# block 1

Block 1, wiring by layer:
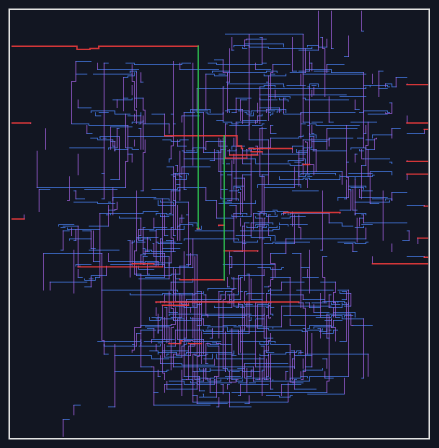

--- src/rtl/ps2_pkg.sv ---
// Shared constants, frame state encoding and helpers for the PS/2 scan-code receiver.
package ps2_pkg;

  localparam logic [7:0] PS2_PREFIX_EXT = 8'hE0;
  localparam logic [7:0] PS2_PREFIX_BRK = 8'hF0;

  localparam int PS2_FILT_LEN_DEF    = 8;
  localparam int PS2_TIMEOUT_CYC_DEF = 100000;

  typedef enum logic [1:0] {
    IDLE   = 2'd0,
    DATA   = 2'd1,
    PARITY = 2'd2,
    STOP   = 2'd3
  } frame_state_t;

  // Odd parity: data byte plus parity bit must hold an odd number of ones.
  function automatic logic parity_ok(input logic [7:0] data, input logic par);
    return ^{data, par};
  endfunction

endpackage

--- src/rtl/ps2_sync_filter.sv ---
// Synchronizes raw PS/2 clock/data, debounces the clock and flags its falling edges.
module ps2_sync_filter
  import ps2_pkg::*;
#(
  parameter int FILT_LEN = PS2_FILT_LEN_DEF
) (
  input  logic clk,
  input  logic rst_n,
  input  logic ps2_clk,
  input  logic ps2_data,
  output logic data_sync,
  output logic clk_fall
);

  localparam int CW = (FILT_LEN > 1) ? $clog2(FILT_LEN + 1) : 1;

  logic [1:0]    clk_sync_reg;
  logic [1:0]    data_sync_reg;
  logic [CW-1:0] filt_cnt_reg;
  logic          filt_level_reg;
  logic          fall_reg;

  // Two-flop synchronizers; both lines idle high on the PS/2 bus.
  always_ff @(posedge clk or negedge rst_n) begin
    if (!rst_n) begin
      clk_sync_reg  <= 2'b11;
      data_sync_reg <= 2'b11;
    end else begin
      clk_sync_reg  <= {clk_sync_reg[0], ps2_clk};
      data_sync_reg <= {data_sync_reg[0], ps2_data};
    end
  end

  // Accept a new clock level only after FILT_LEN consecutive differing samples;
  // a 1->0 acceptance produces a one-cycle fall pulse.
  always_ff @(posedge clk or negedge rst_n) begin
    if (!rst_n) begin
      filt_cnt_reg   <= '0;
      filt_level_reg <= 1'b1;
      fall_reg       <= 1'b0;
    end else if (clk_sync_reg[1] == filt_level_reg) begin
      filt_cnt_reg <= '0;
      fall_reg     <= 1'b0;
    end else if (filt_cnt_reg == CW'(FILT_LEN - 1)) begin
      filt_cnt_reg   <= '0;
      filt_level_reg <= clk_sync_reg[1];
      fall_reg       <= ~clk_sync_reg[1];
    end else begin
      filt_cnt_reg <= filt_cnt_reg + 1'b1;
      fall_reg     <= 1'b0;
    end
  end

  assign data_sync = data_sync_reg[1];
  assign clk_fall  = fall_reg;

endmodule

--- src/rtl/ps2_scan_rx.sv ---
// PS/2 keyboard receiver: frames 11-bit words, checks parity/stop/timeout and
// folds E0/F0 prefixes into a {ext, byte} key code with a break flag.
module ps2_scan_rx
  import ps2_pkg::*;
#(
  parameter int FILT_LEN    = PS2_FILT_LEN_DEF,
  parameter int TIMEOUT_CYC = PS2_TIMEOUT_CYC_DEF
) (
  input  logic       clk,
  input  logic       rst_n,
  input  logic       ps2_clk,
  input  logic       ps2_data,
  output logic [8:0] key_code,
  output logic       key_break,
  output logic       key_valid,
  output logic       frame_err
);

  localparam int TW = $clog2(TIMEOUT_CYC + 1);

  logic data_sync;
  logic clk_fall;

  ps2_sync_filter #(.FILT_LEN(FILT_LEN)) u_sync_filter (
    .clk       (clk),
    .rst_n     (rst_n),
    .ps2_clk   (ps2_clk),
    .ps2_data  (ps2_data),
    .data_sync (data_sync),
    .clk_fall  (clk_fall)
  );

  frame_state_t state_reg, state_next;
  logic [2:0]    bit_cnt_reg, bit_cnt_next;
  logic [7:0]    shift_reg, shift_next;
  logic          par_reg, par_next;
  logic [TW-1:0] to_cnt_reg, to_cnt_next;
  logic          ext_reg, ext_next;
  logic          brk_reg, brk_next;
  logic [8:0]    key_code_reg, key_code_next;
  logic          key_break_reg, key_break_next;
  logic          key_valid_reg, key_valid_next;
  logic          frame_err_reg, frame_err_next;

  // State and output registers; reset drops any partial frame silently.
  always_ff @(posedge clk or negedge rst_n) begin
    if (!rst_n) begin
      state_reg     <= IDLE;
      bit_cnt_reg   <= '0;
      shift_reg     <= '0;
      par_reg       <= 1'b0;
      to_cnt_reg    <= '0;
      ext_reg       <= 1'b0;
      brk_reg       <= 1'b0;
      key_code_reg  <= 9'h000;
      key_break_reg <= 1'b0;
      key_valid_reg <= 1'b0;
      frame_err_reg <= 1'b0;
    end else begin
      state_reg     <= state_next;
      bit_cnt_reg   <= bit_cnt_next;
      shift_reg     <= shift_next;
      par_reg       <= par_next;
      to_cnt_reg    <= to_cnt_next;
      ext_reg       <= ext_next;
      brk_reg       <= brk_next;
      key_code_reg  <= key_code_next;
      key_break_reg <= key_break_next;
      key_valid_reg <= key_valid_next;
      frame_err_reg <= frame_err_next;
    end
  end

  // Frame FSM, prefix decode and timeout supervision.
  always_comb begin
    state_next     = state_reg;
    bit_cnt_next   = bit_cnt_reg;
    shift_next     = shift_reg;
    par_next       = par_reg;
    ext_next       = ext_reg;
    brk_next       = brk_reg;
    key_code_next  = key_code_reg;
    key_break_next = key_break_reg;
    key_valid_next = 1'b0;
    frame_err_next = 1'b0;
    to_cnt_next    = (state_reg == IDLE || clk_fall) ? '0 : to_cnt_reg + 1'b1;

    case (state_reg)
      IDLE: begin
        if (clk_fall && !data_sync) begin
          state_next   = DATA;
          bit_cnt_next = '0;
        end
      end
      DATA: begin
        if (clk_fall) begin
          shift_next   = {data_sync, shift_reg[7:1]};
          bit_cnt_next = bit_cnt_reg + 1'b1;
          if (bit_cnt_reg == 3'd7) state_next = PARITY;
        end
      end
      PARITY: begin
        if (clk_fall) begin
          par_next   = data_sync;
          state_next = STOP;
        end
      end
      STOP: begin
        if (clk_fall) begin
          state_next = IDLE;
          if (parity_ok(shift_reg, par_reg) && data_sync) begin
            if (shift_reg == PS2_PREFIX_EXT) begin
              ext_next = 1'b1;
            end else if (shift_reg == PS2_PREFIX_BRK) begin
              brk_next = 1'b1;
            end else begin
              key_code_next  = {ext_reg, shift_reg};
              key_break_next = brk_reg;
              key_valid_next = 1'b1;
              ext_next       = 1'b0;
              brk_next       = 1'b0;
            end
          end else begin
            frame_err_next = 1'b1;
            ext_next       = 1'b0;
            brk_next       = 1'b0;
          end
        end
      end
      default: state_next = IDLE;
    endcase

    // A stalled frame is abandoned; a fresh edge always restarts the count.
    if (state_reg != IDLE && !clk_fall && to_cnt_reg == TW'(TIMEOUT_CYC - 1)) begin
      state_next     = IDLE;
      to_cnt_next    = '0;
      frame_err_next = 1'b1;
      ext_next       = 1'b0;
      brk_next       = 1'b0;
    end
  end

  assign key_code  = key_code_reg;
  assign key_break = key_break_reg;
  assign key_valid = key_valid_reg;
  assign frame_err = frame_err_reg;

endmodule

--- config.mk ---
export PLATFORM = sky130hd
export DESIGN_NAME = ps2_scan_rx
export DESIGN_NICKNAME = d
export VERILOG_FILES = /design/src/rtl/ps2_pkg.sv /design/src/rtl/ps2_sync_filter.sv /design/src/rtl/ps2_scan_rx.sv
export SDC_FILE = /design/constraint.sdc
export NUM_CORES = 1
export LEC_CHECK = 0
export ABC_AREA = 1
export CAP_MARGIN = 15
export CORE_AREA = 2 2 87 89
export CTS_CLUSTER_DIAMETER = 120
export DETAILED_ROUTE_END_ITERATION = 12
export DIE_AREA = 0 0 89 91
export GPL_TIMING_DRIVEN = 1
export PLACE_DENSITY = 0.58
export SLEW_MARGIN = 20
export SYNTH_ARGS = -nofsm -noshare
export SYNTH_HDL_FRONTEND = slang
export SYNTH_SLANG_ARGS = --single-unit
--- constraint.sdc ---
create_clock -name clk -period 2.3 [get_ports clk]
set_input_delay 0.69 -clock clk [delete_from_list [all_inputs] [get_ports clk]]
set_output_delay 0.69 -clock clk [all_outputs]
set_load 0.02 [all_outputs]
# block 2

$ cat src/rtl/dram_refresh_ctrl.sv
// DDR4 refresh scheduler: times tREFI, tracks owed refreshes, and issues
// PRECHARGE-all / REFRESH on the command bus once the main FSM grants it.
module dram_refresh_ctrl #(
  parameter int T_REFI       = 250,
  parameter int T_RFC        = 172,
  parameter int T_RP         = 10,
  parameter int MAX_POSTPONE = 8,
  parameter int CNT_W        = 12
) (
  input  logic       CLK,
  input  logic       RST,
  input  logic       init_done,
  input  logic       bank_open,
  input  logic       ref_gnt,
  output logic       ref_req,
  output logic       ref_urgent,
  output logic       cmd_valid,
  output logic       cmd_is_pre,
  output logic       ref_busy,
  output logic       ref_done,
  output logic [3:0] backlog,
  output logic       ref_overflow
);

  typedef enum logic [2:0] {
    IDLE,
    REQ,
    PRE,
    PRE_WAIT,
    REF,
    REF_WAIT
  } state_e;

  localparam logic [CNT_W-1:0] REFI_LAST = CNT_W'(T_REFI - 1);
  localparam logic [CNT_W-1:0] RP_LOAD   = CNT_W'(T_RP - 2);
  localparam logic [CNT_W-1:0] RFC_LOAD  = CNT_W'(T_RFC - 2);
  localparam logic [3:0]       BL_SAT    = 4'(MAX_POSTPONE + 1);
  localparam logic [3:0]       BL_URG    = 4'(MAX_POSTPONE);

  state_e           state_q, state_d;
  logic [CNT_W-1:0] intv_q, intv_d;
  logic [CNT_W-1:0] wait_q, wait_d;
  logic [3:0]       backlog_q, backlog_d;
  logic             ovf_q, ovf_d;
  logic             done_q, done_d;
  logic             tick;
  logic             ref_cmd;

  assign tick    = init_done && (intv_q == REFI_LAST);
  assign ref_cmd = (state_q == REF);

  always_comb begin
    intv_d = intv_q + CNT_W'(1);
    if (!init_done || tick) begin
      intv_d = '0;
    end
  end

  // A tick and a REF strobe in the same cycle cancel; saturation makes the
  // tick sticky-flag an overflow instead of growing the backlog.
  always_comb begin
    backlog_d = backlog_q;
    ovf_d     = ovf_q;
    if (!init_done) begin
      backlog_d = '0;
    end else if (tick && !ref_cmd) begin
      if (backlog_q == BL_SAT) begin
        ovf_d = 1'b1;
      end else begin
        backlog_d = backlog_q + 4'd1;
      end
    end else if (ref_cmd && !tick && backlog_q != '0) begin
      backlog_d = backlog_q - 4'd1;
    end
  end

  always_comb begin
    state_d    = state_q;
    wait_d     = wait_q;
    done_d     = 1'b0;
    ref_req    = 1'b0;
    cmd_valid  = 1'b0;
    cmd_is_pre = 1'b0;
    ref_busy   = 1'b0;
    case (state_q)
      IDLE: begin
        // Looking at the tick as well lets the request rise with the backlog.
        if (backlog_q != '0 || tick) begin
          state_d = REQ;
        end
      end
      REQ: begin
        ref_req = 1'b1;
        if (ref_gnt) begin
          state_d = bank_open ? PRE : REF;
        end
      end
      PRE: begin
        cmd_valid  = 1'b1;
        cmd_is_pre = 1'b1;
        ref_busy   = 1'b1;
        wait_d     = RP_LOAD;
        state_d    = PRE_WAIT;
      end
      PRE_WAIT: begin
        ref_busy = 1'b1;
        if (wait_q == '0) begin
          state_d = REF;
        end else begin
          wait_d = wait_q - CNT_W'(1);
        end
      end
      REF: begin
        cmd_valid = 1'b1;
        ref_busy  = 1'b1;
        wait_d    = RFC_LOAD;
        state_d   = REF_WAIT;
      end
      REF_WAIT: begin
        ref_busy = 1'b1;
        if (wait_q == '0) begin
          state_d = IDLE;
          done_d  = 1'b1;
        end else begin
          wait_d = wait_q - CNT_W'(1);
        end
      end
      default: begin
        state_d = IDLE;
      end
    endcase
  end

  always_ff @(posedge CLK) begin
    if (RST) begin
      state_q   <= IDLE;
      intv_q    <= '0;
      wait_q    <= '0;
      backlog_q <= '0;
      ovf_q     <= 1'b0;
      done_q    <= 1'b0;
    end else begin
      state_q   <= state_d;
      intv_q    <= intv_d;
      wait_q    <= wait_d;
      backlog_q <= backlog_d;
      ovf_q     <= ovf_d;
      done_q    <= done_d;
    end
  end

  assign ref_done     = done_q;
  assign backlog      = backlog_q;
  assign ref_overflow = ovf_q;
  assign ref_urgent   = (backlog_q >= BL_URG);

endmodule

$ cat config.mk
export PLATFORM = sky130hd
export DESIGN_NAME = dram_refresh_ctrl
export DESIGN_NICKNAME = d
export VERILOG_FILES = /design/src/rtl/dram_refresh_ctrl.sv
export SDC_FILE = /design/constraint.sdc
export NUM_CORES = 1
export LEC_CHECK = 0
export CORE_UTILIZATION = 50
export DETAILED_ROUTE_END_ITERATION = 10
export PLACE_DENSITY = 0.7
export SYNTH_ARGS = -nofsm -noshare
export SYNTH_HDL_FRONTEND = slang
export SYNTH_SLANG_ARGS = --single-unit
$ cat constraint.sdc
create_clock -name CLK -period 5.3 [get_ports CLK]
set_input_delay 1.59 -clock CLK [delete_from_list [all_inputs] [get_ports CLK]]
set_output_delay 1.59 -clock CLK [all_outputs]
set_load 0.02 [all_outputs]
# block 3

## src/rtl/mem_port_ctrl.sv

```systemverilog
// Per-processor load/store request controller in front of the shared memory arbiters.
// Optional grant-wait timeout is compiled in with `define MEM_PORT_TIMEOUT_EN.
module mem_port_ctrl #(
  parameter int BUS_SIZE = 128,
  parameter int ADDR_W   = 16,
  parameter int RD_LAT   = 1,
  parameter int TIMEOUT  = 255
) (
  input  logic                i_clk,
  input  logic                i_rstn,
  input  logic                i_cmd_valid,
  output logic                o_cmd_ready,
  input  logic                i_cmd_we,
  input  logic [ADDR_W-1:0]   i_cmd_addr,
  input  logic [BUS_SIZE-1:0] i_cmd_wdata,
  input  logic [1:0]          i_cmd_size,
  output logic                o_rsp_valid,
  output logic [BUS_SIZE-1:0] o_rsp_data,
  output logic                o_rsp_err,
  output logic                o_req_rd,
  output logic                o_req_wr,
  input  logic                i_grant_rd,
  input  logic                i_grant_wr,
  output logic [ADDR_W-1:0]   o_addr,
  output logic [BUS_SIZE-1:0] o_wr_data,
  output logic [1:0]          o_wr_size,
  input  logic [BUS_SIZE-1:0] i_rd_data
);

  typedef enum logic [1:0] {S_IDLE, S_REQ, S_RDWAIT, S_RSP} state_e;

  state_e              state_q, state_d;
  logic                we_q, we_d;
  logic [ADDR_W-1:0]   addr_q, addr_d;
  logic [BUS_SIZE-1:0] wdata_q, wdata_d;
  logic [1:0]          size_q, size_d;
  logic [BUS_SIZE-1:0] rsp_data_q, rsp_data_d;
  logic [1:0]          lat_cnt_q, lat_cnt_d;
  logic                grant_hit;
  logic                timeout_hit;

  // Only a grant on the lane matching the latched command counts.
  assign grant_hit = (state_q == S_REQ) && (we_q ? i_grant_wr : i_grant_rd);

`ifdef MEM_PORT_TIMEOUT_EN
  localparam int TMO_W = ($clog2(TIMEOUT + 1) > 8) ? $clog2(TIMEOUT + 1) : 8;

  logic [TMO_W-1:0] tmo_cnt_q, tmo_cnt_d;
  logic             err_q, err_d;

  always_comb begin
    tmo_cnt_d = tmo_cnt_q;
    if (state_q == S_IDLE) begin
      tmo_cnt_d = '0;
    end else if ((state_q == S_REQ) && !grant_hit) begin
      tmo_cnt_d = tmo_cnt_q + 1'b1;
    end
  end

  // A grant in the final wait cycle takes priority over the timeout.
  assign timeout_hit = (state_q == S_REQ) && !grant_hit &&
                       (tmo_cnt_q == TMO_W'(TIMEOUT - 1));
  assign err_d       = timeout_hit;
  assign o_rsp_err   = err_q;

  always_ff @(posedge i_clk or negedge i_rstn) begin
    if (!i_rstn) begin
      tmo_cnt_q <= '0;
      err_q     <= 1'b0;
    end else begin
      tmo_cnt_q <= tmo_cnt_d;
      err_q     <= err_d;
    end
  end
`else
  assign timeout_hit = 1'b0;
  assign o_rsp_err   = 1'b0;
`endif

  always_ff @(posedge i_clk or negedge i_rstn) begin
    // NOTE: sequential state uses non-blocking assignments so every flop samples pre-edge values.
    if (!i_rstn) state_q <= S_IDLE;
    else         state_q <= state_d;
  end

  always_comb begin
    // NOTE: every signal gets a default first so no path through the case infers a latch.
    state_d    = state_q;
    we_d       = we_q;
    addr_d     = addr_q;
    wdata_d    = wdata_q;
    size_d     = size_q;
    rsp_data_d = rsp_data_q;
    lat_cnt_d  = lat_cnt_q;
    case (state_q)
      S_IDLE: begin
        if (i_cmd_valid) begin
          we_d    = i_cmd_we;
          addr_d  = i_cmd_addr;
          wdata_d = i_cmd_wdata;
          size_d  = i_cmd_size;
          state_d = S_REQ;
        end
      end
      S_REQ: begin
        if (grant_hit) begin
          if (we_q) begin
            state_d = S_RSP;
          end else if (RD_LAT > 0) begin
            lat_cnt_d = 2'(RD_LAT - 1);
            state_d   = S_RDWAIT;
          end else begin
            rsp_data_d = i_rd_data;
            state_d    = S_RSP;
          end
        end else if (timeout_hit) begin
          state_d = S_RSP;
        end
      end
      S_RDWAIT: begin
        if (lat_cnt_q == 2'd0) begin
          rsp_data_d = i_rd_data;
          state_d    = S_RSP;
        end else begin
          lat_cnt_d = lat_cnt_q - 2'd1;
        end
      end
      S_RSP:   state_d = S_IDLE;
      default: state_d = S_IDLE;
    endcase
  end

  // The command latch is reset so the memory lane shows zeros out of reset.
  always_ff @(posedge i_clk or negedge i_rstn) begin
    if (!i_rstn) begin
      we_q       <= 1'b0;
      addr_q     <= '0;
      wdata_q    <= '0;
      size_q     <= '0;
      rsp_data_q <= '0;
      lat_cnt_q  <= '0;
    end else begin
      we_q       <= we_d;
      addr_q     <= addr_d;
      wdata_q    <= wdata_d;
      size_q     <= size_d;
      rsp_data_q <= rsp_data_d;
      lat_cnt_q  <= lat_cnt_d;
    end
  end

  always_comb begin
    o_cmd_ready = 1'b0;
    o_req_rd    = 1'b0;
    o_req_wr    = 1'b0;
    o_rsp_valid = 1'b0;
    case (state_q)
      S_IDLE:  o_cmd_ready = 1'b1;
      S_REQ: begin
        o_req_rd = !we_q;
        o_req_wr = we_q;
      end
      S_RSP:   o_rsp_valid = 1'b1;
      default: ;
    endcase
  end

  assign o_addr     = addr_q;
  assign o_wr_data  = wdata_q;
  assign o_wr_size  = size_q;
  assign o_rsp_data = rsp_data_q;

endmodule

```

## config.mk

```make
export PLATFORM = sky130hd
export DESIGN_NAME = mem_port_ctrl
export DESIGN_NICKNAME = d
export VERILOG_FILES = /design/src/rtl/mem_port_ctrl.sv
export SDC_FILE = /design/constraint.sdc
export NUM_CORES = 1
export LEC_CHECK = 0
export CORE_AREA = 2 2 220 222
export DETAILED_ROUTE_END_ITERATION = 8
export DIE_AREA = 0 0 222 224
export SLEW_MARGIN = 20
export SYNTH_ARGS = -nofsm -noshare
export SYNTH_HDL_FRONTEND = slang
export SYNTH_SLANG_ARGS = --single-unit
```

## constraint.sdc

```tcl
create_clock -name i_clk -period 3.2 [get_ports i_clk]
set_input_delay 0.32 -clock i_clk [delete_from_list [all_inputs] [get_ports i_clk]]
set_output_delay 0.32 -clock i_clk [all_outputs]
set_load 0.01 [all_outputs]
```

Block 1, clock nets:
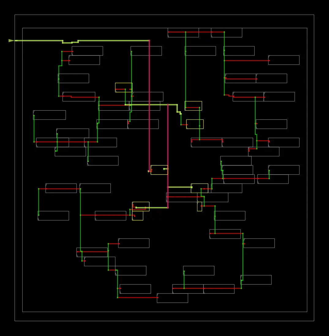
worst skew pair latency: 0.30 ns
number of clock sinks: 55
setup skew after layout: 0.008896 ns

Notes on 'wiring by layer' of block 1 above:
[red] metal 3 | wire length: 218 um
[purple] metal 2 | wire length: 2100 um
[blue] metal 1 | wire length: 2400 um
[green] metal 4 | wire length: 69.4 um
Wirelength per Cell: 10.84 um
all-layer global routing usage: 13.61%
vias after detailed routing: 2072
final wirelength: 4.782 mm

==> flow_results.xml, block 1 <==
<?xml version="1.0" encoding="UTF-8"?>
<metrics>
  <group name="min_path">
    <metric name="worstHoldPathType" unit="">reg2reg</metric>
    <metric name="hold-path-cell-count" unit="">0</metric>
  </group>
  <group name="timing">
    <metric name="worst_pin_slew" unit="ns">0.3629</metric>
  </group>
  <group name="layout">
    <metric name="post-route-cell-area" unit="um2">3115</metric>
    <metric name="final_cell_count_no_fill" unit="">441</metric>
    <metric name="most-common-layout-cells" unit="">80 x nand2_1, 50 x dfrtp_1, 34 x nor2_1</metric>
    <metric name="largest_reg_flops" unit="">17</metric>
    <metric name="nFillCells" unit="">722</metric>
  </group>
  <group name="clock_network">
    <metric name="ctsRootBufferMaster" unit="">clkbuf_8</metric>
    <metric name="cts_tree" unit="">built</metric>
  </group>
  <group name="synthesis">
    <metric name="registers_synthesis" unit="">55</metric>
  </group>
  <group name="critical_path">
    <metric name="worstPathCellList" unit="">inv_1, ha_1, nor2_4, nand3_1, nor3_2, nand4_2, nand2_2, nor2_1, o21ai_0, a21oi_1</metric>
    <metric name="reg2reg_depth" unit="">10</metric>
    <metric name="critical_path.startpoint" unit="">state_reg[0]</metric>
    <metric name="slowest_delay" unit="ns">0.40</metric>
  </group>
  <group name="run_status">
    <metric name="status" unit="">completed</metric>
  </group>
  <group name="route">
    <metric name="drt_drc_violations_left" unit="">0</metric>
    <metric name="top_signal_layer_used" unit="">met4</metric>
  </group>
  <group name="power_and_ir_drop">
    <metric name="share_comb_of_total_power" unit="%">22.1</metric>
    <metric name="sequentialPowerShare" unit="%">52.5</metric>
  </group>
</metrics>
## block 1: area by class of cell
| type | count | area (um2) | area share, % |
|---|---|---|---|
| sequential | 55 | 1383 | 44.38 |
| multi-input combinational | 223 | 1195 | 38.35 |
| timing repair buffer | 17 | 172.7 | 5.542 |
| inverter | 39 | 146.4 | 4.699 |
| tap | 99 | 123.9 | 3.976 |
| clock buffer | 7 | 86.33 | 2.771 |
| clock inverter | 1 | 8.758 | 0.2811 |
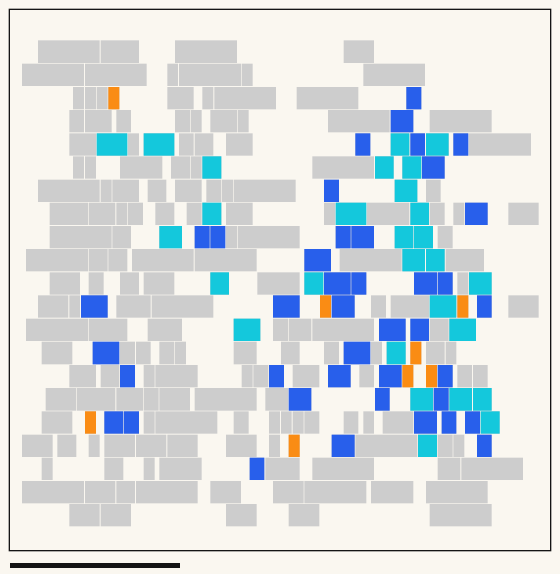
Block 2: gate-type map
Bar = 20 um.
[cyan] and/or cells | cells: 28
[orange] inv cells | cells: 8
[blue] aoi and oai cells | cells: 41

==> flow_results.xml, block 2 <==
<?xml version="1.0" encoding="UTF-8"?>
<metrics>
  <group name="route">
    <metric name="wl_met1" unit="mm">1.850</metric>
    <metric name="avgViaCountPerCell" unit="">6.084</metric>
    <metric name="drt_wl_total" unit="mm">4.160</metric>
    <metric name="met2_length" unit="mm">2.060</metric>
    <metric name="drt_pre_antenna_iters" unit="">4</metric>
  </group>
  <group name="global_routing">
    <metric name="first_global_vias" unit="">1653</metric>
    <metric name="globalRouteMet2Util" unit="%">39.76</metric>
  </group>
  <group name="synthesis">
    <metric name="synth.yosys.num_cells" unit="">229</metric>
    <metric name="yosys_area" unit="um2">1883</metric>
    <metric name="yosys-mux-area-fraction" unit="%">5.116</metric>
    <metric name="synthesis.yosys.warnings" unit="">0</metric>
  </group>
  <group name="clock_network">
    <metric name="cts.clk_slew.worst_paths" unit="ns">0.07</metric>
    <metric name="cts_setup_buffers" unit="">0</metric>
    <metric name="cts_tree" unit="">built</metric>
  </group>
  <group name="layout">
    <metric name="layout.nets" unit="">249</metric>
    <metric name="most-common-layout-cells" unit="">33 x dfxtp_1, 22 x nor2_1, 15 x clkdlybuf4s50_1</metric>
  </group>
  <group name="critical_path">
    <metric name="timing_worst_setup_path_type" unit="">reg2out</metric>
    <metric name="reg2reg_to" unit="">backlog[3]</metric>
  </group>
  <group name="timing">
    <metric name="fmax" unit="MHz">247.8</metric>
    <metric name="finalMaxSlewViolations" unit="">0</metric>
  </group>
  <group name="die">
    <metric name="nWellTaps" unit="">46</metric>
    <metric name="design.die.area" unit="um2">4016</metric>
    <metric name="num_io_pins" unit="">16</metric>
  </group>
  <group name="run_status">
    <metric name="status" unit="">completed</metric>
  </group>
</metrics>
[block 2: worst max-delay path, cell delays in order, from the launching register on]
cell             delay [ns]
dfxtp_1                0.42
xnor2_1                0.86
inv_1                  0.26
clkdlybuf4s50_1        0.61
[block 2: state kept, by name (all words and copies together) (netlist names)]
| name | flops |
|---|---|
| wait_q | 12 |
| state_q | 3 |
| ref_done | 1 |
| ref_overflow | 1 |
| backlog | 4 |
| intv_q | 12 |
[block 2: power by group]
part           leakage [nW]  switching [W]  internal (W)
clock                0.0450      0.0000971     0.0000910
combinational         0.474     0.00000772    0.00000513
sequential            0.266    0.000000940      0.000249
Block 3, gate-type map:
Bar = 50 um.
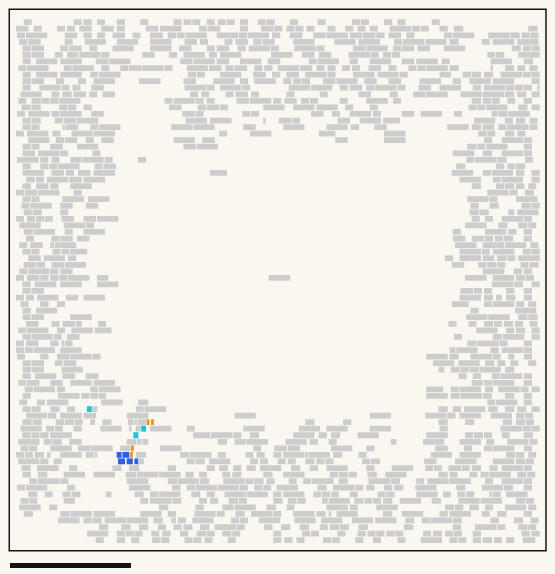
[blue] aoi and oai cells | cells: 5 | where: bottom left
[cyan] and/or cells | cells: 3
[orange] inv cells | cells: 4 | where: bottom left

==> flow_results.xml, block 3 <==
<?xml version="1.0" encoding="UTF-8"?>
<metrics>
  <group name="run_status">
    <metric name="status" unit="">completed</metric>
  </group>
  <group name="global_routing">
    <metric name="antenna_found_initial" unit="">1</metric>
    <metric name="globalRouteOverflowTotal" unit="">0</metric>
  </group>
  <group name="synthesis">
    <metric name="yosysMostFrequentCell" unit="">dfrtp_1</metric>
    <metric name="synth-edff-count" unit="">0</metric>
    <metric name="syn_area" unit="um2">11080</metric>
    <metric name="simple_gate_fraction_of_synth_area" unit="%">0.7453</metric>
  </group>
  <group name="power_and_ir_drop">
    <metric name="p_switching" unit="W">0.005799</metric>
    <metric name="pwr-share-clk" unit="%">19.7</metric>
    <metric name="intPower" unit="W">0.01346</metric>
  </group>
  <group name="layout">
    <metric name="mostFrequentLayoutCell" unit="">clkdlybuf4s50_1</metric>
    <metric name="final_core_utilization" unit="%">39.05</metric>
    <metric name="comb-cell-share" unit="%">20.48</metric>
  </group>
  <group name="critical_path">
    <metric name="crit_path_end_kind" unit="">output pin</metric>
    <metric name="setup.reg_to_reg.worst_slack" unit="ns">1.06</metric>
  </group>
  <group name="clock_network">
    <metric name="clk_latency" unit="ns">0.52</metric>
  </group>
  <group name="timing">
    <metric name="worst_pin_slew" unit="ns">0.6739</metric>
  </group>
  <group name="route">
    <metric name="detail-route-antenna-nets" unit="">0</metric>
  </group>
</metrics>
## block 3: worst max-delay path by stage
stage | cells after the start | from | endpoint | slack (ns)
floorplan | 6 | state_q[0] | o_wr_data[89] | 1.57
global placement | 5 | state_q[0] | o_rsp_data[60] | 1.10
detailed placement | 5 | state_q[0] | o_rsp_data[17] | 1.04
CTS | 4 | state_q[1] | o_req_rd | 0.67
global route | 4 | state_q[1] | o_req_rd | 0.60
finish | 4 | state_q[1] | o_req_rd | 0.77

## Gallery

Pin map.
Pins as bars across the die edge, other pins in gray.
shot_01.png
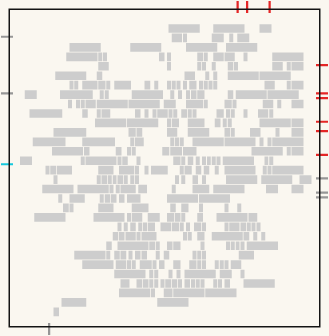
shot_02.png
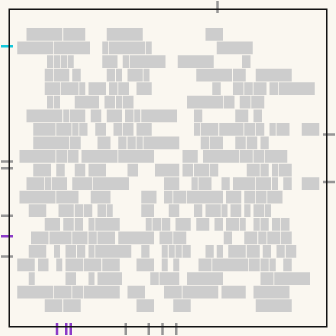
shot_03.png
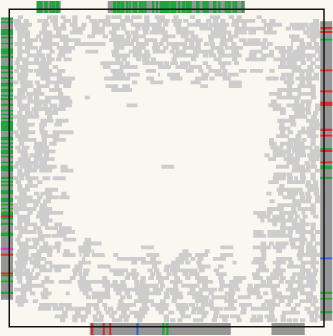
The one with the most pins is shot_03.png.
Block 1 is shot_01.png.
Block 3 is shot_03.png.
Block 2 is shot_02.png.

Key to shot_01.png:
[cyan] ps2_data | pins: 1 | direction: input | edge: left
[red] key_code | pins: 9 | direction: output | edge: 6 right, 3 top
all pins by edge: 9 right, 3 left, 3 top, 1 bottom


# block 4

Block 4, clock nets:
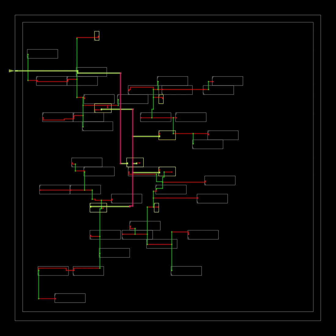

### config.mk
export PLATFORM = sky130hd
export DESIGN_NAME = qpu_ifu_itcm_rsp
export DESIGN_NICKNAME = d
export VERILOG_FILES = /design/src/rtl/qpu_ifu_itcm_rsp.sv
export SDC_FILE = /design/constraint.sdc
export NUM_CORES = 1
export LEC_CHECK = 0
export ABC_AREA = 1
export CORE_MARGIN = 2
export CORE_UTILIZATION = 35
export CTS_CLUSTER_DIAMETER = 50
export CTS_CLUSTER_SIZE = 40
export DETAILED_ROUTE_END_ITERATION = 7
export GPL_TIMING_DRIVEN = 0
export PLACE_DENSITY = 0.81
export SETUP_SLACK_MARGIN = 0.2
export SYNTH_ARGS = -nofsm -noshare
export SYNTH_HDL_FRONTEND = slang
export SYNTH_SLANG_ARGS = --single-unit
### constraint.sdc
create_clock -name clk -period 2.26 [get_ports clk]
set_clock_uncertainty 0.2 [all_clocks]
set_input_delay 0.452 -clock clk [delete_from_list [all_inputs] [get_ports clk]]
set_output_delay 0.452 -clock clk [all_outputs]
set_load 0.05 [all_outputs]
### src/rtl/qpu_ifu_itcm_rsp.sv
// ITCM fetch responder: in-order instruction responses from a 1-cycle sync-read SRAM,
// with a host program-load port and a 2-entry response skid (stage + skid).
module qpu_ifu_itcm_rsp #(
    parameter int unsigned         PC_W      = 32,
    parameter int unsigned         INSTR_W   = 32,
    parameter int unsigned         AW        = 10,
    parameter logic [PC_W-1:0]     BASE      = '0,
    parameter logic [INSTR_W-1:0]  ERR_INSTR = '0
) (
    input  logic               clk,
    input  logic               rst_n,
    input  logic               ifu_req_valid,
    output logic               ifu_req_ready,
    input  logic [PC_W-1:0]    ifu_req_pc,
    input  logic               ifu_req_seq,
    output logic               ifu_rsp_valid,
    input  logic               ifu_rsp_ready,
    output logic [INSTR_W-1:0] ifu_rsp_instr,
    input  logic               host_wr_valid,
    output logic               host_wr_ready,
    input  logic [AW-1:0]      host_wr_addr,
    input  logic [INSTR_W-1:0] host_wr_data,
    output logic               ram_cs,
    output logic               ram_we,
    output logic [AW-1:0]      ram_addr,
    output logic [INSTR_W-1:0] ram_wdata,
    input  logic [INSTR_W-1:0] ram_dout,
    output logic               itcm_idle
);

    localparam int unsigned OCC_W = 2;

    logic [OCC_W-1:0]   occ;
    logic               stage_v;
    logic               stage_oor;
    logic               skid_v;
    logic [INSTR_W-1:0] skid_data;

    logic               req_hsk;
    logic               rsp_hsk;
    logic               wr_hsk;
    logic               in_range;
    logic               stage_pop;
    logic               skid_pop;
    logic               stage_to_skid;
    logic [PC_W-1:0]    pc_off;
    logic [INSTR_W-1:0] stage_data;
    logic               unused_c;

    // Byte offset into the ITCM; in range when no bits above the word index are set.
    assign pc_off   = ifu_req_pc - BASE;
    assign in_range = (ifu_req_pc >= BASE) && (pc_off[PC_W-1:AW+2] == '0);
    assign unused_c = ^{ifu_req_seq, pc_off[1:0]};

    // Ready depends only on registered occupancy and the host request, never on rsp_ready.
    assign ifu_req_ready = ~host_wr_valid & (occ != OCC_W'(2));
    assign host_wr_ready = (occ == '0);
    assign itcm_idle     = (occ == '0);

    assign wr_hsk  = host_wr_valid & host_wr_ready;
    assign req_hsk = ifu_req_valid & ifu_req_ready;
    assign rsp_hsk = ifu_rsp_valid & ifu_rsp_ready;

    assign ram_cs    = wr_hsk | (req_hsk & in_range);
    assign ram_we    = wr_hsk;
    assign ram_addr  = wr_hsk ? host_wr_addr : pc_off[AW+1:2];
    assign ram_wdata = host_wr_data;

    // Stage data lives on the SRAM output; it stays stable because no read issues while held.
    assign stage_data    = stage_oor ? ERR_INSTR : ram_dout;
    assign ifu_rsp_valid = skid_v | stage_v;
    assign ifu_rsp_instr = skid_v ? skid_data : stage_data;

    assign skid_pop      = rsp_hsk & skid_v;
    assign stage_pop     = rsp_hsk & ~skid_v;
    assign stage_to_skid = stage_v & ~stage_pop & req_hsk;

    always_ff @(posedge clk or negedge rst_n) begin
        if (!rst_n) begin
            occ       <= '0;
            stage_v   <= 1'b0;
            stage_oor <= 1'b0;
            skid_v    <= 1'b0;
            skid_data <= '0;
        end else begin
            occ <= occ + OCC_W'(req_hsk) - OCC_W'(rsp_hsk);

            if (req_hsk) begin
                stage_v   <= 1'b1;
                stage_oor <= ~in_range;
            end else if (stage_pop) begin
                stage_v <= 1'b0;
            end

            // An unconsumed stage entry is parked in the skid before the new read overwrites dout.
            if (stage_to_skid) begin
                skid_v    <= 1'b1;
                skid_data <= stage_data;
            end else if (skid_pop) begin
                skid_v <= 1'b0;
            end
        end
    end

endmodule

# block 5

$ cat src/rtl/seq_arith_unit_pkg.sv
// Shared sizing constants, opcode encodings and controller state type
// for the sequential arithmetic unit.
package constants;
  localparam int WORD_SIZE   = 19;
  localparam int OPCODE_SIZE = 3;
endpackage

package opcodes;
  import constants::*;

  localparam logic [OPCODE_SIZE-1:0] OP_ADD = 3'd0;
  localparam logic [OPCODE_SIZE-1:0] OP_SUB = 3'd1;
  localparam logic [OPCODE_SIZE-1:0] OP_MUL = 3'd2;
  localparam logic [OPCODE_SIZE-1:0] OP_DIV = 3'd3;
  localparam logic [OPCODE_SIZE-1:0] OP_INC = 3'd4;
  localparam logic [OPCODE_SIZE-1:0] OP_DEC = 3'd5;

  typedef enum logic [1:0] {
    IDLE = 2'd0,
    EXEC = 2'd1,
    DONE = 2'd2
  } state_t;
endpackage

$ cat src/rtl/seq_arith_unit_muldiv_core.sv
// Iterative shift-add multiplier / restoring divider sharing one {hi,lo}
// shift register; one bit per cycle, done pulses after WIDTH iterations.
module seq_muldiv_core
  import constants::*;
#(
  parameter int WIDTH = WORD_SIZE
) (
  input  logic             clk,
  input  logic             rst,
  input  logic             start,
  input  logic             is_div,
  input  logic [WIDTH-1:0] a,
  input  logic [WIDTH-1:0] b,
  output logic             done,
  output logic [WIDTH-1:0] hi,
  output logic [WIDTH-1:0] lo
);
  localparam int CW = $clog2(WIDTH + 1);

  logic [CW-1:0]    count;
  logic             busy;
  logic [WIDTH-1:0] cur_hi, cur_lo, nxt_hi, nxt_lo;
  logic [WIDTH:0]   sum, shifted;

  // The start cycle already performs the first iteration on freshly loaded operands.
  always_comb begin
    cur_hi  = start ? '0 : hi;
    cur_lo  = start ? a : lo;
    sum     = '0;
    shifted = '0;
    nxt_hi  = cur_hi;
    nxt_lo  = cur_lo;
    if (is_div) begin
      shifted = {cur_hi, cur_lo[WIDTH-1]};
      if (shifted >= {1'b0, b}) begin
        sum    = shifted - {1'b0, b};
        nxt_hi = sum[WIDTH-1:0];
        nxt_lo = {cur_lo[WIDTH-2:0], 1'b1};
      end else begin
        nxt_hi = shifted[WIDTH-1:0];
        nxt_lo = {cur_lo[WIDTH-2:0], 1'b0};
      end
    end else begin
      sum    = {1'b0, cur_hi} + (cur_lo[0] ? {1'b0, b} : '0);
      nxt_hi = sum[WIDTH:1];
      nxt_lo = {sum[0], cur_lo[WIDTH-1:1]};
    end
  end

  always_ff @(posedge clk) begin
    if (rst) begin
      busy  <= 1'b0;
      done  <= 1'b0;
      count <= '0;
      hi    <= '0;
      lo    <= '0;
    end else begin
      done <= 1'b0;
      if (start || busy) begin
        hi <= nxt_hi;
        lo <= nxt_lo;
        if (start) begin
          busy  <= 1'b1;
          count <= CW'(1);
        end else if (count == CW'(WIDTH - 1)) begin
          busy  <= 1'b0;
          done  <= 1'b1;
          count <= '0;
        end else begin
          count <= count + CW'(1);
        end
      end
    end
  end
endmodule

$ cat src/rtl/seq_arith_unit.sv
// Sequential arithmetic unit: single-request IDLE/EXEC/DONE controller with
// one-cycle add/sub/inc/dec and a WIDTH-cycle multiply/divide core.
module seq_arith_unit
  import constants::*, opcodes::*;
#(
  parameter int WIDTH = WORD_SIZE,
  parameter int OPW   = OPCODE_SIZE
) (
  input  logic             clk,
  input  logic             rst,
  input  logic             in_valid,
  output logic             in_ready,
  input  logic [OPW-1:0]   opcode,
  input  logic [WIDTH-1:0] operand_1,
  input  logic [WIDTH-1:0] operand_2,
  output logic             out_valid,
  input  logic             out_ready,
  output logic [WIDTH-1:0] result,
  output logic [WIDTH-1:0] remainder,
  output logic             carry,
  output logic             zero,
  output logic             div_by_zero,
  output logic             illegal_op
);
  state_t           state;
  logic             first;
  logic [OPW-1:0]   op_q;
  logic [WIDTH-1:0] a_q, b_q;
  logic             is_div, is_md, core_done;
  logic [WIDTH-1:0] core_hi, core_lo;
  logic [WIDTH:0]   wide;
  logic [WIDTH-1:0] s_rem;
  logic             s_dbz, s_ill;

  assign in_ready  = (state == IDLE) && !rst;
  assign out_valid = (state == DONE);
  assign is_div    = (op_q == OPW'(OP_DIV));
  assign is_md     = (op_q == OPW'(OP_MUL)) || (is_div && (b_q != '0));

  seq_muldiv_core #(.WIDTH(WIDTH)) u_core (
    .clk    (clk),
    .rst    (rst),
    .start  (state == EXEC && first && is_md),
    .is_div (is_div),
    .a      (a_q),
    .b      (b_q),
    .done   (core_done),
    .hi     (core_hi),
    .lo     (core_lo)
  );

  // Single-cycle results; the top bit of wide is carry-out or borrow.
  always_comb begin
    wide  = '0;
    s_rem = '0;
    s_dbz = 1'b0;
    s_ill = 1'b0;
    case (op_q)
      OPW'(OP_ADD): wide = {1'b0, a_q} + {1'b0, b_q};
      OPW'(OP_SUB): wide = {1'b0, a_q} - {1'b0, b_q};
      OPW'(OP_INC): wide = {1'b0, a_q} + (WIDTH+1)'(1);
      OPW'(OP_DEC): wide = {1'b0, a_q} - (WIDTH+1)'(1);
      OPW'(OP_MUL): wide = '0;
      OPW'(OP_DIV): begin
        wide  = {1'b0, {WIDTH{1'b1}}};
        s_rem = a_q;
        s_dbz = 1'b1;
      end
      default: s_ill = 1'b1;
    endcase
  end

  always_ff @(posedge clk) begin
    if (rst) begin
      state       <= IDLE;
      first       <= 1'b0;
      op_q        <= '0;
      a_q         <= '0;
      b_q         <= '0;
      result      <= '0;
      remainder   <= '0;
      carry       <= 1'b0;
      zero        <= 1'b0;
      div_by_zero <= 1'b0;
      illegal_op  <= 1'b0;
    end else begin
      case (state)
        IDLE: if (in_valid) begin
          op_q  <= opcode;
          a_q   <= operand_1;
          b_q   <= operand_2;
          first <= 1'b1;
          state <= EXEC;
        end
        // First EXEC cycle launches the core or registers the quick result.
        EXEC: if (first) begin
          first <= 1'b0;
          if (!is_md) begin
            result      <= wide[WIDTH-1:0];
            remainder   <= s_rem;
            carry       <= wide[WIDTH];
            zero        <= (wide[WIDTH-1:0] == '0);
            div_by_zero <= s_dbz;
            illegal_op  <= s_ill;
          end
        end else if (!is_md) begin
          state <= DONE;
        end else if (core_done) begin
          result      <= core_lo;
          remainder   <= is_div ? core_hi : '0;
          carry       <= is_div ? 1'b0 : (core_hi != '0);
          zero        <= (core_lo == '0);
          div_by_zero <= 1'b0;
          illegal_op  <= 1'b0;
          state       <= DONE;
        end
        DONE: if (out_ready) state <= IDLE;
        default: state <= IDLE;
      endcase
    end
  end
endmodule

$ cat config.mk
export PLATFORM = sky130hd
export DESIGN_NAME = seq_arith_unit
export DESIGN_NICKNAME = d
export VERILOG_FILES = /design/src/rtl/seq_arith_unit_pkg.sv /design/src/rtl/seq_arith_unit_muldiv_core.sv /design/src/rtl/seq_arith_unit.sv
export SDC_FILE = /design/constraint.sdc
export NUM_CORES = 1
export LEC_CHECK = 0
export CAP_MARGIN = 20
export CELL_PAD_IN_SITES_DETAIL_PLACEMENT = 1
export CELL_PAD_IN_SITES_GLOBAL_PLACEMENT = 2
export CORE_MARGIN = 2
export CORE_UTILIZATION = 34
export DETAILED_ROUTE_END_ITERATION = 12
export MAX_ROUTING_LAYER = met4
export PLACE_DENSITY = 0.82
export SLEW_MARGIN = 20
export SYNTH_ARGS = -nofsm -noshare
export SYNTH_HDL_FRONTEND = slang
export SYNTH_HIERARCHICAL = 1
export SYNTH_SLANG_ARGS = --single-unit
$ cat constraint.sdc
create_clock -name clk -period 5.8 [get_ports clk]
set_input_delay 1.16 -clock clk [delete_from_list [all_inputs] [get_ports clk]]
set_output_delay 1.16 -clock clk [all_outputs]
set_load 0.02 [all_outputs]
Block 5, signal metal coverage by tile:
The die is cut into 36 by 36 equal tiles; dark blue is low, red is high, scaled to the fullest tile. Values are wire area over tile area, all layers added.
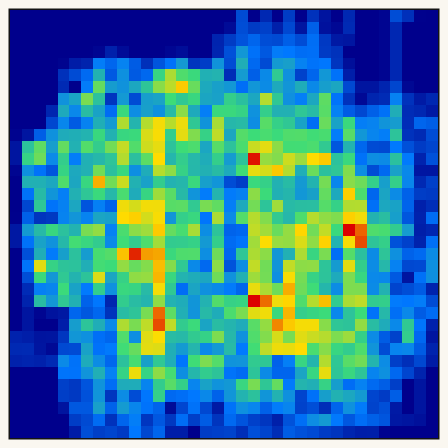
mean over tiles: 0.20
tiles over half the peak: 20%
fullest tile: 0.64
densest ninth of the die: middle
nearly empty tiles: 15%

Block 5, gate-type map:
Bar = 50 um.
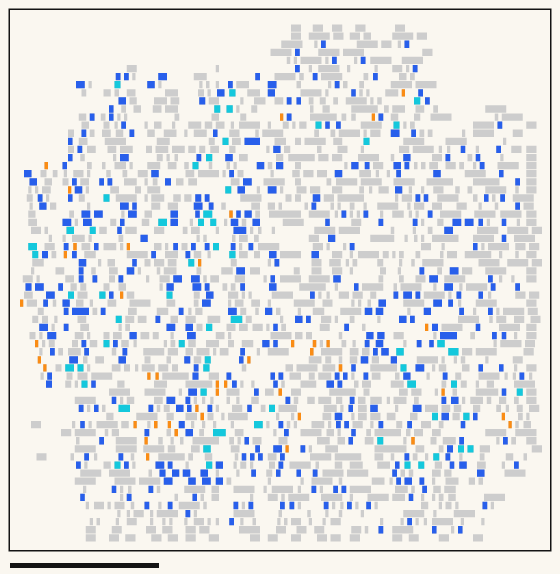
[cyan] and/or cells | cells: 60
[blue] aoi and oai cells | cells: 363 | where: spread over the die
[orange] inv cells | cells: 42
most common cell after layout, fill and taps aside: nand2_1
number of standard cells in the final layout excluding fillers: 1923
logic share of the area: 60.07%

==> flow_results.xml, block 5 <==
<?xml version="1.0" encoding="UTF-8"?>
<metrics>
  <group name="layout">
    <metric name="drive_above_1_share" unit="%">6.549</metric>
    <metric name="most-common-layout-cells" unit="">205 x nand2_1, 181 x a21oi_1, 142 x nor2_1</metric>
    <metric name="synthToLayoutAreaGrowth" unit="%">16.15</metric>
    <metric name="num-clock-buffers" unit="">18</metric>
    <metric name="layout.area.comb" unit="um2">7476</metric>
    <metric name="n_multi_input_combinational_cell" unit="">1205</metric>
  </group>
  <group name="global_routing">
    <metric name="first_global_vias" unit="">11200</metric>
  </group>
  <group name="run_status">
    <metric name="status" unit="">completed</metric>
  </group>
  <group name="power_and_ir_drop">
    <metric name="sequentialPowerShare" unit="%">31.9</metric>
    <metric name="static_leak" unit="nW">4.735</metric>
  </group>
  <group name="placement">
    <metric name="detailed_place_hpwl" unit="mm">30.80</metric>
  </group>
  <group name="timing">
    <metric name="finalWorstPathRequiredPeriod" unit="ns">5.048</metric>
    <metric name="max-slew-margin-rel" unit="%">44.88</metric>
  </group>
  <group name="min_path">
    <metric name="worstHoldPathType" unit="">reg2reg</metric>
  </group>
  <group name="synthesis">
    <metric name="synth_cells" unit="">1487</metric>
    <metric name="yosys.area_share.xor_xnor" unit="%">4.660</metric>
    <metric name="syn_area" unit="um2">10710</metric>
    <metric name="simple_gate_fraction_of_synth_area" unit="%">27.25</metric>
    <metric name="registers_synthesis" unit="">131</metric>
    <metric name="yosys_area" unit="um2">10710</metric>
  </group>
  <group name="critical_path">
    <metric name="setup.reg_to_reg.worst_slack" unit="ns">0.75</metric>
    <metric name="cp.arrival" unit="ns">5.40</metric>
  </group>
  <group name="route">
    <metric name="drt_pre_antenna_iters" unit="">5</metric>
  </group>
</metrics>
[block 5: worst min-delay path by stage]
stage | start | endpoint | slack [ns]
after floorplan | u_core/lo[16] | u_core/lo[16] | 0.44
after global placement | result[15] | result[15] | 0.44
after detailed placement | result[0] | result[0] | 0.45
after CTS | result[0] | result[0] | 0.46
after global routing | result[10] | result[10] | 0.48
final | result[0] | result[0] | 0.45
[block 5: metal layers]
layer  routed length (um)  up-vias
met5                    0        -
met2                18690      273
met3                 1821       55
met1                19780     5521
met4                 1351        0
li1                     -     5417
Block 4, sequential cells grouped by signal name:
Other sequential cells in the stronger gray, the rest of the logic in the fainter gray.
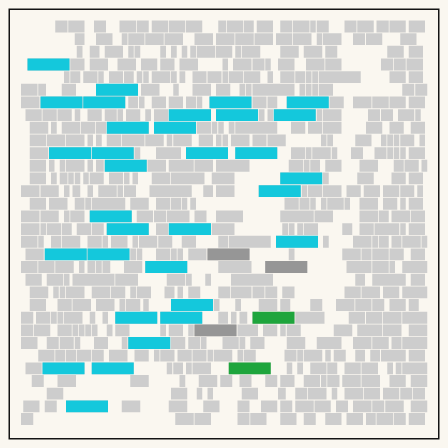
[cyan] skid_data | placed flops: 32
[green] occ | placed flops: 2

About 'clock nets' of block 4:
number of CTS-inserted buffers: 5
clk_buf instances: 8
number of clock sinks: 37

==> flow_results.xml, block 4 <==
<?xml version="1.0" encoding="UTF-8"?>
<metrics>
  <group name="run_status">
    <metric name="status" unit="">completed</metric>
  </group>
  <group name="critical_path">
    <metric name="timing_worst_setup_path_type" unit="">in2out</metric>
    <metric name="crit_path_end_kind" unit="">output pin</metric>
    <metric name="worstPathCellList" unit="">clkdlybuf4s50_1, inv_1, nor2_1, nand2_1, o21ai_2, buf_6</metric>
    <metric name="worst-path-max-fanout" unit="">2</metric>
  </group>
  <group name="global_routing">
    <metric name="first_global_vias" unit="">3201</metric>
  </group>
  <group name="synthesis">
    <metric name="synth_async_sr_flop_share" unit="%">100.0</metric>
    <metric name="synth-edff-count" unit="">0</metric>
    <metric name="registers_synthesis" unit="">37</metric>
  </group>
  <group name="layout">
    <metric name="ff_latch_area" unit="um2">925.9</metric>
    <metric name="final_cell_count_no_fill" unit="">686</metric>
    <metric name="synthToLayoutAreaGrowth" unit="%">105.8</metric>
  </group>
  <group name="clock_network">
    <metric name="clk_latency" unit="ns">0.28</metric>
  </group>
  <group name="timing">
    <metric name="setup_viol_count_final" unit="">0</metric>
    <metric name="finalMaxSlewViolations" unit="">0</metric>
  </group>
  <group name="power_and_ir_drop">
    <metric name="sequentialPower" unit="W">0.00109</metric>
    <metric name="peakVddDrop" unit="mV">0.3355</metric>
    <metric name="pwr-share-clk" unit="%">11.4</metric>
  </group>
</metrics>
## block 4: cell type report
| cell class | instances | area share, % |
|---|---|---|
| buffer | 52 | 9.166 |
| inverter | 75 | 5.145 |
| timing repair buffer | 184 | 35.07 |
| sequential | 37 | 16.63 |
| clock buffer | 8 | 1.438 |
| tap | 102 | 2.292 |
| multi-input combinational | 228 | 30.26 |
## block 4: logic make-up after synthesis
group	after synthesis	share of synthesized area [%]
simple gates	156	22.93
buf+inv	127	24.36
compound gates	68	16.92
xor+xnor	2	0.6474
fa+ha+maj	2	0.9245
flops	37	34.21

# block 6

--- config.mk ---
export PLATFORM = sky130hd
export DESIGN_NAME = hamming_interleave
export DESIGN_NICKNAME = d
export VERILOG_FILES = /design/src/rtl/hamming_interleave.sv
export SDC_FILE = /design/constraint.sdc
export NUM_CORES = 1
export LEC_CHECK = 0
export CAP_MARGIN = 0
export CORE_MARGIN = 4
export CORE_UTILIZATION = 60
export CTS_CLUSTER_DIAMETER = 200
export DETAILED_ROUTE_END_ITERATION = 10
export PLACE_DENSITY_LB_ADDON = 0.2
export SYNTH_ARGS = -nofsm -noshare
export SYNTH_HDL_FRONTEND = slang
export SYNTH_SLANG_ARGS = --single-unit
--- constraint.sdc ---
create_clock -name clk_i -period 9.05 [get_ports clk_i]
set_input_delay 1.81 -clock clk_i [delete_from_list [all_inputs] [get_ports clk_i]]
set_output_delay 1.81 -clock clk_i [all_outputs]
set_load 0.01 [all_outputs]
--- src/rtl/hamming_interleave.sv ---
// hamming_interleave: ping-pong block interleaver, DEPTH codewords in, CODED_WIDTH bit-columns out.
// Optional zero-pad flush of a partial block: define HAMMING_INTERLEAVE_FLUSH_EN.
module hamming_interleave #(
    parameter int DATA_WIDTH = 32,
    parameter int DEPTH = 8,
    localparam int CODED_WIDTH = DATA_WIDTH + $clog2(DATA_WIDTH + $clog2(DATA_WIDTH + 1) + 1) + 1
) (
    input  logic                   clk_i,
    input  logic                   rst_n_i,
`ifdef HAMMING_INTERLEAVE_FLUSH_EN
    input  logic                   flush_i,
`endif
    input  logic                   in_valid_i,
    output logic                   in_ready_o,
    input  logic [CODED_WIDTH-1:0] in_data_i,
    output logic                   out_valid_o,
    input  logic                   out_ready_i,
    output logic [DEPTH-1:0]       out_data_o,
    output logic                   out_last_o
);
    localparam int WW = $clog2(DEPTH);
    localparam int RW = $clog2(CODED_WIDTH);

    logic [CODED_WIDTH-1:0] bank_q [2][DEPTH];
    logic [1:0]    full_q, full_d;
    logic          wr_sel_q, wr_sel_d, rd_sel_q, rd_sel_d;
    logic [WW-1:0] wr_cnt_q, wr_cnt_d;
    logic [RW-1:0] rd_cnt_q, rd_cnt_d;
    logic          in_hs, out_hs, wr_done, rd_done;

    assign in_ready_o  = !full_q[wr_sel_q];
    assign out_valid_o = full_q[rd_sel_q];
    assign out_last_o  = out_valid_o && rd_cnt_q == RW'(CODED_WIDTH - 1);
    assign in_hs       = in_valid_i && in_ready_o;
    assign out_hs      = out_valid_o && out_ready_i;
    assign rd_done     = out_hs && out_last_o;

`ifdef HAMMING_INTERLEAVE_FLUSH_EN
    logic          flush_do;
    logic [WW:0]   pad_row;
    // A flush closes a partial block (including one started by this cycle's write)
    assign flush_do = flush_i && in_ready_o && (wr_cnt_q != '0 || in_hs);
    assign pad_row  = {1'b0, wr_cnt_q} + (WW + 1)'(in_hs);
    assign wr_done  = (in_hs && wr_cnt_q == WW'(DEPTH - 1)) || flush_do;
`else
    assign wr_done  = in_hs && wr_cnt_q == WW'(DEPTH - 1);
`endif

    // Column rd_cnt of the draining bank, forced to zero while idle
    always_comb begin
        out_data_o = '0;
        for (int d = 0; d < DEPTH; d++)
            out_data_o[d] = out_valid_o ? bank_q[rd_sel_q][d][rd_cnt_q] : 1'b0;
    end

    // Next-state for bank pointers, counters and full flags; fill and drain never share a bank
    always_comb begin
        full_d = full_q;
        if (rd_done) full_d[rd_sel_q] = 1'b0;
        if (wr_done) full_d[wr_sel_q] = 1'b1;
        wr_sel_d = wr_done ? !wr_sel_q : wr_sel_q;
        rd_sel_d = rd_done ? !rd_sel_q : rd_sel_q;
        wr_cnt_d = wr_done ? '0 : in_hs ? wr_cnt_q + 1'b1 : wr_cnt_q;
        rd_cnt_d = rd_done ? '0 : out_hs ? rd_cnt_q + 1'b1 : rd_cnt_q;
    end

    // Row storage; contents are qualified by the full flags so need no reset
    always_ff @(posedge clk_i) begin
        for (int r = 0; r < DEPTH; r++)
            if (in_hs && wr_cnt_q == WW'(r)) bank_q[wr_sel_q][r] <= in_data_i;
`ifdef HAMMING_INTERLEAVE_FLUSH_EN
            else if (flush_do && r >= int'(pad_row)) bank_q[wr_sel_q][r] <= '0;
`endif
    end

    // Control state with asynchronous reset
    always_ff @(posedge clk_i or negedge rst_n_i) begin
        if (!rst_n_i) begin
            full_q   <= '0;
            wr_sel_q <= 1'b0;
            rd_sel_q <= 1'b0;
            wr_cnt_q <= '0;
            rd_cnt_q <= '0;
        end else begin
            full_q   <= full_d;
            wr_sel_q <= wr_sel_d;
            rd_sel_q <= rd_sel_d;
            wr_cnt_q <= wr_cnt_d;
            rd_cnt_q <= rd_cnt_d;
        end
    end
endmodule

# block 7

**config.mk**
```make
export PLATFORM = sky130hd
export DESIGN_NAME = mux_frame_sequencer
export DESIGN_NICKNAME = d
export VERILOG_FILES = /design/src/rtl/mux_frame_sequencer.sv
export SDC_FILE = /design/constraint.sdc
export NUM_CORES = 1
export LEC_CHECK = 0
export CAP_MARGIN = 20
export CORE_MARGIN = 2
export CORE_UTILIZATION = 55
export DETAILED_ROUTE_END_ITERATION = 8
export DONT_BUFFER_PORTS = 1
export PLACE_DENSITY = 0.85
export RECOVER_POWER = 50
export SLEW_MARGIN = 20
export SYNTH_ARGS = -nofsm -noshare
export SYNTH_HDL_FRONTEND = slang
export SYNTH_SLANG_ARGS = --single-unit
```
**constraint.sdc**
```tcl
create_clock -name clk -period 2.2 [get_ports clk]
set_clock_uncertainty 0.15 [all_clocks]
set_input_delay 0.33 -clock clk [delete_from_list [all_inputs] [get_ports clk]]
set_output_delay 0.33 -clock clk [all_outputs]
set_load 0.02 [all_outputs]
```
**src/rtl/mux_frame_sequencer.sv**
```systemverilog
// ---------------------------------------------------------------------------
// mux_frame_sequencer
//
// Upstream controller for the 4:1 bit-select mux. Accepts 4-bit words over a
// valid/ready handshake, then walks the mux select across all four bits of
// the word, holding each bit for BIT_DIV cycles. A one-word pending buffer
// lets the next word start on the cycle straight after the previous frame's
// last slot. The mux output is looped back on y_in and compared against the
// expected bit at the end of every slot; any disagreement sets a sticky err.
//
// Parameters
//   BIT_DIV    cycles each bit is held on sel_out (1..255)
//   MSB_FIRST  0: select order 0,1,2,3   1: select order 3,2,1,0
//
// Ports
//   clk          in   system clock, rising edge
//   rst_n        in   asynchronous active-low reset
//   in_valid     in   in_data carries a word
//   in_ready     out  pending buffer is empty, a word can be taken
//   in_data      in   word to serialise
//   d_out        out  data bus to the mux d input (changes only on load)
//   sel_out      out  select to the mux sel input (changes only at slot ends)
//   y_in         in   mux output fed back for checking
//   busy         out  a frame is in progress
//   frame_start  out  one-cycle pulse, first cycle of a frame
//   bit_strobe   out  one-cycle pulse, last cycle of each bit slot
//   frame_done   out  one-cycle pulse, last cycle of the last bit slot
//   err_clr      in   clears err (a same-cycle mismatch takes priority)
//   err          out  sticky loopback mismatch flag
// ---------------------------------------------------------------------------
module mux_frame_sequencer #(
    parameter int unsigned BIT_DIV   = 1,
    parameter bit          MSB_FIRST = 1'b0
) (
    input  logic       clk,
    input  logic       rst_n,
    input  logic       in_valid,
    output logic       in_ready,
    input  logic [3:0] in_data,
    output logic [3:0] d_out,
    output logic [1:0] sel_out,
    input  logic       y_in,
    output logic       busy,
    output logic       frame_start,
    output logic       bit_strobe,
    output logic       frame_done,
    input  logic       err_clr,
    output logic       err
);

    localparam logic [7:0] DIV_LAST  = 8'(BIT_DIV - 1);
    localparam logic [1:0] SEL_FIRST = MSB_FIRST ? 2'd3 : 2'd0;

    typedef enum logic {
        IDLE  = 1'b0,
        SHIFT = 1'b1
    } state_t;

    state_t     state_q;
    logic [3:0] pend_q;
    logic       pend_v_q;
    logic [1:0] bit_cnt_q;
    logic [7:0] div_q;
    logic [3:0] d_q;
    logic [1:0] sel_q;
    logic       frame_start_q;
    logic       err_q;

    // Decodes of the registered state; none of these depend on inputs
    // except the handshake accept and the loopback compare.
    logic       slot_end;
    logic       last_slot_end;
    logic       load;
    logic       accept;
    logic [1:0] sel_d;
    logic       exp_bit;
    logic       mismatch;

    always_comb begin
        slot_end      = (state_q == SHIFT) && (div_q == DIV_LAST);
        last_slot_end = slot_end && (bit_cnt_q == 2'd3);
        // A word is launched either from idle or exactly on the last cycle
        // of the running frame, which is what makes frames gap-free.
        load          = pend_v_q && ((state_q == IDLE) || last_slot_end);
        // in_ready is !pend_v_q, so a word can never be accepted and loaded
        // on the same edge; the two updates of pend_v_q are exclusive.
        accept        = in_valid && !pend_v_q;
        sel_d         = MSB_FIRST ? (sel_q - 2'd1) : (sel_q + 2'd1);
        exp_bit       = d_q[sel_q];
        mismatch      = slot_end && (y_in != exp_bit);
    end

    always_ff @(posedge clk or negedge rst_n) begin
        if (!rst_n) begin
            state_q       <= IDLE;
            pend_q        <= 4'd0;
            pend_v_q      <= 1'b0;
            bit_cnt_q     <= 2'd0;
            div_q         <= 8'd0;
            d_q           <= 4'd0;
            sel_q         <= 2'd0;
            frame_start_q <= 1'b0;
            err_q         <= 1'b0;
        end else begin
            frame_start_q <= load;

            // Pending buffer
            if (accept) begin
                pend_q   <= in_data;
                pend_v_q <= 1'b1;
            end else if (load) begin
                pend_v_q <= 1'b0;
            end

            // Frame sequencing
            if (load) begin
                d_q       <= pend_q;
                sel_q     <= SEL_FIRST;
                bit_cnt_q <= 2'd0;
                div_q     <= 8'd0;
                state_q   <= SHIFT;
            end else if (state_q == SHIFT) begin
                if (slot_end) begin
                    div_q <= 8'd0;
                    if (bit_cnt_q == 2'd3) begin
                        // No word waiting: park with d_out/sel_out held.
                        state_q <= IDLE;
                    end else begin
                        bit_cnt_q <= bit_cnt_q + 2'd1;
                        sel_q     <= sel_d;
                    end
                end else begin
                    div_q <= div_q + 8'd1;
                end
            end

            // Loopback check; a mismatch beats a simultaneous clear.
            if (mismatch) begin
                err_q <= 1'b1;
            end else if (err_clr) begin
                err_q <= 1'b0;
            end
        end
    end

    assign in_ready    = !pend_v_q;
    assign d_out       = d_q;
    assign sel_out     = sel_q;
    assign busy        = (state_q == SHIFT);
    assign frame_start = frame_start_q;
    assign bit_strobe  = slot_end;
    assign frame_done  = last_slot_end;
    assign err         = err_q;

endmodule

```
Block 6, gate-type map:
Bar = 50 um.
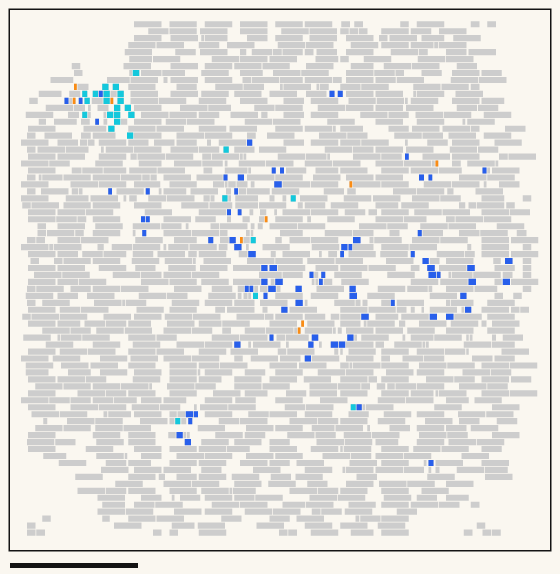
[orange] inv cells | cells: 9
[cyan] and/or cells | cells: 26 | where: top left
[blue] aoi and oai cells | cells: 79
most common cell after layout, fill and taps aside: edfxtp_1
number of standard cells in the final layout excluding fillers: 1771

Block 6, clock nets:
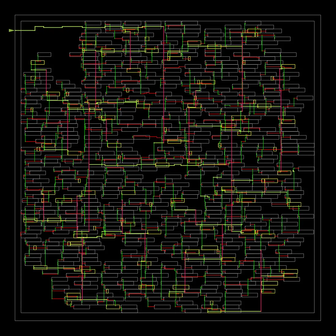
setup skew after layout: 0.02616 ns
number of CTS-inserted buffers: 61

==> flow_results.xml, block 6 <==
<?xml version="1.0" encoding="UTF-8"?>
<metrics>
  <group name="layout">
    <metric name="diodes" unit="">0</metric>
    <metric name="nFillCells" unit="">2566</metric>
    <metric name="post-route-cell-area" unit="um2">27650</metric>
    <metric name="reg.largest.list" unit="">bank_q: 624 flops, rd_cnt_q: 6 flops, wr_cnt_q: 3 flops</metric>
  </group>
  <group name="die">
    <metric name="count_of_standard_cell_rows" unit="">74</metric>
    <metric name="design.die.area" unit="um2">44490</metric>
    <metric name="placeableCoreArea" unit="um2">40740</metric>
  </group>
  <group name="route">
    <metric name="drt_wl_total" unit="mm">54.26</metric>
  </group>
  <group name="synthesis">
    <metric name="syn_area" unit="um2">24710</metric>
    <metric name="synth_cells" unit="">1112</metric>
    <metric name="synthTopLogicFamily" unit="">multiplexers</metric>
  </group>
  <group name="clock_network">
    <metric name="clock_path_buffers" unit="">3</metric>
    <metric name="ctsRootBufferMaster" unit="">clkbuf_16</metric>
  </group>
  <group name="timing">
    <metric name="finalWorstSetupSlack" unit="ns">2.743</metric>
    <metric name="setup_viol_count_final" unit="">0</metric>
    <metric name="worst_pin_slew" unit="ns">1.193</metric>
  </group>
  <group name="power_and_ir_drop">
    <metric name="share_comb_of_total_power" unit="%">26.0</metric>
  </group>
  <group name="run_status">
    <metric name="status" unit="">completed</metric>
  </group>
</metrics>
block 6: worst reg2reg max path: cells and delay by family (launching register included):
family | cells | cell delay, ns
compound gates | 2 | 0.40
buf+inv | 2 | 0.92
fa+ha+maj | 1 | 0.24
flops | 1 | 0.80
simple gates | 3 | 0.89
block 6: layer usage:
| metal | up-vias | track usage (%) | wire length, um |
|---|---|---|---|
| li1 | 4871 | - | - |
| met1 | 6240 | 36.93 | 21610 |
| met2 | 569 | 40.16 | 26680 |
| met3 | 89 | 4.634 | 4707 |
| met4 | 0 | 6.685 | 1267 |
| met5 | - | 0 | 0 |
Block 7, sequential cells grouped by signal name:
Other sequential cells in the stronger gray, the rest of the logic in the fainter gray.
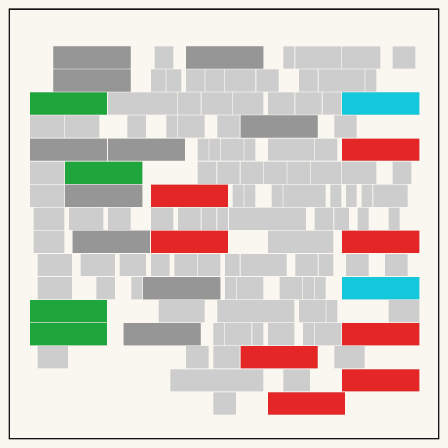
[cyan] bit_cnt_q | placed flops: 2
[red] div_q | placed flops: 8
[green] pend_q | placed flops: 4
not colored: 10

Block 7, clock nets:
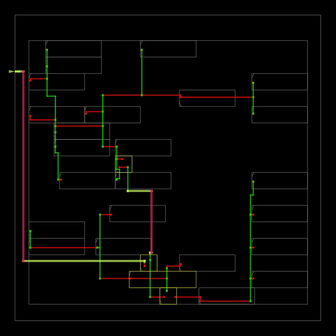
clk_buf instances: 3
number of clock sinks: 24
Power Clock: 0.000311 W
number of CTS-inserted buffers: 3
worst skew pair latency: 0.31 ns

==> flow_results.xml, block 7 <==
<?xml version="1.0" encoding="UTF-8"?>
<metrics>
  <group name="global_routing">
    <metric name="top_usage_layer" unit="">met2</metric>
  </group>
  <group name="synthesis">
    <metric name="synth.yosys.num_cells" unit="">103</metric>
    <metric name="mappedNetlistNets" unit="">115</metric>
    <metric name="synthesis.yosys.warnings" unit="">0</metric>
    <metric name="post_synthesis_share_of_cell_area_spent_on_full_adders_half_adders_and_majority_gates" unit="%">3.161</metric>
  </group>
  <group name="timing">
    <metric name="setup_viol_count_final" unit="">5</metric>
    <metric name="hold_violations" unit="">0</metric>
    <metric name="finalWorstSetupSlack" unit="ns">-0.1741</metric>
  </group>
  <group name="die">
    <metric name="placeableCoreArea" unit="um2">2002</metric>
  </group>
  <group name="critical_path">
    <metric name="cell_count_along_the_critical_path" unit="">5</metric>
    <metric name="crit_path_end_kind" unit="">output pin</metric>
  </group>
  <group name="min_path">
    <metric name="hold_crit_endpoint" unit="">pend_q[0]</metric>
  </group>
  <group name="route">
    <metric name="route.met3.wl" unit="um">112</metric>
    <metric name="detail-route-antenna-nets" unit="">0</metric>
    <metric name="top_signal_layer_used" unit="">met4</metric>
    <metric name="drt_wl_total" unit="mm">2.738</metric>
  </group>
  <group name="placement">
    <metric name="place_area" unit="um2">1274</metric>
  </group>
  <group name="run_status">
    <metric name="status" unit="">finished with violations</metric>
    <metric name="failed_checks" unit="">setup timing</metric>
  </group>
  <group name="layout">
    <metric name="drive_above_1_share" unit="%">38.28</metric>
    <metric name="synthToLayoutAreaGrowth" unit="%">27.08</metric>
  </group>
</metrics>
[block 7: where the power goes]
group,switching (W),internal (W)
clock network,0.000127,0.000184
logic,0.000330,0.000407
registers,0.000268,0.000590
[block 7: what timing repair did]
action	in CTS	in global routing
setup endpoints to repair	5	18
hold buffers	3	3
gates resized	14	4
pin swaps	12	4
endpoints found under the hold margin	26	26
cloned	0	0
buffers inserted	6	3
[block 7: final cells by class]
type	instances	area share [%]
Multi-Input combinational cell	70	40.30
Sequential cell	24	39.80
Timing Repair Buffer	23	12.27
Tap cell	27	2.239
Clock inverter	1	1.990
Inverter	7	1.907
Clock buffer	3	1.493

==> screenshots <==
Pin map.
Pins as bars across the die edge, other pins in gray.
(a)
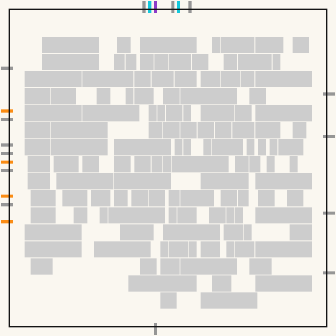
(b)
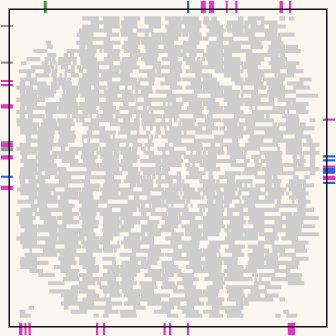
Of these, most pins: (b)
- (a) = block 7
- (b) = block 6

Key to (a):
[cyan] sel_out | pins: 2 | direction: output | edge: top
[purple] in_ready | pins: 1 | direction: output | edge: top
[orange] in_data | pins: 4 | direction: input | edge: left


# block 8

Block 8, clock nets:
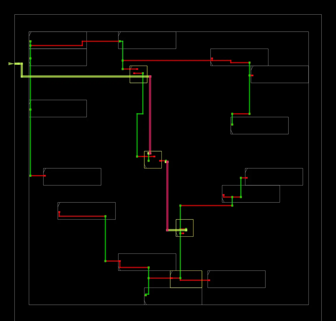

## config.mk

```make
export PLATFORM = sky130hd
export DESIGN_NAME = gate_sweep_ctrl
export DESIGN_NICKNAME = d
export VERILOG_FILES = /design/src/rtl/gate_sweep_ctrl.sv
export SDC_FILE = /design/constraint.sdc
export NUM_CORES = 1
export LEC_CHECK = 0
export CAP_MARGIN = 20
export CORE_MARGIN = 2
export CORE_UTILIZATION = 47
export DETAILED_ROUTE_END_ITERATION = 7
export GPL_ROUTABILITY_DRIVEN = 0
export GPL_TIMING_DRIVEN = 0
export PLACE_DENSITY = 0.7
export SYNTH_ARGS = -nofsm -noshare
export SYNTH_HDL_FRONTEND = slang
export SYNTH_SLANG_ARGS = --single-unit
export TNS_END_PERCENT = 30
```

## constraint.sdc

```tcl
create_clock -name clk -period 1.9 [get_ports clk]
set_input_delay 0.19 -clock clk [delete_from_list [all_inputs] [get_ports clk]]
set_output_delay 0.19 -clock clk [all_outputs]
set_load 0.02 [all_outputs]
```

## src/rtl/gate_sweep_ctrl.sv

```systemverilog
// Exhaustive sweep controller for an N_IN-input NOR gate: drives every input vector, samples y, counts mismatches.
// Optional first-failure capture is compiled in when GATE_SWEEP_FAIL_CAPTURE_EN is defined.
module gate_sweep_ctrl #(
  parameter int N_IN       = 2,
  parameter int SETTLE_CYC = 1
) (
  input  logic            clk,
  input  logic            rst_n,
  input  logic            start,
  input  logic            y,
  output logic [N_IN-1:0] din,
  output logic            busy,
  output logic            done,
  output logic            pass,
  output logic [N_IN:0]   err_cnt,
  output logic            fail_valid,
  output logic [N_IN-1:0] fail_vec
);

  typedef enum logic [1:0] {IDLE, SETTLE, CHECK, DONE} state_t;

  localparam logic [N_IN-1:0] DIN_MAX     = '1;
  localparam logic [3:0]      SETTLE_LAST = 4'(SETTLE_CYC - 1);

  state_t     state;
  logic [3:0] settle_cnt;
  logic       mismatch;

  // Expected gate output is the NOR of the vector currently driven.
  assign mismatch = (y != ~|din);

  always_ff @(posedge clk or negedge rst_n) begin
    if (!rst_n) begin
      state      <= IDLE;
      settle_cnt <= '0;
      din        <= '0;
      busy       <= 1'b0;
      done       <= 1'b0;
      pass       <= 1'b0;
      err_cnt    <= '0;
    end else begin
      case (state)
        IDLE: begin
          busy <= 1'b0;
          done <= 1'b0;
          din  <= '0;
          if (start) begin
            state      <= SETTLE;
            settle_cnt <= '0;
            err_cnt    <= '0;
            busy       <= 1'b1;
          end
        end
        SETTLE: begin
          if (settle_cnt == SETTLE_LAST) begin
            state <= CHECK;
          end else begin
            settle_cnt <= settle_cnt + 4'd1;
          end
        end
        CHECK: begin
          if (mismatch) begin
            err_cnt <= err_cnt + (N_IN+1)'(1);
          end
          if (din == DIN_MAX) begin
            // pass must include the verdict of this final check
            state <= DONE;
            done  <= 1'b1;
            busy  <= 1'b0;
            din   <= '0;
            pass  <= (err_cnt == '0) && !mismatch;
          end else begin
            state      <= SETTLE;
            settle_cnt <= '0;
            din        <= din + N_IN'(1);
          end
        end
        DONE: begin
          done  <= 1'b0;
          state <= IDLE;
        end
        default: state <= IDLE;
      endcase
    end
  end

`ifdef GATE_SWEEP_FAIL_CAPTURE_EN
  // Only the first mismatch of a sweep is recorded; cleared on the accepted start.
  always_ff @(posedge clk or negedge rst_n) begin
    if (!rst_n) begin
      fail_valid <= 1'b0;
      fail_vec   <= '0;
    end else if (state == IDLE && start) begin
      fail_valid <= 1'b0;
      fail_vec   <= '0;
    end else if (state == CHECK && mismatch && !fail_valid) begin
      fail_valid <= 1'b1;
      fail_vec   <= din;
    end
  end
`else
  assign fail_valid = 1'b0;
  assign fail_vec   = '0;
`endif

endmodule

```

# block 9

[src/rtl/icache_dm.sv]
// Direct-mapped read-only instruction cache with two-word blocks and a blocking fill.
// Define ICACHE_STATS_EN to add saturating hit_count/miss_count outputs.
module icache_dm #(
    parameter int SETS = 16
) (
    input  logic        CLK,
    input  logic        nRST,
    input  logic        imemREN,
    input  logic [31:0] imemaddr,
    output logic        ihit,
    output logic [31:0] imemload,
    output logic        iREN,
    output logic [31:0] iaddr,
    input  logic        iwait,
    input  logic [31:0] iload
`ifdef ICACHE_STATS_EN
    ,
    output logic [31:0] hit_count,
    output logic [31:0] miss_count
`endif
);

    localparam int IDX = $clog2(SETS);
    localparam int TAG = 29 - IDX;

    typedef enum logic [1:0] {
        IDLE   = 2'd0,
        FETCH0 = 2'd1,
        FETCH1 = 2'd2
    } state_t;

    state_t             state_q, state_d;
    logic [SETS-1:0]    valid_q, valid_d;
    logic [TAG-1:0]     miss_tag_q, miss_tag_d;
    logic [IDX-1:0]     miss_idx_q, miss_idx_d;
    logic [TAG-1:0]     tag_q   [SETS];
    logic [TAG-1:0]     tag_d   [SETS];
    logic [31:0]        data0_q [SETS];
    logic [31:0]        data0_d [SETS];
    logic [31:0]        data1_q [SETS];
    logic [31:0]        data1_d [SETS];

    logic [IDX-1:0]     req_idx;
    logic [TAG-1:0]     req_tag;
    logic               req_off;
    logic               lookup_hit;
    logic               unused_addr_bits;

    assign req_off          = imemaddr[2];
    assign req_idx          = imemaddr[2+IDX:3];
    assign req_tag          = imemaddr[31:3+IDX];
    assign unused_addr_bits = ^imemaddr[1:0];
    assign lookup_hit       = imemREN && valid_q[req_idx] && (tag_q[req_idx] == req_tag);

    always_comb begin
        state_d    = state_q;
        valid_d    = valid_q;
        miss_tag_d = miss_tag_q;
        miss_idx_d = miss_idx_q;
        tag_d      = tag_q;
        data0_d    = data0_q;
        data1_d    = data1_q;
        ihit       = 1'b0;
        imemload   = 32'd0;
        iREN       = 1'b0;
        iaddr      = 32'd0;
        case (state_q)
            IDLE: begin
                ihit = lookup_hit;
                if (lookup_hit) begin
                    imemload = req_off ? data1_q[req_idx] : data0_q[req_idx];
                end else if (imemREN) begin
                    miss_tag_d = req_tag;
                    miss_idx_d = req_idx;
                    state_d    = FETCH0;
                end
            end
            FETCH0: begin
                iREN  = 1'b1;
                iaddr = {miss_tag_q, miss_idx_q, 3'b000};
                if (!iwait) begin
                    data0_d[miss_idx_q] = iload;
                    state_d             = FETCH1;
                end
            end
            FETCH1: begin
                iREN  = 1'b1;
                iaddr = {miss_tag_q, miss_idx_q, 3'b100};
                // Tag and valid only land with the last word, so a half-filled set never hits.
                if (!iwait) begin
                    data1_d[miss_idx_q] = iload;
                    tag_d[miss_idx_q]   = miss_tag_q;
                    valid_d[miss_idx_q] = 1'b1;
                    state_d             = IDLE;
                end
            end
            default: state_d = IDLE;
        endcase
    end

    always_ff @(posedge CLK or negedge nRST) begin
        if (!nRST) begin
            state_q    <= IDLE;
            valid_q    <= '0;
            miss_tag_q <= '0;
            miss_idx_q <= '0;
        end else begin
            state_q    <= state_d;
            valid_q    <= valid_d;
            miss_tag_q <= miss_tag_d;
            miss_idx_q <= miss_idx_d;
        end
    end

    always_ff @(posedge CLK) begin
        tag_q   <= tag_d;
        data0_q <= data0_d;
        data1_q <= data1_d;
    end

`ifdef ICACHE_STATS_EN
    logic [31:0] hit_count_q, hit_count_d;
    logic [31:0] miss_count_q, miss_count_d;

    always_comb begin
        hit_count_d  = hit_count_q;
        miss_count_d = miss_count_q;
        if (ihit && (hit_count_q != 32'hFFFF_FFFF)) begin
            hit_count_d = hit_count_q + 32'd1;
        end
        if ((state_q == IDLE) && (state_d == FETCH0) && (miss_count_q != 32'hFFFF_FFFF)) begin
            miss_count_d = miss_count_q + 32'd1;
        end
    end

    always_ff @(posedge CLK or negedge nRST) begin
        if (!nRST) begin
            hit_count_q  <= '0;
            miss_count_q <= '0;
        end else begin
            hit_count_q  <= hit_count_d;
            miss_count_q <= miss_count_d;
        end
    end

    assign hit_count  = hit_count_q;
    assign miss_count = miss_count_q;
`endif

endmodule

[config.mk]
export PLATFORM = sky130hd
export DESIGN_NAME = icache_dm
export DESIGN_NICKNAME = d
export VERILOG_FILES = /design/src/rtl/icache_dm.sv
export SDC_FILE = /design/constraint.sdc
export NUM_CORES = 1
export LEC_CHECK = 0
export CAP_MARGIN = 10
export CORE_MARGIN = 2
export CORE_UTILIZATION = 50
export DETAILED_ROUTE_END_ITERATION = 7
export PLACE_DENSITY_LB_ADDON = 0.12
export SLEW_MARGIN = 30
export SYNTH_ARGS = -nofsm -noshare
export SYNTH_HDL_FRONTEND = slang
export SYNTH_SLANG_ARGS = --single-unit
export TNS_END_PERCENT = 50
[constraint.sdc]
create_clock -name CLK -period 7.9 [get_ports CLK]
set_input_delay 1.975 -clock CLK [delete_from_list [all_inputs] [get_ports CLK]]
set_output_delay 1.975 -clock CLK [all_outputs]
set_load 0.01 [all_outputs]
# block 10

<file path="config.mk">
export PLATFORM = sky130hd
export DESIGN_NAME = calc_cu_flat
export DESIGN_NICKNAME = d
export VERILOG_FILES = /design/src/rtl/calc_cu_if.sv /design/src/rtl/calc_cu.sv /design/src/flat_wrapper.sv
export SDC_FILE = /design/constraint.sdc
export NUM_CORES = 1
export LEC_CHECK = 0
export CELL_PAD_IN_SITES_DETAIL_PLACEMENT = 0
export CELL_PAD_IN_SITES_GLOBAL_PLACEMENT = 2
export CORE_ASPECT_RATIO = 0.5
export CORE_MARGIN = 4
export CORE_UTILIZATION = 21
export CTS_BUF_LIST = sky130_fd_sc_hd__clkbuf_4 sky130_fd_sc_hd__clkbuf_8
export CTS_CLUSTER_DIAMETER = 120
export DETAILED_ROUTE_END_ITERATION = 8
export HOLD_SLACK_MARGIN = 0.02
export PLACE_DENSITY = 0.85
export SYNTH_ARGS = -nofsm -noshare
export SYNTH_HDL_FRONTEND = slang
export SYNTH_SLANG_ARGS = --single-unit
</file>
<file path="constraint.sdc">
create_clock -name i_clk -period 1.5 [get_ports i_clk]
set_input_delay 0.3 -clock i_clk [delete_from_list [all_inputs] [get_ports i_clk]]
set_output_delay 0.3 -clock i_clk [all_outputs]
set_load 0.005 [all_outputs]
</file>
<file path="src/rtl/calc_cu_if.sv">
// Control/status bundle between the smallCALC control unit and its datapath/top level.
// master = control unit side, slave = datapath/top side.
interface calc_cu_if #(
    parameter int unsigned CNT_W = 8
) ();
    logic             go;
    logic [1:0]       op;
    logic [1:0]       s1;
    logic [1:0]       wa;
    logic             we;
    logic [1:0]       raa;
    logic             rea;
    logic [1:0]       rab;
    logic             reb;
    logic [1:0]       c;
    logic             s2;
    logic             busy;
    logic             done;
    logic [CNT_W-1:0] op_cnt;

    modport master (
        input  go, op,
        output s1, wa, we, raa, rea, rab, reb, c, s2, busy, done, op_cnt
    );

    modport slave (
        output go, op,
        input  s1, wa, we, raa, rea, rab, reb, c, s2, busy, done, op_cnt
    );
endinterface

</file>
<file path="src/rtl/calc_cu.sv">
// smallCALC control unit: sequences LOAD_A -> LOAD_B -> EXEC -> OUT per accepted go and
// drives Moore-decoded datapath controls plus busy/done and a completed-operation counter.
module calc_cu #(
    parameter int unsigned CNT_W = 8
) (
    input logic       i_clk,
    input logic       i_rst_n,
    calc_cu_if.master bus
);

    typedef enum logic [2:0] {
        StIdle  = 3'd0,
        StLoadA = 3'd1,
        StLoadB = 3'd2,
        StExec  = 3'd3,
        StOut   = 3'd4
    } state_e;

    state_e           r_state;
    state_e           w_state_next;
    logic [1:0]       r_op_q;
    logic [CNT_W-1:0] r_op_cnt;
    logic             w_accept;

    // go is only honoured where a new operation may begin
    assign w_accept = bus.go && ((r_state == StIdle) || (r_state == StOut));

    always_ff @(posedge i_clk) begin
        if (!i_rst_n) begin
            r_state  <= StIdle;
            r_op_q   <= 2'b00;
            r_op_cnt <= '0;
        end else begin
            r_state <= w_state_next;
            if (w_accept) begin
                r_op_q <= bus.op;
            end
            if (r_state == StOut) begin
                r_op_cnt <= r_op_cnt + CNT_W'(1);
            end
        end
    end

    always_comb begin
        w_state_next = StIdle;
        case (r_state)
            StIdle:  w_state_next = bus.go ? StLoadA : StIdle;
            StLoadA: w_state_next = StLoadB;
            StLoadB: w_state_next = StExec;
            StExec:  w_state_next = StOut;
            StOut:   w_state_next = bus.go ? StLoadA : StIdle;
            default: w_state_next = StIdle;
        endcase
    end

    always_comb begin
        bus.s1   = 2'b00;
        bus.wa   = 2'b00;
        bus.we   = 1'b0;
        bus.raa  = 2'b00;
        bus.rea  = 1'b0;
        bus.rab  = 2'b00;
        bus.reb  = 1'b0;
        bus.c    = 2'b00;
        bus.s2   = 1'b0;
        bus.busy = 1'b0;
        bus.done = 1'b0;
        case (r_state)
            StLoadA: begin
                bus.s1   = 2'b11;
                bus.wa   = 2'b00;
                bus.we   = 1'b1;
                bus.busy = 1'b1;
            end
            StLoadB: begin
                bus.s1   = 2'b10;
                bus.wa   = 2'b01;
                bus.we   = 1'b1;
                bus.busy = 1'b1;
            end
            StExec: begin
                bus.s1   = 2'b00;
                bus.wa   = 2'b10;
                bus.we   = 1'b1;
                bus.raa  = 2'b00;
                bus.rea  = 1'b1;
                bus.rab  = 2'b01;
                bus.reb  = 1'b1;
                bus.c    = r_op_q;
                bus.busy = 1'b1;
            end
            StOut: begin
                bus.s1   = 2'b01;
                bus.wa   = 2'b10;
                bus.raa  = 2'b00;
                bus.rea  = 1'b1;
                bus.rab  = 2'b01;
                bus.reb  = 1'b1;
                bus.c    = r_op_q;
                bus.s2   = 1'b1;
                bus.busy = 1'b1;
                bus.done = 1'b1;
            end
            default: ;
        endcase
    end

    assign bus.op_cnt = r_op_cnt;

endmodule

</file>
<file path="src/flat_wrapper.sv">
// flat-port wrapper written by rule: the top's interface ports become plain ports
module calc_cu_flat 
#(
    parameter int unsigned CNT_W = 8
)
  (i_clk, i_rst_n, bus_go, bus_op, bus_s1, bus_wa, bus_we, bus_raa, bus_rea, bus_rab, bus_reb, bus_c, bus_s2, bus_busy, bus_done, bus_op_cnt);
  calc_cu_if #(.CNT_W(CNT_W)) bus_i ();
  input logic i_clk;
  input logic i_rst_n;
  input wire logic [$bits(bus_i.go)-1:0] bus_go;
  input wire logic [$bits(bus_i.op)-1:0] bus_op;
  output wire logic [$bits(bus_i.s1)-1:0] bus_s1;
  output wire logic [$bits(bus_i.wa)-1:0] bus_wa;
  output wire logic [$bits(bus_i.we)-1:0] bus_we;
  output wire logic [$bits(bus_i.raa)-1:0] bus_raa;
  output wire logic [$bits(bus_i.rea)-1:0] bus_rea;
  output wire logic [$bits(bus_i.rab)-1:0] bus_rab;
  output wire logic [$bits(bus_i.reb)-1:0] bus_reb;
  output wire logic [$bits(bus_i.c)-1:0] bus_c;
  output wire logic [$bits(bus_i.s2)-1:0] bus_s2;
  output wire logic [$bits(bus_i.busy)-1:0] bus_busy;
  output wire logic [$bits(bus_i.done)-1:0] bus_done;
  output wire logic [$bits(bus_i.op_cnt)-1:0] bus_op_cnt;
  assign bus_i.go = bus_go;
  assign bus_i.op = bus_op;
  assign bus_s1 = bus_i.s1;
  assign bus_wa = bus_i.wa;
  assign bus_we = bus_i.we;
  assign bus_raa = bus_i.raa;
  assign bus_rea = bus_i.rea;
  assign bus_rab = bus_i.rab;
  assign bus_reb = bus_i.reb;
  assign bus_c = bus_i.c;
  assign bus_s2 = bus_i.s2;
  assign bus_busy = bus_i.busy;
  assign bus_done = bus_i.done;
  assign bus_op_cnt = bus_i.op_cnt;
  calc_cu #(.CNT_W(CNT_W)) u_core (.i_clk(i_clk), .i_rst_n(i_rst_n), .bus(bus_i));
endmodule
</file>
Block 9, sequential cells grouped by signal name:
Other sequential cells in the stronger gray, the rest of the logic in the fainter gray.
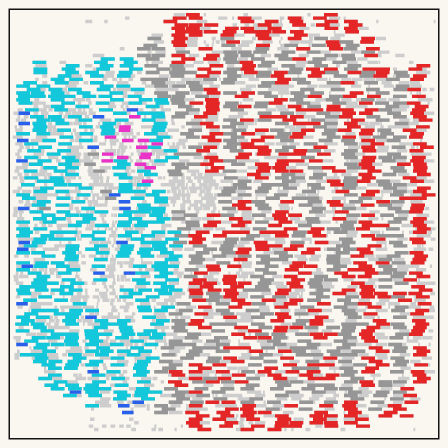
[blue] miss_tag_q | placed flops: 25
[cyan] tag_q | placed flops: 400
[red] data0_q | placed flops: 512
[magenta] valid_q | placed flops: 16
not colored: 518

Block 9, gate-type map:
Bar = 100 um.
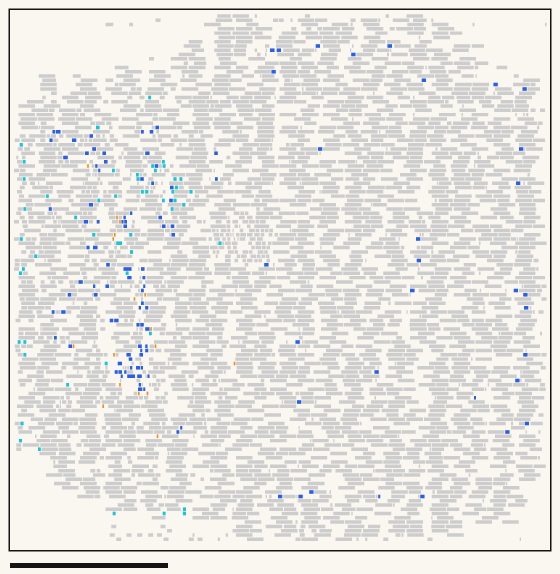
[blue] aoi and oai cells | cells: 117
[cyan] and/or cells | cells: 51
[orange] inv cells | cells: 17

==> flow_results.xml, block 9 <==
<?xml version="1.0" encoding="UTF-8"?>
<metrics>
  <group name="route">
    <metric name="wl_met1" unit="mm">57.39</metric>
    <metric name="detail-route-antenna-nets" unit="">0</metric>
  </group>
  <group name="power_and_ir_drop">
    <metric name="p_switching" unit="W">0.004201</metric>
    <metric name="intPower" unit="W">0.01394</metric>
  </group>
  <group name="layout">
    <metric name="drive_above_1_share" unit="%">30.47</metric>
    <metric name="comb-cell-share" unit="%">19.43</metric>
  </group>
  <group name="timing">
    <metric name="finalMaxSlewViolations" unit="">0</metric>
  </group>
  <group name="clock_network">
    <metric name="cts_repair_resize_count" unit="">1</metric>
  </group>
  <group name="run_status">
    <metric name="status" unit="">completed</metric>
  </group>
  <group name="global_routing">
    <metric name="first_global_vias" unit="">28430</metric>
    <metric name="largest_net_degree_at_the_start_of_global_routing" unit="">101</metric>
  </group>
  <group name="synthesis">
    <metric name="synth.yosys.seq_area_share" unit="%">76.72</metric>
    <metric name="yosysMostFrequentCell" unit="">edfxtp_1</metric>
  </group>
  <group name="min_path">
    <metric name="hold-path-cell-count" unit="">1</metric>
  </group>
  <group name="flow_run">
    <metric name="tool_warnings" unit="">34</metric>
  </group>
</metrics>
-- block 9: worst max-delay path by stage --
stage | start | endpoint | slack, ns | cells past startpoint
floorplan | imemaddr[3] | imemload[10] | 1.20 | 12
global placement | imemaddr[3] | imemload[19] | -0.05 | 13
detailed placement | imemaddr[4] | imemload[26] | 0.005 | 13
CTS | imemaddr[4] | imemload[19] | 0.005 | 13
global route | imemaddr[4] | imemload[6] | 0.008 | 14
finish | imemaddr[4] | imemload[26] | 0.16 | 12
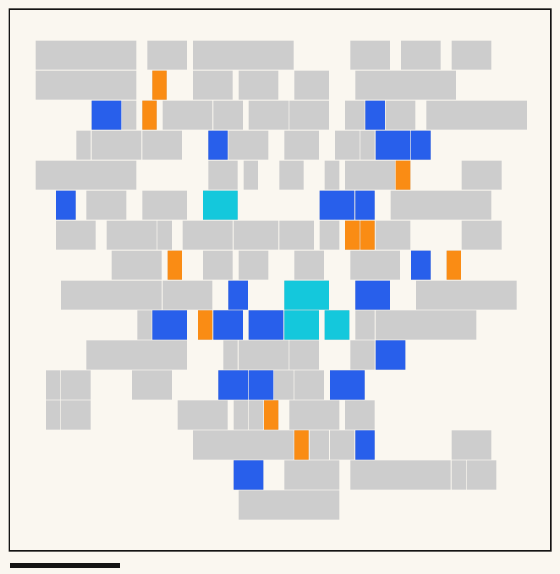
Block 8: gate-type map
Bar = 10 um.
[blue] aoi and oai cells | cells: 20
[orange] inv cells | cells: 10
[cyan] and/or cells | cells: 4 | where: middle
number of standard cells in the final layout excluding fillers: 143
logic share of the area: 45.11%
most common cell after layout, fill and taps aside: dfrtp_1

About 'clock nets' of block 8:
worst skew pair latency: 0.28 ns
Power Clock: 0.000224 W

==> flow_results.xml, block 8 <==
<?xml version="1.0" encoding="UTF-8"?>
<metrics>
  <group name="layout">
    <metric name="nFillCells" unit="">182</metric>
    <metric name="most-common-layout-cells" unit="">14 x dfrtp_1, 11 x ha_1, 11 x clkdlybuf4s50_1</metric>
    <metric name="clock_area_share" unit="%">3.152</metric>
    <metric name="final_core_utilization" unit="%">59.28</metric>
    <metric name="synthToLayoutAreaGrowth" unit="%">21.05</metric>
  </group>
  <group name="power_and_ir_drop">
    <metric name="comb_power" unit="W">0.000782</metric>
    <metric name="fin_total_pwr" unit="W">0.001451</metric>
    <metric name="share_comb_of_total_power" unit="%">53.9</metric>
    <metric name="intPower" unit="W">0.0008363</metric>
    <metric name="static_leak" unit="nW">0.5199</metric>
    <metric name="pwr-share-clk" unit="%">15.4</metric>
  </group>
  <group name="run_status">
    <metric name="status" unit="">completed</metric>
  </group>
  <group name="synthesis">
    <metric name="area_leaders" unit="">dfrtp_1 37%, ha_1 14%, inv_1 3.9%</metric>
    <metric name="registers_synthesis" unit="">14</metric>
    <metric name="simple_gate_fraction_of_synth_area" unit="%">16.45</metric>
    <metric name="ys_types" unit="">40</metric>
    <metric name="post-synth-top-area-fraction" unit="%">36.84</metric>
    <metric name="fraction_of_the_mapped_netlist_area_in_compound_gates" unit="%">17.24</metric>
  </group>
  <group name="min_path">
    <metric name="worstHoldPathType" unit="">in2async</metric>
  </group>
  <group name="timing">
    <metric name="clock-skew-final" unit="ns">0.001000</metric>
  </group>
  <group name="clock_network">
    <metric name="cts_repair_resize_count" unit="">0</metric>
    <metric name="clock_sink_count" unit="">14</metric>
  </group>
  <group name="critical_path">
    <metric name="cell_count_along_the_critical_path" unit="">7</metric>
    <metric name="timing.critical_path.slowest_stage_cell" unit="">or4_4</metric>
    <metric name="crit_top_cell" unit="">buf_6</metric>
    <metric name="setup.reg_to_reg.worst_slack" unit="ns">0.07</metric>
  </group>
  <group name="placement">
    <metric name="detailed_place_hpwl" unit="mm">1.315</metric>
  </group>
  <group name="global_routing">
    <metric name="globalRouteOverflowTotal" unit="">0</metric>
  </group>
  <group name="route">
    <metric name="avgViaCountPerCell" unit="">5.336</metric>
    <metric name="drt_iter0_drc" unit="">2</metric>
  </group>
</metrics>
block 8: per-layer routing:
layer | vias up | track usage, % | wire, um | share of wire [%]
li1 | 380 | - | - | -
met3 | 4 | 3.988 | 56 | 3.2
met4 | 0 | 7.619 | 23 | 1.3
met5 | - | 0 | 0 | 0
met2 | 10 | 27.63 | 834 | 48
met1 | 369 | 20.59 | 816 | 47
block 8: registers in the layout (all words and copies together) (netlist names):
register / count
busy: 1
done: 1
din: 2
err_cnt: 3
state: 2
pass: 1
settle_cnt: 4
Block 10, clock nets:
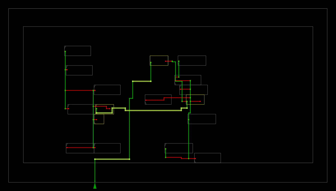
FFs & Latches: 13
number of clock sinks: 13

Block 10, sequential cells grouped by signal name:
Other cells in gray.
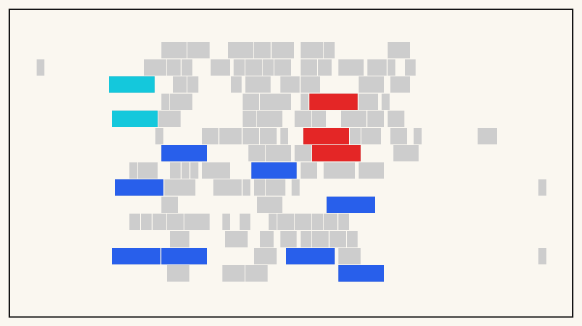
[red] u_core.r_state | placed flops: 3
[cyan] u_core.r_op_q | placed flops: 2
[blue] u_core.bus.op_cnt | placed flops: 8
combined flip-flop and latch cell area: 267.8 um2
share of the core filled with cells in the final layout: 36.32%
power in sequential cells: 0.000365 W
flop share of the area: 23.91%

==> flow_results.xml, block 10 <==
<?xml version="1.0" encoding="UTF-8"?>
<metrics>
  <group name="route">
    <metric name="met2_length" unit="um">834</metric>
    <metric name="drt_wl_total" unit="mm">1.778</metric>
    <metric name="vias_after_detailed_routing" unit="">655</metric>
    <metric name="routedWlPerCell" unit="um">11.18</metric>
  </group>
  <group name="timing">
    <metric name="finalCritPeriodShare" unit="%">114.0</metric>
    <metric name="hold_violations" unit="">0</metric>
    <metric name="finalWorstSetupSlack" unit="ns">-0.2101</metric>
    <metric name="setup_viol_count_final" unit="">15</metric>
  </group>
  <group name="placement">
    <metric name="place_area" unit="um2">983.4</metric>
  </group>
  <group name="synthesis">
    <metric name="common_cells" unit="">13 x dfxtp_1, 8 x buf_4, 8 x nor2_1</metric>
    <metric name="ys_types" unit="">29</metric>
  </group>
  <group name="critical_path">
    <metric name="endpoint" unit="">bus_rea</metric>
    <metric name="timing.critical_path.slowest_stage_cell" unit="">or3b_4</metric>
    <metric name="reg2reg_to" unit="">u_core.bus.op_cnt[6]</metric>
    <metric name="cp.arrival" unit="ns">1.41</metric>
  </group>
  <group name="die">
    <metric name="count_of_standard_cell_rows" unit="">14</metric>
    <metric name="floorplan.initialDensity" unit="%">22.40</metric>
  </group>
  <group name="clock_network">
    <metric name="cts_repair_resize_count" unit="">45</metric>
    <metric name="cts_hold_buf" unit="">0</metric>
    <metric name="h_tree_depth" unit="">1</metric>
  </group>
  <group name="min_path">
    <metric name="hold_path_startpoint" unit="">u_core.bus.op_cnt[7]</metric>
    <metric name="worstHoldPathType" unit="">reg2reg</metric>
  </group>
  <group name="power_and_ir_drop">
    <metric name="comb_power" unit="W">0.000196</metric>
    <metric name="p_switching" unit="W">0.0002109</metric>
  </group>
  <group name="global_routing">
    <metric name="grt_pass1_wl" unit="mm">2.760</metric>
    <metric name="met3_usage_in_global_routing" unit="%">3.051</metric>
  </group>
  <group name="run_status">
    <metric name="failed_checks" unit="">setup timing</metric>
    <metric name="status" unit="">finished with violations</metric>
  </group>
  <group name="layout">
    <metric name="mostFrequentLayoutCell" unit="">buf_4</metric>
  </group>
</metrics>
## block 10: logic make-up (layout without fill, tap and decap cells)
family | count (synthesis) | in the layout | share of synthesized area, %
AND/OR/NAND/NOR | 30 | 30 | 24.10
AND-OR/OR-AND | 16 | 16 | 13.95
buffers and inverters | 15 | 50 | 13.95
flip-flops | 13 | 13 | 37.68
XOR/XNOR | 4 | 4 | 5.072
multiplexers | 2 | 2 | 2.899
adder cells (fa/ha/maj) | 1 | 1 | 1.811
other | 1 | 3 | 0.5430

==> notes/layouts.md <==
Pictures saved along the way, in no particular order.

Wiring by layer.
image #1
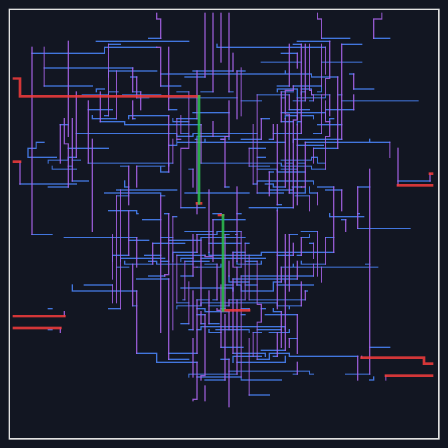
image #2
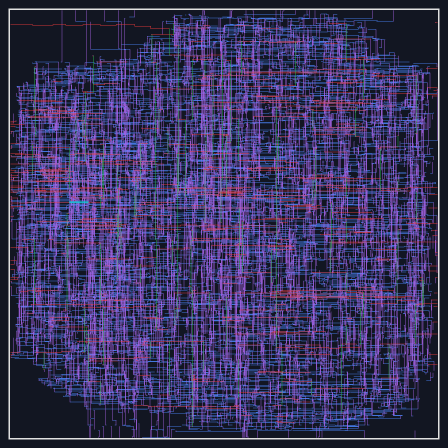
image #3
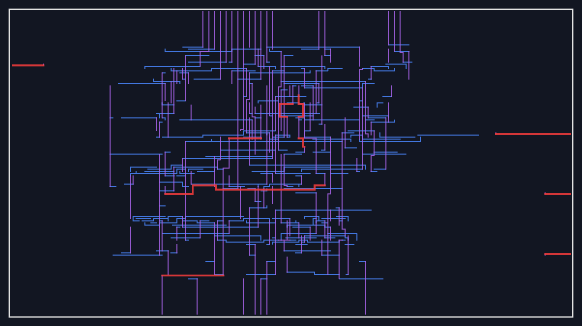
block 9 -> image #2
block 10 -> image #3
block 8 -> image #1

Key to image #2:
[red] metal 3 | wire length: 8280 um
[blue] metal 1 | wire length: 57.4 mm
[green] metal 4 | wire length: 3480 um
[purple] metal 2 | wire length: 69.8 mm
[cyan] metal 5 | wire length: 13.8 um


# block 11

--- config.mk ---
export PLATFORM = sky130hd
export DESIGN_NAME = seg_scan_capture_flat
export DESIGN_NICKNAME = d
export VERILOG_FILES = /design/src/rtl/seg_scan_capture_if.sv /design/src/rtl/seg_scan_capture.sv /design/src/flat_wrapper.sv
export SDC_FILE = /design/constraint.sdc
export NUM_CORES = 1
export LEC_CHECK = 0
export ABC_AREA = 1
export CORE_ASPECT_RATIO = 0.8
export CORE_MARGIN = 1
export CORE_UTILIZATION = 40
export DETAILED_ROUTE_END_ITERATION = 12
export HOLD_SLACK_MARGIN = 0.02
export MAX_ROUTING_LAYER = met4
export SLEW_MARGIN = 20
export SYNTH_ARGS = -nofsm -noshare
export SYNTH_HDL_FRONTEND = slang
export SYNTH_SLANG_ARGS = --single-unit
--- constraint.sdc ---
create_clock -name MCLK -period 3.2 [get_ports MCLK]
set_clock_uncertainty 0.15 [all_clocks]
set_input_delay 0.48 -clock MCLK [delete_from_list [all_inputs] [get_ports MCLK]]
set_output_delay 0.48 -clock MCLK [all_outputs]
set_load 0.02 [all_outputs]
--- src/rtl/seg_scan_capture_if.sv ---
// Seven-segment display nets as seen by the capture block, plus the decoded frame it returns.
// The master side drives the display nets and the slave side captures them.
interface seg_scan_capture_if;
    logic [6:0]  seg;
    logic [3:0]  an;
    logic        dp;
    logic [15:0] digits;
    logic [3:0]  dp_out;
    logic [3:0]  digit_valid;
    logic        frame_done;
    logic        err;

    modport master (
        output seg, an, dp,
        input  digits, dp_out, digit_valid, frame_done, err
    );

    modport slave (
        input  seg, an, dp,
        output digits, dp_out, digit_valid, frame_done, err
    );
endinterface

--- src/rtl/seg_scan_capture.sv ---
// Captures a multiplexed seven-segment scan: waits for each slot to settle, decodes the glyph
// back to a hex nibble and assembles a four-digit frame with per-digit validity.
module seg_scan_capture #(
    parameter int unsigned SETTLE_CYCLES = 4
) (
    input  logic              MCLK,
    input  logic              reset,
    seg_scan_capture_if.slave bus
);

    typedef struct packed {
        logic [3:0] an;
        logic [6:0] seg;
        logic       dp;
    } sample_t;

    typedef struct packed {
        logic       legal;
        logic       blank;
        logic [3:0] nibble;
    } glyph_t;

    localparam sample_t    IDLE_SAMPLE = '{an: 4'hF, seg: 7'h7F, dp: 1'b1};
    localparam logic [7:0] CNT_SAT     = 8'(SETTLE_CYCLES);
    localparam logic [7:0] CNT_PRE_CAP = 8'(SETTLE_CYCLES - 2);

    // Maps an active-low g..a pattern to its hex value; anything unknown is reported illegal.
    function automatic glyph_t decode_glyph(input logic [6:0] pattern);
        glyph_t g;
        g = '{legal: 1'b1, blank: 1'b0, nibble: 4'h0};
        case (pattern)
            7'h40: g.nibble = 4'h0;
            7'h79: g.nibble = 4'h1;
            7'h24: g.nibble = 4'h2;
            7'h30: g.nibble = 4'h3;
            7'h19: g.nibble = 4'h4;
            7'h12: g.nibble = 4'h5;
            7'h02: g.nibble = 4'h6;
            7'h78: g.nibble = 4'h7;
            7'h00: g.nibble = 4'h8;
            7'h10: g.nibble = 4'h9;
            7'h08: g.nibble = 4'hA;
            7'h03: g.nibble = 4'hB;
            7'h46: g.nibble = 4'hC;
            7'h21: g.nibble = 4'hD;
            7'h06: g.nibble = 4'hE;
            7'h0E: g.nibble = 4'hF;
            7'h7F: begin
                g.legal = 1'b0;
                g.blank = 1'b1;
            end
            default: g.legal = 1'b0;
        endcase
        return g;
    endfunction

    sample_t     in_q;
    sample_t     prev_q;
    logic [7:0]  stable_cnt;

    logic [15:0] digits_q,  digits_n;
    logic [3:0]  dp_q,      dp_n;
    logic [3:0]  valid_q,   valid_n;
    logic [3:0]  seen_q,    seen_n;
    logic        frame_q,   frame_n;
    logic        err_q,     err_n;

    logic        same_sample;
    logic        capture;
    logic [3:0]  slot_oh;
    logic [2:0]  low_count;
    glyph_t      glyph;

    // NOTE: sequential state uses non-blocking assignments so every register samples pre-edge values.
    always_ff @(posedge MCLK or posedge reset) begin
        if (reset) begin
            in_q   <= IDLE_SAMPLE;
            prev_q <= IDLE_SAMPLE;
        end else begin
            in_q   <= '{an: bus.an, seg: bus.seg, dp: bus.dp};
            prev_q <= in_q;
        end
    end

    assign same_sample = (in_q == prev_q);

    // Saturating run counter: a held value can only reach the capture point once.
    always_ff @(posedge MCLK or posedge reset) begin
        if (reset) begin
            stable_cnt <= 8'd0;
        end else if (!same_sample) begin
            stable_cnt <= 8'd0;
        end else if (stable_cnt != CNT_SAT) begin
            stable_cnt <= stable_cnt + 8'd1;
        end
    end

    assign capture   = same_sample && (stable_cnt == CNT_PRE_CAP);
    assign slot_oh   = ~in_q.an;
    assign low_count = 3'($countones(slot_oh));
    assign glyph     = decode_glyph(in_q.seg);

    // NOTE: every always_comb output gets a default first, so no path can infer a latch.
    always_comb begin
        digits_n = digits_q;
        dp_n     = dp_q;
        valid_n  = valid_q;
        seen_n   = seen_q;
        err_n    = err_q;
        frame_n  = 1'b0;

        if (capture) begin
            if (low_count >= 3'd2) begin
                err_n = 1'b1;
            end else if (low_count == 3'd1) begin
                for (int i = 0; i < 4; i++) begin
                    if (slot_oh[i]) begin
                        digits_n[4*i +: 4] = glyph.nibble;
                        valid_n[i]         = glyph.legal;
                        dp_n[i]            = ~in_q.dp;
                    end
                end
                if (!glyph.legal && !glyph.blank) begin
                    err_n = 1'b1;
                end
                seen_n = seen_q | slot_oh;
                if (seen_n == 4'hF) begin
                    frame_n = 1'b1;
                    seen_n  = 4'h0;
                end
            end
        end
    end

    always_ff @(posedge MCLK or posedge reset) begin
        if (reset) begin
            digits_q <= 16'h0000;
            dp_q     <= 4'h0;
            valid_q  <= 4'h0;
            seen_q   <= 4'h0;
            frame_q  <= 1'b0;
            err_q    <= 1'b0;
        end else begin
            digits_q <= digits_n;
            dp_q     <= dp_n;
            valid_q  <= valid_n;
            seen_q   <= seen_n;
            frame_q  <= frame_n;
            err_q    <= err_n;
        end
    end

    assign bus.digits      = digits_q;
    assign bus.dp_out      = dp_q;
    assign bus.digit_valid = valid_q;
    assign bus.frame_done  = frame_q;
    assign bus.err         = err_q;

endmodule

--- src/flat_wrapper.sv ---
// flat-port wrapper written by rule: the top's interface ports become plain ports
module seg_scan_capture_flat 
#(
    parameter int unsigned SETTLE_CYCLES = 4
)
  (MCLK, reset, bus_seg, bus_an, bus_dp, bus_digits, bus_dp_out, bus_digit_valid, bus_frame_done, bus_err);
  seg_scan_capture_if bus_i ();
  input  logic MCLK;
  input  logic reset;
  input wire logic [$bits(bus_i.seg)-1:0] bus_seg;
  input wire logic [$bits(bus_i.an)-1:0] bus_an;
  input wire logic [$bits(bus_i.dp)-1:0] bus_dp;
  output wire logic [$bits(bus_i.digits)-1:0] bus_digits;
  output wire logic [$bits(bus_i.dp_out)-1:0] bus_dp_out;
  output wire logic [$bits(bus_i.digit_valid)-1:0] bus_digit_valid;
  output wire logic [$bits(bus_i.frame_done)-1:0] bus_frame_done;
  output wire logic [$bits(bus_i.err)-1:0] bus_err;
  assign bus_i.seg = bus_seg;
  assign bus_i.an = bus_an;
  assign bus_i.dp = bus_dp;
  assign bus_digits = bus_i.digits;
  assign bus_dp_out = bus_i.dp_out;
  assign bus_digit_valid = bus_i.digit_valid;
  assign bus_frame_done = bus_i.frame_done;
  assign bus_err = bus_i.err;
  seg_scan_capture #(.SETTLE_CYCLES(SETTLE_CYCLES)) u_core (.MCLK(MCLK), .reset(reset), .bus(bus_i));
endmodule
# block 12

### config.mk
export PLATFORM = sky130hd
export DESIGN_NAME = seven_segment_scan_driver
export DESIGN_NICKNAME = d
export VERILOG_FILES = /design/src/rtl/seven_segment_scan_driver.sv
export SDC_FILE = /design/constraint.sdc
export NUM_CORES = 1
export LEC_CHECK = 0
export CAP_MARGIN = 40
export CORE_ASPECT_RATIO = 0.75
export CORE_UTILIZATION = 56
export DETAILED_ROUTE_END_ITERATION = 6
export PLACE_DENSITY = 0.85
export SYNTH_ARGS = -nofsm -noshare
export SYNTH_HDL_FRONTEND = slang
export SYNTH_SLANG_ARGS = --single-unit
### constraint.sdc
create_clock -name clk -period 3.85 [get_ports clk]
set_input_delay 0.5775 -clock clk [delete_from_list [all_inputs] [get_ports clk]]
set_output_delay 0.5775 -clock clk [all_outputs]
set_load 0.01 [all_outputs]
### src/rtl/seven_segment_scan_driver.sv
// +-----------------------------------------------------------------------------+
// | seven_segment_scan_driver : N-digit multiplexed 7-seg scanner with guard    |
// | slots, leading-zero blanking and frame-synchronous input capture.           |
// | Revision: 1.0                                                               |
// +-----------------------------------------------------------------------------+
`default_nettype none

module seven_segment_scan_driver #(
  parameter int N   = 4,
  parameter int DIV = 4
) (
  input  logic           clk,
  input  logic           reset,
  input  logic [4*N-1:0] din,
  input  logic [N-1:0]   dp_in,
  input  logic           blank_lz,
  output logic [6:0]     data_out,
  output logic           dp_out,
  output logic [N-1:0]   select,
  output logic           frame_done
);

  localparam int CNT_W = (DIV > 1) ? $clog2(DIV) : 1;
  localparam int IDX_W = (N > 1) ? $clog2(N) : 1;
  localparam logic [CNT_W-1:0] CNT_LAST = CNT_W'(DIV - 1);
  localparam logic [IDX_W-1:0] IDX_LAST = IDX_W'(N - 1);

  logic [CNT_W-1:0] cnt_q, cnt_d;
  logic [IDX_W-1:0] idx_q, idx_d;
  logic [4*N-1:0]   sh_din_q, sh_din_d;
  logic [N-1:0]     sh_dp_q, sh_dp_d;
  logic             sh_blz_q, sh_blz_d;
  logic [6:0]       data_out_q, data_out_d;
  logic             dp_out_q, dp_out_d;
  logic [N-1:0]     select_q, select_d;
  logic             frame_done_q, frame_done_d;

  logic             hi_zero;
  logic [N-1:0]     lz_blank;
  logic [N-1:0]     onehot;
  logic [3:0]       nib;
  logic             nib_blank;
  logic             nib_dp;

  function automatic logic [6:0] hex_to_seg(input logic [3:0] h);
    case (h)
      4'h0:    hex_to_seg = 7'h3F;
      4'h1:    hex_to_seg = 7'h06;
      4'h2:    hex_to_seg = 7'h5B;
      4'h3:    hex_to_seg = 7'h4F;
      4'h4:    hex_to_seg = 7'h66;
      4'h5:    hex_to_seg = 7'h6D;
      4'h6:    hex_to_seg = 7'h7D;
      4'h7:    hex_to_seg = 7'h07;
      4'h8:    hex_to_seg = 7'h7F;
      4'h9:    hex_to_seg = 7'h6F;
      4'hA:    hex_to_seg = 7'h77;
      4'hB:    hex_to_seg = 7'h7C;
      4'hC:    hex_to_seg = 7'h39;
      4'hD:    hex_to_seg = 7'h5E;
      4'hE:    hex_to_seg = 7'h79;
      default: hex_to_seg = 7'h71;
    endcase
  endfunction

  always_comb begin
    cnt_d        = cnt_q + CNT_W'(1);
    idx_d        = idx_q;
    sh_din_d     = sh_din_q;
    sh_dp_d      = sh_dp_q;
    sh_blz_d     = sh_blz_q;
    frame_done_d = 1'b0;
    if (cnt_q == CNT_LAST) begin
      cnt_d = '0;
      if (idx_q == IDX_LAST) begin
        // Frame boundary: the only point where inputs become visible.
        idx_d        = '0;
        sh_din_d     = din;
        sh_dp_d      = dp_in;
        sh_blz_d     = blank_lz;
        frame_done_d = 1'b1;
      end else begin
        idx_d = idx_q + IDX_W'(1);
      end
    end

    // Walk from the top digit down; a digit is blank while everything above it is zero.
    hi_zero  = 1'b1;
    lz_blank = '0;
    for (int i = N - 1; i >= 0; i--) begin
      hi_zero     = hi_zero & (sh_din_d[4*i +: 4] == 4'h0);
      lz_blank[i] = sh_blz_d & hi_zero & (i != 0);
    end

    onehot    = '0;
    nib       = '0;
    nib_blank = 1'b0;
    nib_dp    = 1'b0;
    for (int i = 0; i < N; i++) begin
      if (idx_d == IDX_W'(i)) begin
        onehot[i] = 1'b1;
        nib       = sh_din_d[4*i +: 4];
        nib_blank = lz_blank[i];
        nib_dp    = sh_dp_d[i];
      end
    end

    select_d   = '0;
    data_out_d = '0;
    dp_out_d   = 1'b0;
    if (cnt_d != '0) begin
      select_d   = onehot;
      data_out_d = nib_blank ? 7'h00 : hex_to_seg(nib);
      dp_out_d   = nib_dp;
    end
  end

  always_ff @(posedge clk or posedge reset) begin
    if (reset) begin
      cnt_q        <= '0;
      idx_q        <= '0;
      sh_din_q     <= '0;
      sh_dp_q      <= '0;
      sh_blz_q     <= 1'b0;
      data_out_q   <= '0;
      dp_out_q     <= 1'b0;
      select_q     <= '0;
      frame_done_q <= 1'b0;
    end else begin
      cnt_q        <= cnt_d;
      idx_q        <= idx_d;
      sh_din_q     <= sh_din_d;
      sh_dp_q      <= sh_dp_d;
      sh_blz_q     <= sh_blz_d;
      data_out_q   <= data_out_d;
      dp_out_q     <= dp_out_d;
      select_q     <= select_d;
      frame_done_q <= frame_done_d;
    end
  end

  assign data_out   = data_out_q;
  assign dp_out     = dp_out_q;
  assign select     = select_q;
  assign frame_done = frame_done_q;

endmodule

`default_nettype wire

# block 13

--- src/rtl/gf163_pkg.sv ---
// Shared GF(2^163) constants, inverter FSM states and the Itoh-Tsujii step table.
package gf163_pkg;

  localparam int M = 163;
  localparam logic [M-1:0] POLY = 163'hC9;

  typedef enum logic [1:0] {
    IDLE = 2'd0,
    SQR  = 2'd1,
    MUL  = 2'd2,
    FIN  = 2'd3
  } state_t;

  localparam logic [3:0] LAST_STEP = 4'd8;

  // Squarings before each multiply of the chain 1,2,4,5,10,20,40,80,81,162.
  function automatic logic [6:0] sq_count(input logic [3:0] s);
    case (s)
      4'd0:    sq_count = 7'd1;
      4'd1:    sq_count = 7'd2;
      4'd2:    sq_count = 7'd1;
      4'd3:    sq_count = 7'd5;
      4'd4:    sq_count = 7'd10;
      4'd5:    sq_count = 7'd20;
      4'd6:    sq_count = 7'd40;
      4'd7:    sq_count = 7'd1;
      4'd8:    sq_count = 7'd81;
      default: sq_count = 7'd0;
    endcase
  endfunction

  // The +1 links of the chain multiply by the original operand instead of beta.
  function automatic logic use_areg(input logic [3:0] s);
    use_areg = (s == 4'd2) || (s == 4'd7);
  endfunction

endpackage

--- src/rtl/gf163_sqr.sv ---
// Combinational GF(2^N) squarer: spread bits to even positions, then reduce mod x^N + P.
module gf163_sqr
  import gf163_pkg::*;
#(
  parameter int N = M,
  parameter logic [N-1:0] P = POLY
) (
  input  logic [N-1:0] a,
  output logic [N-1:0] y
);

  logic [2*N-2:0] s;

  always_comb begin
    s = '0;
    for (int i = 0; i < N; i++) begin
      s[2*i] = a[i];
    end
    // Fold from the top down so a fold never sets a bit that was already visited.
    for (int i = 2*N-2; i >= N; i--) begin
      if (s[i]) begin
        s[i] = 1'b0;
        s[i-N +: N] = s[i-N +: N] ^ P;
      end
    end
    y = s[N-1:0];
  end

endmodule

--- src/rtl/gf163_inv_ctrl.sv ---
// Sequential GF(2^163) Itoh-Tsujii inverter borrowing a shared multiplier via mul_req/mul_ack.
// Optional GF163_INV_ZERO_CHECK_EN: a==0 short-circuits to done after one cycle with err_zero set.
module gf163_inv_ctrl #(
  parameter int M = gf163_pkg::M,
  parameter logic [M-1:0] POLY = gf163_pkg::POLY
) (
  input  logic         clk,
  input  logic         rst_n,
  input  logic         start,
  input  logic [M-1:0] a,
  output logic         busy,
  output logic         done,
  output logic [M-1:0] result,
  output logic         err_zero,
  output logic         mul_req,
  output logic [M-1:0] mul_op_a,
  output logic [M-1:0] mul_op_b,
  input  logic         mul_ack,
  input  logic [M-1:0] mul_res
);

  import gf163_pkg::*;

  state_t       state, state_d;
  logic [M-1:0] areg, beta, t, t_sq, result_q;
  logic [3:0]   step;
  logic [6:0]   sqcnt;
  logic         done_q;
  logic         zero_start;

  gf163_sqr #(.N(M), .P(POLY)) u_sqr (
    .a (t),
    .y (t_sq)
  );

  always_ff @(posedge clk or negedge rst_n) begin
    if (!rst_n) state <= IDLE;
    else        state <= state_d;
  end

  always_comb begin
    state_d = state;
    case (state)
      IDLE:    if (start) state_d = zero_start ? FIN : SQR;
      SQR:     if (sqcnt == 7'd1) state_d = MUL;
      MUL:     if (mul_ack) state_d = (step == LAST_STEP) ? FIN : SQR;
      FIN:     state_d = IDLE;
      default: state_d = IDLE;
    endcase
  end

  always_ff @(posedge clk or negedge rst_n) begin
    if (!rst_n) begin
      areg     <= '0;
      beta     <= '0;
      t        <= '0;
      step     <= '0;
      sqcnt    <= '0;
      result_q <= '0;
      done_q   <= 1'b0;
    end else begin
      done_q <= 1'b0;
      case (state)
        IDLE: if (start) begin
          areg  <= a;
          beta  <= a;
          t     <= a;
          step  <= 4'd0;
          sqcnt <= sq_count(4'd0);
        end
        SQR: begin
          t     <= t_sq;
          sqcnt <= sqcnt - 7'd1;
        end
        MUL: if (mul_ack) begin
          t     <= mul_res;
          beta  <= mul_res;
          step  <= step + 4'd1;
          sqcnt <= sq_count(step + 4'd1);
        end
        FIN: begin
          result_q <= t_sq;
          done_q   <= 1'b1;
        end
        default: ;
      endcase
    end
  end

`ifdef GF163_INV_ZERO_CHECK_EN
  logic zero_flag, err_q;

  assign zero_start = (a == '0);

  always_ff @(posedge clk or negedge rst_n) begin
    if (!rst_n) begin
      zero_flag <= 1'b0;
      err_q     <= 1'b0;
    end else if (state == IDLE && start) begin
      zero_flag <= zero_start;
    end else if (state == FIN) begin
      err_q <= zero_flag;
    end
  end

  assign err_zero = err_q;
`else
  assign zero_start = 1'b0;
  assign err_zero   = 1'b0;
`endif

  assign busy     = (state != IDLE);
  assign done     = done_q;
  assign result   = result_q;
  assign mul_req  = (state == MUL);
  assign mul_op_a = t;
  assign mul_op_b = use_areg(step) ? areg : beta;

endmodule
--- config.mk ---
export PLATFORM = sky130hd
export DESIGN_NAME = gf163_inv_ctrl
export DESIGN_NICKNAME = d
export VERILOG_FILES = /design/src/rtl/gf163_pkg.sv /design/src/rtl/gf163_sqr.sv /design/src/rtl/gf163_inv_ctrl.sv
export SDC_FILE = /design/constraint.sdc
export NUM_CORES = 1
export LEC_CHECK = 0
export CORE_AREA = 2 2 322 324
export DETAILED_ROUTE_END_ITERATION = 6
export DIE_AREA = 0 0 324 326
export GPL_ROUTABILITY_DRIVEN = 1
export PLACE_DENSITY = 0.57
export SETUP_SLACK_MARGIN = 0.2
export SYNTH_ARGS = -nofsm -noshare
export SYNTH_HDL_FRONTEND = slang
export SYNTH_SLANG_ARGS = --single-unit
--- constraint.sdc ---
create_clock -name clk -period 2.5 [get_ports clk]
set_input_delay 0.5 -clock clk [delete_from_list [all_inputs] [get_ports clk]]
set_output_delay 0.5 -clock clk [all_outputs]
set_load 0.1 [all_outputs]
Block 11, wiring by layer:
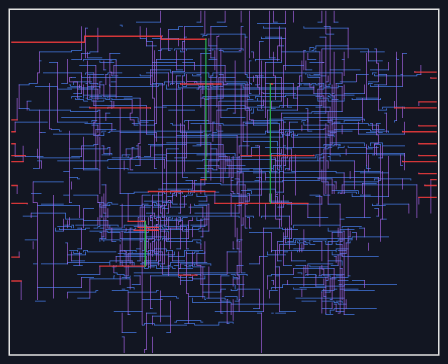
[purple] metal 2 | wire length: 2540 um
[blue] metal 1 | wire length: 3160 um
[red] metal 3 | wire length: 226 um
[green] metal 4 | wire length: 69.4 um

==> flow_results.xml, block 11 <==
<?xml version="1.0" encoding="UTF-8"?>
<metrics>
  <group name="timing">
    <metric name="hold_violations" unit="">0</metric>
    <metric name="finalWorstPathRequiredPeriod" unit="ns">2.675</metric>
    <metric name="setup_viol_count_final" unit="">0</metric>
  </group>
  <group name="synthesis">
    <metric name="area_leaders" unit="">dfrtp_1 33%, dfstp_2 22%, nand2_1 15%</metric>
    <metric name="synth.yosys.num_cells" unit="">355</metric>
    <metric name="common_cells" unit="">117 x nand2_1, 43 x nand3_1, 41 x nor2_1</metric>
    <metric name="synth.yosys.seq_area_share" unit="%">54.18</metric>
  </group>
  <group name="critical_path">
    <metric name="timing_worst_setup_path_type" unit="">reg2reg</metric>
  </group>
  <group name="global_routing">
    <metric name="antenna_found_initial" unit="">0</metric>
    <metric name="largest_net_degree_at_the_start_of_global_routing" unit="">63</metric>
  </group>
  <group name="clock_network">
    <metric name="cts_tree" unit="">built</metric>
    <metric name="cts.clk_slew.worst_paths" unit="ns">0.07</metric>
    <metric name="ctsRootBufferMaster" unit="">clkbuf_8</metric>
  </group>
  <group name="run_status">
    <metric name="status" unit="">completed</metric>
  </group>
  <group name="min_path">
    <metric name="hold-path-cell-count" unit="">0</metric>
  </group>
  <group name="layout">
    <metric name="signal_buffers" unit="">46</metric>
    <metric name="nFillCells" unit="">668</metric>
    <metric name="final_cell_count_no_fill" unit="">501</metric>
  </group>
  <group name="route">
    <metric name="routedWlPerCell" unit="um">11.97</metric>
    <metric name="detail-route-antenna-nets" unit="">0</metric>
  </group>
  <group name="placement">
    <metric name="place_area" unit="um2">3456</metric>
  </group>
</metrics>
[block 11: worst reg2reg max path: stages (launching register included)]
cell and delay, ns:
dfstp_2 0.55, clkinv_1 0.08, ha_1 0.30, ha_1 0.22, fa_1 0.43, nor2_1 0.15, nand2_1 0.09, inv_1 0.12
nand4_1 0.28, nand2_1 0.14, nand2_1 0.06
[block 11: flip-flops by register name (all words and copies together) (netlist names)]
register	cells
u_core.bus.digits	16
u_core.bus.dp_out	4
u_core.bus.err	1
u_core.stable_cnt	8
u_core.bus.frame_done	1
u_core.in_q	12
u_core.prev_q	12
u_core.seen_q	4
u_core.bus.digit_valid	4
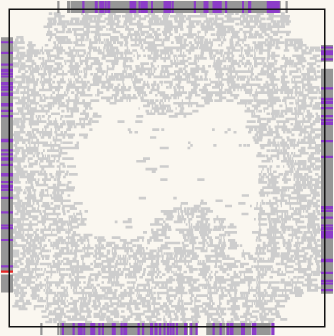
Block 13: pin map
Pins as bars across the die edge, other pins in gray.
[red] clk | pins: 1 | direction: input | edge: left
[purple] mul_op_a | pins: 163 | direction: output | edge: 49 top, 44 bottom, 36 left, 34 right
all pins by edge: 238 top, 212 bottom, 191 left, 182 right
horizontal die dimension: 324 um
die height: 326 um
# port buffers: 821

Block 13, sequential cells grouped by signal name:
Other sequential cells in the stronger gray, the rest of the logic in the fainter gray.
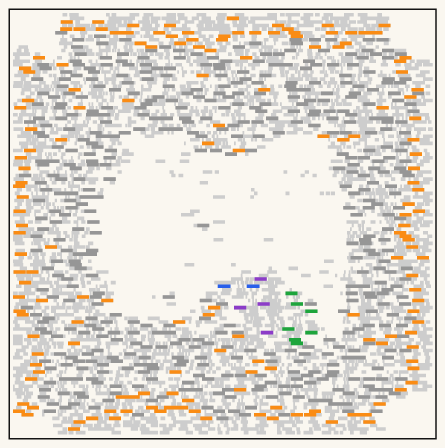
[orange] areg | placed flops: 163 | where: spread over the die
[blue] state | placed flops: 2
[purple] step | placed flops: 4
[green] sqcnt | placed flops: 7

==> flow_results.xml, block 13 <==
<?xml version="1.0" encoding="UTF-8"?>
<metrics>
  <group name="run_status">
    <metric name="status" unit="">finished with violations</metric>
    <metric name="failed_checks" unit="">setup timing</metric>
  </group>
  <group name="min_path">
    <metric name="worstHoldPathType" unit="">in2async</metric>
  </group>
  <group name="layout">
    <metric name="nFillCells" unit="">9425</metric>
    <metric name="comb-cell-share" unit="%">32.33</metric>
    <metric name="most-common-layout-cells" unit="">659 x dfrtp_1, 559 x nand2_1, 395 x buf_4</metric>
    <metric name="num-clock-buffers" unit="">135</metric>
    <metric name="final_cell_count_no_fill" unit="">5458</metric>
    <metric name="layout.nets" unit="">4349</metric>
  </group>
  <group name="timing">
    <metric name="setup_viol_count_final" unit="">163</metric>
    <metric name="finalWorstSetupSlack" unit="ns">-0.5888</metric>
  </group>
  <group name="critical_path">
    <metric name="crit_path_end_kind" unit="">output pin</metric>
    <metric name="critical_path.startpoint" unit="">step[1]</metric>
    <metric name="reg2reg_depth" unit="">11</metric>
    <metric name="endpoint" unit="">mul_op_b[149]</metric>
  </group>
  <group name="synthesis">
    <metric name="syn_area" unit="um2">33520</metric>
    <metric name="common_cells" unit="">666 x dfrtp_1, 560 x nand2_1, 388 x mux2_2</metric>
    <metric name="area_leaders" unit="">dfrtp_1 50%, mux2_2 13%, nand2_1 6.3%</metric>
    <metric name="fraction_of_the_mapped_netlist_area_in_compound_gates" unit="%">11.80</metric>
    <metric name="post_synthesis_share_of_cell_area_spent_on_full_adders_half_adders_and_majority_gates" unit="%">0.4480</metric>
  </group>
  <group name="clock_network">
    <metric name="h_tree_depth" unit="">3</metric>
    <metric name="cts_tree" unit="">built</metric>
    <metric name="cts_inserted_buffers" unit="">82</metric>
  </group>
  <group name="route">
    <metric name="detail-route-antenna-nets" unit="">0</metric>
  </group>
</metrics>
## block 13: flip-flops by register name (all words and copies together), names as in the netlist
signal	cells
areg	163
beta	163
mul_op_a	163
result	163
sqcnt	7
step	4
state	2
done	1
## block 13: metal layers
layer	global-route usage [%]	vias up	share of wire (%)
li1	-	12670	-
met1	33.48	14380	40
met2	45.53	1107	48
met3	7.852	243	8.1
met4	9.783	8	3.7
met5	0	-	0.036
## block 13: what timing repair did
action,in CTS,in global routing
buffers inserted,18,7
hold buffers,1,0
setup endpoints to repair,168,187
gates resized,80,50
gates cloned,7,7
pin swaps,3,2
hold endpoints to repair,42,0
Block 12, wiring by layer:
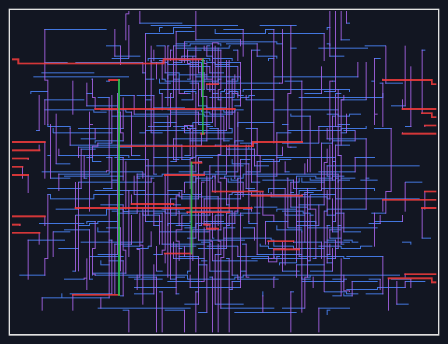
[blue] metal 1 | wire length: 1780 um
[red] metal 3 | wire length: 259 um
[green] metal 4 | wire length: 62.6 um
[purple] metal 2 | wire length: 1860 um

==> flow_results.xml, block 12 <==
<?xml version="1.0" encoding="UTF-8"?>
<metrics>
  <group name="layout">
    <metric name="synthToLayoutAreaGrowth" unit="%">25.54</metric>
    <metric name="layout.area.comb" unit="um2">917.1</metric>
    <metric name="drive_above_1_share" unit="%">23.12</metric>
  </group>
  <group name="timing">
    <metric name="finalMaxSlewViolations" unit="">0</metric>
    <metric name="fmax" unit="MHz">319.6</metric>
  </group>
  <group name="synthesis">
    <metric name="synth_cells" unit="">159</metric>
    <metric name="fraction_of_the_mapped_netlist_area_in_compound_gates" unit="%">10.42</metric>
    <metric name="ys_dominant_reg_cell" unit="">dfrtp_1</metric>
    <metric name="mappedNetlistNets" unit="">191</metric>
    <metric name="synth.yosys.seq_area_share" unit="%">48.28</metric>
    <metric name="syn_area" unit="um2">1969</metric>
  </group>
  <group name="placement">
    <metric name="portBuffers" unit="">35</metric>
  </group>
  <group name="global_routing">
    <metric name="top_usage_layer" unit="">met2</metric>
  </group>
  <group name="route">
    <metric name="drt_pre_antenna_iters" unit="">6</metric>
    <metric name="routedWlPerCell" unit="um">16.58</metric>
    <metric name="drt_drc_violations_left" unit="">6</metric>
  </group>
  <group name="run_status">
    <metric name="failed_checks" unit="">DRC</metric>
    <metric name="status" unit="">finished with violations</metric>
  </group>
</metrics>
[block 12: worst max-delay path: cells and delay by family, from the launching register on]
family | cells | cell delay [ns]
buffers and inverters | 2 | 0.41
adder cells (fa/ha/maj) | 2 | 0.57
AND/OR/NAND/NOR | 2 | 0.12
multiplexers | 3 | 0.98
AND-OR/OR-AND | 2 | 0.61
flip-flops | 1 | 0.38

==> notes/layouts.md <==
Pictures saved along the way, in no particular order.

Gate-type map.
Plate I
Bar = 100 um.
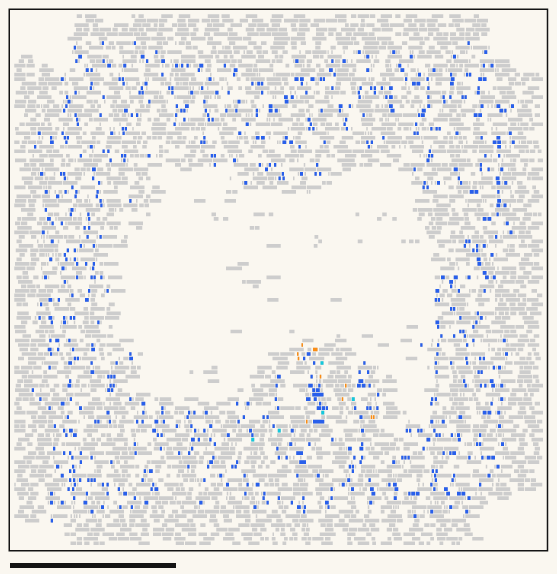
Plate II
Bar = 20 um.
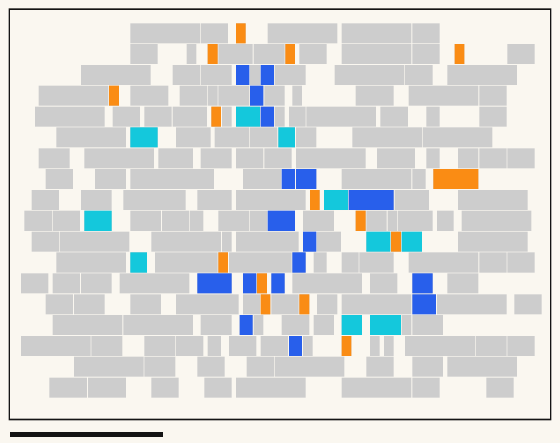
Plate III
Bar = 20 um.
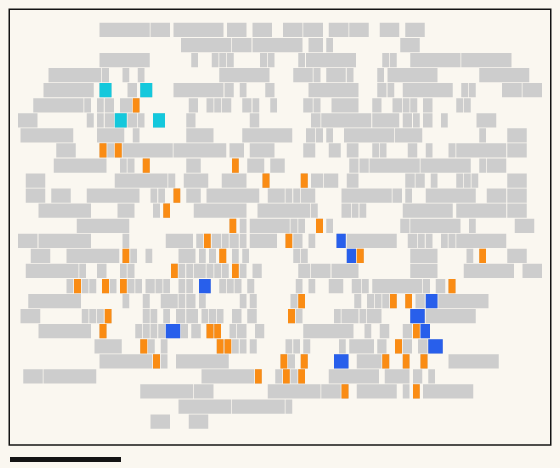
Plate II: block 12
Plate I: block 13
Plate III: block 11
- most cells: Plate I
- fewest cells: Plate II

Key to Plate I:
[cyan] and/or cells | cells: 5 | where: bottom middle
[blue] aoi and oai cells | cells: 678 | where: spread over the die
[orange] inv cells | cells: 10


# block 14

Block 14, pin map:
Pins as bars across the die edge, other pins in gray.
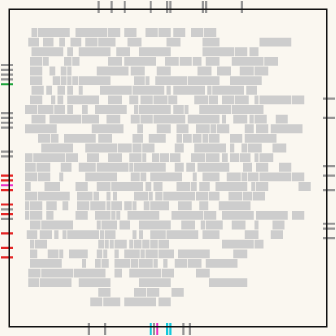

**src/rtl/rx_page_ctrl_pkg.sv**
```systemverilog
// Shared definitions for the RX page controller and the byte receiver.
package rx_page_ctrl_pkg;

    localparam logic [7:0] RX_FLAG_OK  = 8'h00;
    localparam logic [7:0] RX_FLAG_OVF = 8'hff;
    localparam logic [7:0] CNT_MAX     = 8'hff;

    function automatic logic [7:0] sat_inc(input logic [7:0] value);
        return (value == CNT_MAX) ? value : value + 8'd1;
    endfunction

endpackage

```
**src/rtl/rx_flag_ram.sv**
```systemverilog
// Per-page wr_flags register file: one synchronous write port, one async read port.
module rx_flag_ram
    import rx_page_ctrl_pkg::*;
#(
    parameter int PAGES = 4,
    parameter int PW    = 2
) (
    input  logic          clk,
    input  logic          reset_n,
    input  logic          we,
    input  logic [PW-1:0] waddr,
    input  logic [7:0]    wdata,
    input  logic [PW-1:0] raddr,
    output logic [7:0]    rdata
);

    logic [7:0] mem [PAGES];

    always_ff @(posedge clk or negedge reset_n) begin
        if (!reset_n) begin
            for (int unsigned i = 0; i < PAGES; i++) begin
                mem[i] <= RX_FLAG_OK;
            end
        end else if (we) begin
            mem[waddr] <= wdata;
        end
    end

    assign rdata = mem[raddr];

endmodule

```
**src/rtl/rx_page_ctrl.sv**
```systemverilog
// RX page scheduler: ring of filled pages between the byte receiver and the host reader.
module rx_page_ctrl
    import rx_page_ctrl_pkg::*;
#(
    parameter int PAGES = 4,
    parameter int PW    = 2
) (
    input  logic          clk,
    input  logic          reset_n,
    input  logic          rx_switch,
    input  logic [7:0]    rx_wr_flags,
    input  logic          rx_error,
    output logic          rx_abort,
    output logic [PW-1:0] wr_page,
    output logic [PW-1:0] rd_page,
    output logic [7:0]    rd_flags,
    output logic          rx_pending,
    input  logic          rd_done,
    input  logic          clean_all,
    output logic          rx_lost,
    output logic [7:0]    lost_cnt,
    output logic [7:0]    err_cnt,
    output logic [PW:0]   filled_cnt
);

    localparam int MAX_FILL_I = PAGES - 1;
    localparam logic [PW:0] MAX_FILL = MAX_FILL_I[PW:0];

    logic          rd_ok;
    logic          accept;
    logic          we;
    logic          lost_nx;
    logic [PW:0]   after_rd;
    logic [PW:0]   filled_nx;
    logic [PW-1:0] wr_nx;
    logic [PW-1:0] rd_nx;
    logic          pending_nx;
    logic [7:0]    ram_rdata;
    logic [7:0]    flags_nx;

    rx_flag_ram #(
        .PAGES (PAGES),
        .PW    (PW)
    ) u_flag_ram (
        .clk     (clk),
        .reset_n (reset_n),
        .we      (we),
        .waddr   (wr_page),
        .wdata   (rx_wr_flags),
        .raddr   (rd_nx),
        .rdata   (ram_rdata)
    );

    // Release is counted before the full check so a full ring can take a switch
    // in the same cycle as a read.
    always_comb begin
        rd_ok     = rd_done && rx_pending;
        after_rd  = filled_cnt - {{PW{1'b0}}, rd_ok};
        accept    = rx_switch && (after_rd < MAX_FILL);
        we        = accept && !clean_all;
        lost_nx   = rx_switch && !accept && !clean_all;
        wr_nx     = wr_page;
        rd_nx     = rd_page;
        filled_nx = filled_cnt;
        if (clean_all) begin
            wr_nx     = '0;
            rd_nx     = '0;
            filled_nx = '0;
        end else begin
            if (accept) wr_nx = wr_page + PW'(1);
            if (rd_ok)  rd_nx = rd_page + PW'(1);
            filled_nx = after_rd + {{PW{1'b0}}, accept};
        end
        pending_nx = (filled_nx != '0);
        // Bypass the write when the new read page is the one being written this cycle.
        if (!pending_nx)
            flags_nx = RX_FLAG_OK;
        else if (we && (wr_page == rd_nx))
            flags_nx = rx_wr_flags;
        else
            flags_nx = ram_rdata;
    end

    always_ff @(posedge clk or negedge reset_n) begin
        if (!reset_n) begin
            wr_page    <= '0;
            rd_page    <= '0;
            filled_cnt <= '0;
            rx_pending <= 1'b0;
            rd_flags   <= RX_FLAG_OK;
            rx_abort   <= 1'b0;
            rx_lost    <= 1'b0;
            lost_cnt   <= '0;
            err_cnt    <= '0;
        end else begin
            wr_page    <= wr_nx;
            rd_page    <= rd_nx;
            filled_cnt <= filled_nx;
            rx_pending <= pending_nx;
            rd_flags   <= flags_nx;
            rx_abort   <= clean_all;
            rx_lost    <= lost_nx;
            if (lost_nx)  lost_cnt <= sat_inc(lost_cnt);
            if (rx_error) err_cnt  <= sat_inc(err_cnt);
        end
    end

endmodule

```
**config.mk**
```make
export PLATFORM = sky130hd
export DESIGN_NAME = rx_page_ctrl
export DESIGN_NICKNAME = d
export VERILOG_FILES = /design/src/rtl/rx_page_ctrl_pkg.sv /design/src/rtl/rx_flag_ram.sv /design/src/rtl/rx_page_ctrl.sv
export SDC_FILE = /design/constraint.sdc
export NUM_CORES = 1
export LEC_CHECK = 0
export CAP_MARGIN = 20
export CORE_MARGIN = 4
export CORE_UTILIZATION = 50
export DETAILED_ROUTE_END_ITERATION = 7
export PLACE_DENSITY = 0.85
export SYNTH_ARGS = -nofsm -noshare
export SYNTH_HDL_FRONTEND = slang
export SYNTH_SLANG_ARGS = --single-unit
```
**constraint.sdc**
```tcl
create_clock -name clk -period 3.95 [get_ports clk]
set_input_delay 0.395 -clock clk [delete_from_list [all_inputs] [get_ports clk]]
set_output_delay 0.395 -clock clk [all_outputs]
set_load 0.03 [all_outputs]
```
# block 15

File: config.mk
export PLATFORM = sky130hd
export DESIGN_NAME = usb_rx_bit_decoder_flat
export DESIGN_NICKNAME = d
export VERILOG_FILES = /design/src/rtl/usb_rx_if.sv /design/src/rtl/usb_rx_bit_decoder.sv /design/src/flat_wrapper.sv
export SDC_FILE = /design/constraint.sdc
export NUM_CORES = 1
export LEC_CHECK = 0
export CAP_MARGIN = 20
export CORE_MARGIN = 5
export CORE_UTILIZATION = 55
export DETAILED_ROUTE_END_ITERATION = 16
export PLACE_DENSITY_LB_ADDON = 0.15
export SYNTH_ARGS = -nofsm -noshare
export SYNTH_HDL_FRONTEND = slang
export SYNTH_SLANG_ARGS = --single-unit
File: constraint.sdc
create_clock -name clk -period 5.1 [get_ports clk]
set_input_delay 0.51 -clock clk [delete_from_list [all_inputs] [get_ports clk]]
set_output_delay 0.51 -clock clk [all_outputs]
set_load 0.05 [all_outputs]
File: src/rtl/usb_rx_if.sv
// usb_rx_if: bundle between the receive front end and the bit decoder.
//   master: drives the sampled D+ level, bit strobe and eop and receives the decoded results.
//   slave : the bit decoder side.
// Signals:
//   d_plus, shift_enable, eop                        master -> slave
//   data_byte[BYTE_W], byte_valid, stuff_err,
//   align_err, sync_err, packet_done                 slave -> master
interface usb_rx_if #(
    parameter int unsigned BYTE_W = 8
);
    logic              d_plus;
    logic              shift_enable;
    logic              eop;
    logic [BYTE_W-1:0] data_byte;
    logic              byte_valid;
    logic              stuff_err;
    logic              align_err;
    logic              sync_err;
    logic              packet_done;

    modport master (
        output d_plus, shift_enable, eop,
        input  data_byte, byte_valid, stuff_err, align_err, sync_err, packet_done
    );

    modport slave (
        input  d_plus, shift_enable, eop,
        output data_byte, byte_valid, stuff_err, align_err, sync_err, packet_done
    );
endinterface

File: src/rtl/usb_rx_bit_decoder.sv
// usb_rx_bit_decoder: USB full-speed receive bit decoder.
// NRZI-decodes D+ on each bit strobe, strips stuffed zeros, assembles LSB-first
// bytes and flags bit-stuff, alignment and (optional) sync errors; eop ends a packet.
// Ports:
//   clk, rst            clock, asynchronous active-high reset
//   rx (usb_rx_if.slave)
//     in : d_plus, shift_enable, eop
//     out: data_byte (held), byte_valid, stuff_err, align_err, sync_err, packet_done
//          (all registered; the flags are one-cycle pulses)
// Build option: define RX_SYNC_CHECK_EN to check the first byte of each packet
// against the sync pattern 8'h80 instead of delivering it.
module usb_rx_bit_decoder #(
    parameter int unsigned STUFF_RUN = 6,
    parameter int unsigned BYTE_W    = 8
) (
    input  logic    clk,
    input  logic    rst,
    usb_rx_if.slave rx
);
    localparam int unsigned ONES_W = $clog2(STUFF_RUN + 1);
    localparam int unsigned BITS_W = $clog2(BYTE_W);

    typedef enum logic [1:0] {
        IDLE,
        RECV,
        ERR,
        EOP
    } state_e;

    state_e              state_q, state_d;
    logic                prev_q, prev_d;
    logic [BYTE_W-1:0]   sr_q, sr_d;
    logic [BITS_W-1:0]   bit_cnt_q, bit_cnt_d;
    logic [ONES_W-1:0]   ones_q, ones_d;
    logic [BYTE_W-1:0]   data_q, data_d;
    logic                bv_q, bv_d;
    logic                stuff_q, stuff_d;
    logic                align_q, align_d;
    logic                done_q, done_d;
    logic                dec_bit_c;
    logic                shift_c;
    logic [BYTE_W-1:0]   shifted_c;
`ifdef RX_SYNC_CHECK_EN
    localparam logic [BYTE_W-1:0] SYNC_BYTE = BYTE_W'(8'h80);
    logic                first_q, first_d;
    logic                sync_q, sync_d;
`endif

    // Next-state and output decode
    always_comb begin
        state_d   = state_q;
        prev_d    = prev_q;
        sr_d      = sr_q;
        bit_cnt_d = bit_cnt_q;
        ones_d    = ones_q;
        data_d    = data_q;
        bv_d      = 1'b0;
        stuff_d   = 1'b0;
        align_d   = 1'b0;
        done_d    = 1'b0;
`ifdef RX_SYNC_CHECK_EN
        first_d   = first_q;
        sync_d    = 1'b0;
`endif
        // eop masks the strobe: no decode and the reference level is kept
        shift_c   = rx.shift_enable & ~rx.eop;
        dec_bit_c = ~(rx.d_plus ^ prev_q);
        shifted_c = {dec_bit_c, sr_q[BYTE_W-1:1]};
        if (shift_c) begin
            prev_d = rx.d_plus;
        end

        unique case (state_q)
            IDLE: begin
                // first J->K transition starts the sync byte
                if (shift_c && !dec_bit_c) begin
                    state_d   = RECV;
                    sr_d      = shifted_c;
                    bit_cnt_d = BITS_W'(1);
                    ones_d    = '0;
`ifdef RX_SYNC_CHECK_EN
                    first_d   = 1'b1;
`endif
                end
            end
            RECV: begin
                if (rx.eop) begin
                    state_d   = EOP;
                    done_d    = 1'b1;
                    align_d   = (bit_cnt_q != '0);
                    bit_cnt_d = '0;
                    ones_d    = '0;
                end else if (shift_c) begin
                    if (ones_q == ONES_W'(STUFF_RUN)) begin
                        if (dec_bit_c) begin
                            stuff_d = 1'b1;
                            state_d = ERR;
                        end else begin
                            ones_d = '0;
                        end
                    end else begin
                        sr_d   = shifted_c;
                        ones_d = dec_bit_c ? ONES_W'(ones_q + ONES_W'(1)) : '0;
                        if (bit_cnt_q == BITS_W'(BYTE_W - 1)) begin
                            bit_cnt_d = '0;
`ifdef RX_SYNC_CHECK_EN
                            first_d = 1'b0;
                            if (first_q) begin
                                if (shifted_c != SYNC_BYTE) begin
                                    sync_d  = 1'b1;
                                    state_d = ERR;
                                end
                            end else begin
                                data_d = shifted_c;
                                bv_d   = 1'b1;
                            end
`else
                            data_d = shifted_c;
                            bv_d   = 1'b1;
`endif
                        end else begin
                            bit_cnt_d = BITS_W'(bit_cnt_q + BITS_W'(1));
                        end
                    end
                end
            end
            ERR: begin
                if (rx.eop) begin
                    state_d   = EOP;
                    done_d    = 1'b1;
                    bit_cnt_d = '0;
                    ones_d    = '0;
                end
            end
            EOP: begin
                bit_cnt_d = '0;
                ones_d    = '0;
                if (!rx.eop) begin
                    state_d = IDLE;
                    prev_d  = 1'b1;
                end
            end
            default: state_d = IDLE;
        endcase
    end

    // State and output registers
    always_ff @(posedge clk or posedge rst) begin
        if (rst) begin
            state_q   <= IDLE;
            prev_q    <= 1'b1;
            sr_q      <= '0;
            bit_cnt_q <= '0;
            ones_q    <= '0;
            data_q    <= '0;
            bv_q      <= 1'b0;
            stuff_q   <= 1'b0;
            align_q   <= 1'b0;
            done_q    <= 1'b0;
`ifdef RX_SYNC_CHECK_EN
            first_q   <= 1'b0;
            sync_q    <= 1'b0;
`endif
        end else begin
            state_q   <= state_d;
            prev_q    <= prev_d;
            sr_q      <= sr_d;
            bit_cnt_q <= bit_cnt_d;
            ones_q    <= ones_d;
            data_q    <= data_d;
            bv_q      <= bv_d;
            stuff_q   <= stuff_d;
            align_q   <= align_d;
            done_q    <= done_d;
`ifdef RX_SYNC_CHECK_EN
            first_q   <= first_d;
            sync_q    <= sync_d;
`endif
        end
    end

    assign rx.data_byte   = data_q;
    assign rx.byte_valid  = bv_q;
    assign rx.stuff_err   = stuff_q;
    assign rx.align_err   = align_q;
    assign rx.packet_done = done_q;
`ifdef RX_SYNC_CHECK_EN
    assign rx.sync_err    = sync_q;
`else
    assign rx.sync_err    = 1'b0;
`endif

endmodule
File: src/flat_wrapper.sv
// flat-port wrapper written by rule: the top's interface ports become plain ports
module usb_rx_bit_decoder_flat 
#(
    parameter int unsigned STUFF_RUN = 6,
    parameter int unsigned BYTE_W    = 8
)
  (clk, rst, rx_d_plus, rx_shift_enable, rx_eop, rx_data_byte, rx_byte_valid, rx_stuff_err, rx_align_err, rx_sync_err, rx_packet_done);
  usb_rx_if #(.BYTE_W(BYTE_W)) rx_i ();
  input  logic clk;
  input  logic rst;
  input wire logic [$bits(rx_i.d_plus)-1:0] rx_d_plus;
  input wire logic [$bits(rx_i.shift_enable)-1:0] rx_shift_enable;
  input wire logic [$bits(rx_i.eop)-1:0] rx_eop;
  output wire logic [$bits(rx_i.data_byte)-1:0] rx_data_byte;
  output wire logic [$bits(rx_i.byte_valid)-1:0] rx_byte_valid;
  output wire logic [$bits(rx_i.stuff_err)-1:0] rx_stuff_err;
  output wire logic [$bits(rx_i.align_err)-1:0] rx_align_err;
  output wire logic [$bits(rx_i.sync_err)-1:0] rx_sync_err;
  output wire logic [$bits(rx_i.packet_done)-1:0] rx_packet_done;
  assign rx_i.d_plus = rx_d_plus;
  assign rx_i.shift_enable = rx_shift_enable;
  assign rx_i.eop = rx_eop;
  assign rx_data_byte = rx_i.data_byte;
  assign rx_byte_valid = rx_i.byte_valid;
  assign rx_stuff_err = rx_i.stuff_err;
  assign rx_align_err = rx_i.align_err;
  assign rx_sync_err = rx_i.sync_err;
  assign rx_packet_done = rx_i.packet_done;
  usb_rx_bit_decoder #(.STUFF_RUN(STUFF_RUN), .BYTE_W(BYTE_W)) u_core (.clk(clk), .rst(rst), .rx(rx_i));
endmodule
# block 16

$ cat src/rtl/keypad_pkg.sv
// rtl/keypad_pkg.sv - shared state encoding and width helpers for the keypad scanner
package keypad_pkg;

  typedef enum logic [1:0] {
    ST_SCAN     = 2'd0,
    ST_DEBOUNCE = 2'd1,
    ST_HELD     = 2'd2,
    ST_RELEASE  = 2'd3
  } statetype;

  // Largest of four timing parameters; sizes the single shared counter.
  function automatic int max4(input int a, input int b, input int c, input int d);
    int m;
    m = a;
    if (b > m) m = b;
    if (c > m) m = c;
    if (d > m) m = d;
    return m;
  endfunction

  // Bits needed to hold the values 0..v, never less than one.
  function automatic int width_for(input int v);
    return (v < 1) ? 1 : $clog2(v + 1);
  endfunction

  // Bits needed to index n items, never less than one.
  function automatic int idx_width(input int n);
    return (n < 2) ? 1 : $clog2(n);
  endfunction

endpackage

$ cat src/rtl/keypad_sync.sv
// rtl/keypad_sync.sv - two-flop synchroniser for the raw active-low column inputs
module keypad_sync #(
  parameter int W = 4
) (
  input  logic         i_clk,
  input  logic         i_reset,
  input  logic [W-1:0] i_d,
  output logic [W-1:0] o_q
);

  logic [W-1:0] r_meta;
  logic [W-1:0] r_sync;

  // Two flop stages; reset loads ones so an idle (pulled-up) keypad is seen.
  always_ff @(posedge i_clk) begin
    if (i_reset) begin
      r_meta <= '1;
      r_sync <= '1;
    end else begin
      r_meta <= i_d;
      r_sync <= r_meta;
    end
  end

  assign o_q = r_sync;

endmodule

$ cat src/rtl/keypad_scanner.sv
// rtl/keypad_scanner.sv - matrix keypad scanner with debounce and optional auto-repeat
module keypad_scanner
  import keypad_pkg::*;
#(
  parameter int NROWS         = 4,
  parameter int NCOLS         = 4,
  parameter int SETTLE        = 3,
  parameter int DEBOUNCE      = 8,
  parameter int REPEAT_DELAY  = 0,
  parameter int REPEAT_PERIOD = 0
) (
  input  logic                            clk,
  input  logic                            reset,
  input  logic [NCOLS-1:0]                cols,
  output logic [NROWS-1:0]                rows,
  output logic                            key_valid,
  output logic [$clog2(NROWS*NCOLS)-1:0]  key_code,
  output logic                            key_held
);

  localparam int ROW_W  = idx_width(NROWS);
  localparam int COL_W  = idx_width(NCOLS);
  localparam int CODE_W = $clog2(NROWS * NCOLS);
  localparam int CNT_W  = width_for(max4(SETTLE, DEBOUNCE, REPEAT_DELAY, REPEAT_PERIOD));

  localparam bit               REPEAT_ON   = (REPEAT_DELAY > 0);
  localparam logic [ROW_W-1:0] LAST_ROW    = ROW_W'(NROWS - 1);
  localparam logic [CNT_W-1:0] SETTLE_LAST = CNT_W'(SETTLE - 1);
  localparam logic [CNT_W-1:0] DEB_LAST    = CNT_W'(DEBOUNCE - 1);
  localparam logic [CNT_W-1:0] RD_LAST     = CNT_W'(REPEAT_DELAY - 1);
  localparam logic [CNT_W-1:0] RP_LAST     = CNT_W'(REPEAT_PERIOD - 1);
  localparam logic [CNT_W-1:0] CNT_MAX     = '1;

  statetype         r_state;
  statetype         w_state_next;
  logic [CNT_W-1:0] r_cnt;
  logic [CNT_W-1:0] w_cnt_next;
  logic [CNT_W-1:0] w_cnt_inc;
  logic [ROW_W-1:0] r_row;
  logic [ROW_W-1:0] w_row_next;
  logic [ROW_W-1:0] w_row_inc;
  logic [COL_W-1:0] r_col;
  logic [COL_W-1:0] w_col_next;
  logic             r_rep_started;
  logic             w_rep_started_next;
  logic             w_strobe;

  logic [NCOLS-1:0]  w_scol;
  logic              w_any_low;
  logic [COL_W-1:0]  w_low_col;
  logic              w_key_low;
  logic [CODE_W-1:0] w_code;

  logic [NROWS-1:0]  r_rows;
  logic              r_key_valid;
  logic [CODE_W-1:0] r_key_code;
  logic              r_key_held;

  keypad_sync #(.W(NCOLS)) u_sync (
    .i_clk   (clk),
    .i_reset (reset),
    .i_d     (cols),
    .o_q     (w_scol)
  );

  // Lowest-indexed low column in the active row wins among simultaneous presses.
  always_comb begin
    w_any_low = 1'b0;
    w_low_col = '0;
    for (int i = NCOLS - 1; i >= 0; i--) begin
      if (!w_scol[i]) begin
        w_any_low = 1'b1;
        w_low_col = COL_W'(i);
      end
    end
  end

  assign w_key_low = ~w_scol[r_col];
  assign w_row_inc = (r_row == LAST_ROW) ? '0 : r_row + ROW_W'(1);
  assign w_cnt_inc = (r_cnt == CNT_MAX) ? r_cnt : r_cnt + CNT_W'(1);
  assign w_code    = CODE_W'(int'(r_row) * NCOLS + int'(r_col));

  // Next-state logic; the counter is cleared on every transition and every repeat strobe.
  always_comb begin
    w_state_next       = r_state;
    w_cnt_next         = w_cnt_inc;
    w_row_next         = r_row;
    w_col_next         = r_col;
    w_rep_started_next = r_rep_started;
    w_strobe           = 1'b0;
    case (r_state)
      ST_SCAN: begin
        if (r_cnt == SETTLE_LAST) begin
          w_cnt_next = '0;
          if (w_any_low) begin
            w_col_next   = w_low_col;
            w_state_next = ST_DEBOUNCE;
          end else begin
            w_row_next = w_row_inc;
          end
        end
      end
      ST_DEBOUNCE: begin
        if (!w_key_low) begin
          w_state_next = ST_SCAN;
          w_row_next   = w_row_inc;
          w_cnt_next   = '0;
        end else if (r_cnt == DEB_LAST) begin
          w_state_next       = ST_HELD;
          w_cnt_next         = '0;
          w_strobe           = 1'b1;
          w_rep_started_next = 1'b0;
        end
      end
      ST_HELD: begin
        if (!w_key_low) begin
          w_state_next = ST_RELEASE;
          w_cnt_next   = '0;
        end else if (REPEAT_ON) begin
          // First repeat waits the full delay, later ones the shorter period.
          if (r_cnt == (r_rep_started ? RP_LAST : RD_LAST)) begin
            w_strobe           = 1'b1;
            w_cnt_next         = '0;
            w_rep_started_next = 1'b1;
          end
        end
      end
      ST_RELEASE: begin
        if (w_key_low) begin
          w_state_next       = ST_HELD;
          w_cnt_next         = '0;
          w_rep_started_next = 1'b0;
        end else if (r_cnt == DEB_LAST) begin
          w_state_next = ST_SCAN;
          w_row_next   = w_row_inc;
          w_cnt_next   = '0;
        end
      end
      default: begin
        w_state_next = ST_SCAN;
        w_cnt_next   = '0;
      end
    endcase
  end

  // State, counter, latched key and registered outputs.
  always_ff @(posedge clk) begin
    if (reset) begin
      r_state       <= ST_SCAN;
      r_cnt         <= '0;
      r_row         <= '0;
      r_col         <= '0;
      r_rep_started <= 1'b0;
      r_rows        <= ~NROWS'(1);
      r_key_valid   <= 1'b0;
      r_key_code    <= '0;
      r_key_held    <= 1'b0;
    end else begin
      r_state       <= w_state_next;
      r_cnt         <= w_cnt_next;
      r_row         <= w_row_next;
      r_col         <= w_col_next;
      r_rep_started <= w_rep_started_next;
      r_rows        <= ~(NROWS'(1) << w_row_next);
      r_key_valid   <= w_strobe;
      if (w_strobe) begin
        r_key_code <= w_code;
      end
      r_key_held    <= (w_state_next == ST_HELD) || (w_state_next == ST_RELEASE);
    end
  end

  assign rows      = r_rows;
  assign key_valid = r_key_valid;
  assign key_code  = r_key_code;
  assign key_held  = r_key_held;

endmodule

$ cat config.mk
export PLATFORM = sky130hd
export DESIGN_NAME = keypad_scanner
export DESIGN_NICKNAME = d
export VERILOG_FILES = /design/src/rtl/keypad_pkg.sv /design/src/rtl/keypad_sync.sv /design/src/rtl/keypad_scanner.sv
export SDC_FILE = /design/constraint.sdc
export NUM_CORES = 1
export LEC_CHECK = 0
export CAP_MARGIN = 10
export CORE_ASPECT_RATIO = 1.75
export CORE_MARGIN = 2
export CORE_UTILIZATION = 39
export CTS_CLUSTER_SIZE = 12
export DETAILED_ROUTE_END_ITERATION = 10
export PLACE_DENSITY = 0.66
export SYNTH_ARGS = -nofsm -noshare
export SYNTH_HDL_FRONTEND = slang
export SYNTH_SLANG_ARGS = --single-unit
export TNS_END_PERCENT = 50
$ cat constraint.sdc
create_clock -name clk -period 5.95 [get_ports clk]
set_input_delay 1.785 -clock clk [delete_from_list [all_inputs] [get_ports clk]]
set_output_delay 1.785 -clock clk [all_outputs]
set_load 0.005 [all_outputs]
# block 17

**config.mk**
```make
export PLATFORM = sky130hd
export DESIGN_NAME = wb_commit_arbiter_flat
export DESIGN_NICKNAME = d
export VERILOG_FILES = /design/src/rtl/wb_commit_arbiter_if.sv /design/src/rtl/wb_commit_arbiter.sv /design/src/flat_wrapper.sv
export SDC_FILE = /design/constraint.sdc
export NUM_CORES = 1
export LEC_CHECK = 0
export CORE_UTILIZATION = 45
export DETAILED_ROUTE_END_ITERATION = 16
export PLACE_DENSITY = 0.81
export SYNTH_ARGS = -nofsm -noshare
export SYNTH_HDL_FRONTEND = slang
export SYNTH_SLANG_ARGS = --single-unit
```
**constraint.sdc**
```tcl
create_clock -name clk -period 6.9 [get_ports clk]
set_input_delay 1.38 -clock clk [delete_from_list [all_inputs] [get_ports clk]]
set_output_delay 1.38 -clock clk [all_outputs]
set_load 0.01 [all_outputs]
```
**src/rtl/wb_commit_arbiter_if.sv**
```systemverilog
// Writeback/commit bus for wb_commit_arbiter: issue-table writes, per-unit
// writeback results with one-hot acks, the commit packet and the flush suppress.
interface wb_commit_arbiter_if #(
  parameter int NUM_UNITS = 4,
  parameter int MAX_IDS   = 8,
  parameter int PHYS_W    = 6,
  parameter int ID_W      = $clog2(MAX_IDS)
);
  logic                      issue_valid;
  logic [ID_W-1:0]           issue_id;
  logic [PHYS_W-1:0]         issue_phys_addr;
  logic                      issue_uses_rd;
  logic [NUM_UNITS-1:0]      unit_valid;
  logic [NUM_UNITS*ID_W-1:0] unit_id;
  logic [NUM_UNITS*32-1:0]   unit_data;
  logic [NUM_UNITS-1:0]      unit_ack;
  logic                      writeback_supress;
  logic                      commit_valid;
  logic [ID_W-1:0]           commit_id;
  logic [PHYS_W-1:0]         commit_phys_addr;
  logic [31:0]               commit_data;

  modport slave (
    input  issue_valid, issue_id, issue_phys_addr, issue_uses_rd,
    input  unit_valid, unit_id, unit_data, writeback_supress,
    output unit_ack, commit_valid, commit_id, commit_phys_addr, commit_data
  );

  modport master (
    output issue_valid, issue_id, issue_phys_addr, issue_uses_rd,
    output unit_valid, unit_id, unit_data, writeback_supress,
    input  unit_ack, commit_valid, commit_id, commit_phys_addr, commit_data
  );
endinterface

```
**src/rtl/wb_commit_arbiter.sv**
```systemverilog
// Round-robin writeback arbiter with an issue-time id->phys table and a registered
// commit packet. Define WB_COMMIT_STATS_EN to add saturating commit/conflict counters.
module wb_commit_arbiter #(
  parameter int NUM_UNITS = 4,
  parameter int MAX_IDS   = 8,
  parameter int ID_W      = $clog2(MAX_IDS),
  parameter int PHYS_W    = 6
) (
  input  logic clk,
  input  logic rst,
  wb_commit_arbiter_if.slave bus
`ifdef WB_COMMIT_STATS_EN
  ,
  output logic [31:0] stat_commits,
  output logic [31:0] stat_conflicts
`endif
);

  localparam int PTR_W  = (NUM_UNITS > 1) ? $clog2(NUM_UNITS) : 1;
  localparam int DATA_W = 32;

  logic [PTR_W-1:0]  ptr_r;
  logic              tab_uses_r [MAX_IDS];
  logic [PHYS_W-1:0] tab_phys_r [MAX_IDS];
  logic              commit_valid_r;
  logic [ID_W-1:0]   commit_id_r;
  logic [PHYS_W-1:0] commit_phys_r;
  logic [DATA_W-1:0] commit_data_r;

  logic                 grant_found_s;
  logic [PTR_W-1:0]     grant_idx_s;
  logic [PTR_W-1:0]     next_ptr_s;
  logic [ID_W-1:0]      grant_id_s;
  logic [DATA_W-1:0]    grant_data_s;
  logic                 bypass_s;
  logic                 sel_uses_s;
  logic [PHYS_W-1:0]    sel_phys_s;
  logic [NUM_UNITS-1:0] ack_s;

  function automatic logic [PTR_W-1:0] scan_idx(input logic [PTR_W-1:0] base, input int off);
    int sum_v;
    sum_v = int'(base) + off;
    if (sum_v >= NUM_UNITS) begin
      sum_v = sum_v - NUM_UNITS;
    end
    return PTR_W'(sum_v);
  endfunction

  // Round-robin scan: first valid unit at or after the pointer wins.
  always_comb begin
    grant_found_s = 1'b0;
    grant_idx_s   = '0;
    for (int k = 0; k < NUM_UNITS; k++) begin
      if (!grant_found_s && bus.unit_valid[scan_idx(ptr_r, k)]) begin
        grant_found_s = 1'b1;
        grant_idx_s   = scan_idx(ptr_r, k);
      end else begin
        grant_found_s = grant_found_s;
      end
    end
  end

  // Winner payload, table lookup with same-cycle issue bypass, ack and next pointer.
  always_comb begin
    grant_id_s   = bus.unit_id[grant_idx_s*ID_W +: ID_W];
    grant_data_s = bus.unit_data[grant_idx_s*DATA_W +: DATA_W];
    bypass_s     = bus.issue_valid && (bus.issue_id == grant_id_s);
    if (bypass_s) begin
      sel_uses_s = bus.issue_uses_rd;
      sel_phys_s = bus.issue_phys_addr;
    end else begin
      sel_uses_s = tab_uses_r[grant_id_s];
      sel_phys_s = tab_phys_r[grant_id_s];
    end
    if (grant_idx_s == PTR_W'(NUM_UNITS - 1)) begin
      next_ptr_s = '0;
    end else begin
      next_ptr_s = grant_idx_s + PTR_W'(1);
    end
    ack_s = '0;
    if (grant_found_s && !rst) begin
      ack_s[grant_idx_s] = 1'b1;
    end else begin
      ack_s = '0;
    end
  end

  // Issue table: written at issue, only cleared by reset.
  always_ff @(posedge clk or posedge rst) begin
    if (rst) begin
      for (int i = 0; i < MAX_IDS; i++) begin
        tab_uses_r[i] <= 1'b0;
        tab_phys_r[i] <= '0;
      end
    end else if (bus.issue_valid) begin
      tab_uses_r[bus.issue_id] <= bus.issue_uses_rd;
      tab_phys_r[bus.issue_id] <= bus.issue_phys_addr;
    end
  end

  // Pointer advance and commit register; fields hold when nobody wins.
  always_ff @(posedge clk or posedge rst) begin
    if (rst) begin
      ptr_r          <= '0;
      commit_valid_r <= 1'b0;
      commit_id_r    <= '0;
      commit_phys_r  <= '0;
      commit_data_r  <= '0;
    end else if (grant_found_s) begin
      ptr_r          <= next_ptr_s;
      commit_valid_r <= sel_uses_s & ~bus.writeback_supress;
      commit_id_r    <= grant_id_s;
      commit_phys_r  <= sel_phys_s;
      commit_data_r  <= grant_data_s;
    end else begin
      commit_valid_r <= 1'b0;
    end
  end

  assign bus.unit_ack         = ack_s;
  assign bus.commit_valid     = commit_valid_r;
  assign bus.commit_id        = commit_id_r;
  assign bus.commit_phys_addr = commit_phys_r;
  assign bus.commit_data      = commit_data_r;

`ifdef WB_COMMIT_STATS_EN
  logic [31:0] stat_commits_r;
  logic [31:0] stat_conflicts_r;

  // Saturating activity counters.
  always_ff @(posedge clk or posedge rst) begin
    if (rst) begin
      stat_commits_r   <= 32'd0;
      stat_conflicts_r <= 32'd0;
    end else begin
      if (commit_valid_r && (stat_commits_r != 32'hFFFF_FFFF)) begin
        stat_commits_r <= stat_commits_r + 32'd1;
      end
      if (($countones(bus.unit_valid) > 1) && (stat_conflicts_r != 32'hFFFF_FFFF)) begin
        stat_conflicts_r <= stat_conflicts_r + 32'd1;
      end
    end
  end

  assign stat_commits   = stat_commits_r;
  assign stat_conflicts = stat_conflicts_r;
`endif

endmodule

```
**src/flat_wrapper.sv**
```systemverilog
// flat-port wrapper written by rule: the top's interface ports become plain ports
module wb_commit_arbiter_flat 
#(
  parameter int NUM_UNITS = 4,
  parameter int MAX_IDS   = 8,
  parameter int ID_W      = $clog2(MAX_IDS),
  parameter int PHYS_W    = 6
)
  (clk, rst, bus_issue_valid, bus_issue_id, bus_issue_phys_addr, bus_issue_uses_rd, bus_unit_valid, bus_unit_id, bus_unit_data, bus_writeback_supress, bus_unit_ack, bus_commit_valid, bus_commit_id, bus_commit_phys_addr, bus_commit_data);
  wb_commit_arbiter_if #(.NUM_UNITS(NUM_UNITS), .MAX_IDS(MAX_IDS), .PHYS_W(PHYS_W), .ID_W(ID_W)) bus_i ();
  input  logic clk;
  input  logic rst;
  input wire logic [$bits(bus_i.issue_valid)-1:0] bus_issue_valid;
  input wire logic [$bits(bus_i.issue_id)-1:0] bus_issue_id;
  input wire logic [$bits(bus_i.issue_phys_addr)-1:0] bus_issue_phys_addr;
  input wire logic [$bits(bus_i.issue_uses_rd)-1:0] bus_issue_uses_rd;
  input wire logic [$bits(bus_i.unit_valid)-1:0] bus_unit_valid;
  input wire logic [$bits(bus_i.unit_id)-1:0] bus_unit_id;
  input wire logic [$bits(bus_i.unit_data)-1:0] bus_unit_data;
  input wire logic [$bits(bus_i.writeback_supress)-1:0] bus_writeback_supress;
  output wire logic [$bits(bus_i.unit_ack)-1:0] bus_unit_ack;
  output wire logic [$bits(bus_i.commit_valid)-1:0] bus_commit_valid;
  output wire logic [$bits(bus_i.commit_id)-1:0] bus_commit_id;
  output wire logic [$bits(bus_i.commit_phys_addr)-1:0] bus_commit_phys_addr;
  output wire logic [$bits(bus_i.commit_data)-1:0] bus_commit_data;
  assign bus_i.issue_valid = bus_issue_valid;
  assign bus_i.issue_id = bus_issue_id;
  assign bus_i.issue_phys_addr = bus_issue_phys_addr;
  assign bus_i.issue_uses_rd = bus_issue_uses_rd;
  assign bus_i.unit_valid = bus_unit_valid;
  assign bus_i.unit_id = bus_unit_id;
  assign bus_i.unit_data = bus_unit_data;
  assign bus_i.writeback_supress = bus_writeback_supress;
  assign bus_unit_ack = bus_i.unit_ack;
  assign bus_commit_valid = bus_i.commit_valid;
  assign bus_commit_id = bus_i.commit_id;
  assign bus_commit_phys_addr = bus_i.commit_phys_addr;
  assign bus_commit_data = bus_i.commit_data;
  wb_commit_arbiter #(.NUM_UNITS(NUM_UNITS), .MAX_IDS(MAX_IDS), .ID_W(ID_W), .PHYS_W(PHYS_W)) u_core (.clk(clk), .rst(rst), .bus(bus_i));
endmodule
```
Block 15, sequential cells grouped by signal name:
Other sequential cells in the stronger gray, the rest of the logic in the fainter gray.
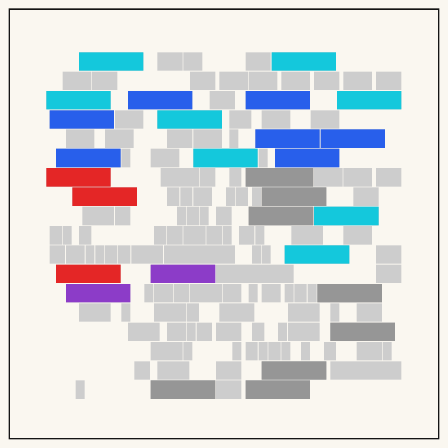
[purple] u_core.state_q | placed flops: 2
[red] u_core.ones_q | placed flops: 3
[blue] u_core.sr_q | placed flops: 7
[cyan] u_core.rx.data_byte | placed flops: 8
not colored: 8
flop share of the area: 42.50%
power in sequential cells: 0.000320 W
share of the core filled with cells in the final layout: 67.28%

==> flow_results.xml, block 15 <==
<?xml version="1.0" encoding="UTF-8"?>
<metrics>
  <group name="route">
    <metric name="drt_drc_violations_left" unit="">0</metric>
    <metric name="avgViaCountPerCell" unit="">5.171</metric>
    <metric name="route.met3.wl" unit="um">82</metric>
    <metric name="detail-route-antenna-nets" unit="">0</metric>
    <metric name="met2_length" unit="mm">1.136</metric>
  </group>
  <group name="critical_path">
    <metric name="crit_path_end_kind" unit="">register</metric>
    <metric name="setup.worst_path.start_class" unit="">input pin</metric>
    <metric name="slowest_delay" unit="ns">0.58</metric>
    <metric name="cp.arrival" unit="ns">2.29</metric>
  </group>
  <group name="die">
    <metric name="design.die.area" unit="um2">3635</metric>
    <metric name="die_x" unit="um">60.30</metric>
    <metric name="nWellTaps" unit="">30</metric>
  </group>
  <group name="clock_network">
    <metric name="clock_path_buffers" unit="">2</metric>
    <metric name="cts_repair_resize_count" unit="">0</metric>
    <metric name="ctsRootBufferMaster" unit="">clkbuf_4</metric>
    <metric name="cts_hold_buf" unit="">0</metric>
  </group>
  <group name="layout">
    <metric name="comb-cell-share" unit="%">38.41</metric>
    <metric name="drive_above_1_share" unit="%">17.86</metric>
    <metric name="synthToLayoutAreaGrowth" unit="%">18.70</metric>
  </group>
  <group name="global_routing">
    <metric name="first_global_vias" unit="">906</metric>
    <metric name="largest_net_degree_at_the_start_of_global_routing" unit="">29</metric>
    <metric name="global_route.usage.total" unit="%">15.76</metric>
  </group>
  <group name="run_status">
    <metric name="status" unit="">completed</metric>
  </group>
  <group name="synthesis">
    <metric name="synth.yosys.seq_area_share" unit="%">50.45</metric>
    <metric name="ys_dominant_reg_cell" unit="">dfrtp_1</metric>
    <metric name="syn_area" unit="um2">1391</metric>
    <metric name="yosys.area.top_type" unit="">dfrtp_1</metric>
  </group>
  <group name="timing">
    <metric name="finalWorstSetupSlack" unit="ns">3.050</metric>
  </group>
  <group name="power_and_ir_drop">
    <metric name="pwr-share-clk" unit="%">18.8</metric>
  </group>
</metrics>
[block 15: cell families (layout without fill, tap and decap cells)]
| kind of cell | after synthesis | in the layout | share of synthesized area (%) |
|---|---|---|---|
| adders and majority gates | 11 | 11 | 9.892 |
| other | 1 | 1 | 0.2695 |
| muxes | 16 | 16 | 12.86 |
| buffers and inverters | 13 | 31 | 3.957 |
| and+or+nand+nor | 31 | 31 | 11.15 |
| DFF | 28 | 28 | 50.45 |
| xor gates and xnor gates | 1 | 1 | 0.6296 |
| AOI/OAI and AO/OA | 21 | 21 | 10.79 |
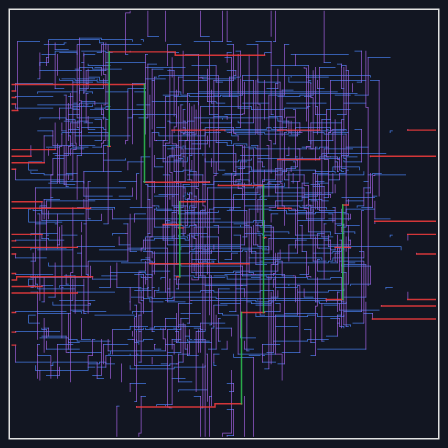
Block 14: wiring by layer
[red] metal 3 | wire length: 361 um
[green] metal 4 | wire length: 121 um
[blue] metal 1 | wire length: 3120 um
[purple] metal 2 | wire length: 3500 um
Wirelength per Cell: 17.24 um
final wirelength: 7.102 mm
all-layer global routing usage: 20.06%

Notes on 'pin map' of block 14 above:
[red] lost_cnt | pins: 8 | direction: output | edge: left
[green] reset_n | pins: 1 | direction: input | edge: left
[cyan] filled_cnt | pins: 3 | direction: output | edge: bottom
[magenta] rd_page | pins: 2 | direction: output | edge: 1 bottom, 1 left
all pins by edge: 22 left, 9 bottom, 9 top, 8 right
# port buffers: 47
horizontal die dimension: 89.33 um
die height: 89.33 um

==> flow_results.xml, block 14 <==
<?xml version="1.0" encoding="UTF-8"?>
<metrics>
  <group name="clock_network">
    <metric name="cts.clk_slew.worst_paths" unit="ns">0.07</metric>
    <metric name="cts_repair_resize_count" unit="">0</metric>
    <metric name="ctsRootBufferMaster" unit="">clkbuf_8</metric>
  </group>
  <group name="timing">
    <metric name="final.setup.tns" unit="ns">0</metric>
    <metric name="finalWorstPathRequiredPeriod" unit="ns">3.578</metric>
  </group>
  <group name="route">
    <metric name="detail-route-antenna-nets" unit="">0</metric>
    <metric name="drt_iter0_drc" unit="">119</metric>
  </group>
  <group name="synthesis">
    <metric name="post-synth-top-area-fraction" unit="%">49.94</metric>
    <metric name="area_leaders" unit="">dfrtp_1 50%, mux2_2 15%, mux2i_1 4.8%</metric>
    <metric name="yosys.area_share.xor_xnor" unit="%">3.973</metric>
    <metric name="mappedNetlistNets" unit="">306</metric>
  </group>
  <group name="layout">
    <metric name="final_core_utilization" unit="%">62.52</metric>
    <metric name="layout.nets" unit="">355</metric>
    <metric name="nFillCells" unit="">529</metric>
  </group>
  <group name="critical_path">
    <metric name="slowest_delay" unit="ns">0.60</metric>
  </group>
  <group name="run_status">
    <metric name="status" unit="">completed</metric>
  </group>
  <group name="power_and_ir_drop">
    <metric name="sequentialPower" unit="W">0.00113</metric>
  </group>
</metrics>
[block 14: routing by layer]
layer | track usage, % | routed length [um] | vias up
met5 | 0 | 0 | -
met4 | 6.901 | 121 | 0
met3 | 6.728 | 360 | 13
met2 | 31.55 | 3498 | 59
met1 | 26.05 | 3122 | 1154
li1 | - | - | 1102
[block 14: state kept, by name, indices dropped and copies added (netlist names)]
name and cells:
rx_pending 1, rd_flags 8, rx_abort 1, lost_cnt 8
err_cnt 8, filled_cnt 3, u_flag_ram.mem 32, wr_page 2
rx_lost 1, rd_page 2
Block 17, clock nets:
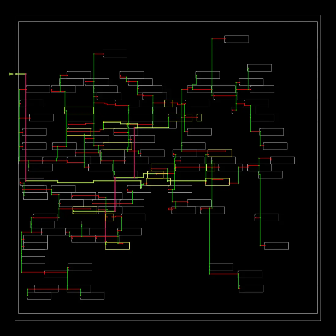
clk_buf instances: 9
worst skew pair latency: 0.35 ns
number of CTS-inserted buffers: 9
number of clock sinks: 100
FFs & Latches: 100

==> flow_results.xml, block 17 <==
<?xml version="1.0" encoding="UTF-8"?>
<metrics>
  <group name="placement">
    <metric name="dpl_worst_slack" unit="ns">1.516</metric>
    <metric name="routability_congestion_estimate_from_global_placement" unit="">0.8775</metric>
  </group>
  <group name="die">
    <metric name="floorplan.initialDensity" unit="%">46.55</metric>
    <metric name="num_io_pins" unit="">204</metric>
  </group>
  <group name="critical_path">
    <metric name="worst_r2r_startpoint" unit="">u_core.ptr_r[1]</metric>
    <metric name="worst-path-max-fanout" unit="">40</metric>
  </group>
  <group name="route">
    <metric name="drt_drc_violations_left" unit="">0</metric>
    <metric name="avgViaCountPerCell" unit="">5.654</metric>
    <metric name="drt_iter0_drc" unit="">514</metric>
  </group>
  <group name="timing">
    <metric name="worst_pin_slew" unit="ns">0.9118</metric>
    <metric name="finalWorstPathRequiredPeriod" unit="ns">5.389</metric>
  </group>
  <group name="global_routing">
    <metric name="top_usage_layer" unit="">met2</metric>
    <metric name="largest_net_degree_at_the_start_of_global_routing" unit="">82</metric>
  </group>
  <group name="power_and_ir_drop">
    <metric name="pwr_density_cell" unit="nW/um2">341.5</metric>
  </group>
  <group name="min_path">
    <metric name="hold_crit_endpoint" unit="">u_core.bus.commit_data[0]</metric>
  </group>
  <group name="layout">
    <metric name="n_multi_input_combinational_cell" unit="">527</metric>
    <metric name="signal_buffers" unit="">212</metric>
    <metric name="inv_count" unit="">6</metric>
    <metric name="top_reg_by_flops" unit="">u_core.tab_phys_r</metric>
  </group>
  <group name="synthesis">
    <metric name="yosys.area_share.xor_xnor" unit="%">0</metric>
    <metric name="synthTopLogicFamily" unit="">simple AND/OR/NAND/NOR gates</metric>
    <metric name="yosys-mux-area-fraction" unit="%">14.94</metric>
  </group>
  <group name="run_status">
    <metric name="status" unit="">completed</metric>
  </group>
  <group name="flow_run">
    <metric name="cap_violations" unit="">0</metric>
    <metric name="tool_warnings" unit="">29</metric>
  </group>
  <group name="clock_network">
    <metric name="cts.clk_slew.worst_paths" unit="ns">0.07</metric>
  </group>
</metrics>
-- block 17: synthesized netlist by cell type (10+ instances only) --
cell type,instances,area [um2]
mux2_2,54,608.1
mux2i_1,24,240.2
nand2_1,204,765.7
o21ai_0,43,215.2
nor2_1,13,48.80
a21oi_1,13,65.06
nand3_1,74,370.4
o21ai_1,10,50.05
clkbuf_1,24,90.09
dfrtp_1,100,2502
and3_1,10,62.56
-- block 17: power by group --
part | internal [W] | switching [W]
Combinational | 0.000663 | 0.000731
Clock | 0.000324 | 0.000231
Sequential | 0.000787 | 0.000131
Block 16, wiring by layer:
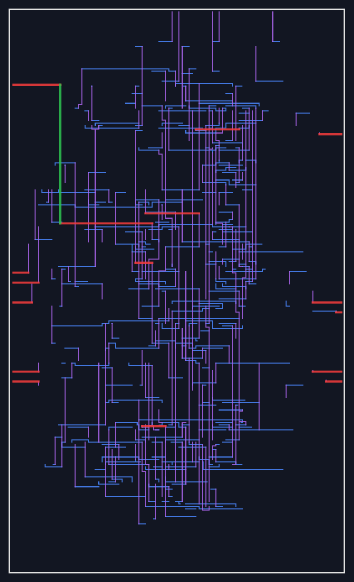
[purple] metal 2 | wire length: 1140 um
[green] metal 4 | wire length: 19.0 um
[blue] metal 1 | wire length: 872 um
[red] metal 3 | wire length: 66.5 um

==> flow_results.xml, block 16 <==
<?xml version="1.0" encoding="UTF-8"?>
<metrics>
  <group name="global_routing">
    <metric name="globalRouteMet2Util" unit="%">23.06</metric>
    <metric name="top_usage_layer" unit="">met2</metric>
    <metric name="first_global_vias" unit="">823</metric>
  </group>
  <group name="critical_path">
    <metric name="reg2reg_to" unit="">r_cnt[3]</metric>
    <metric name="cell_count_along_the_critical_path" unit="">1</metric>
    <metric name="slowest_delay" unit="ns">0.56</metric>
    <metric name="crit_path_end_kind" unit="">output pin</metric>
    <metric name="worst_r2r_startpoint" unit="">r_col[0]</metric>
    <metric name="cp.arrival" unit="ns">1.34</metric>
  </group>
  <group name="layout">
    <metric name="most-common-layout-cells" unit="">27 x dfxtp_1, 15 x clkdlybuf4s50_1, 9 x nor2_1</metric>
    <metric name="signal_buffers" unit="">15</metric>
    <metric name="final_cell_count_no_fill" unit="">162</metric>
    <metric name="dominant_cells" unit="">combinational gates</metric>
    <metric name="layout.nets" unit="">144</metric>
  </group>
  <group name="clock_network">
    <metric name="cts_tree" unit="">built</metric>
  </group>
  <group name="die">
    <metric name="die_x" unit="um">45.87</metric>
  </group>
  <group name="power_and_ir_drop">
    <metric name="fin_total_pwr" unit="W">0.0003884</metric>
  </group>
  <group name="min_path">
    <metric name="hold_crit_endpoint" unit="">u_sync.o_q[1]</metric>
    <metric name="worstHoldPathType" unit="">reg2reg</metric>
  </group>
  <group name="synthesis">
    <metric name="synth.yosys.seq_area_share" unit="%">45.19</metric>
    <metric name="synth_async_sr_flop_share" unit="%">0</metric>
    <metric name="synthesis.yosys.warnings" unit="">0</metric>
  </group>
  <group name="run_status">
    <metric name="status" unit="">completed</metric>
  </group>
  <group name="timing">
    <metric name="clock-skew-final" unit="ns">0.003651</metric>
  </group>
</metrics>
## block 16: power breakdown
part | total, W | switching, W | internal, W
combinational | 0.0000758 | 0.0000393 | 0.0000364
sequential | 0.000210 | 0.0000149 | 0.000195
clock | 0.000103 | 0.0000561 | 0.0000469
total | 0.000388 | 0.000110 | 0.000278
## block 16: kinds of logic (layout without fill, tap and decap cells)
family	after synthesis	count (layout)	synth area share (%)
and+or+nand+nor	50	50	25.73
DFF	27	27	45.19
AOI/OAI and AO/OA	24	24	14.23
buffers and inverters	12	23	3.870
muxes	6	6	7.113
adders and majority gates	3	3	3.138
xor gates and xnor gates	1	1	0.7324

==> screenshots <==
Gate-type map.
picture 1
Bar = 10 um.
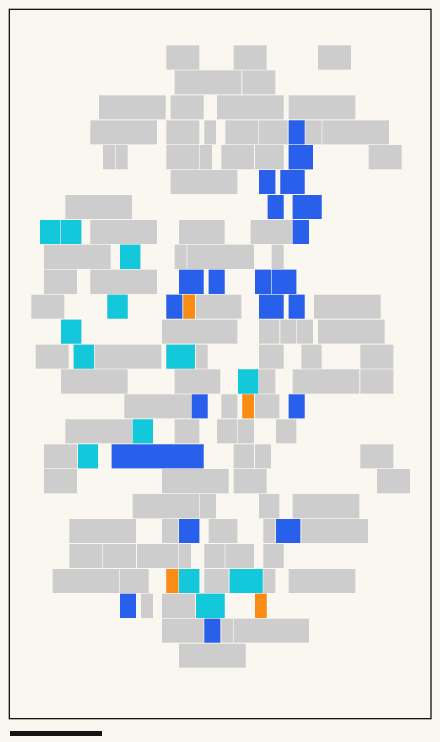
picture 2
Bar = 20 um.
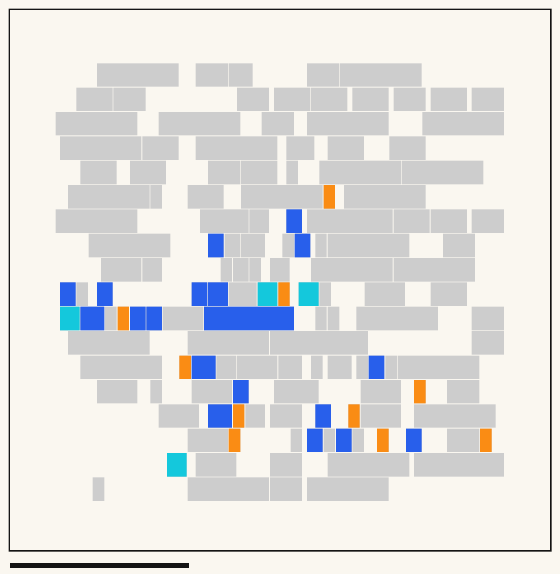
picture 3
Bar = 20 um.
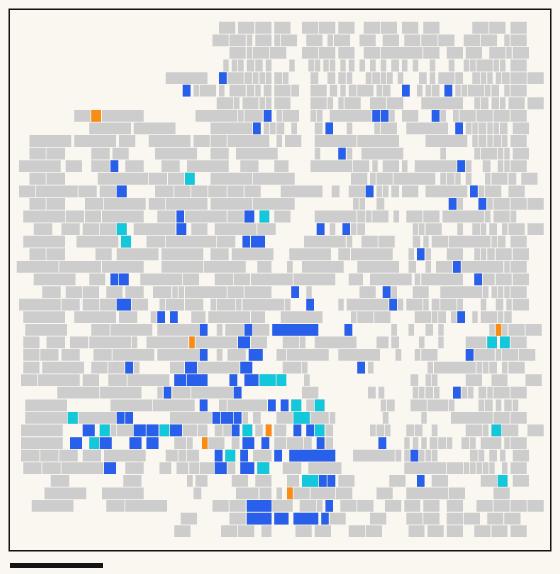
picture 4
Bar = 20 um.
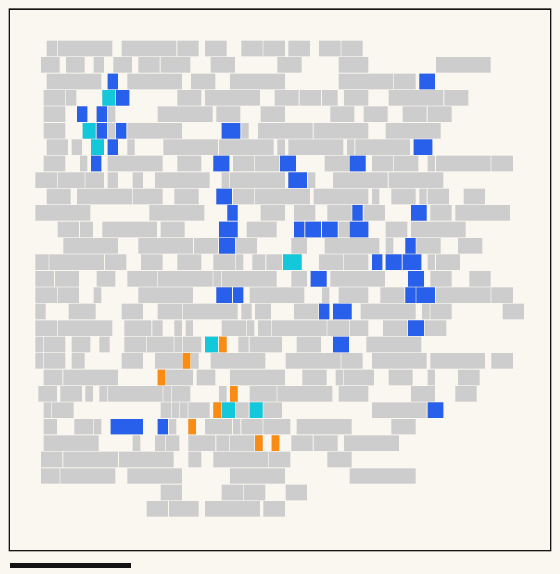
block 17: picture 3
block 15: picture 2
block 14: picture 4
block 16: picture 1
- largest die: picture 3
- most cells: picture 3

Key to picture 4:
[cyan] and/or cells | cells: 7
[blue] aoi and oai cells | cells: 42
[orange] inv cells | cells: 8 | where: bottom middle


# block 18

Block 18, wiring by layer:
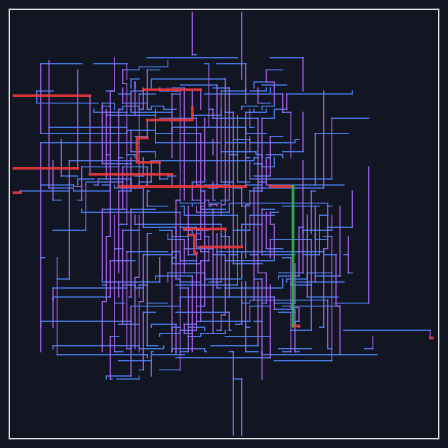

===== src/rtl/button_bounce_gen.sv =====
// button_bounce_gen
//   Turns clean press/release strobes into a bouncing active-low button
//   waveform. Each accepted command emits 2*BOUNCES+1 edges separated by
//   pseudo-random gaps and then holds the new level. The gaps come from an
//   8-bit LFSR, so a given seed always gives the same waveform.
//
// Ports:
//   clk          in   rising-edge clock
//   reset_n      in   asynchronous active-low reset
//   press_req    in   one-cycle strobe, start a press burst (accepted in IDLE)
//   release_req  in   one-cycle strobe, start a release burst (accepted in HELD)
//   noisy_button out  registered bouncing active-low button level
//   busy         out  high while a burst is in progress
//   pressed      out  high once a press burst has settled, until a release settles
//   done         out  one-cycle pulse on the settling edge of a burst
module button_bounce_gen #(
  parameter int         BOUNCES  = 2,
  parameter int         MIN_GAP  = 2,
  parameter int         GAP_BITS = 2,
  parameter logic [7:0] SEED     = 8'hA5
) (
  input  logic clk,
  input  logic reset_n,
  input  logic press_req,
  input  logic release_req,
  output logic noisy_button,
  output logic busy,
  output logic pressed,
  output logic done
);

  localparam int EDGES   = 2 * BOUNCES + 1;
  localparam int EDGE_W  = $clog2(2 * BOUNCES + 2);
  localparam int GAP_MAX = MIN_GAP + (1 << GAP_BITS) - 1;
  localparam int GAP_W   = (GAP_MAX < 2) ? 1 : $clog2(GAP_MAX + 1);

  // An all-zero LFSR would lock up, so a zero seed is forced to 1.
  localparam logic [7:0]        LFSR_INIT = (SEED == 8'h00) ? 8'h01 : SEED;
  localparam logic [7:0]        GAP_MASK  = 8'((1 << GAP_BITS) - 1);
  localparam logic [EDGE_W-1:0] LAST_EDGE = EDGE_W'(EDGES - 1);

  typedef enum logic [1:0] {
    S_IDLE,
    S_PRESS_BOUNCE,
    S_HELD,
    S_RELEASE_BOUNCE
  } state_t;

  state_t            r_state;
  logic [7:0]        r_lfsr;
  logic [EDGE_W-1:0] r_edge_cnt;
  logic [GAP_W-1:0]  r_gap_cnt;
  logic              r_noisy;
  logic              r_busy;
  logic              r_pressed;
  logic              r_done;

  logic [7:0]        w_lfsr_next;
  logic [7:0]        w_rand;
  logic [GAP_W-1:0]  w_gap_reload;
  logic              w_last;

  // Fibonacci LFSR, x^8+x^6+x^5+x^4+1, shifting left.
  assign w_lfsr_next = {r_lfsr[6:0], r_lfsr[7] ^ r_lfsr[5] ^ r_lfsr[4] ^ r_lfsr[3]};

  // The gap counter holds (gap - 1) so that a zero count means "emit an
  // edge on this clock"; gap = MIN_GAP + low GAP_BITS of the LFSR.
  assign w_rand       = r_lfsr & GAP_MASK;
  assign w_gap_reload = GAP_W'(MIN_GAP - 1) + GAP_W'(w_rand);
  assign w_last       = (r_edge_cnt == LAST_EDGE);

  always_ff @(posedge clk or negedge reset_n) begin
    if (!reset_n) begin
      r_state    <= S_IDLE;
      r_lfsr     <= LFSR_INIT;
      r_edge_cnt <= '0;
      r_gap_cnt  <= '0;
      r_noisy    <= 1'b1;
      r_busy     <= 1'b0;
      r_pressed  <= 1'b0;
      r_done     <= 1'b0;
    end else begin
      r_done <= 1'b0;
      case (r_state)
        S_IDLE: begin
          // Zero gap count makes the first edge appear on the next clock.
          if (press_req) begin
            r_state    <= S_PRESS_BOUNCE;
            r_edge_cnt <= '0;
            r_gap_cnt  <= '0;
          end
        end
        S_HELD: begin
          if (release_req) begin
            r_state    <= S_RELEASE_BOUNCE;
            r_edge_cnt <= '0;
            r_gap_cnt  <= '0;
          end
        end
        S_PRESS_BOUNCE, S_RELEASE_BOUNCE: begin
          if (r_gap_cnt != '0) begin
            r_gap_cnt <= r_gap_cnt - GAP_W'(1);
          end else begin
            // Every emitted edge, including the last, advances the LFSR once.
            r_lfsr    <= w_lfsr_next;
            r_gap_cnt <= w_gap_reload;
            if (w_last) begin
              // The settling level is forced rather than toggled so the
              // final level is correct by construction.
              r_noisy   <= (r_state == S_RELEASE_BOUNCE);
              r_busy    <= 1'b0;
              r_done    <= 1'b1;
              r_pressed <= (r_state == S_PRESS_BOUNCE);
              r_state   <= (r_state == S_PRESS_BOUNCE) ? S_HELD : S_IDLE;
            end else begin
              r_noisy    <= ~r_noisy;
              r_busy     <= 1'b1;
              r_edge_cnt <= r_edge_cnt + EDGE_W'(1);
            end
          end
        end
        default: r_state <= S_IDLE;
      endcase
    end
  end

  assign noisy_button = r_noisy;
  assign busy         = r_busy;
  assign pressed      = r_pressed;
  assign done         = r_done;

endmodule

===== config.mk =====
export PLATFORM = sky130hd
export DESIGN_NAME = button_bounce_gen
export DESIGN_NICKNAME = d
export VERILOG_FILES = /design/src/rtl/button_bounce_gen.sv
export SDC_FILE = /design/constraint.sdc
export NUM_CORES = 1
export LEC_CHECK = 0
export CORE_MARGIN = 3
export CORE_UTILIZATION = 60
export DETAILED_ROUTE_END_ITERATION = 10
export PLACE_DENSITY = 0.9
export SYNTH_ARGS = -nofsm -noshare
export SYNTH_HDL_FRONTEND = slang
export SYNTH_SLANG_ARGS = --single-unit
export TNS_END_PERCENT = 20

===== constraint.sdc =====
create_clock -name clk -period 4.2 [get_ports clk]
set_input_delay 0.63 -clock clk [delete_from_list [all_inputs] [get_ports clk]]
set_output_delay 0.63 -clock clk [all_outputs]
set_load 0.02 [all_outputs]

# block 19

$ cat src/rtl/ap3216_pkg.sv
// Shared definitions for the AP3216 ambient-light poll sequencer:
// register map, sequencer states and the I2C command fields.
package ap3216_pkg;

  localparam logic [7:0] SYS_CFG   = 8'h00;
  localparam logic [7:0] ALS_LO    = 8'h0C;
  localparam logic [7:0] ALS_HI    = 8'h0D;
  localparam logic [7:0] SWRST_VAL = 8'h04;

  typedef enum logic [3:0] {
    ST_SWRST_WR   = 4'd0,
    ST_SWRST_WAIT = 4'd1,
    ST_MODE_WR    = 4'd2,
    ST_CONV_WAIT  = 4'd3,
    ST_RD_LO      = 4'd4,
    ST_RD_HI      = 4'd5,
    ST_PUBLISH    = 4'd6,
    ST_POLL_WAIT  = 4'd7,
    ST_IDLE       = 4'd8
  } state_t;

  typedef struct packed {
    logic       rw;
    logic [6:0] dev;
    logic [7:0] reg_addr;
    logic [7:0] wdata;
  } cmd_t;

  function automatic int max4(input int a, input int b, input int c, input int d);
    int m;
    m = a;
    if (b > m) m = b;
    if (c > m) m = c;
    if (d > m) m = d;
    return m;
  endfunction

endpackage

$ cat src/rtl/ap3216_txn_timer.sv
// Loadable down-counter: a load of N raises O_done in the Nth cycle after the
// load edge, so a state that exits on O_done lasts exactly N cycles.
module ap3216_txn_timer #(
  parameter int W = 8
) (
  input  logic         I_clk,
  input  logic         I_reset,
  input  logic         I_load,
  input  logic [W-1:0] I_load_val,
  output logic         O_done
);

  logic [W-1:0] cnt_r;

  // Count down to zero and park there until the next load.
  always_ff @(posedge I_clk) begin
    if (!I_reset) begin
      cnt_r <= {W{1'b0}};
    end else if (I_load) begin
      cnt_r <= I_load_val;
    end else if (cnt_r != {W{1'b0}}) begin
      cnt_r <= cnt_r - {{(W-1){1'b0}}, 1'b1};
    end else begin
      cnt_r <= cnt_r;
    end
  end

  assign O_done = (cnt_r == {{(W-1){1'b0}}, 1'b1});

endmodule

$ cat src/rtl/ap3216_poll_sequencer.sv
// AP3216 bring-up and periodic ALS polling over a byte-level I2C master,
// with response timeout, bounded retries and full re-initialisation.
module ap3216_poll_sequencer
  import ap3216_pkg::*;
#(
  parameter logic [6:0] DEV_ADDR       = 7'h1E,
  parameter logic [7:0] MODE_VAL       = 8'h01,
  parameter int         SWRST_WAIT     = 500_000,
  parameter int         CONV_WAIT      = 6_000_000,
  parameter int         POLL_CYCLES    = 5_000_000,
  parameter int         TIMEOUT_CYCLES = 100_000,
  parameter int         MAX_RETRY      = 3
) (
  input  logic        I_clk,
  input  logic        I_reset,
  input  logic        I_enable,
  output logic        O_cmd_valid,
  input  logic        I_cmd_ready,
  output logic        O_cmd_rw,
  output logic [6:0]  O_cmd_dev,
  output logic [7:0]  O_cmd_reg,
  output logic [7:0]  O_cmd_wdata,
  input  logic        I_rsp_valid,
  input  logic        I_rsp_err,
  input  logic [7:0]  I_rsp_rdata,
  output logic [15:0] O_als_data,
  output logic [11:0] O_bright_data,
  output logic        O_als_valid,
  output logic        O_sensor_ok,
  output logic [7:0]  O_err_count
);

  localparam int TW = $clog2(max4(SWRST_WAIT, CONV_WAIT, POLL_CYCLES, TIMEOUT_CYCLES)) + 1;
  localparam int RW = $clog2(MAX_RETRY + 1);
  localparam logic [RW-1:0] RETRY_LAST = RW'(MAX_RETRY - 1);

  state_t        state_r;
  cmd_t          cmd_r;
  logic          cmd_valid_r;
  logic          pending_r;
  logic [RW-1:0] retry_r;
  logic [7:0]    lo_r;
  logic [15:0]   als_data_r;
  logic          als_valid_r;
  logic          sensor_ok_r;
  logic [7:0]    err_count_r;

  logic          accept_s;
  logic          rsp_s;
  logic          ok_s;
  logic          fail_s;
  logic          tmr_load_s;
  logic [TW-1:0] tmr_val_s;
  logic          tmr_done_s;

  function automatic cmd_t cmd_for(input state_t s);
    cmd_t c;
    case (s)
      ST_SWRST_WR: c = '{1'b0, DEV_ADDR, SYS_CFG, SWRST_VAL};
      ST_MODE_WR:  c = '{1'b0, DEV_ADDR, SYS_CFG, MODE_VAL};
      ST_RD_LO:    c = '{1'b1, DEV_ADDR, ALS_LO, 8'h00};
      ST_RD_HI:    c = '{1'b1, DEV_ADDR, ALS_HI, 8'h00};
      default:     c = '{1'b0, 7'h00, 8'h00, 8'h00};
    endcase
    return c;
  endfunction

  // Handshake qualifiers and the single timer's load source; a response in
  // the expiry cycle masks the timeout.
  always_comb begin
    accept_s   = cmd_valid_r & I_cmd_ready;
    rsp_s      = pending_r & I_rsp_valid;
    ok_s       = rsp_s & ~I_rsp_err;
    fail_s     = (rsp_s & I_rsp_err) | (pending_r & ~I_rsp_valid & tmr_done_s);
    tmr_load_s = 1'b0;
    tmr_val_s  = {TW{1'b0}};
    if (accept_s) begin
      tmr_load_s = 1'b1;
      tmr_val_s  = TW'(TIMEOUT_CYCLES);
    end else if (ok_s && (state_r == ST_SWRST_WR)) begin
      tmr_load_s = 1'b1;
      tmr_val_s  = TW'(SWRST_WAIT);
    end else if (ok_s && (state_r == ST_MODE_WR)) begin
      tmr_load_s = 1'b1;
      tmr_val_s  = TW'(CONV_WAIT);
    end else if (state_r == ST_PUBLISH) begin
      tmr_load_s = 1'b1;
      tmr_val_s  = TW'(POLL_CYCLES);
    end else begin
      tmr_load_s = 1'b0;
      tmr_val_s  = {TW{1'b0}};
    end
  end

  ap3216_txn_timer #(.W(TW)) u_timer (
    .I_clk      (I_clk),
    .I_reset    (I_reset),
    .I_load     (tmr_load_s),
    .I_load_val (tmr_val_s),
    .O_done     (tmr_done_s)
  );

  // Sequencer FSM; entering a command state raises O_cmd_valid on the same edge.
  always_ff @(posedge I_clk) begin
    if (!I_reset) begin
      state_r     <= ST_SWRST_WR;
      cmd_r       <= '{1'b0, 7'h00, 8'h00, 8'h00};
      cmd_valid_r <= 1'b0;
      pending_r   <= 1'b0;
      retry_r     <= {RW{1'b0}};
      lo_r        <= 8'h00;
      als_data_r  <= 16'h0000;
      als_valid_r <= 1'b0;
      sensor_ok_r <= 1'b0;
      err_count_r <= 8'h00;
    end else begin
      als_valid_r <= 1'b0;
      if (accept_s) begin
        cmd_valid_r <= 1'b0;
        pending_r   <= 1'b1;
      end
      case (state_r)
        ST_SWRST_WR, ST_MODE_WR, ST_RD_LO, ST_RD_HI: begin
          if (!cmd_valid_r && !pending_r) begin
            cmd_valid_r <= 1'b1;
            cmd_r       <= cmd_for(state_r);
          end else if (ok_s) begin
            pending_r <= 1'b0;
            case (state_r)
              ST_SWRST_WR: state_r <= ST_SWRST_WAIT;
              ST_MODE_WR:  state_r <= ST_CONV_WAIT;
              ST_RD_LO: begin
                lo_r        <= I_rsp_rdata;
                state_r     <= ST_RD_HI;
                cmd_valid_r <= 1'b1;
                cmd_r       <= cmd_for(ST_RD_HI);
              end
              ST_RD_HI: begin
                als_data_r  <= {I_rsp_rdata, lo_r};
                als_valid_r <= 1'b1;
                sensor_ok_r <= 1'b1;
                retry_r     <= {RW{1'b0}};
                state_r     <= ST_PUBLISH;
              end
              default: state_r <= ST_SWRST_WR;
            endcase
          end else if (fail_s) begin
            pending_r   <= 1'b0;
            err_count_r <= (err_count_r == 8'hFF) ? 8'hFF : err_count_r + 8'h01;
            cmd_valid_r <= 1'b1;
            if (retry_r < RETRY_LAST) begin
              retry_r <= retry_r + {{(RW-1){1'b0}}, 1'b1};
              // A half-read sample is discarded: the low byte is always re-read.
              if (state_r == ST_RD_HI) begin
                state_r <= ST_RD_LO;
                cmd_r   <= cmd_for(ST_RD_LO);
              end else begin
                state_r <= state_r;
                cmd_r   <= cmd_for(state_r);
              end
            end else begin
              retry_r     <= {RW{1'b0}};
              sensor_ok_r <= 1'b0;
              state_r     <= ST_SWRST_WR;
              cmd_r       <= cmd_for(ST_SWRST_WR);
            end
          end else begin
            state_r <= state_r;
          end
        end
        ST_SWRST_WAIT: begin
          if (tmr_done_s) begin
            state_r     <= ST_MODE_WR;
            cmd_valid_r <= 1'b1;
            cmd_r       <= cmd_for(ST_MODE_WR);
          end
        end
        ST_CONV_WAIT: begin
          if (tmr_done_s) begin
            state_r     <= ST_RD_LO;
            cmd_valid_r <= 1'b1;
            cmd_r       <= cmd_for(ST_RD_LO);
          end
        end
        ST_PUBLISH: state_r <= ST_POLL_WAIT;
        ST_POLL_WAIT: begin
          if (tmr_done_s && I_enable) begin
            state_r     <= ST_RD_LO;
            cmd_valid_r <= 1'b1;
            cmd_r       <= cmd_for(ST_RD_LO);
          end else if (tmr_done_s) begin
            state_r <= ST_IDLE;
          end else begin
            state_r <= ST_POLL_WAIT;
          end
        end
        ST_IDLE: begin
          if (I_enable) begin
            state_r     <= ST_RD_LO;
            cmd_valid_r <= 1'b1;
            cmd_r       <= cmd_for(ST_RD_LO);
          end
        end
        default: begin
          state_r     <= ST_SWRST_WR;
          cmd_valid_r <= 1'b0;
          pending_r   <= 1'b0;
        end
      endcase
    end
  end

  assign O_cmd_valid   = cmd_valid_r;
  assign O_cmd_rw      = cmd_r.rw;
  assign O_cmd_dev     = cmd_r.dev;
  assign O_cmd_reg     = cmd_r.reg_addr;
  assign O_cmd_wdata   = cmd_r.wdata;
  assign O_als_data    = als_data_r;
  assign O_bright_data = als_data_r[15:4];
  assign O_als_valid   = als_valid_r;
  assign O_sensor_ok   = sensor_ok_r;
  assign O_err_count   = err_count_r;

endmodule

$ cat config.mk
export PLATFORM = sky130hd
export DESIGN_NAME = ap3216_poll_sequencer
export DESIGN_NICKNAME = d
export VERILOG_FILES = /design/src/rtl/ap3216_pkg.sv /design/src/rtl/ap3216_txn_timer.sv /design/src/rtl/ap3216_poll_sequencer.sv
export SDC_FILE = /design/constraint.sdc
export NUM_CORES = 1
export LEC_CHECK = 0
export ABC_AREA = 0
export CELL_PAD_IN_SITES_DETAIL_PLACEMENT = 1
export CELL_PAD_IN_SITES_GLOBAL_PLACEMENT = 1
export CORE_UTILIZATION = 43
export CTS_BUF_LIST = sky130_fd_sc_hd__clkbuf_8
export DETAILED_ROUTE_END_ITERATION = 10
export PLACE_DENSITY = 0.95
export SLEW_MARGIN = 20
export SYNTH_ARGS = -nofsm -noshare
export SYNTH_HDL_FRONTEND = slang
export SYNTH_HIERARCHICAL = 1
export SYNTH_SLANG_ARGS = --single-unit
export TNS_END_PERCENT = 20
$ cat constraint.sdc
create_clock -name I_clk -period 4.7 [get_ports I_clk]
set_input_delay 0.94 -clock I_clk [delete_from_list [all_inputs] [get_ports I_clk]]
set_output_delay 0.94 -clock I_clk [all_outputs]
set_load 0.01 [all_outputs]
# block 20

## config.mk

```make
export PLATFORM = sky130hd
export DESIGN_NAME = frame_tx_scheduler_flat
export DESIGN_NICKNAME = d
export VERILOG_FILES = /design/src/rtl/frame_tx_scheduler_pkg.sv /design/src/rtl/frame_tx_scheduler_if.sv /design/src/rtl/frame_tx_scheduler.sv /design/src/flat_wrapper.sv
export SDC_FILE = /design/constraint.sdc
export NUM_CORES = 1
export LEC_CHECK = 0
export CAP_MARGIN = 20
export CORE_UTILIZATION = 51
export DETAILED_ROUTE_END_ITERATION = 6
export PLACE_DENSITY = 0.83
export SYNTH_ARGS = -nofsm -noshare
export SYNTH_HDL_FRONTEND = slang
export SYNTH_SLANG_ARGS = --single-unit
```

## constraint.sdc

```tcl
create_clock -name clk -period 6.35 [get_ports clk]
set_input_delay 1.27 -clock clk [delete_from_list [all_inputs] [get_ports clk]]
set_output_delay 1.27 -clock clk [all_outputs]
set_load 0.02 [all_outputs]
```

## src/rtl/frame_tx_scheduler_pkg.sv

```systemverilog
// Shared definitions for the frame transmit scheduler: default geometry,
// timing constants, FSM state encoding and a counter reload helper.
package frame_tx_scheduler_pkg;

  localparam int DEF_ADDR_W          = 20;
  localparam int DEF_FRAME_LAST_ADDR = 57599;   // 320*180-1
  localparam int DEF_NUM_CLONES      = 2;
  localparam int DEF_IFG_CYCLES      = 32;
  localparam int DEF_ACK_TIMEOUT     = 4095;

  // Width of the shared gap/ack down-counter.
  localparam int CNT_W = 12;

  typedef enum logic [2:0] {
    ST_IDLE      = 3'd0,
    ST_ISSUE     = 3'd1,
    ST_WAIT_ACK  = 3'd2,
    ST_WAIT_DONE = 3'd3,
    ST_GAP       = 3'd4
  } sched_state_e;

  // Reload value so that a down-counter reaching zero marks the end of a
  // window of 'cycles' clock cycles (cycles is expected to be >= 1).
  function automatic logic [CNT_W-1:0] cnt_reload(input int cycles);
    if (cycles > 0) begin
      return CNT_W'(cycles - 1);
    end else begin
      return {CNT_W{1'b0}};
    end
  endfunction

endpackage

```

## src/rtl/frame_tx_scheduler_if.sv

```systemverilog
// Handshake between the scheduler (master) and the UDP frame generator
// (slave): start pulse plus packet descriptor out, busy/lastaddr back.
interface frame_tx_scheduler_if
  import frame_tx_scheduler_pkg::*;
#(
  parameter int ADDR_W = DEF_ADDR_W
);

  logic              tx_start;
  logic [ADDR_W-1:0] tx_startaddr;
  logic [7:0]        tx_index_clone;
  logic [15:0]       tx_segment_num;
  logic [7:0]        tx_aux;
  logic              tx_busy;
  logic [ADDR_W-1:0] tx_lastaddr;

  modport master (
    output tx_start, tx_startaddr, tx_index_clone, tx_segment_num, tx_aux,
    input  tx_busy, tx_lastaddr
  );

  modport slave (
    input  tx_start, tx_startaddr, tx_index_clone, tx_segment_num, tx_aux,
    output tx_busy, tx_lastaddr
  );

endinterface

```

## src/rtl/frame_tx_scheduler.sv

```systemverilog
// Frame transmit scheduler: walks one VRAM frame in generator-sized
// segments, sending NUM_CLONES copies of each segment, with an ack timeout
// on the start handshake and an inter-frame gap after every packet.
module frame_tx_scheduler
  import frame_tx_scheduler_pkg::*;
#(
  parameter int ADDR_W          = DEF_ADDR_W,
  parameter int FRAME_LAST_ADDR = DEF_FRAME_LAST_ADDR,
  parameter int NUM_CLONES      = DEF_NUM_CLONES,
  parameter int IFG_CYCLES      = DEF_IFG_CYCLES,
  parameter int ACK_TIMEOUT     = DEF_ACK_TIMEOUT
) (
  input  logic                 clk,
  input  logic                 rst_n,
  input  logic                 enable,
  input  logic                 frame_start,
  frame_tx_scheduler_if.master tx,
  output logic                 frame_busy,
  output logic                 frame_done
);

  // WAIT_ACK lasts ACK_TIMEOUT cycles, so together with the ISSUE cycle a
  // silent generator sees a start pulse every ACK_TIMEOUT+1 cycles.
  localparam logic [CNT_W-1:0]  ACK_LOAD   = cnt_reload(ACK_TIMEOUT);
  localparam logic [CNT_W-1:0]  GAP_LOAD   = cnt_reload(IFG_CYCLES);
  localparam logic [CNT_W-1:0]  CNT_ZERO   = {CNT_W{1'b0}};
  localparam logic [7:0]        LAST_CLONE = 8'(NUM_CLONES - 1);
  localparam logic [ADDR_W-1:0] FRAME_LAST = ADDR_W'(FRAME_LAST_ADDR);
  localparam logic [ADDR_W-1:0] ADDR_ZERO  = {ADDR_W{1'b0}};

  sched_state_e      state_q, state_d;
  logic [CNT_W-1:0]  cnt_q, cnt_d;
  logic [ADDR_W-1:0] startaddr_q, startaddr_d;
  logic [ADDR_W-1:0] lastaddr_q, lastaddr_d;
  logic [7:0]        clone_q, clone_d;
  logic [15:0]       seg_q, seg_d;
  logic [7:0]        aux_q, aux_d;
  logic              tx_start_q, tx_start_d;
  logic              frame_busy_q, frame_busy_d;
  logic              frame_done_q, frame_done_d;
  logic              pending_q, pending_d;
  logic              frame_finished_s;

  // Next-state and next-output logic for the segment/clone sequencer.
  always_comb begin
    state_d      = state_q;
    cnt_d        = cnt_q;
    startaddr_d  = startaddr_q;
    lastaddr_d   = lastaddr_q;
    clone_d      = clone_q;
    seg_d        = seg_q;
    aux_d        = aux_q;
    tx_start_d   = 1'b0;
    frame_busy_d = frame_busy_q;
    frame_done_d = 1'b0;
    // A trigger arriving while a frame is in flight is remembered once.
    pending_d    = pending_q | (frame_start & frame_busy_q);
    // Frame is exhausted at the end address, or when the generator wrapped
    // its address back to zero part way through the frame.
    frame_finished_s = (lastaddr_q >= FRAME_LAST) ||
                       ((lastaddr_q == ADDR_ZERO) && (startaddr_q != ADDR_ZERO));

    case (state_q)
      ST_IDLE: begin
        if ((frame_start | pending_q) & enable) begin
          startaddr_d  = ADDR_ZERO;
          clone_d      = 8'd0;
          seg_d        = 16'd0;
          frame_busy_d = 1'b1;
          pending_d    = 1'b0;
          state_d      = ST_ISSUE;
        end else begin
          state_d = ST_IDLE;
        end
      end

      ST_ISSUE: begin
        tx_start_d = 1'b1;
        cnt_d      = ACK_LOAD;
        state_d    = ST_WAIT_ACK;
      end

      ST_WAIT_ACK: begin
        if (tx.tx_busy) begin
          state_d = ST_WAIT_DONE;
        end else if (cnt_q == CNT_ZERO) begin
          state_d = ST_ISSUE;
        end else begin
          cnt_d = cnt_q - CNT_W'(1);
        end
      end

      // Entered with busy high, so the first low sample is the falling edge.
      ST_WAIT_DONE: begin
        if (!tx.tx_busy) begin
          lastaddr_d = tx.tx_lastaddr;
          cnt_d      = GAP_LOAD;
          state_d    = ST_GAP;
        end else begin
          state_d = ST_WAIT_DONE;
        end
      end

      ST_GAP: begin
        if (cnt_q != CNT_ZERO) begin
          cnt_d = cnt_q - CNT_W'(1);
        end else if (!enable) begin
          frame_busy_d = 1'b0;
          state_d      = ST_IDLE;
        end else if (clone_q < LAST_CLONE) begin
          clone_d = clone_q + 8'd1;
          state_d = ST_ISSUE;
        end else if (frame_finished_s) begin
          clone_d      = 8'd0;
          frame_done_d = 1'b1;
          frame_busy_d = 1'b0;
          aux_d        = aux_q + 8'd1;
          state_d      = ST_IDLE;
        end else begin
          clone_d     = 8'd0;
          startaddr_d = lastaddr_q + ADDR_W'(1);
          seg_d       = seg_q + 16'd1;
          state_d     = ST_ISSUE;
        end
      end

      default: begin
        frame_busy_d = 1'b0;
        state_d      = ST_IDLE;
      end
    endcase
  end

  // State and output registers with synchronous active-low reset.
  always_ff @(posedge clk) begin
    if (!rst_n) begin
      state_q      <= ST_IDLE;
      cnt_q        <= CNT_ZERO;
      startaddr_q  <= ADDR_ZERO;
      lastaddr_q   <= ADDR_ZERO;
      clone_q      <= 8'd0;
      seg_q        <= 16'd0;
      aux_q        <= 8'd0;
      tx_start_q   <= 1'b0;
      frame_busy_q <= 1'b0;
      frame_done_q <= 1'b0;
      pending_q    <= 1'b0;
    end else begin
      state_q      <= state_d;
      cnt_q        <= cnt_d;
      startaddr_q  <= startaddr_d;
      lastaddr_q   <= lastaddr_d;
      clone_q      <= clone_d;
      seg_q        <= seg_d;
      aux_q        <= aux_d;
      tx_start_q   <= tx_start_d;
      frame_busy_q <= frame_busy_d;
      frame_done_q <= frame_done_d;
      pending_q    <= pending_d;
    end
  end

  assign tx.tx_start       = tx_start_q;
  assign tx.tx_startaddr   = startaddr_q;
  assign tx.tx_index_clone = clone_q;
  assign tx.tx_segment_num = seg_q;
  assign tx.tx_aux         = aux_q;
  assign frame_busy        = frame_busy_q;
  assign frame_done        = frame_done_q;

endmodule
```

## src/flat_wrapper.sv

```systemverilog
// flat-port wrapper written by rule: the top's interface ports become plain ports
module frame_tx_scheduler_flat import frame_tx_scheduler_pkg::*;
#(
  parameter int ADDR_W          = DEF_ADDR_W,
  parameter int FRAME_LAST_ADDR = DEF_FRAME_LAST_ADDR,
  parameter int NUM_CLONES      = DEF_NUM_CLONES,
  parameter int IFG_CYCLES      = DEF_IFG_CYCLES,
  parameter int ACK_TIMEOUT     = DEF_ACK_TIMEOUT
)
  (clk, rst_n, enable, frame_start, frame_busy, frame_done, tx_tx_start, tx_tx_startaddr, tx_tx_index_clone, tx_tx_segment_num, tx_tx_aux, tx_tx_busy, tx_tx_lastaddr);
  frame_tx_scheduler_if #(.ADDR_W(ADDR_W)) tx_i ();
  input  logic clk;
  input  logic rst_n;
  input  logic enable;
  input  logic frame_start;
  output logic frame_busy;
  output logic frame_done;
  output wire logic [$bits(tx_i.tx_start)-1:0] tx_tx_start;
  output wire logic [$bits(tx_i.tx_startaddr)-1:0] tx_tx_startaddr;
  output wire logic [$bits(tx_i.tx_index_clone)-1:0] tx_tx_index_clone;
  output wire logic [$bits(tx_i.tx_segment_num)-1:0] tx_tx_segment_num;
  output wire logic [$bits(tx_i.tx_aux)-1:0] tx_tx_aux;
  input wire logic [$bits(tx_i.tx_busy)-1:0] tx_tx_busy;
  input wire logic [$bits(tx_i.tx_lastaddr)-1:0] tx_tx_lastaddr;
  assign tx_tx_start = tx_i.tx_start;
  assign tx_tx_startaddr = tx_i.tx_startaddr;
  assign tx_tx_index_clone = tx_i.tx_index_clone;
  assign tx_tx_segment_num = tx_i.tx_segment_num;
  assign tx_tx_aux = tx_i.tx_aux;
  assign tx_i.tx_busy = tx_tx_busy;
  assign tx_i.tx_lastaddr = tx_tx_lastaddr;
  frame_tx_scheduler #(.ADDR_W(ADDR_W), .FRAME_LAST_ADDR(FRAME_LAST_ADDR), .NUM_CLONES(NUM_CLONES), .IFG_CYCLES(IFG_CYCLES), .ACK_TIMEOUT(ACK_TIMEOUT)) u_core (.clk(clk), .rst_n(rst_n), .enable(enable), .frame_start(frame_start), .tx(tx_i), .frame_busy(frame_busy), .frame_done(frame_done));
endmodule
```

Block 18, clock nets:
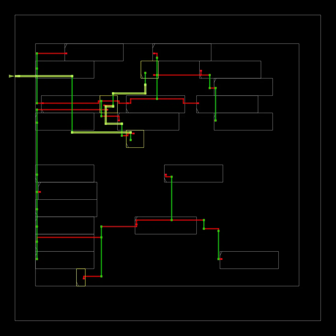
FFs & Latches: 20
Power Clock: 0.0000934 W

About 'wiring by layer' of block 18:
[green] metal 4 | wire length: 15.6 um
[purple] metal 2 | wire length: 1070 um
[blue] metal 1 | wire length: 855 um
[red] metal 3 | wire length: 74.7 um

==> flow_results.xml, block 18 <==
<?xml version="1.0" encoding="UTF-8"?>
<metrics>
  <group name="timing">
    <metric name="rsz_0062_raised_after_global_routing" unit="">no</metric>
    <metric name="fmax" unit="MHz">481.9</metric>
    <metric name="worst_pin_slew" unit="ns">0.8467</metric>
  </group>
  <group name="die">
    <metric name="num_io_pins" unit="">8</metric>
    <metric name="die_x" unit="um">48.03</metric>
  </group>
  <group name="clock_network">
    <metric name="cts_inserted_buffers" unit="">3</metric>
    <metric name="clock_sink_count" unit="">20</metric>
  </group>
  <group name="run_status">
    <metric name="status" unit="">completed</metric>
  </group>
  <group name="critical_path">
    <metric name="slowest_delay" unit="ns">0.60</metric>
    <metric name="worst_r2r_startpoint" unit="">r_gap_cnt[0]</metric>
    <metric name="reg2reg_to" unit="">pressed</metric>
    <metric name="reg2reg_depth" unit="">6</metric>
  </group>
  <group name="layout">
    <metric name="final_cell_count_no_fill" unit="">130</metric>
  </group>
  <group name="route">
    <metric name="drt_pre_antenna_iters" unit="">4</metric>
  </group>
  <group name="power_and_ir_drop">
    <metric name="sw_frac_of_total" unit="%">41.49</metric>
    <metric name="peakVddDrop" unit="mV">0.3692</metric>
  </group>
</metrics>
## block 18: cell type report
type                       instances  area, um2
fill                             103      439.2
tap                               16      20.02
clock buffer                       4      26.28
sequential                        20      506.7
inverter                           8      30.03
multi-input combinational         75      484.2
timing repair buffer               7      70.07
## block 18: flip-flops by register name, summed over array words and instances, names as in the netlist
register	flops
busy	1
done	1
noisy_button	1
pressed	1
r_edge_cnt	3
r_gap_cnt	3
r_lfsr	8
r_state	2
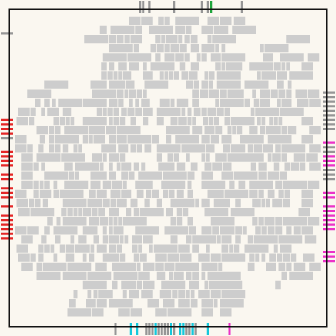
Block 20: pin map
Pins as bars across the die edge, other pins in gray.
[magenta] tx_tx_segment_num | pins: 16 | direction: output | edge: 15 right, 1 bottom
[cyan] tx_tx_aux | pins: 8 | direction: output | edge: bottom
[red] tx_tx_lastaddr | pins: 20 | direction: input | edge: left
[green] frame_busy | pins: 1 | direction: output | edge: top
horizontal die dimension: 94.36 um
die height: 94.36 um

Block 20, gate-type map:
Bar = 20 um.
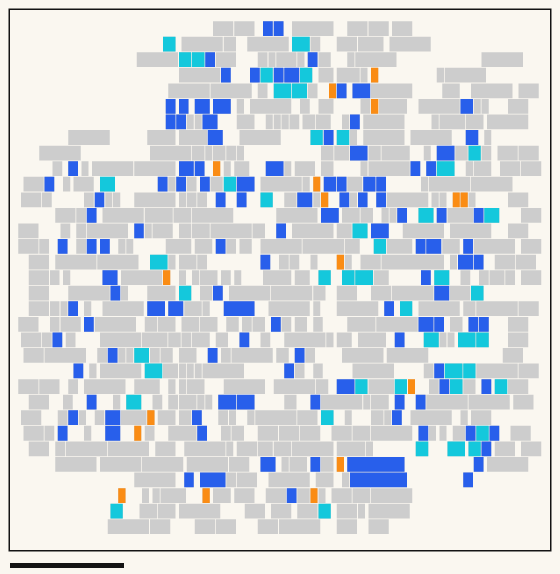
[blue] aoi and oai cells | cells: 118 | where: spread over the die
[orange] inv cells | cells: 17
[cyan] and/or cells | cells: 46

==> flow_results.xml, block 20 <==
<?xml version="1.0" encoding="UTF-8"?>
<metrics>
  <group name="run_status">
    <metric name="status" unit="">completed</metric>
  </group>
  <group name="min_path">
    <metric name="hold-path-cell-count" unit="">2</metric>
  </group>
  <group name="layout">
    <metric name="layout.nets" unit="">626</metric>
    <metric name="synthToLayoutAreaGrowth" unit="%">24.10</metric>
  </group>
  <group name="route">
    <metric name="route.met3.wl" unit="um">540</metric>
    <metric name="top_signal_layer_used" unit="">met4</metric>
  </group>
  <group name="die">
    <metric name="floorplan.initialDensity" unit="%">52.95</metric>
  </group>
  <group name="flow_run">
    <metric name="tool_warnings" unit="">28</metric>
  </group>
  <group name="placement">
    <metric name="detailed_place_hpwl" unit="mm">7.437</metric>
    <metric name="dpl_worst_slack" unit="ns">1.548</metric>
  </group>
  <group name="critical_path">
    <metric name="cp_num_buf_inv" unit="">1</metric>
  </group>
  <group name="global_routing">
    <metric name="met3_usage_in_global_routing" unit="%">4.831</metric>
  </group>
  <group name="synthesis">
    <metric name="synth.yosys.num_cells" unit="">528</metric>
    <metric name="yosys.area.top_type" unit="">dfxtp_1</metric>
    <metric name="mappedNetlistNets" unit="">560</metric>
  </group>
  <group name="power_and_ir_drop">
    <metric name="fin_total_pwr" unit="W">0.001162</metric>
  </group>
  <group name="clock_network">
    <metric name="cts_inserted_buffers" unit="">9</metric>
    <metric name="clock_sink_count" unit="">91</metric>
  </group>
  <group name="timing">
    <metric name="worst_pin_slew" unit="ns">0.9681</metric>
    <metric name="fmax" unit="MHz">224.9</metric>
  </group>
</metrics>
## block 20: layout make-up
class | count | area, um2
Fill cell | 670 | 2818
Multi-Input combinational cell | 390 | 2347
Sequential cell | 91 | 1822
Timing Repair Buffer | 85 | 830.8
Clock buffer | 12 | 155.1
Tap cell | 105 | 131.4
Inverter | 17 | 63.81
Clock inverter | 4 | 48.80
## block 20: logic make-up after synthesis
family,Yosys count
XOR/XNOR,23
AND/OR/NAND/NOR,232
AND-OR/OR-AND,127
flip-flops,91
adder cells (fa/ha/maj),7
multiplexers,1
buffers and inverters,47
Block 19, gate-type map:
Bar = 20 um.
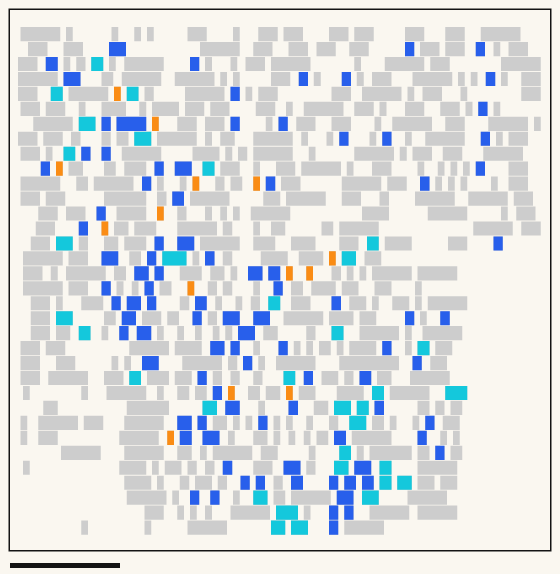
[blue] aoi and oai cells | cells: 95
[orange] inv cells | cells: 14
[cyan] and/or cells | cells: 34
most common cell after layout, fill and taps aside: nand2_1
number of standard cells in the final layout excluding fillers: 640
logic share of the area: 47.18%

==> flow_results.xml, block 19 <==
<?xml version="1.0" encoding="UTF-8"?>
<metrics>
  <group name="synthesis">
    <metric name="ys_dominant_reg_cell" unit="">dfxtp_1</metric>
    <metric name="yosys_area" unit="um2">3981</metric>
    <metric name="synthesis.yosys.warnings" unit="">6</metric>
  </group>
  <group name="min_path">
    <metric name="worstHoldPathType" unit="">reg2reg</metric>
    <metric name="hold-path-cell-count" unit="">2</metric>
  </group>
  <group name="layout">
    <metric name="diodes" unit="">0</metric>
    <metric name="drive_above_1_share" unit="%">8.835</metric>
    <metric name="synthToLayoutAreaGrowth" unit="%">17.44</metric>
    <metric name="inv_count" unit="">14</metric>
    <metric name="layout.nets" unit="">546</metric>
  </group>
  <group name="critical_path">
    <metric name="timing.critical_path.slowest_stage_cell" unit="">or4_4</metric>
    <metric name="cell_count_along_the_critical_path" unit="">8</metric>
    <metric name="timing_worst_setup_path_type" unit="">reg2reg</metric>
  </group>
  <group name="timing">
    <metric name="finalWorstPathRequiredPeriod" unit="ns">3.133</metric>
    <metric name="whs" unit="ns">0.4589</metric>
    <metric name="clock-skew-final" unit="ns">0.01050</metric>
  </group>
  <group name="route">
    <metric name="drt_drc_violations_left" unit="">2</metric>
    <metric name="vias_after_detailed_routing" unit="">3698</metric>
    <metric name="wl_met1" unit="mm">4.772</metric>
    <metric name="avgViaCountPerCell" unit="">5.778</metric>
  </group>
  <group name="global_routing">
    <metric name="global_route.usage.total" unit="%">24.31</metric>
  </group>
  <group name="run_status">
    <metric name="status" unit="">finished with violations</metric>
    <metric name="failed_checks" unit="">DRC</metric>
  </group>
  <group name="power_and_ir_drop">
    <metric name="pwr_density_cell" unit="nW/um2">467.7</metric>
    <metric name="static_leak" unit="nW">1.726</metric>
  </group>
</metrics>
## block 19: kinds of logic after synthesis
family | share of synthesized area, %
other cells | 0.09419
xor+xnor | 2.640
fa+ha+maj | 1.257
compound gates | 17.47
flops | 35.70
mux | 5.217
simple gates | 26.68
buf+inv | 10.94
## block 19: path summary, 6_finish.rpt
| path | startpoint | endpoint |
|---|---|---|
| worst max-delay path | u_timer/cnt_r[8] | O_cmd_wdata[0] |
| worst min-delay path | O_als_data[3] | O_als_data[3] |
| worst max register to register | u_timer/cnt_r[8] | O_cmd_wdata[0] |
| worst min register to register | O_als_data[3] | O_als_data[3] |

==> layout pictures side by side <==
Sequential cells grouped by signal name.
Other sequential cells in the stronger gray, the rest of the logic in the fainter gray.
panel A
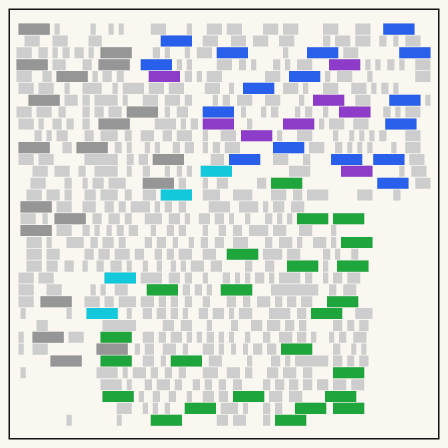
panel B
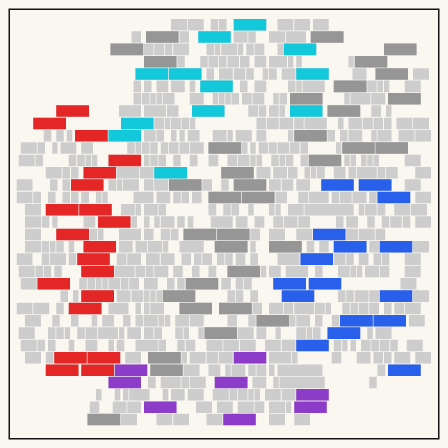
panel C
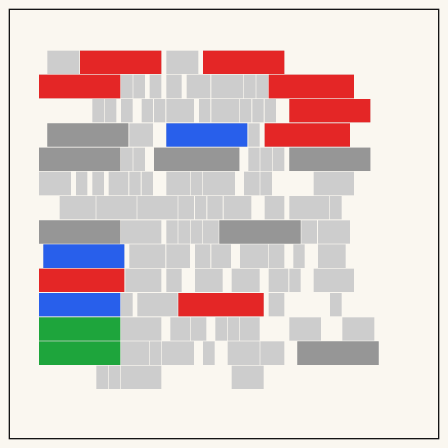
block 19: panel A
block 18: panel C
block 20: panel B
Of these, fewest cells: panel C
Of these, most sequential cells: panel B


# block 21

Block 21, gate-type map:
Bar = 20 um.
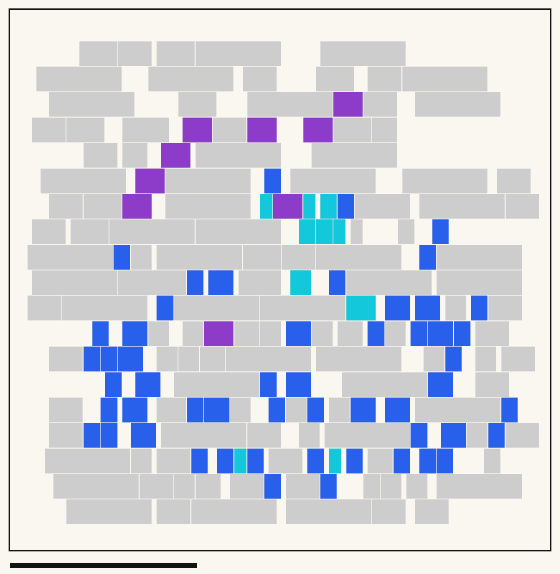

<file path="config.mk">
export PLATFORM = sky130hd
export DESIGN_NAME = serial_adder_ctrl
export DESIGN_NICKNAME = d
export VERILOG_FILES = /design/src/rtl/serial_adder_pkg.sv /design/src/rtl/full_adder_behavioral.sv /design/src/rtl/serial_adder_ctrl.sv
export SDC_FILE = /design/constraint.sdc
export NUM_CORES = 1
export LEC_CHECK = 0
export CORE_UTILIZATION = 58
export CTS_BUF_LIST = sky130_fd_sc_hd__clkbuf_4 sky130_fd_sc_hd__clkbuf_8
export CTS_CLUSTER_DIAMETER = 150
export DETAILED_ROUTE_END_ITERATION = 12
export HOLD_SLACK_MARGIN = 0.03
export PLACE_DENSITY = 0.95
export SLEW_MARGIN = 20
export SYNTH_ARGS = -nofsm -noshare
export SYNTH_HDL_FRONTEND = slang
export SYNTH_SLANG_ARGS = --single-unit
</file>
<file path="constraint.sdc">
create_clock -name clk -period 4 [get_ports clk]
set_clock_uncertainty 0.05 [all_clocks]
set_input_delay 0.8 -clock clk [delete_from_list [all_inputs] [get_ports clk]]
set_output_delay 0.8 -clock clk [all_outputs]
set_load 0.01 [all_outputs]
</file>
<file path="src/rtl/serial_adder_pkg.sv">
// Shared definitions for the bit-serial adder controller: state encoding and
// the default operand width.
package serial_adder_pkg;

    typedef enum logic [1:0] {
        ST_IDLE = 2'd0,
        ST_RUN  = 2'd1,
        ST_DONE = 2'd2
    } state_e;

    localparam int unsigned DEFAULT_WIDTH = 32'd8;

endpackage

</file>
<file path="src/rtl/full_adder_behavioral.sv">
// Single-bit full adder cell, time-shared by the serial adder controller.
module full_adder_behavioral (
    input  logic A,
    input  logic B,
    input  logic Cin,
    output logic S,
    output logic Cout
);

    assign S    = A ^ B ^ Cin;
    assign Cout = (A & B) | (Cin & (A ^ B));

endmodule

</file>
<file path="src/rtl/serial_adder_ctrl.sv">
// Bit-serial WIDTH-bit adder: feeds one bit pair per clock, LSB first, through
// a single full adder cell with the carry held in a register between cycles.
module serial_adder_ctrl
    import serial_adder_pkg::*;
#(
    parameter int unsigned WIDTH = DEFAULT_WIDTH
) (
    input  logic             clk,
    input  logic             rst_n,
    input  logic             start,
    input  logic [WIDTH-1:0] A,
    input  logic [WIDTH-1:0] B,
    input  logic             Cin,
    output logic             busy,
    output logic             done,
    output logic [WIDTH-1:0] S,
    output logic             Cout
);

    localparam int unsigned CNT_W = ($clog2(WIDTH + 1) < 1) ? 1 : $clog2(WIDTH + 1);
    localparam logic [CNT_W-1:0] CNT_LAST = CNT_W'(WIDTH - 1);

    state_e             state_q, state_d;
    logic [WIDTH-1:0]   a_sh_q, a_sh_d;
    logic [WIDTH-1:0]   b_sh_q, b_sh_d;
    logic [WIDTH-1:0]   sum_sh_q, sum_sh_d;
    logic [WIDTH-1:0]   s_q, s_d;
    logic [CNT_W-1:0]   cnt_q, cnt_d;
    logic               carry_q, carry_d;
    logic               cout_q, cout_d;
    logic               busy_q, busy_d;
    logic               done_q, done_d;
    logic               fa_s, fa_cout;
    logic [WIDTH-1:0]   sum_next_s;

    full_adder_behavioral u_fa (
        .A    (a_sh_q[0]),
        .B    (b_sh_q[0]),
        .Cin  (carry_q),
        .S    (fa_s),
        .Cout (fa_cout)
    );

    // Next-state, datapath shifting and registered status decode
    always_comb begin
        state_d    = state_q;
        a_sh_d     = a_sh_q;
        b_sh_d     = b_sh_q;
        sum_sh_d   = sum_sh_q;
        s_d        = s_q;
        cnt_d      = cnt_q;
        carry_d    = carry_q;
        cout_d     = cout_q;
        // Written as shift-then-insert so WIDTH=1 needs no empty slice.
        sum_next_s = sum_sh_q >> 1;
        sum_next_s[WIDTH-1] = fa_s;

        case (state_q)
            ST_IDLE: begin
                if (start) begin
                    a_sh_d   = A;
                    b_sh_d   = B;
                    carry_d  = Cin;
                    cnt_d    = '0;
                    sum_sh_d = '0;
                    state_d  = ST_RUN;
                end else begin
                    state_d  = ST_IDLE;
                end
            end
            ST_RUN: begin
                sum_sh_d = sum_next_s;
                carry_d  = fa_cout;
                a_sh_d   = a_sh_q >> 1;
                b_sh_d   = b_sh_q >> 1;
                cnt_d    = cnt_q + CNT_W'(1);
                if (cnt_q == CNT_LAST) begin
                    s_d     = sum_next_s;
                    cout_d  = fa_cout;
                    state_d = ST_DONE;
                end else begin
                    state_d = ST_RUN;
                end
            end
            ST_DONE: begin
                state_d = ST_IDLE;
            end
            default: begin
                state_d = ST_IDLE;
            end
        endcase

        busy_d = (state_d == ST_RUN);
        done_d = (state_d == ST_DONE);
    end

    // State, datapath and output registers
    always_ff @(posedge clk or negedge rst_n) begin
        if (!rst_n) begin
            state_q  <= ST_IDLE;
            a_sh_q   <= '0;
            b_sh_q   <= '0;
            sum_sh_q <= '0;
            s_q      <= '0;
            cnt_q    <= '0;
            carry_q  <= 1'b0;
            cout_q   <= 1'b0;
            busy_q   <= 1'b0;
            done_q   <= 1'b0;
        end else begin
            state_q  <= state_d;
            a_sh_q   <= a_sh_d;
            b_sh_q   <= b_sh_d;
            sum_sh_q <= sum_sh_d;
            s_q      <= s_d;
            cnt_q    <= cnt_d;
            carry_q  <= carry_d;
            cout_q   <= cout_d;
            busy_q   <= busy_d;
            done_q   <= done_d;
        end
    end

    assign busy = busy_q;
    assign done = done_q;
    assign S    = s_q;
    assign Cout = cout_q;

endmodule

</file>
# block 22

===== config.mk =====
export PLATFORM = sky130hd
export DESIGN_NAME = aes_word_stream_bridge_flat
export DESIGN_NICKNAME = d
export VERILOG_FILES = /design/src/rtl/aes_word_stream_bridge_if.sv /design/src/rtl/aes_word_stream_bridge.sv /design/src/flat_wrapper.sv
export SDC_FILE = /design/constraint.sdc
export NUM_CORES = 1
export LEC_CHECK = 0
export CORE_ASPECT_RATIO = 0.7
export CORE_MARGIN = 1.5
export CORE_UTILIZATION = 35
export CTS_BUF_LIST = sky130_fd_sc_hd__clkbuf_4 sky130_fd_sc_hd__clkbuf_8
export CTS_CLUSTER_SIZE = 16
export DETAILED_ROUTE_END_ITERATION = 8
export SKIP_CTS_REPAIR_TIMING = 1
export SLEW_MARGIN = 20
export SYNTH_ARGS = -nofsm -noshare
export SYNTH_HDL_FRONTEND = slang
export SYNTH_SLANG_ARGS = --single-unit

===== constraint.sdc =====
create_clock -name AES_clk -period 3.5 [get_ports AES_clk]
set_input_delay 0.35 -clock AES_clk [delete_from_list [all_inputs] [get_ports AES_clk]]
set_output_delay 0.35 -clock AES_clk [all_outputs]
set_load 0.02 [all_outputs]

===== src/rtl/aes_word_stream_bridge_if.sv =====
// Bundle of every non-clock signal of the AES word stream bridge.
// The slave modport is the bridge's view. The master modport is the view of
// everything around it: word source, word sink, key loader and the AES core.
interface aes_word_stream_bridge_if;

  // key loading
  logic [127:0] key_in;
  logic         key_wr;
  logic         key_ready;

  // plaintext word stream
  logic [31:0]  in_word;
  logic         in_valid;
  logic         in_ready;

  // ciphertext word stream
  logic [31:0]  out_word;
  logic         out_valid;
  logic         out_ready;

  // error reporting
  logic         err_timeout;
  logic         err_clr;

  // AES_top side
  logic         AES_en;
  logic [127:0] AES_data_in;
  logic [127:0] AES_key_in;
  logic [127:0] AES_data_out;
  logic         AES_data_out_valid;

  modport slave (
    input  key_in,
    input  key_wr,
    input  in_word,
    input  in_valid,
    input  out_ready,
    input  err_clr,
    input  AES_data_out,
    input  AES_data_out_valid,
    output key_ready,
    output in_ready,
    output out_word,
    output out_valid,
    output err_timeout,
    output AES_en,
    output AES_data_in,
    output AES_key_in
  );

  modport master (
    output key_in,
    output key_wr,
    output in_word,
    output in_valid,
    output out_ready,
    output err_clr,
    output AES_data_out,
    output AES_data_out_valid,
    input  key_ready,
    input  in_ready,
    input  out_word,
    input  out_valid,
    input  err_timeout,
    input  AES_en,
    input  AES_data_in,
    input  AES_key_in
  );

endinterface


===== src/rtl/aes_word_stream_bridge.sv =====
// Word-level front/back end for AES_top.
// Collects four 32-bit plaintext words into a 128-bit block and holds AES_en
// high until the core reports a result or the watchdog expires. It then
// streams the 128-bit ciphertext back out as four words, most significant
// word first. The input buffer and the output buffer are separate, so the
// next block can be collected while the current one is encrypted or drained.
module aes_word_stream_bridge #(
  parameter int TIMEOUT_CYCLES = 128
) (
  input  logic                     AES_clk,
  input  logic                     AES_rst_n,
  aes_word_stream_bridge_if.slave  bus
);

  // Watchdog width. TIMEOUT_CYCLES >= 2 keeps this at least one bit wide.
  localparam int TW = (TIMEOUT_CYCLES > 2) ? $clog2(TIMEOUT_CYCLES) : 1;
  localparam logic [TW-1:0] TO_LAST = TW'(TIMEOUT_CYCLES - 1);

  typedef enum logic {
    IDLE,
    RUN
  } state_t;

  state_t        state_q;
  state_t        state_d;

  logic [2:0]    in_cnt_q;
  logic [127:0]  in_buf_q;
  logic [2:0]    out_cnt_q;
  logic [127:0]  out_buf_q;
  logic [127:0]  key_q;
  logic [127:0]  data_in_q;
  logic [TW-1:0] to_cnt_q;
  logic          err_q;

  logic          in_full;
  logic          in_accept;
  logic          out_pending;
  logic          out_accept;
  logic          start_run;
  logic          run_done;
  logic          run_abort;
  logic [31:0]   out_word_sel;

  // Handshake decodes. in_ready depends only on the counter, so there is no
  // path from in_valid to in_ready.
  assign in_full     = (in_cnt_q == 3'd4);
  assign in_accept   = bus.in_valid && !in_full;
  assign out_pending = (out_cnt_q != 3'd0);
  assign out_accept  = out_pending && bus.out_ready;

  // Next-state decode. A block starts only from IDLE, which guarantees that
  // AES_en is low for at least one cycle between blocks. A result from the
  // core wins over a watchdog expiry in the same cycle.
  always_comb begin
    state_d   = state_q;
    start_run = 1'b0;
    run_done  = 1'b0;
    run_abort = 1'b0;
    case (state_q)
      IDLE: begin
        if (in_full && !out_pending) begin
          start_run = 1'b1;
          state_d   = RUN;
        end
      end
      RUN: begin
        if (bus.AES_data_out_valid) begin
          run_done = 1'b1;
          state_d  = IDLE;
        end else if (to_cnt_q == TO_LAST) begin
          run_abort = 1'b1;
          state_d   = IDLE;
        end
      end
      default: begin
        state_d = IDLE;
      end
    endcase
  end

  // State register. AES_en is decoded from it, so reset drops AES_en at once.
  always_ff @(posedge AES_clk or negedge AES_rst_n) begin
    if (!AES_rst_n) begin
      state_q <= IDLE;
    end else begin
      state_q <= state_d;
    end
  end

  // Input collection. Slot 0 is the most significant word. The buffer is
  // handed to the core when a run starts, so collection of the next block
  // can continue during RUN.
  always_ff @(posedge AES_clk or negedge AES_rst_n) begin
    if (!AES_rst_n) begin
      in_cnt_q <= 3'd0;
      in_buf_q <= '0;
    end else if (start_run) begin
      in_cnt_q <= 3'd0;
    end else if (in_accept) begin
      case (in_cnt_q[1:0])
        2'd0:    in_buf_q[127:96] <= bus.in_word;
        2'd1:    in_buf_q[95:64]  <= bus.in_word;
        2'd2:    in_buf_q[63:32]  <= bus.in_word;
        default: in_buf_q[31:0]   <= bus.in_word;
      endcase
      in_cnt_q <= in_cnt_q + 3'd1;
    end
  end

  // AES_data_in snapshot. It stays stable for the whole run even though
  // the input buffer keeps filling.
  always_ff @(posedge AES_clk or negedge AES_rst_n) begin
    if (!AES_rst_n) begin
      data_in_q <= '0;
    end else if (start_run) begin
      data_in_q <= in_buf_q;
    end
  end

  // Key register. It is locked while a block is in the core, so the key
  // seen by AES_top cannot change in the middle of an encryption.
  always_ff @(posedge AES_clk or negedge AES_rst_n) begin
    if (!AES_rst_n) begin
      key_q <= '0;
    end else if (bus.key_wr && (state_q != RUN)) begin
      key_q <= bus.key_in;
    end
  end

  // Watchdog. It counts the cycles spent in RUN and is cleared when a
  // block starts.
  always_ff @(posedge AES_clk or negedge AES_rst_n) begin
    if (!AES_rst_n) begin
      to_cnt_q <= '0;
    end else if (start_run) begin
      to_cnt_q <= '0;
    end else if (state_q == RUN) begin
      to_cnt_q <= to_cnt_q + 1'b1;
    end
  end

  // Output buffer. It is loaded from the core and drained one word per
  // accepted handshake. A new run cannot start until it is empty, so a load
  // and a drain never happen in the same cycle.
  always_ff @(posedge AES_clk or negedge AES_rst_n) begin
    if (!AES_rst_n) begin
      out_buf_q <= '0;
      out_cnt_q <= 3'd0;
    end else if (run_done) begin
      out_buf_q <= bus.AES_data_out;
      out_cnt_q <= 3'd4;
    end else if (out_accept) begin
      out_cnt_q <= out_cnt_q - 3'd1;
    end
  end

  // Sticky timeout flag. A clear request wins over a timeout in the same
  // cycle.
  always_ff @(posedge AES_clk or negedge AES_rst_n) begin
    if (!AES_rst_n) begin
      err_q <= 1'b0;
    end else if (bus.err_clr) begin
      err_q <= 1'b0;
    end else if (run_abort) begin
      err_q <= 1'b1;
    end
  end

  // Output word select. A count of 4 means the most significant word goes
  // next. The select holds while the sink stalls.
  always_comb begin
    out_word_sel = 32'd0;
    case (out_cnt_q)
      3'd4:    out_word_sel = out_buf_q[127:96];
      3'd3:    out_word_sel = out_buf_q[95:64];
      3'd2:    out_word_sel = out_buf_q[63:32];
      3'd1:    out_word_sel = out_buf_q[31:0];
      default: out_word_sel = 32'd0;
    endcase
  end

  assign bus.in_ready    = !in_full;
  assign bus.key_ready   = (state_q != RUN);
  assign bus.out_valid   = out_pending;
  assign bus.out_word    = out_word_sel;
  assign bus.err_timeout = err_q;
  assign bus.AES_en      = (state_q == RUN);
  assign bus.AES_data_in = data_in_q;
  assign bus.AES_key_in  = key_q;

endmodule


===== src/flat_wrapper.sv =====
// flat-port wrapper written by rule: the top's interface ports become plain ports
module aes_word_stream_bridge_flat 
#(
  parameter int TIMEOUT_CYCLES = 128
)
  (AES_clk, AES_rst_n, bus_key_in, bus_key_wr, bus_in_word, bus_in_valid, bus_out_ready, bus_err_clr, bus_AES_data_out, bus_AES_data_out_valid, bus_key_ready, bus_in_ready, bus_out_word, bus_out_valid, bus_err_timeout, bus_AES_en, bus_AES_data_in, bus_AES_key_in);
  aes_word_stream_bridge_if bus_i ();
  input  logic AES_clk;
  input  logic AES_rst_n;
  input wire logic [$bits(bus_i.key_in)-1:0] bus_key_in;
  input wire logic [$bits(bus_i.key_wr)-1:0] bus_key_wr;
  input wire logic [$bits(bus_i.in_word)-1:0] bus_in_word;
  input wire logic [$bits(bus_i.in_valid)-1:0] bus_in_valid;
  input wire logic [$bits(bus_i.out_ready)-1:0] bus_out_ready;
  input wire logic [$bits(bus_i.err_clr)-1:0] bus_err_clr;
  input wire logic [$bits(bus_i.AES_data_out)-1:0] bus_AES_data_out;
  input wire logic [$bits(bus_i.AES_data_out_valid)-1:0] bus_AES_data_out_valid;
  output wire logic [$bits(bus_i.key_ready)-1:0] bus_key_ready;
  output wire logic [$bits(bus_i.in_ready)-1:0] bus_in_ready;
  output wire logic [$bits(bus_i.out_word)-1:0] bus_out_word;
  output wire logic [$bits(bus_i.out_valid)-1:0] bus_out_valid;
  output wire logic [$bits(bus_i.err_timeout)-1:0] bus_err_timeout;
  output wire logic [$bits(bus_i.AES_en)-1:0] bus_AES_en;
  output wire logic [$bits(bus_i.AES_data_in)-1:0] bus_AES_data_in;
  output wire logic [$bits(bus_i.AES_key_in)-1:0] bus_AES_key_in;
  assign bus_i.key_in = bus_key_in;
  assign bus_i.key_wr = bus_key_wr;
  assign bus_i.in_word = bus_in_word;
  assign bus_i.in_valid = bus_in_valid;
  assign bus_i.out_ready = bus_out_ready;
  assign bus_i.err_clr = bus_err_clr;
  assign bus_i.AES_data_out = bus_AES_data_out;
  assign bus_i.AES_data_out_valid = bus_AES_data_out_valid;
  assign bus_key_ready = bus_i.key_ready;
  assign bus_in_ready = bus_i.in_ready;
  assign bus_out_word = bus_i.out_word;
  assign bus_out_valid = bus_i.out_valid;
  assign bus_err_timeout = bus_i.err_timeout;
  assign bus_AES_en = bus_i.AES_en;
  assign bus_AES_data_in = bus_i.AES_data_in;
  assign bus_AES_key_in = bus_i.AES_key_in;
  aes_word_stream_bridge #(.TIMEOUT_CYCLES(TIMEOUT_CYCLES)) u_core (.AES_clk(AES_clk), .AES_rst_n(AES_rst_n), .bus(bus_i));
endmodule

# block 23

### src/rtl/fetch_unit.sv
// Instruction fetch stage: PC sequencing, one outstanding imem request, IF/ID register with skid buffer.
// Optional stall-cycle counter enabled by defining FETCH_STALL_CNT_EN.
module fetch_unit #(
  parameter logic [15:0] RESET_PC = 16'h0000,
  parameter logic [15:0] PC_INC   = 16'd1
) (
  input  logic        clock,
  input  logic        reset,
  input  logic        stall,
  input  logic        branch_taken,
  input  logic [15:0] branch_target,
  output logic        imem_req,
  output logic [15:0] imem_addr,
  input  logic        imem_ready,
  input  logic [15:0] imem_data,
  output logic [15:0] instr_out,
  output logic [15:0] pc_out,
  output logic        valid_out,
  output logic [2:0]  reg1,
  output logic [2:0]  reg2,
  output logic [2:0]  reg3,
  output logic        RegWrite,
  output logic [15:0] stall_count
);

  typedef enum logic [1:0] {IDLE, FETCH, DROP, HOLD} state_t;

  state_t      state, state_n;
  logic [15:0] pc, pc_n;
  logic [15:0] req_addr, req_addr_n;
  logic [15:0] instr_n, pc_out_n;
  logic        valid_n;
  logic [15:0] skid_instr, skid_instr_n;
  logic [15:0] skid_pc, skid_pc_n;
  logic [15:0] pc_seq;

  assign pc_seq = pc + PC_INC;

  // HOLD doubles as the skid-occupied flag, so leaving HOLD empties the skid.
  always_ff @(posedge clock) begin
    if (reset) state <= IDLE;
    else       state <= state_n;
  end

  always_comb begin
    state_n      = state;
    pc_n         = pc;
    req_addr_n   = req_addr;
    instr_n      = instr_out;
    pc_out_n     = pc_out;
    valid_n      = valid_out;
    skid_instr_n = skid_instr;
    skid_pc_n    = skid_pc;
    case (state)
      IDLE: begin
        state_n    = FETCH;
        req_addr_n = pc;
        if (branch_taken) begin
          pc_n       = branch_target;
          req_addr_n = branch_target;
          valid_n    = 1'b0;
        end
      end
      FETCH: begin
        if (branch_taken) begin
          valid_n = 1'b0;
          pc_n    = branch_target;
          if (imem_ready) req_addr_n = branch_target;
          else            state_n    = DROP;
        end else if (imem_ready) begin
          pc_n       = pc_seq;
          req_addr_n = pc_seq;
          if (stall) begin
            skid_instr_n = imem_data;
            skid_pc_n    = req_addr;
            state_n      = HOLD;
          end else begin
            instr_n  = imem_data;
            pc_out_n = req_addr;
            valid_n  = 1'b1;
          end
        end else if (!stall) begin
          valid_n = 1'b0;
        end
      end
      DROP: begin
        // The old request stays on the bus until its response is thrown away.
        if (branch_taken) begin
          pc_n    = branch_target;
          valid_n = 1'b0;
        end
        if (imem_ready) begin
          state_n    = FETCH;
          req_addr_n = pc_n;
        end
      end
      HOLD: begin
        if (branch_taken) begin
          pc_n       = branch_target;
          req_addr_n = branch_target;
          valid_n    = 1'b0;
          state_n    = FETCH;
        end else if (!stall) begin
          instr_n    = skid_instr;
          pc_out_n   = skid_pc;
          valid_n    = 1'b1;
          req_addr_n = pc;
          state_n    = FETCH;
        end
      end
      default: state_n = IDLE;
    endcase
  end

  always_ff @(posedge clock) begin
    if (reset) begin
      pc         <= RESET_PC;
      req_addr   <= RESET_PC;
      instr_out  <= 16'h0000;
      pc_out     <= 16'h0000;
      valid_out  <= 1'b0;
      skid_instr <= 16'h0000;
      skid_pc    <= 16'h0000;
    end else begin
      pc         <= pc_n;
      req_addr   <= req_addr_n;
      instr_out  <= instr_n;
      pc_out     <= pc_out_n;
      valid_out  <= valid_n;
      skid_instr <= skid_instr_n;
      skid_pc    <= skid_pc_n;
    end
  end

  assign imem_req  = !reset && (state == FETCH || state == DROP);
  assign imem_addr = req_addr;

  assign reg3     = instr_out[11:9];
  assign reg1     = instr_out[8:6];
  assign reg2     = instr_out[5:3];
  assign RegWrite = valid_out && !instr_out[15];

`ifdef FETCH_STALL_CNT_EN
  always_ff @(posedge clock) begin
    if (reset)
      stall_count <= 16'h0000;
    else if (stall && valid_out && stall_count != 16'hFFFF)
      stall_count <= stall_count + 16'd1;
  end
`else
  assign stall_count = 16'h0000;
`endif

endmodule

### config.mk
export PLATFORM = sky130hd
export DESIGN_NAME = fetch_unit
export DESIGN_NICKNAME = d
export VERILOG_FILES = /design/src/rtl/fetch_unit.sv
export SDC_FILE = /design/constraint.sdc
export NUM_CORES = 1
export LEC_CHECK = 0
export CORE_MARGIN = 10
export CORE_UTILIZATION = 40
export CTS_BUF_LIST = sky130_fd_sc_hd__clkbuf_4 sky130_fd_sc_hd__clkbuf_8
export DETAILED_ROUTE_END_ITERATION = 8
export GPL_ROUTABILITY_DRIVEN = 0
export PLACE_DENSITY = 0.66
export SYNTH_ARGS = -nofsm -noshare
export SYNTH_HDL_FRONTEND = slang
export SYNTH_SLANG_ARGS = --single-unit
### constraint.sdc
create_clock -name clock -period 2.78 [get_ports clock]
set_input_delay 0.417 -clock clock [delete_from_list [all_inputs] [get_ports clock]]
set_output_delay 0.417 -clock clock [all_outputs]
set_load 0.02 [all_outputs]
Block 23, gate-type map:
Bar = 50 um.
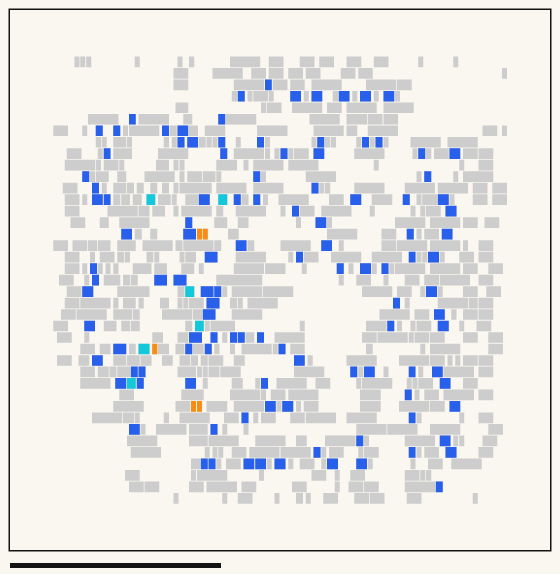
[cyan] and/or cells | cells: 6
[blue] aoi and oai cells | cells: 114
[orange] inv cells | cells: 5

==> flow_results.xml, block 23 <==
<?xml version="1.0" encoding="UTF-8"?>
<metrics>
  <group name="synthesis">
    <metric name="post_synthesis_share_of_cell_area_spent_on_full_adders_half_adders_and_majority_gates" unit="%">1.344</metric>
    <metric name="yosys_area" unit="um2">4654</metric>
    <metric name="yosysMostFrequentCell" unit="">dfxtp_1</metric>
  </group>
  <group name="clock_network">
    <metric name="cts_setup_buffers" unit="">0</metric>
    <metric name="h_tree_depth" unit="">3</metric>
  </group>
  <group name="placement">
    <metric name="portBuffers" unit="">96</metric>
  </group>
  <group name="die">
    <metric name="placeableCoreArea" unit="um2">11420</metric>
    <metric name="floorplan.initialDensity" unit="%">40.76</metric>
  </group>
  <group name="critical_path">
    <metric name="worst_r2r_startpoint" unit="">state[1]</metric>
    <metric name="endpoint" unit="">imem_req</metric>
    <metric name="worst-path-max-fanout" unit="">3</metric>
    <metric name="timing.critical_path.slowest_stage_cell" unit="">clkdlybuf4s50_1</metric>
    <metric name="crit_path_end_kind" unit="">output pin</metric>
  </group>
  <group name="timing">
    <metric name="clock-skew-final" unit="ns">0.007330</metric>
    <metric name="finalCritPeriodShare" unit="%">80.71</metric>
  </group>
  <group name="global_routing">
    <metric name="first_global_vias" unit="">3832</metric>
  </group>
  <group name="run_status">
    <metric name="status" unit="">completed</metric>
  </group>
  <group name="layout">
    <metric name="nFillCells" unit="">1146</metric>
  </group>
  <group name="min_path">
    <metric name="worstHoldPathType" unit="">reg2reg</metric>
  </group>
</metrics>
[block 23: cell type report]
class / count / share of cell area, %
multi-input cells: 402 / 40.75
flip-flops and latches: 99 / 34.15
repair buffers: 110 / 18.50
well taps: 143 / 3.083
clock buffers: 11 / 2.501
clock inverters: 3 / 0.6900
inverters: 5 / 0.3234
[block 23: cell families after synthesis]
kind of cell	after synthesis
AND/OR/NAND/NOR	204
adder cells (fa/ha/maj)	5
buffers and inverters	71
AND-OR/OR-AND	123
flip-flops	99
XOR/XNOR	16
multiplexers	38
other	1
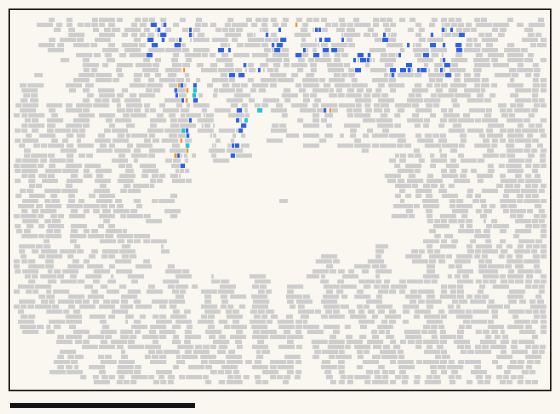
Block 22: gate-type map
Bar = 100 um.
[orange] inv cells | cells: 9
[blue] aoi and oai cells | cells: 83
[cyan] and/or cells | cells: 6

==> flow_results.xml, block 22 <==
<?xml version="1.0" encoding="UTF-8"?>
<metrics>
  <group name="layout">
    <metric name="n_multi_input_combinational_cell" unit="">673</metric>
    <metric name="ff_latch_area" unit="um2">13190</metric>
    <metric name="signal_buffers" unit="">623</metric>
  </group>
  <group name="timing">
    <metric name="clock-skew-final" unit="ns">0.02625</metric>
    <metric name="finalCritPeriodShare" unit="%">91.70</metric>
  </group>
  <group name="run_status">
    <metric name="status" unit="">completed</metric>
  </group>
  <group name="synthesis">
    <metric name="syn_area" unit="um2">20450</metric>
    <metric name="synth_cells" unit="">1282</metric>
    <metric name="simple_gate_fraction_of_synth_area" unit="%">1.456</metric>
    <metric name="synth.yosys.num_cells" unit="">1282</metric>
  </group>
  <group name="die">
    <metric name="design.die.area" unit="um2">59920</metric>
    <metric name="placeableCoreArea" unit="um2">57270</metric>
  </group>
  <group name="placement">
    <metric name="detailed_place_hpwl" unit="mm">46.54</metric>
  </group>
  <group name="min_path">
    <metric name="hold-path-cell-count" unit="">2</metric>
  </group>
  <group name="route">
    <metric name="vias_after_detailed_routing" unit="">13470</metric>
  </group>
  <group name="critical_path">
    <metric name="endpoint" unit="">bus_out_word[16]</metric>
  </group>
  <group name="power_and_ir_drop">
    <metric name="intPower" unit="W">0.01648</metric>
  </group>
  <group name="clock_network">
    <metric name="clock_path_buffers" unit="">3</metric>
    <metric name="h_tree_depth" unit="">3</metric>
  </group>
  <group name="global_routing">
    <metric name="met3_usage_in_global_routing" unit="%">7.950</metric>
  </group>
</metrics>
==> block 22: cell usage after synthesis, drive strengths merged (2+ instances only) <==
library cell,count,area [um2]
nor2,6,30.03
o221ai,2,17.52
nor2b,2,12.51
inv,9,33.78
buf,54,315.3
or3,3,18.77
dfrtp,527,13190
clkbuf,19,71.32
a222oi,32,320.3
xor2,2,17.52
nand4,4,25.02
and2,2,12.51
nand2,40,150.1
o31ai,2,15.01
mux2,513,5777
a21oi,4,20.02
o21ai,38,190.2
ha,10,125.1
Block 21, pin map:
Pins as bars across the die edge, other pins in gray.
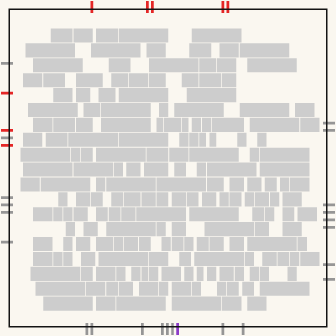
[red] S | pins: 8 | direction: output | edge: 5 top, 3 left
[purple] Cin | pins: 1 | direction: input | edge: bottom
all pins by edge: 9 bottom, 9 left, 8 right, 5 top

Block 21, sequential cells grouped by signal name:
Other sequential cells in the stronger gray, the rest of the logic in the fainter gray.
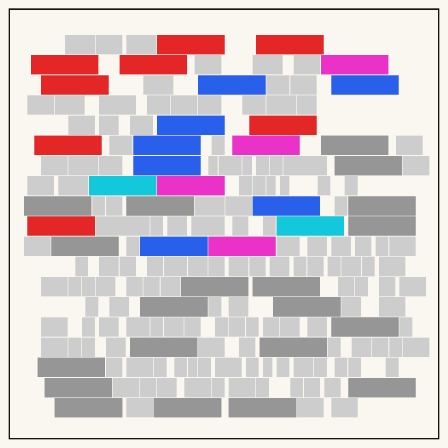
[red] S | placed flops: 8
[magenta] cnt_q | placed flops: 4
[blue] sum_sh_q | placed flops: 7
[cyan] state_q | placed flops: 2
not colored: 20

Notes on 'gate-type map' of block 21 above:
[cyan] nand cells | cells: 10
[purple] non-inverting ao/oa cells | cells: 9
[blue] aoi and oai cells | cells: 53

==> flow_results.xml, block 21 <==
<?xml version="1.0" encoding="UTF-8"?>
<metrics>
  <group name="run_status">
    <metric name="status" unit="">finished with violations</metric>
    <metric name="failed_checks" unit="">DRC</metric>
  </group>
  <group name="synthesis">
    <metric name="registers_synthesis" unit="">41</metric>
    <metric name="synth_cells" unit="">158</metric>
  </group>
  <group name="die">
    <metric name="nWellTaps" unit="">31</metric>
    <metric name="count_of_standard_cell_rows" unit="">19</metric>
  </group>
  <group name="timing">
    <metric name="worst_pin_slew" unit="ns">0.8895</metric>
    <metric name="setup_viol_count_final" unit="">0</metric>
    <metric name="finalCritPeriodShare" unit="%">63.27</metric>
  </group>
  <group name="critical_path">
    <metric name="worst_ep_required" unit="ns">4.22</metric>
    <metric name="timing.critical_path.slowest_stage_cell" unit="">clkdlybuf4s50_1</metric>
  </group>
  <group name="route">
    <metric name="vias_after_detailed_routing" unit="">1366</metric>
    <metric name="drt_drc_violations_left" unit="">2</metric>
    <metric name="detail-route-antenna-nets" unit="">0</metric>
  </group>
  <group name="power_and_ir_drop">
    <metric name="sequentialPower" unit="W">0.000741</metric>
    <metric name="sw_frac_of_total" unit="%">36.92</metric>
    <metric name="peakVddDrop" unit="mV">0.4635</metric>
    <metric name="static_leak" unit="nW">0.9290</metric>
  </group>
</metrics>
## block 21: critical path, delay by kind of cell
kind                   cells  cell delay [ns]
AOI/OAI and AO/OA          2             0.32
buffers and inverters      2             1.17
and+or+nand+nor            1             0.46
## block 21: metrics by stage
step,util [%],setup slack [ns],cells,instance area [um2]
finish,75.96,1.469,219,2167
CTS,75.96,1.531,219,2167
global route,75.96,1.368,219,2167
detailed placement,73.68,1.164,211,2102
floorplan,-,2.420,158,1799
global placement,73.68,1.314,211,2102
## block 21: routing by layer
metal	vias up	share of wire, %
met5	-	0
met4	0	3.3
met1	669	43
li1	634	-
met2	48	48
met3	15	6.4

## Gallery

Wiring by layer.
image #1
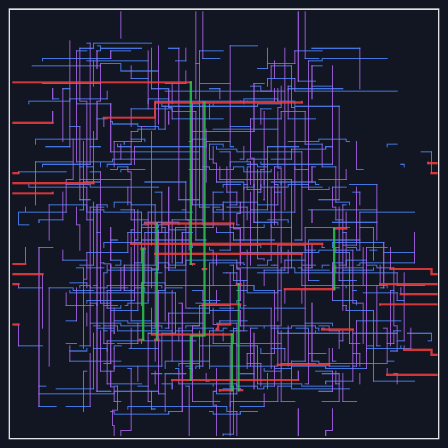
image #2
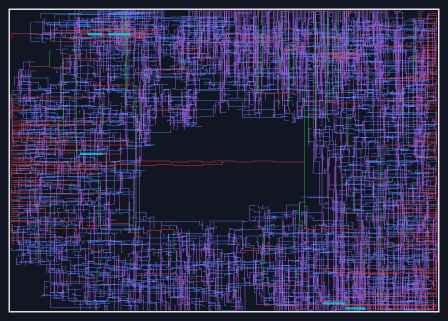
image #3
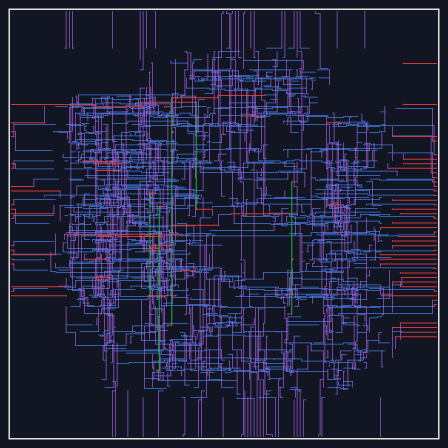
Block 23 is image #3.
Block 21 is image #1.
Block 22 is image #2.

Key to image #2:
[green] metal 4 | wire length: 1620 um
[blue] metal 1 | wire length: 25.0 mm
[red] metal 3 | wire length: 5310 um
[cyan] metal 5 | wire length: 61.6 um
[purple] metal 2 | wire length: 31.5 mm



==> notes/layouts.md <==
Pictures saved along the way, in no particular order.

Sequential cells grouped by signal name.
Other sequential cells in the stronger gray, the rest of the logic in the fainter gray.
panel A
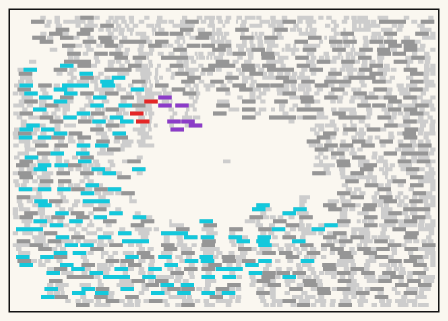
panel B
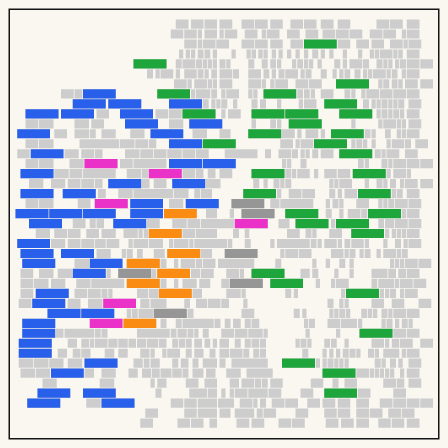
panel C
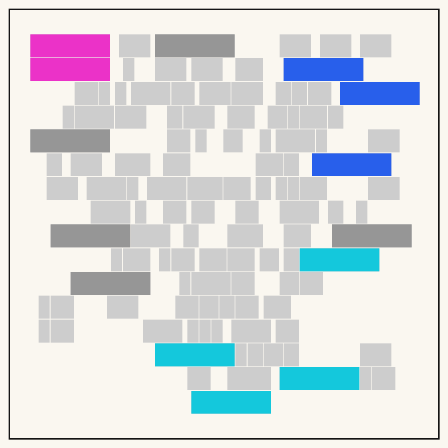
panel D
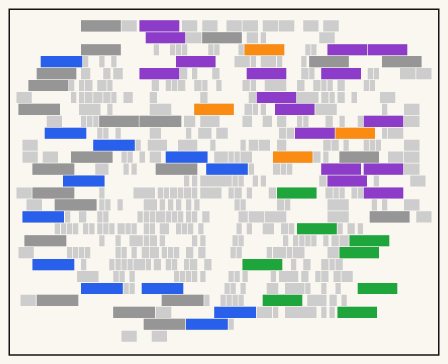
panel E
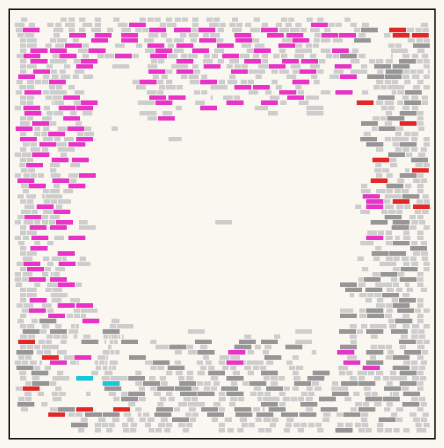
panel F
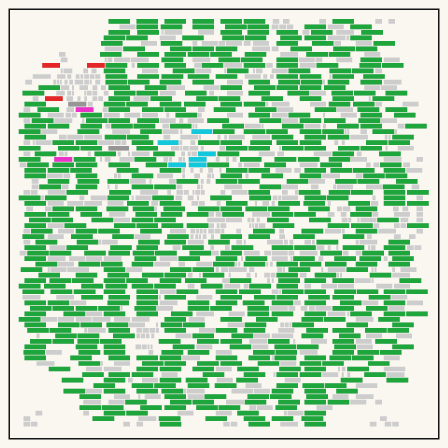
| picture | from |
|---|---|
| panel E | block 3 |
| panel D | block 11 |
| panel A | block 22 |
| panel C | block 8 |
| panel F | block 6 |
| panel B | block 17 |
The one with the fewest sequential cells is panel C.
The one with the most cells is panel A.


==> screenshots <==
Signal metal coverage by tile.
picture 1
The die is cut into 10 by 10 equal tiles; dark blue is low, red is high, scaled to the fullest tile. Values are wire area over tile area, all layers added.
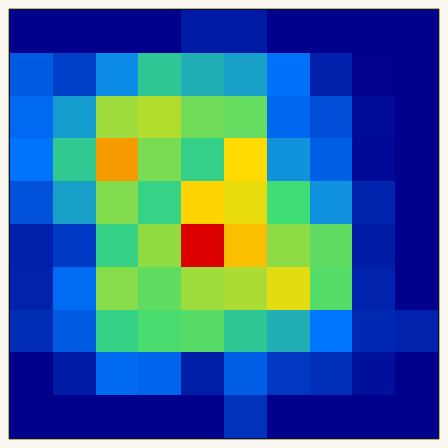
picture 2
The die is cut into 9 by 15 equal tiles; dark blue is low, red is high, scaled to the fullest tile. Values are wire area over tile area, all layers added.
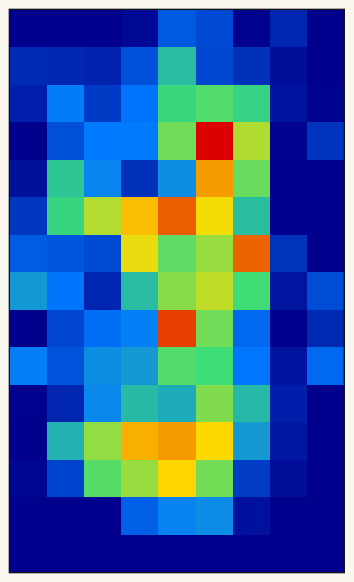
picture 3
The die is cut into 26 by 26 equal tiles; dark blue is low, red is high, scaled to the fullest tile. Values are wire area over tile area, all layers added.
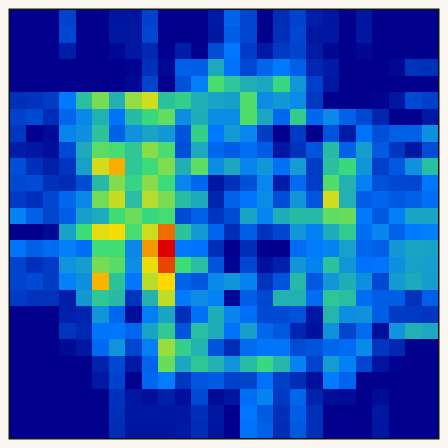
Picture 1 comes from block 18.
Picture 3 comes from block 23.
Picture 2 comes from block 16.

Power and IR drop assume default switching activity.
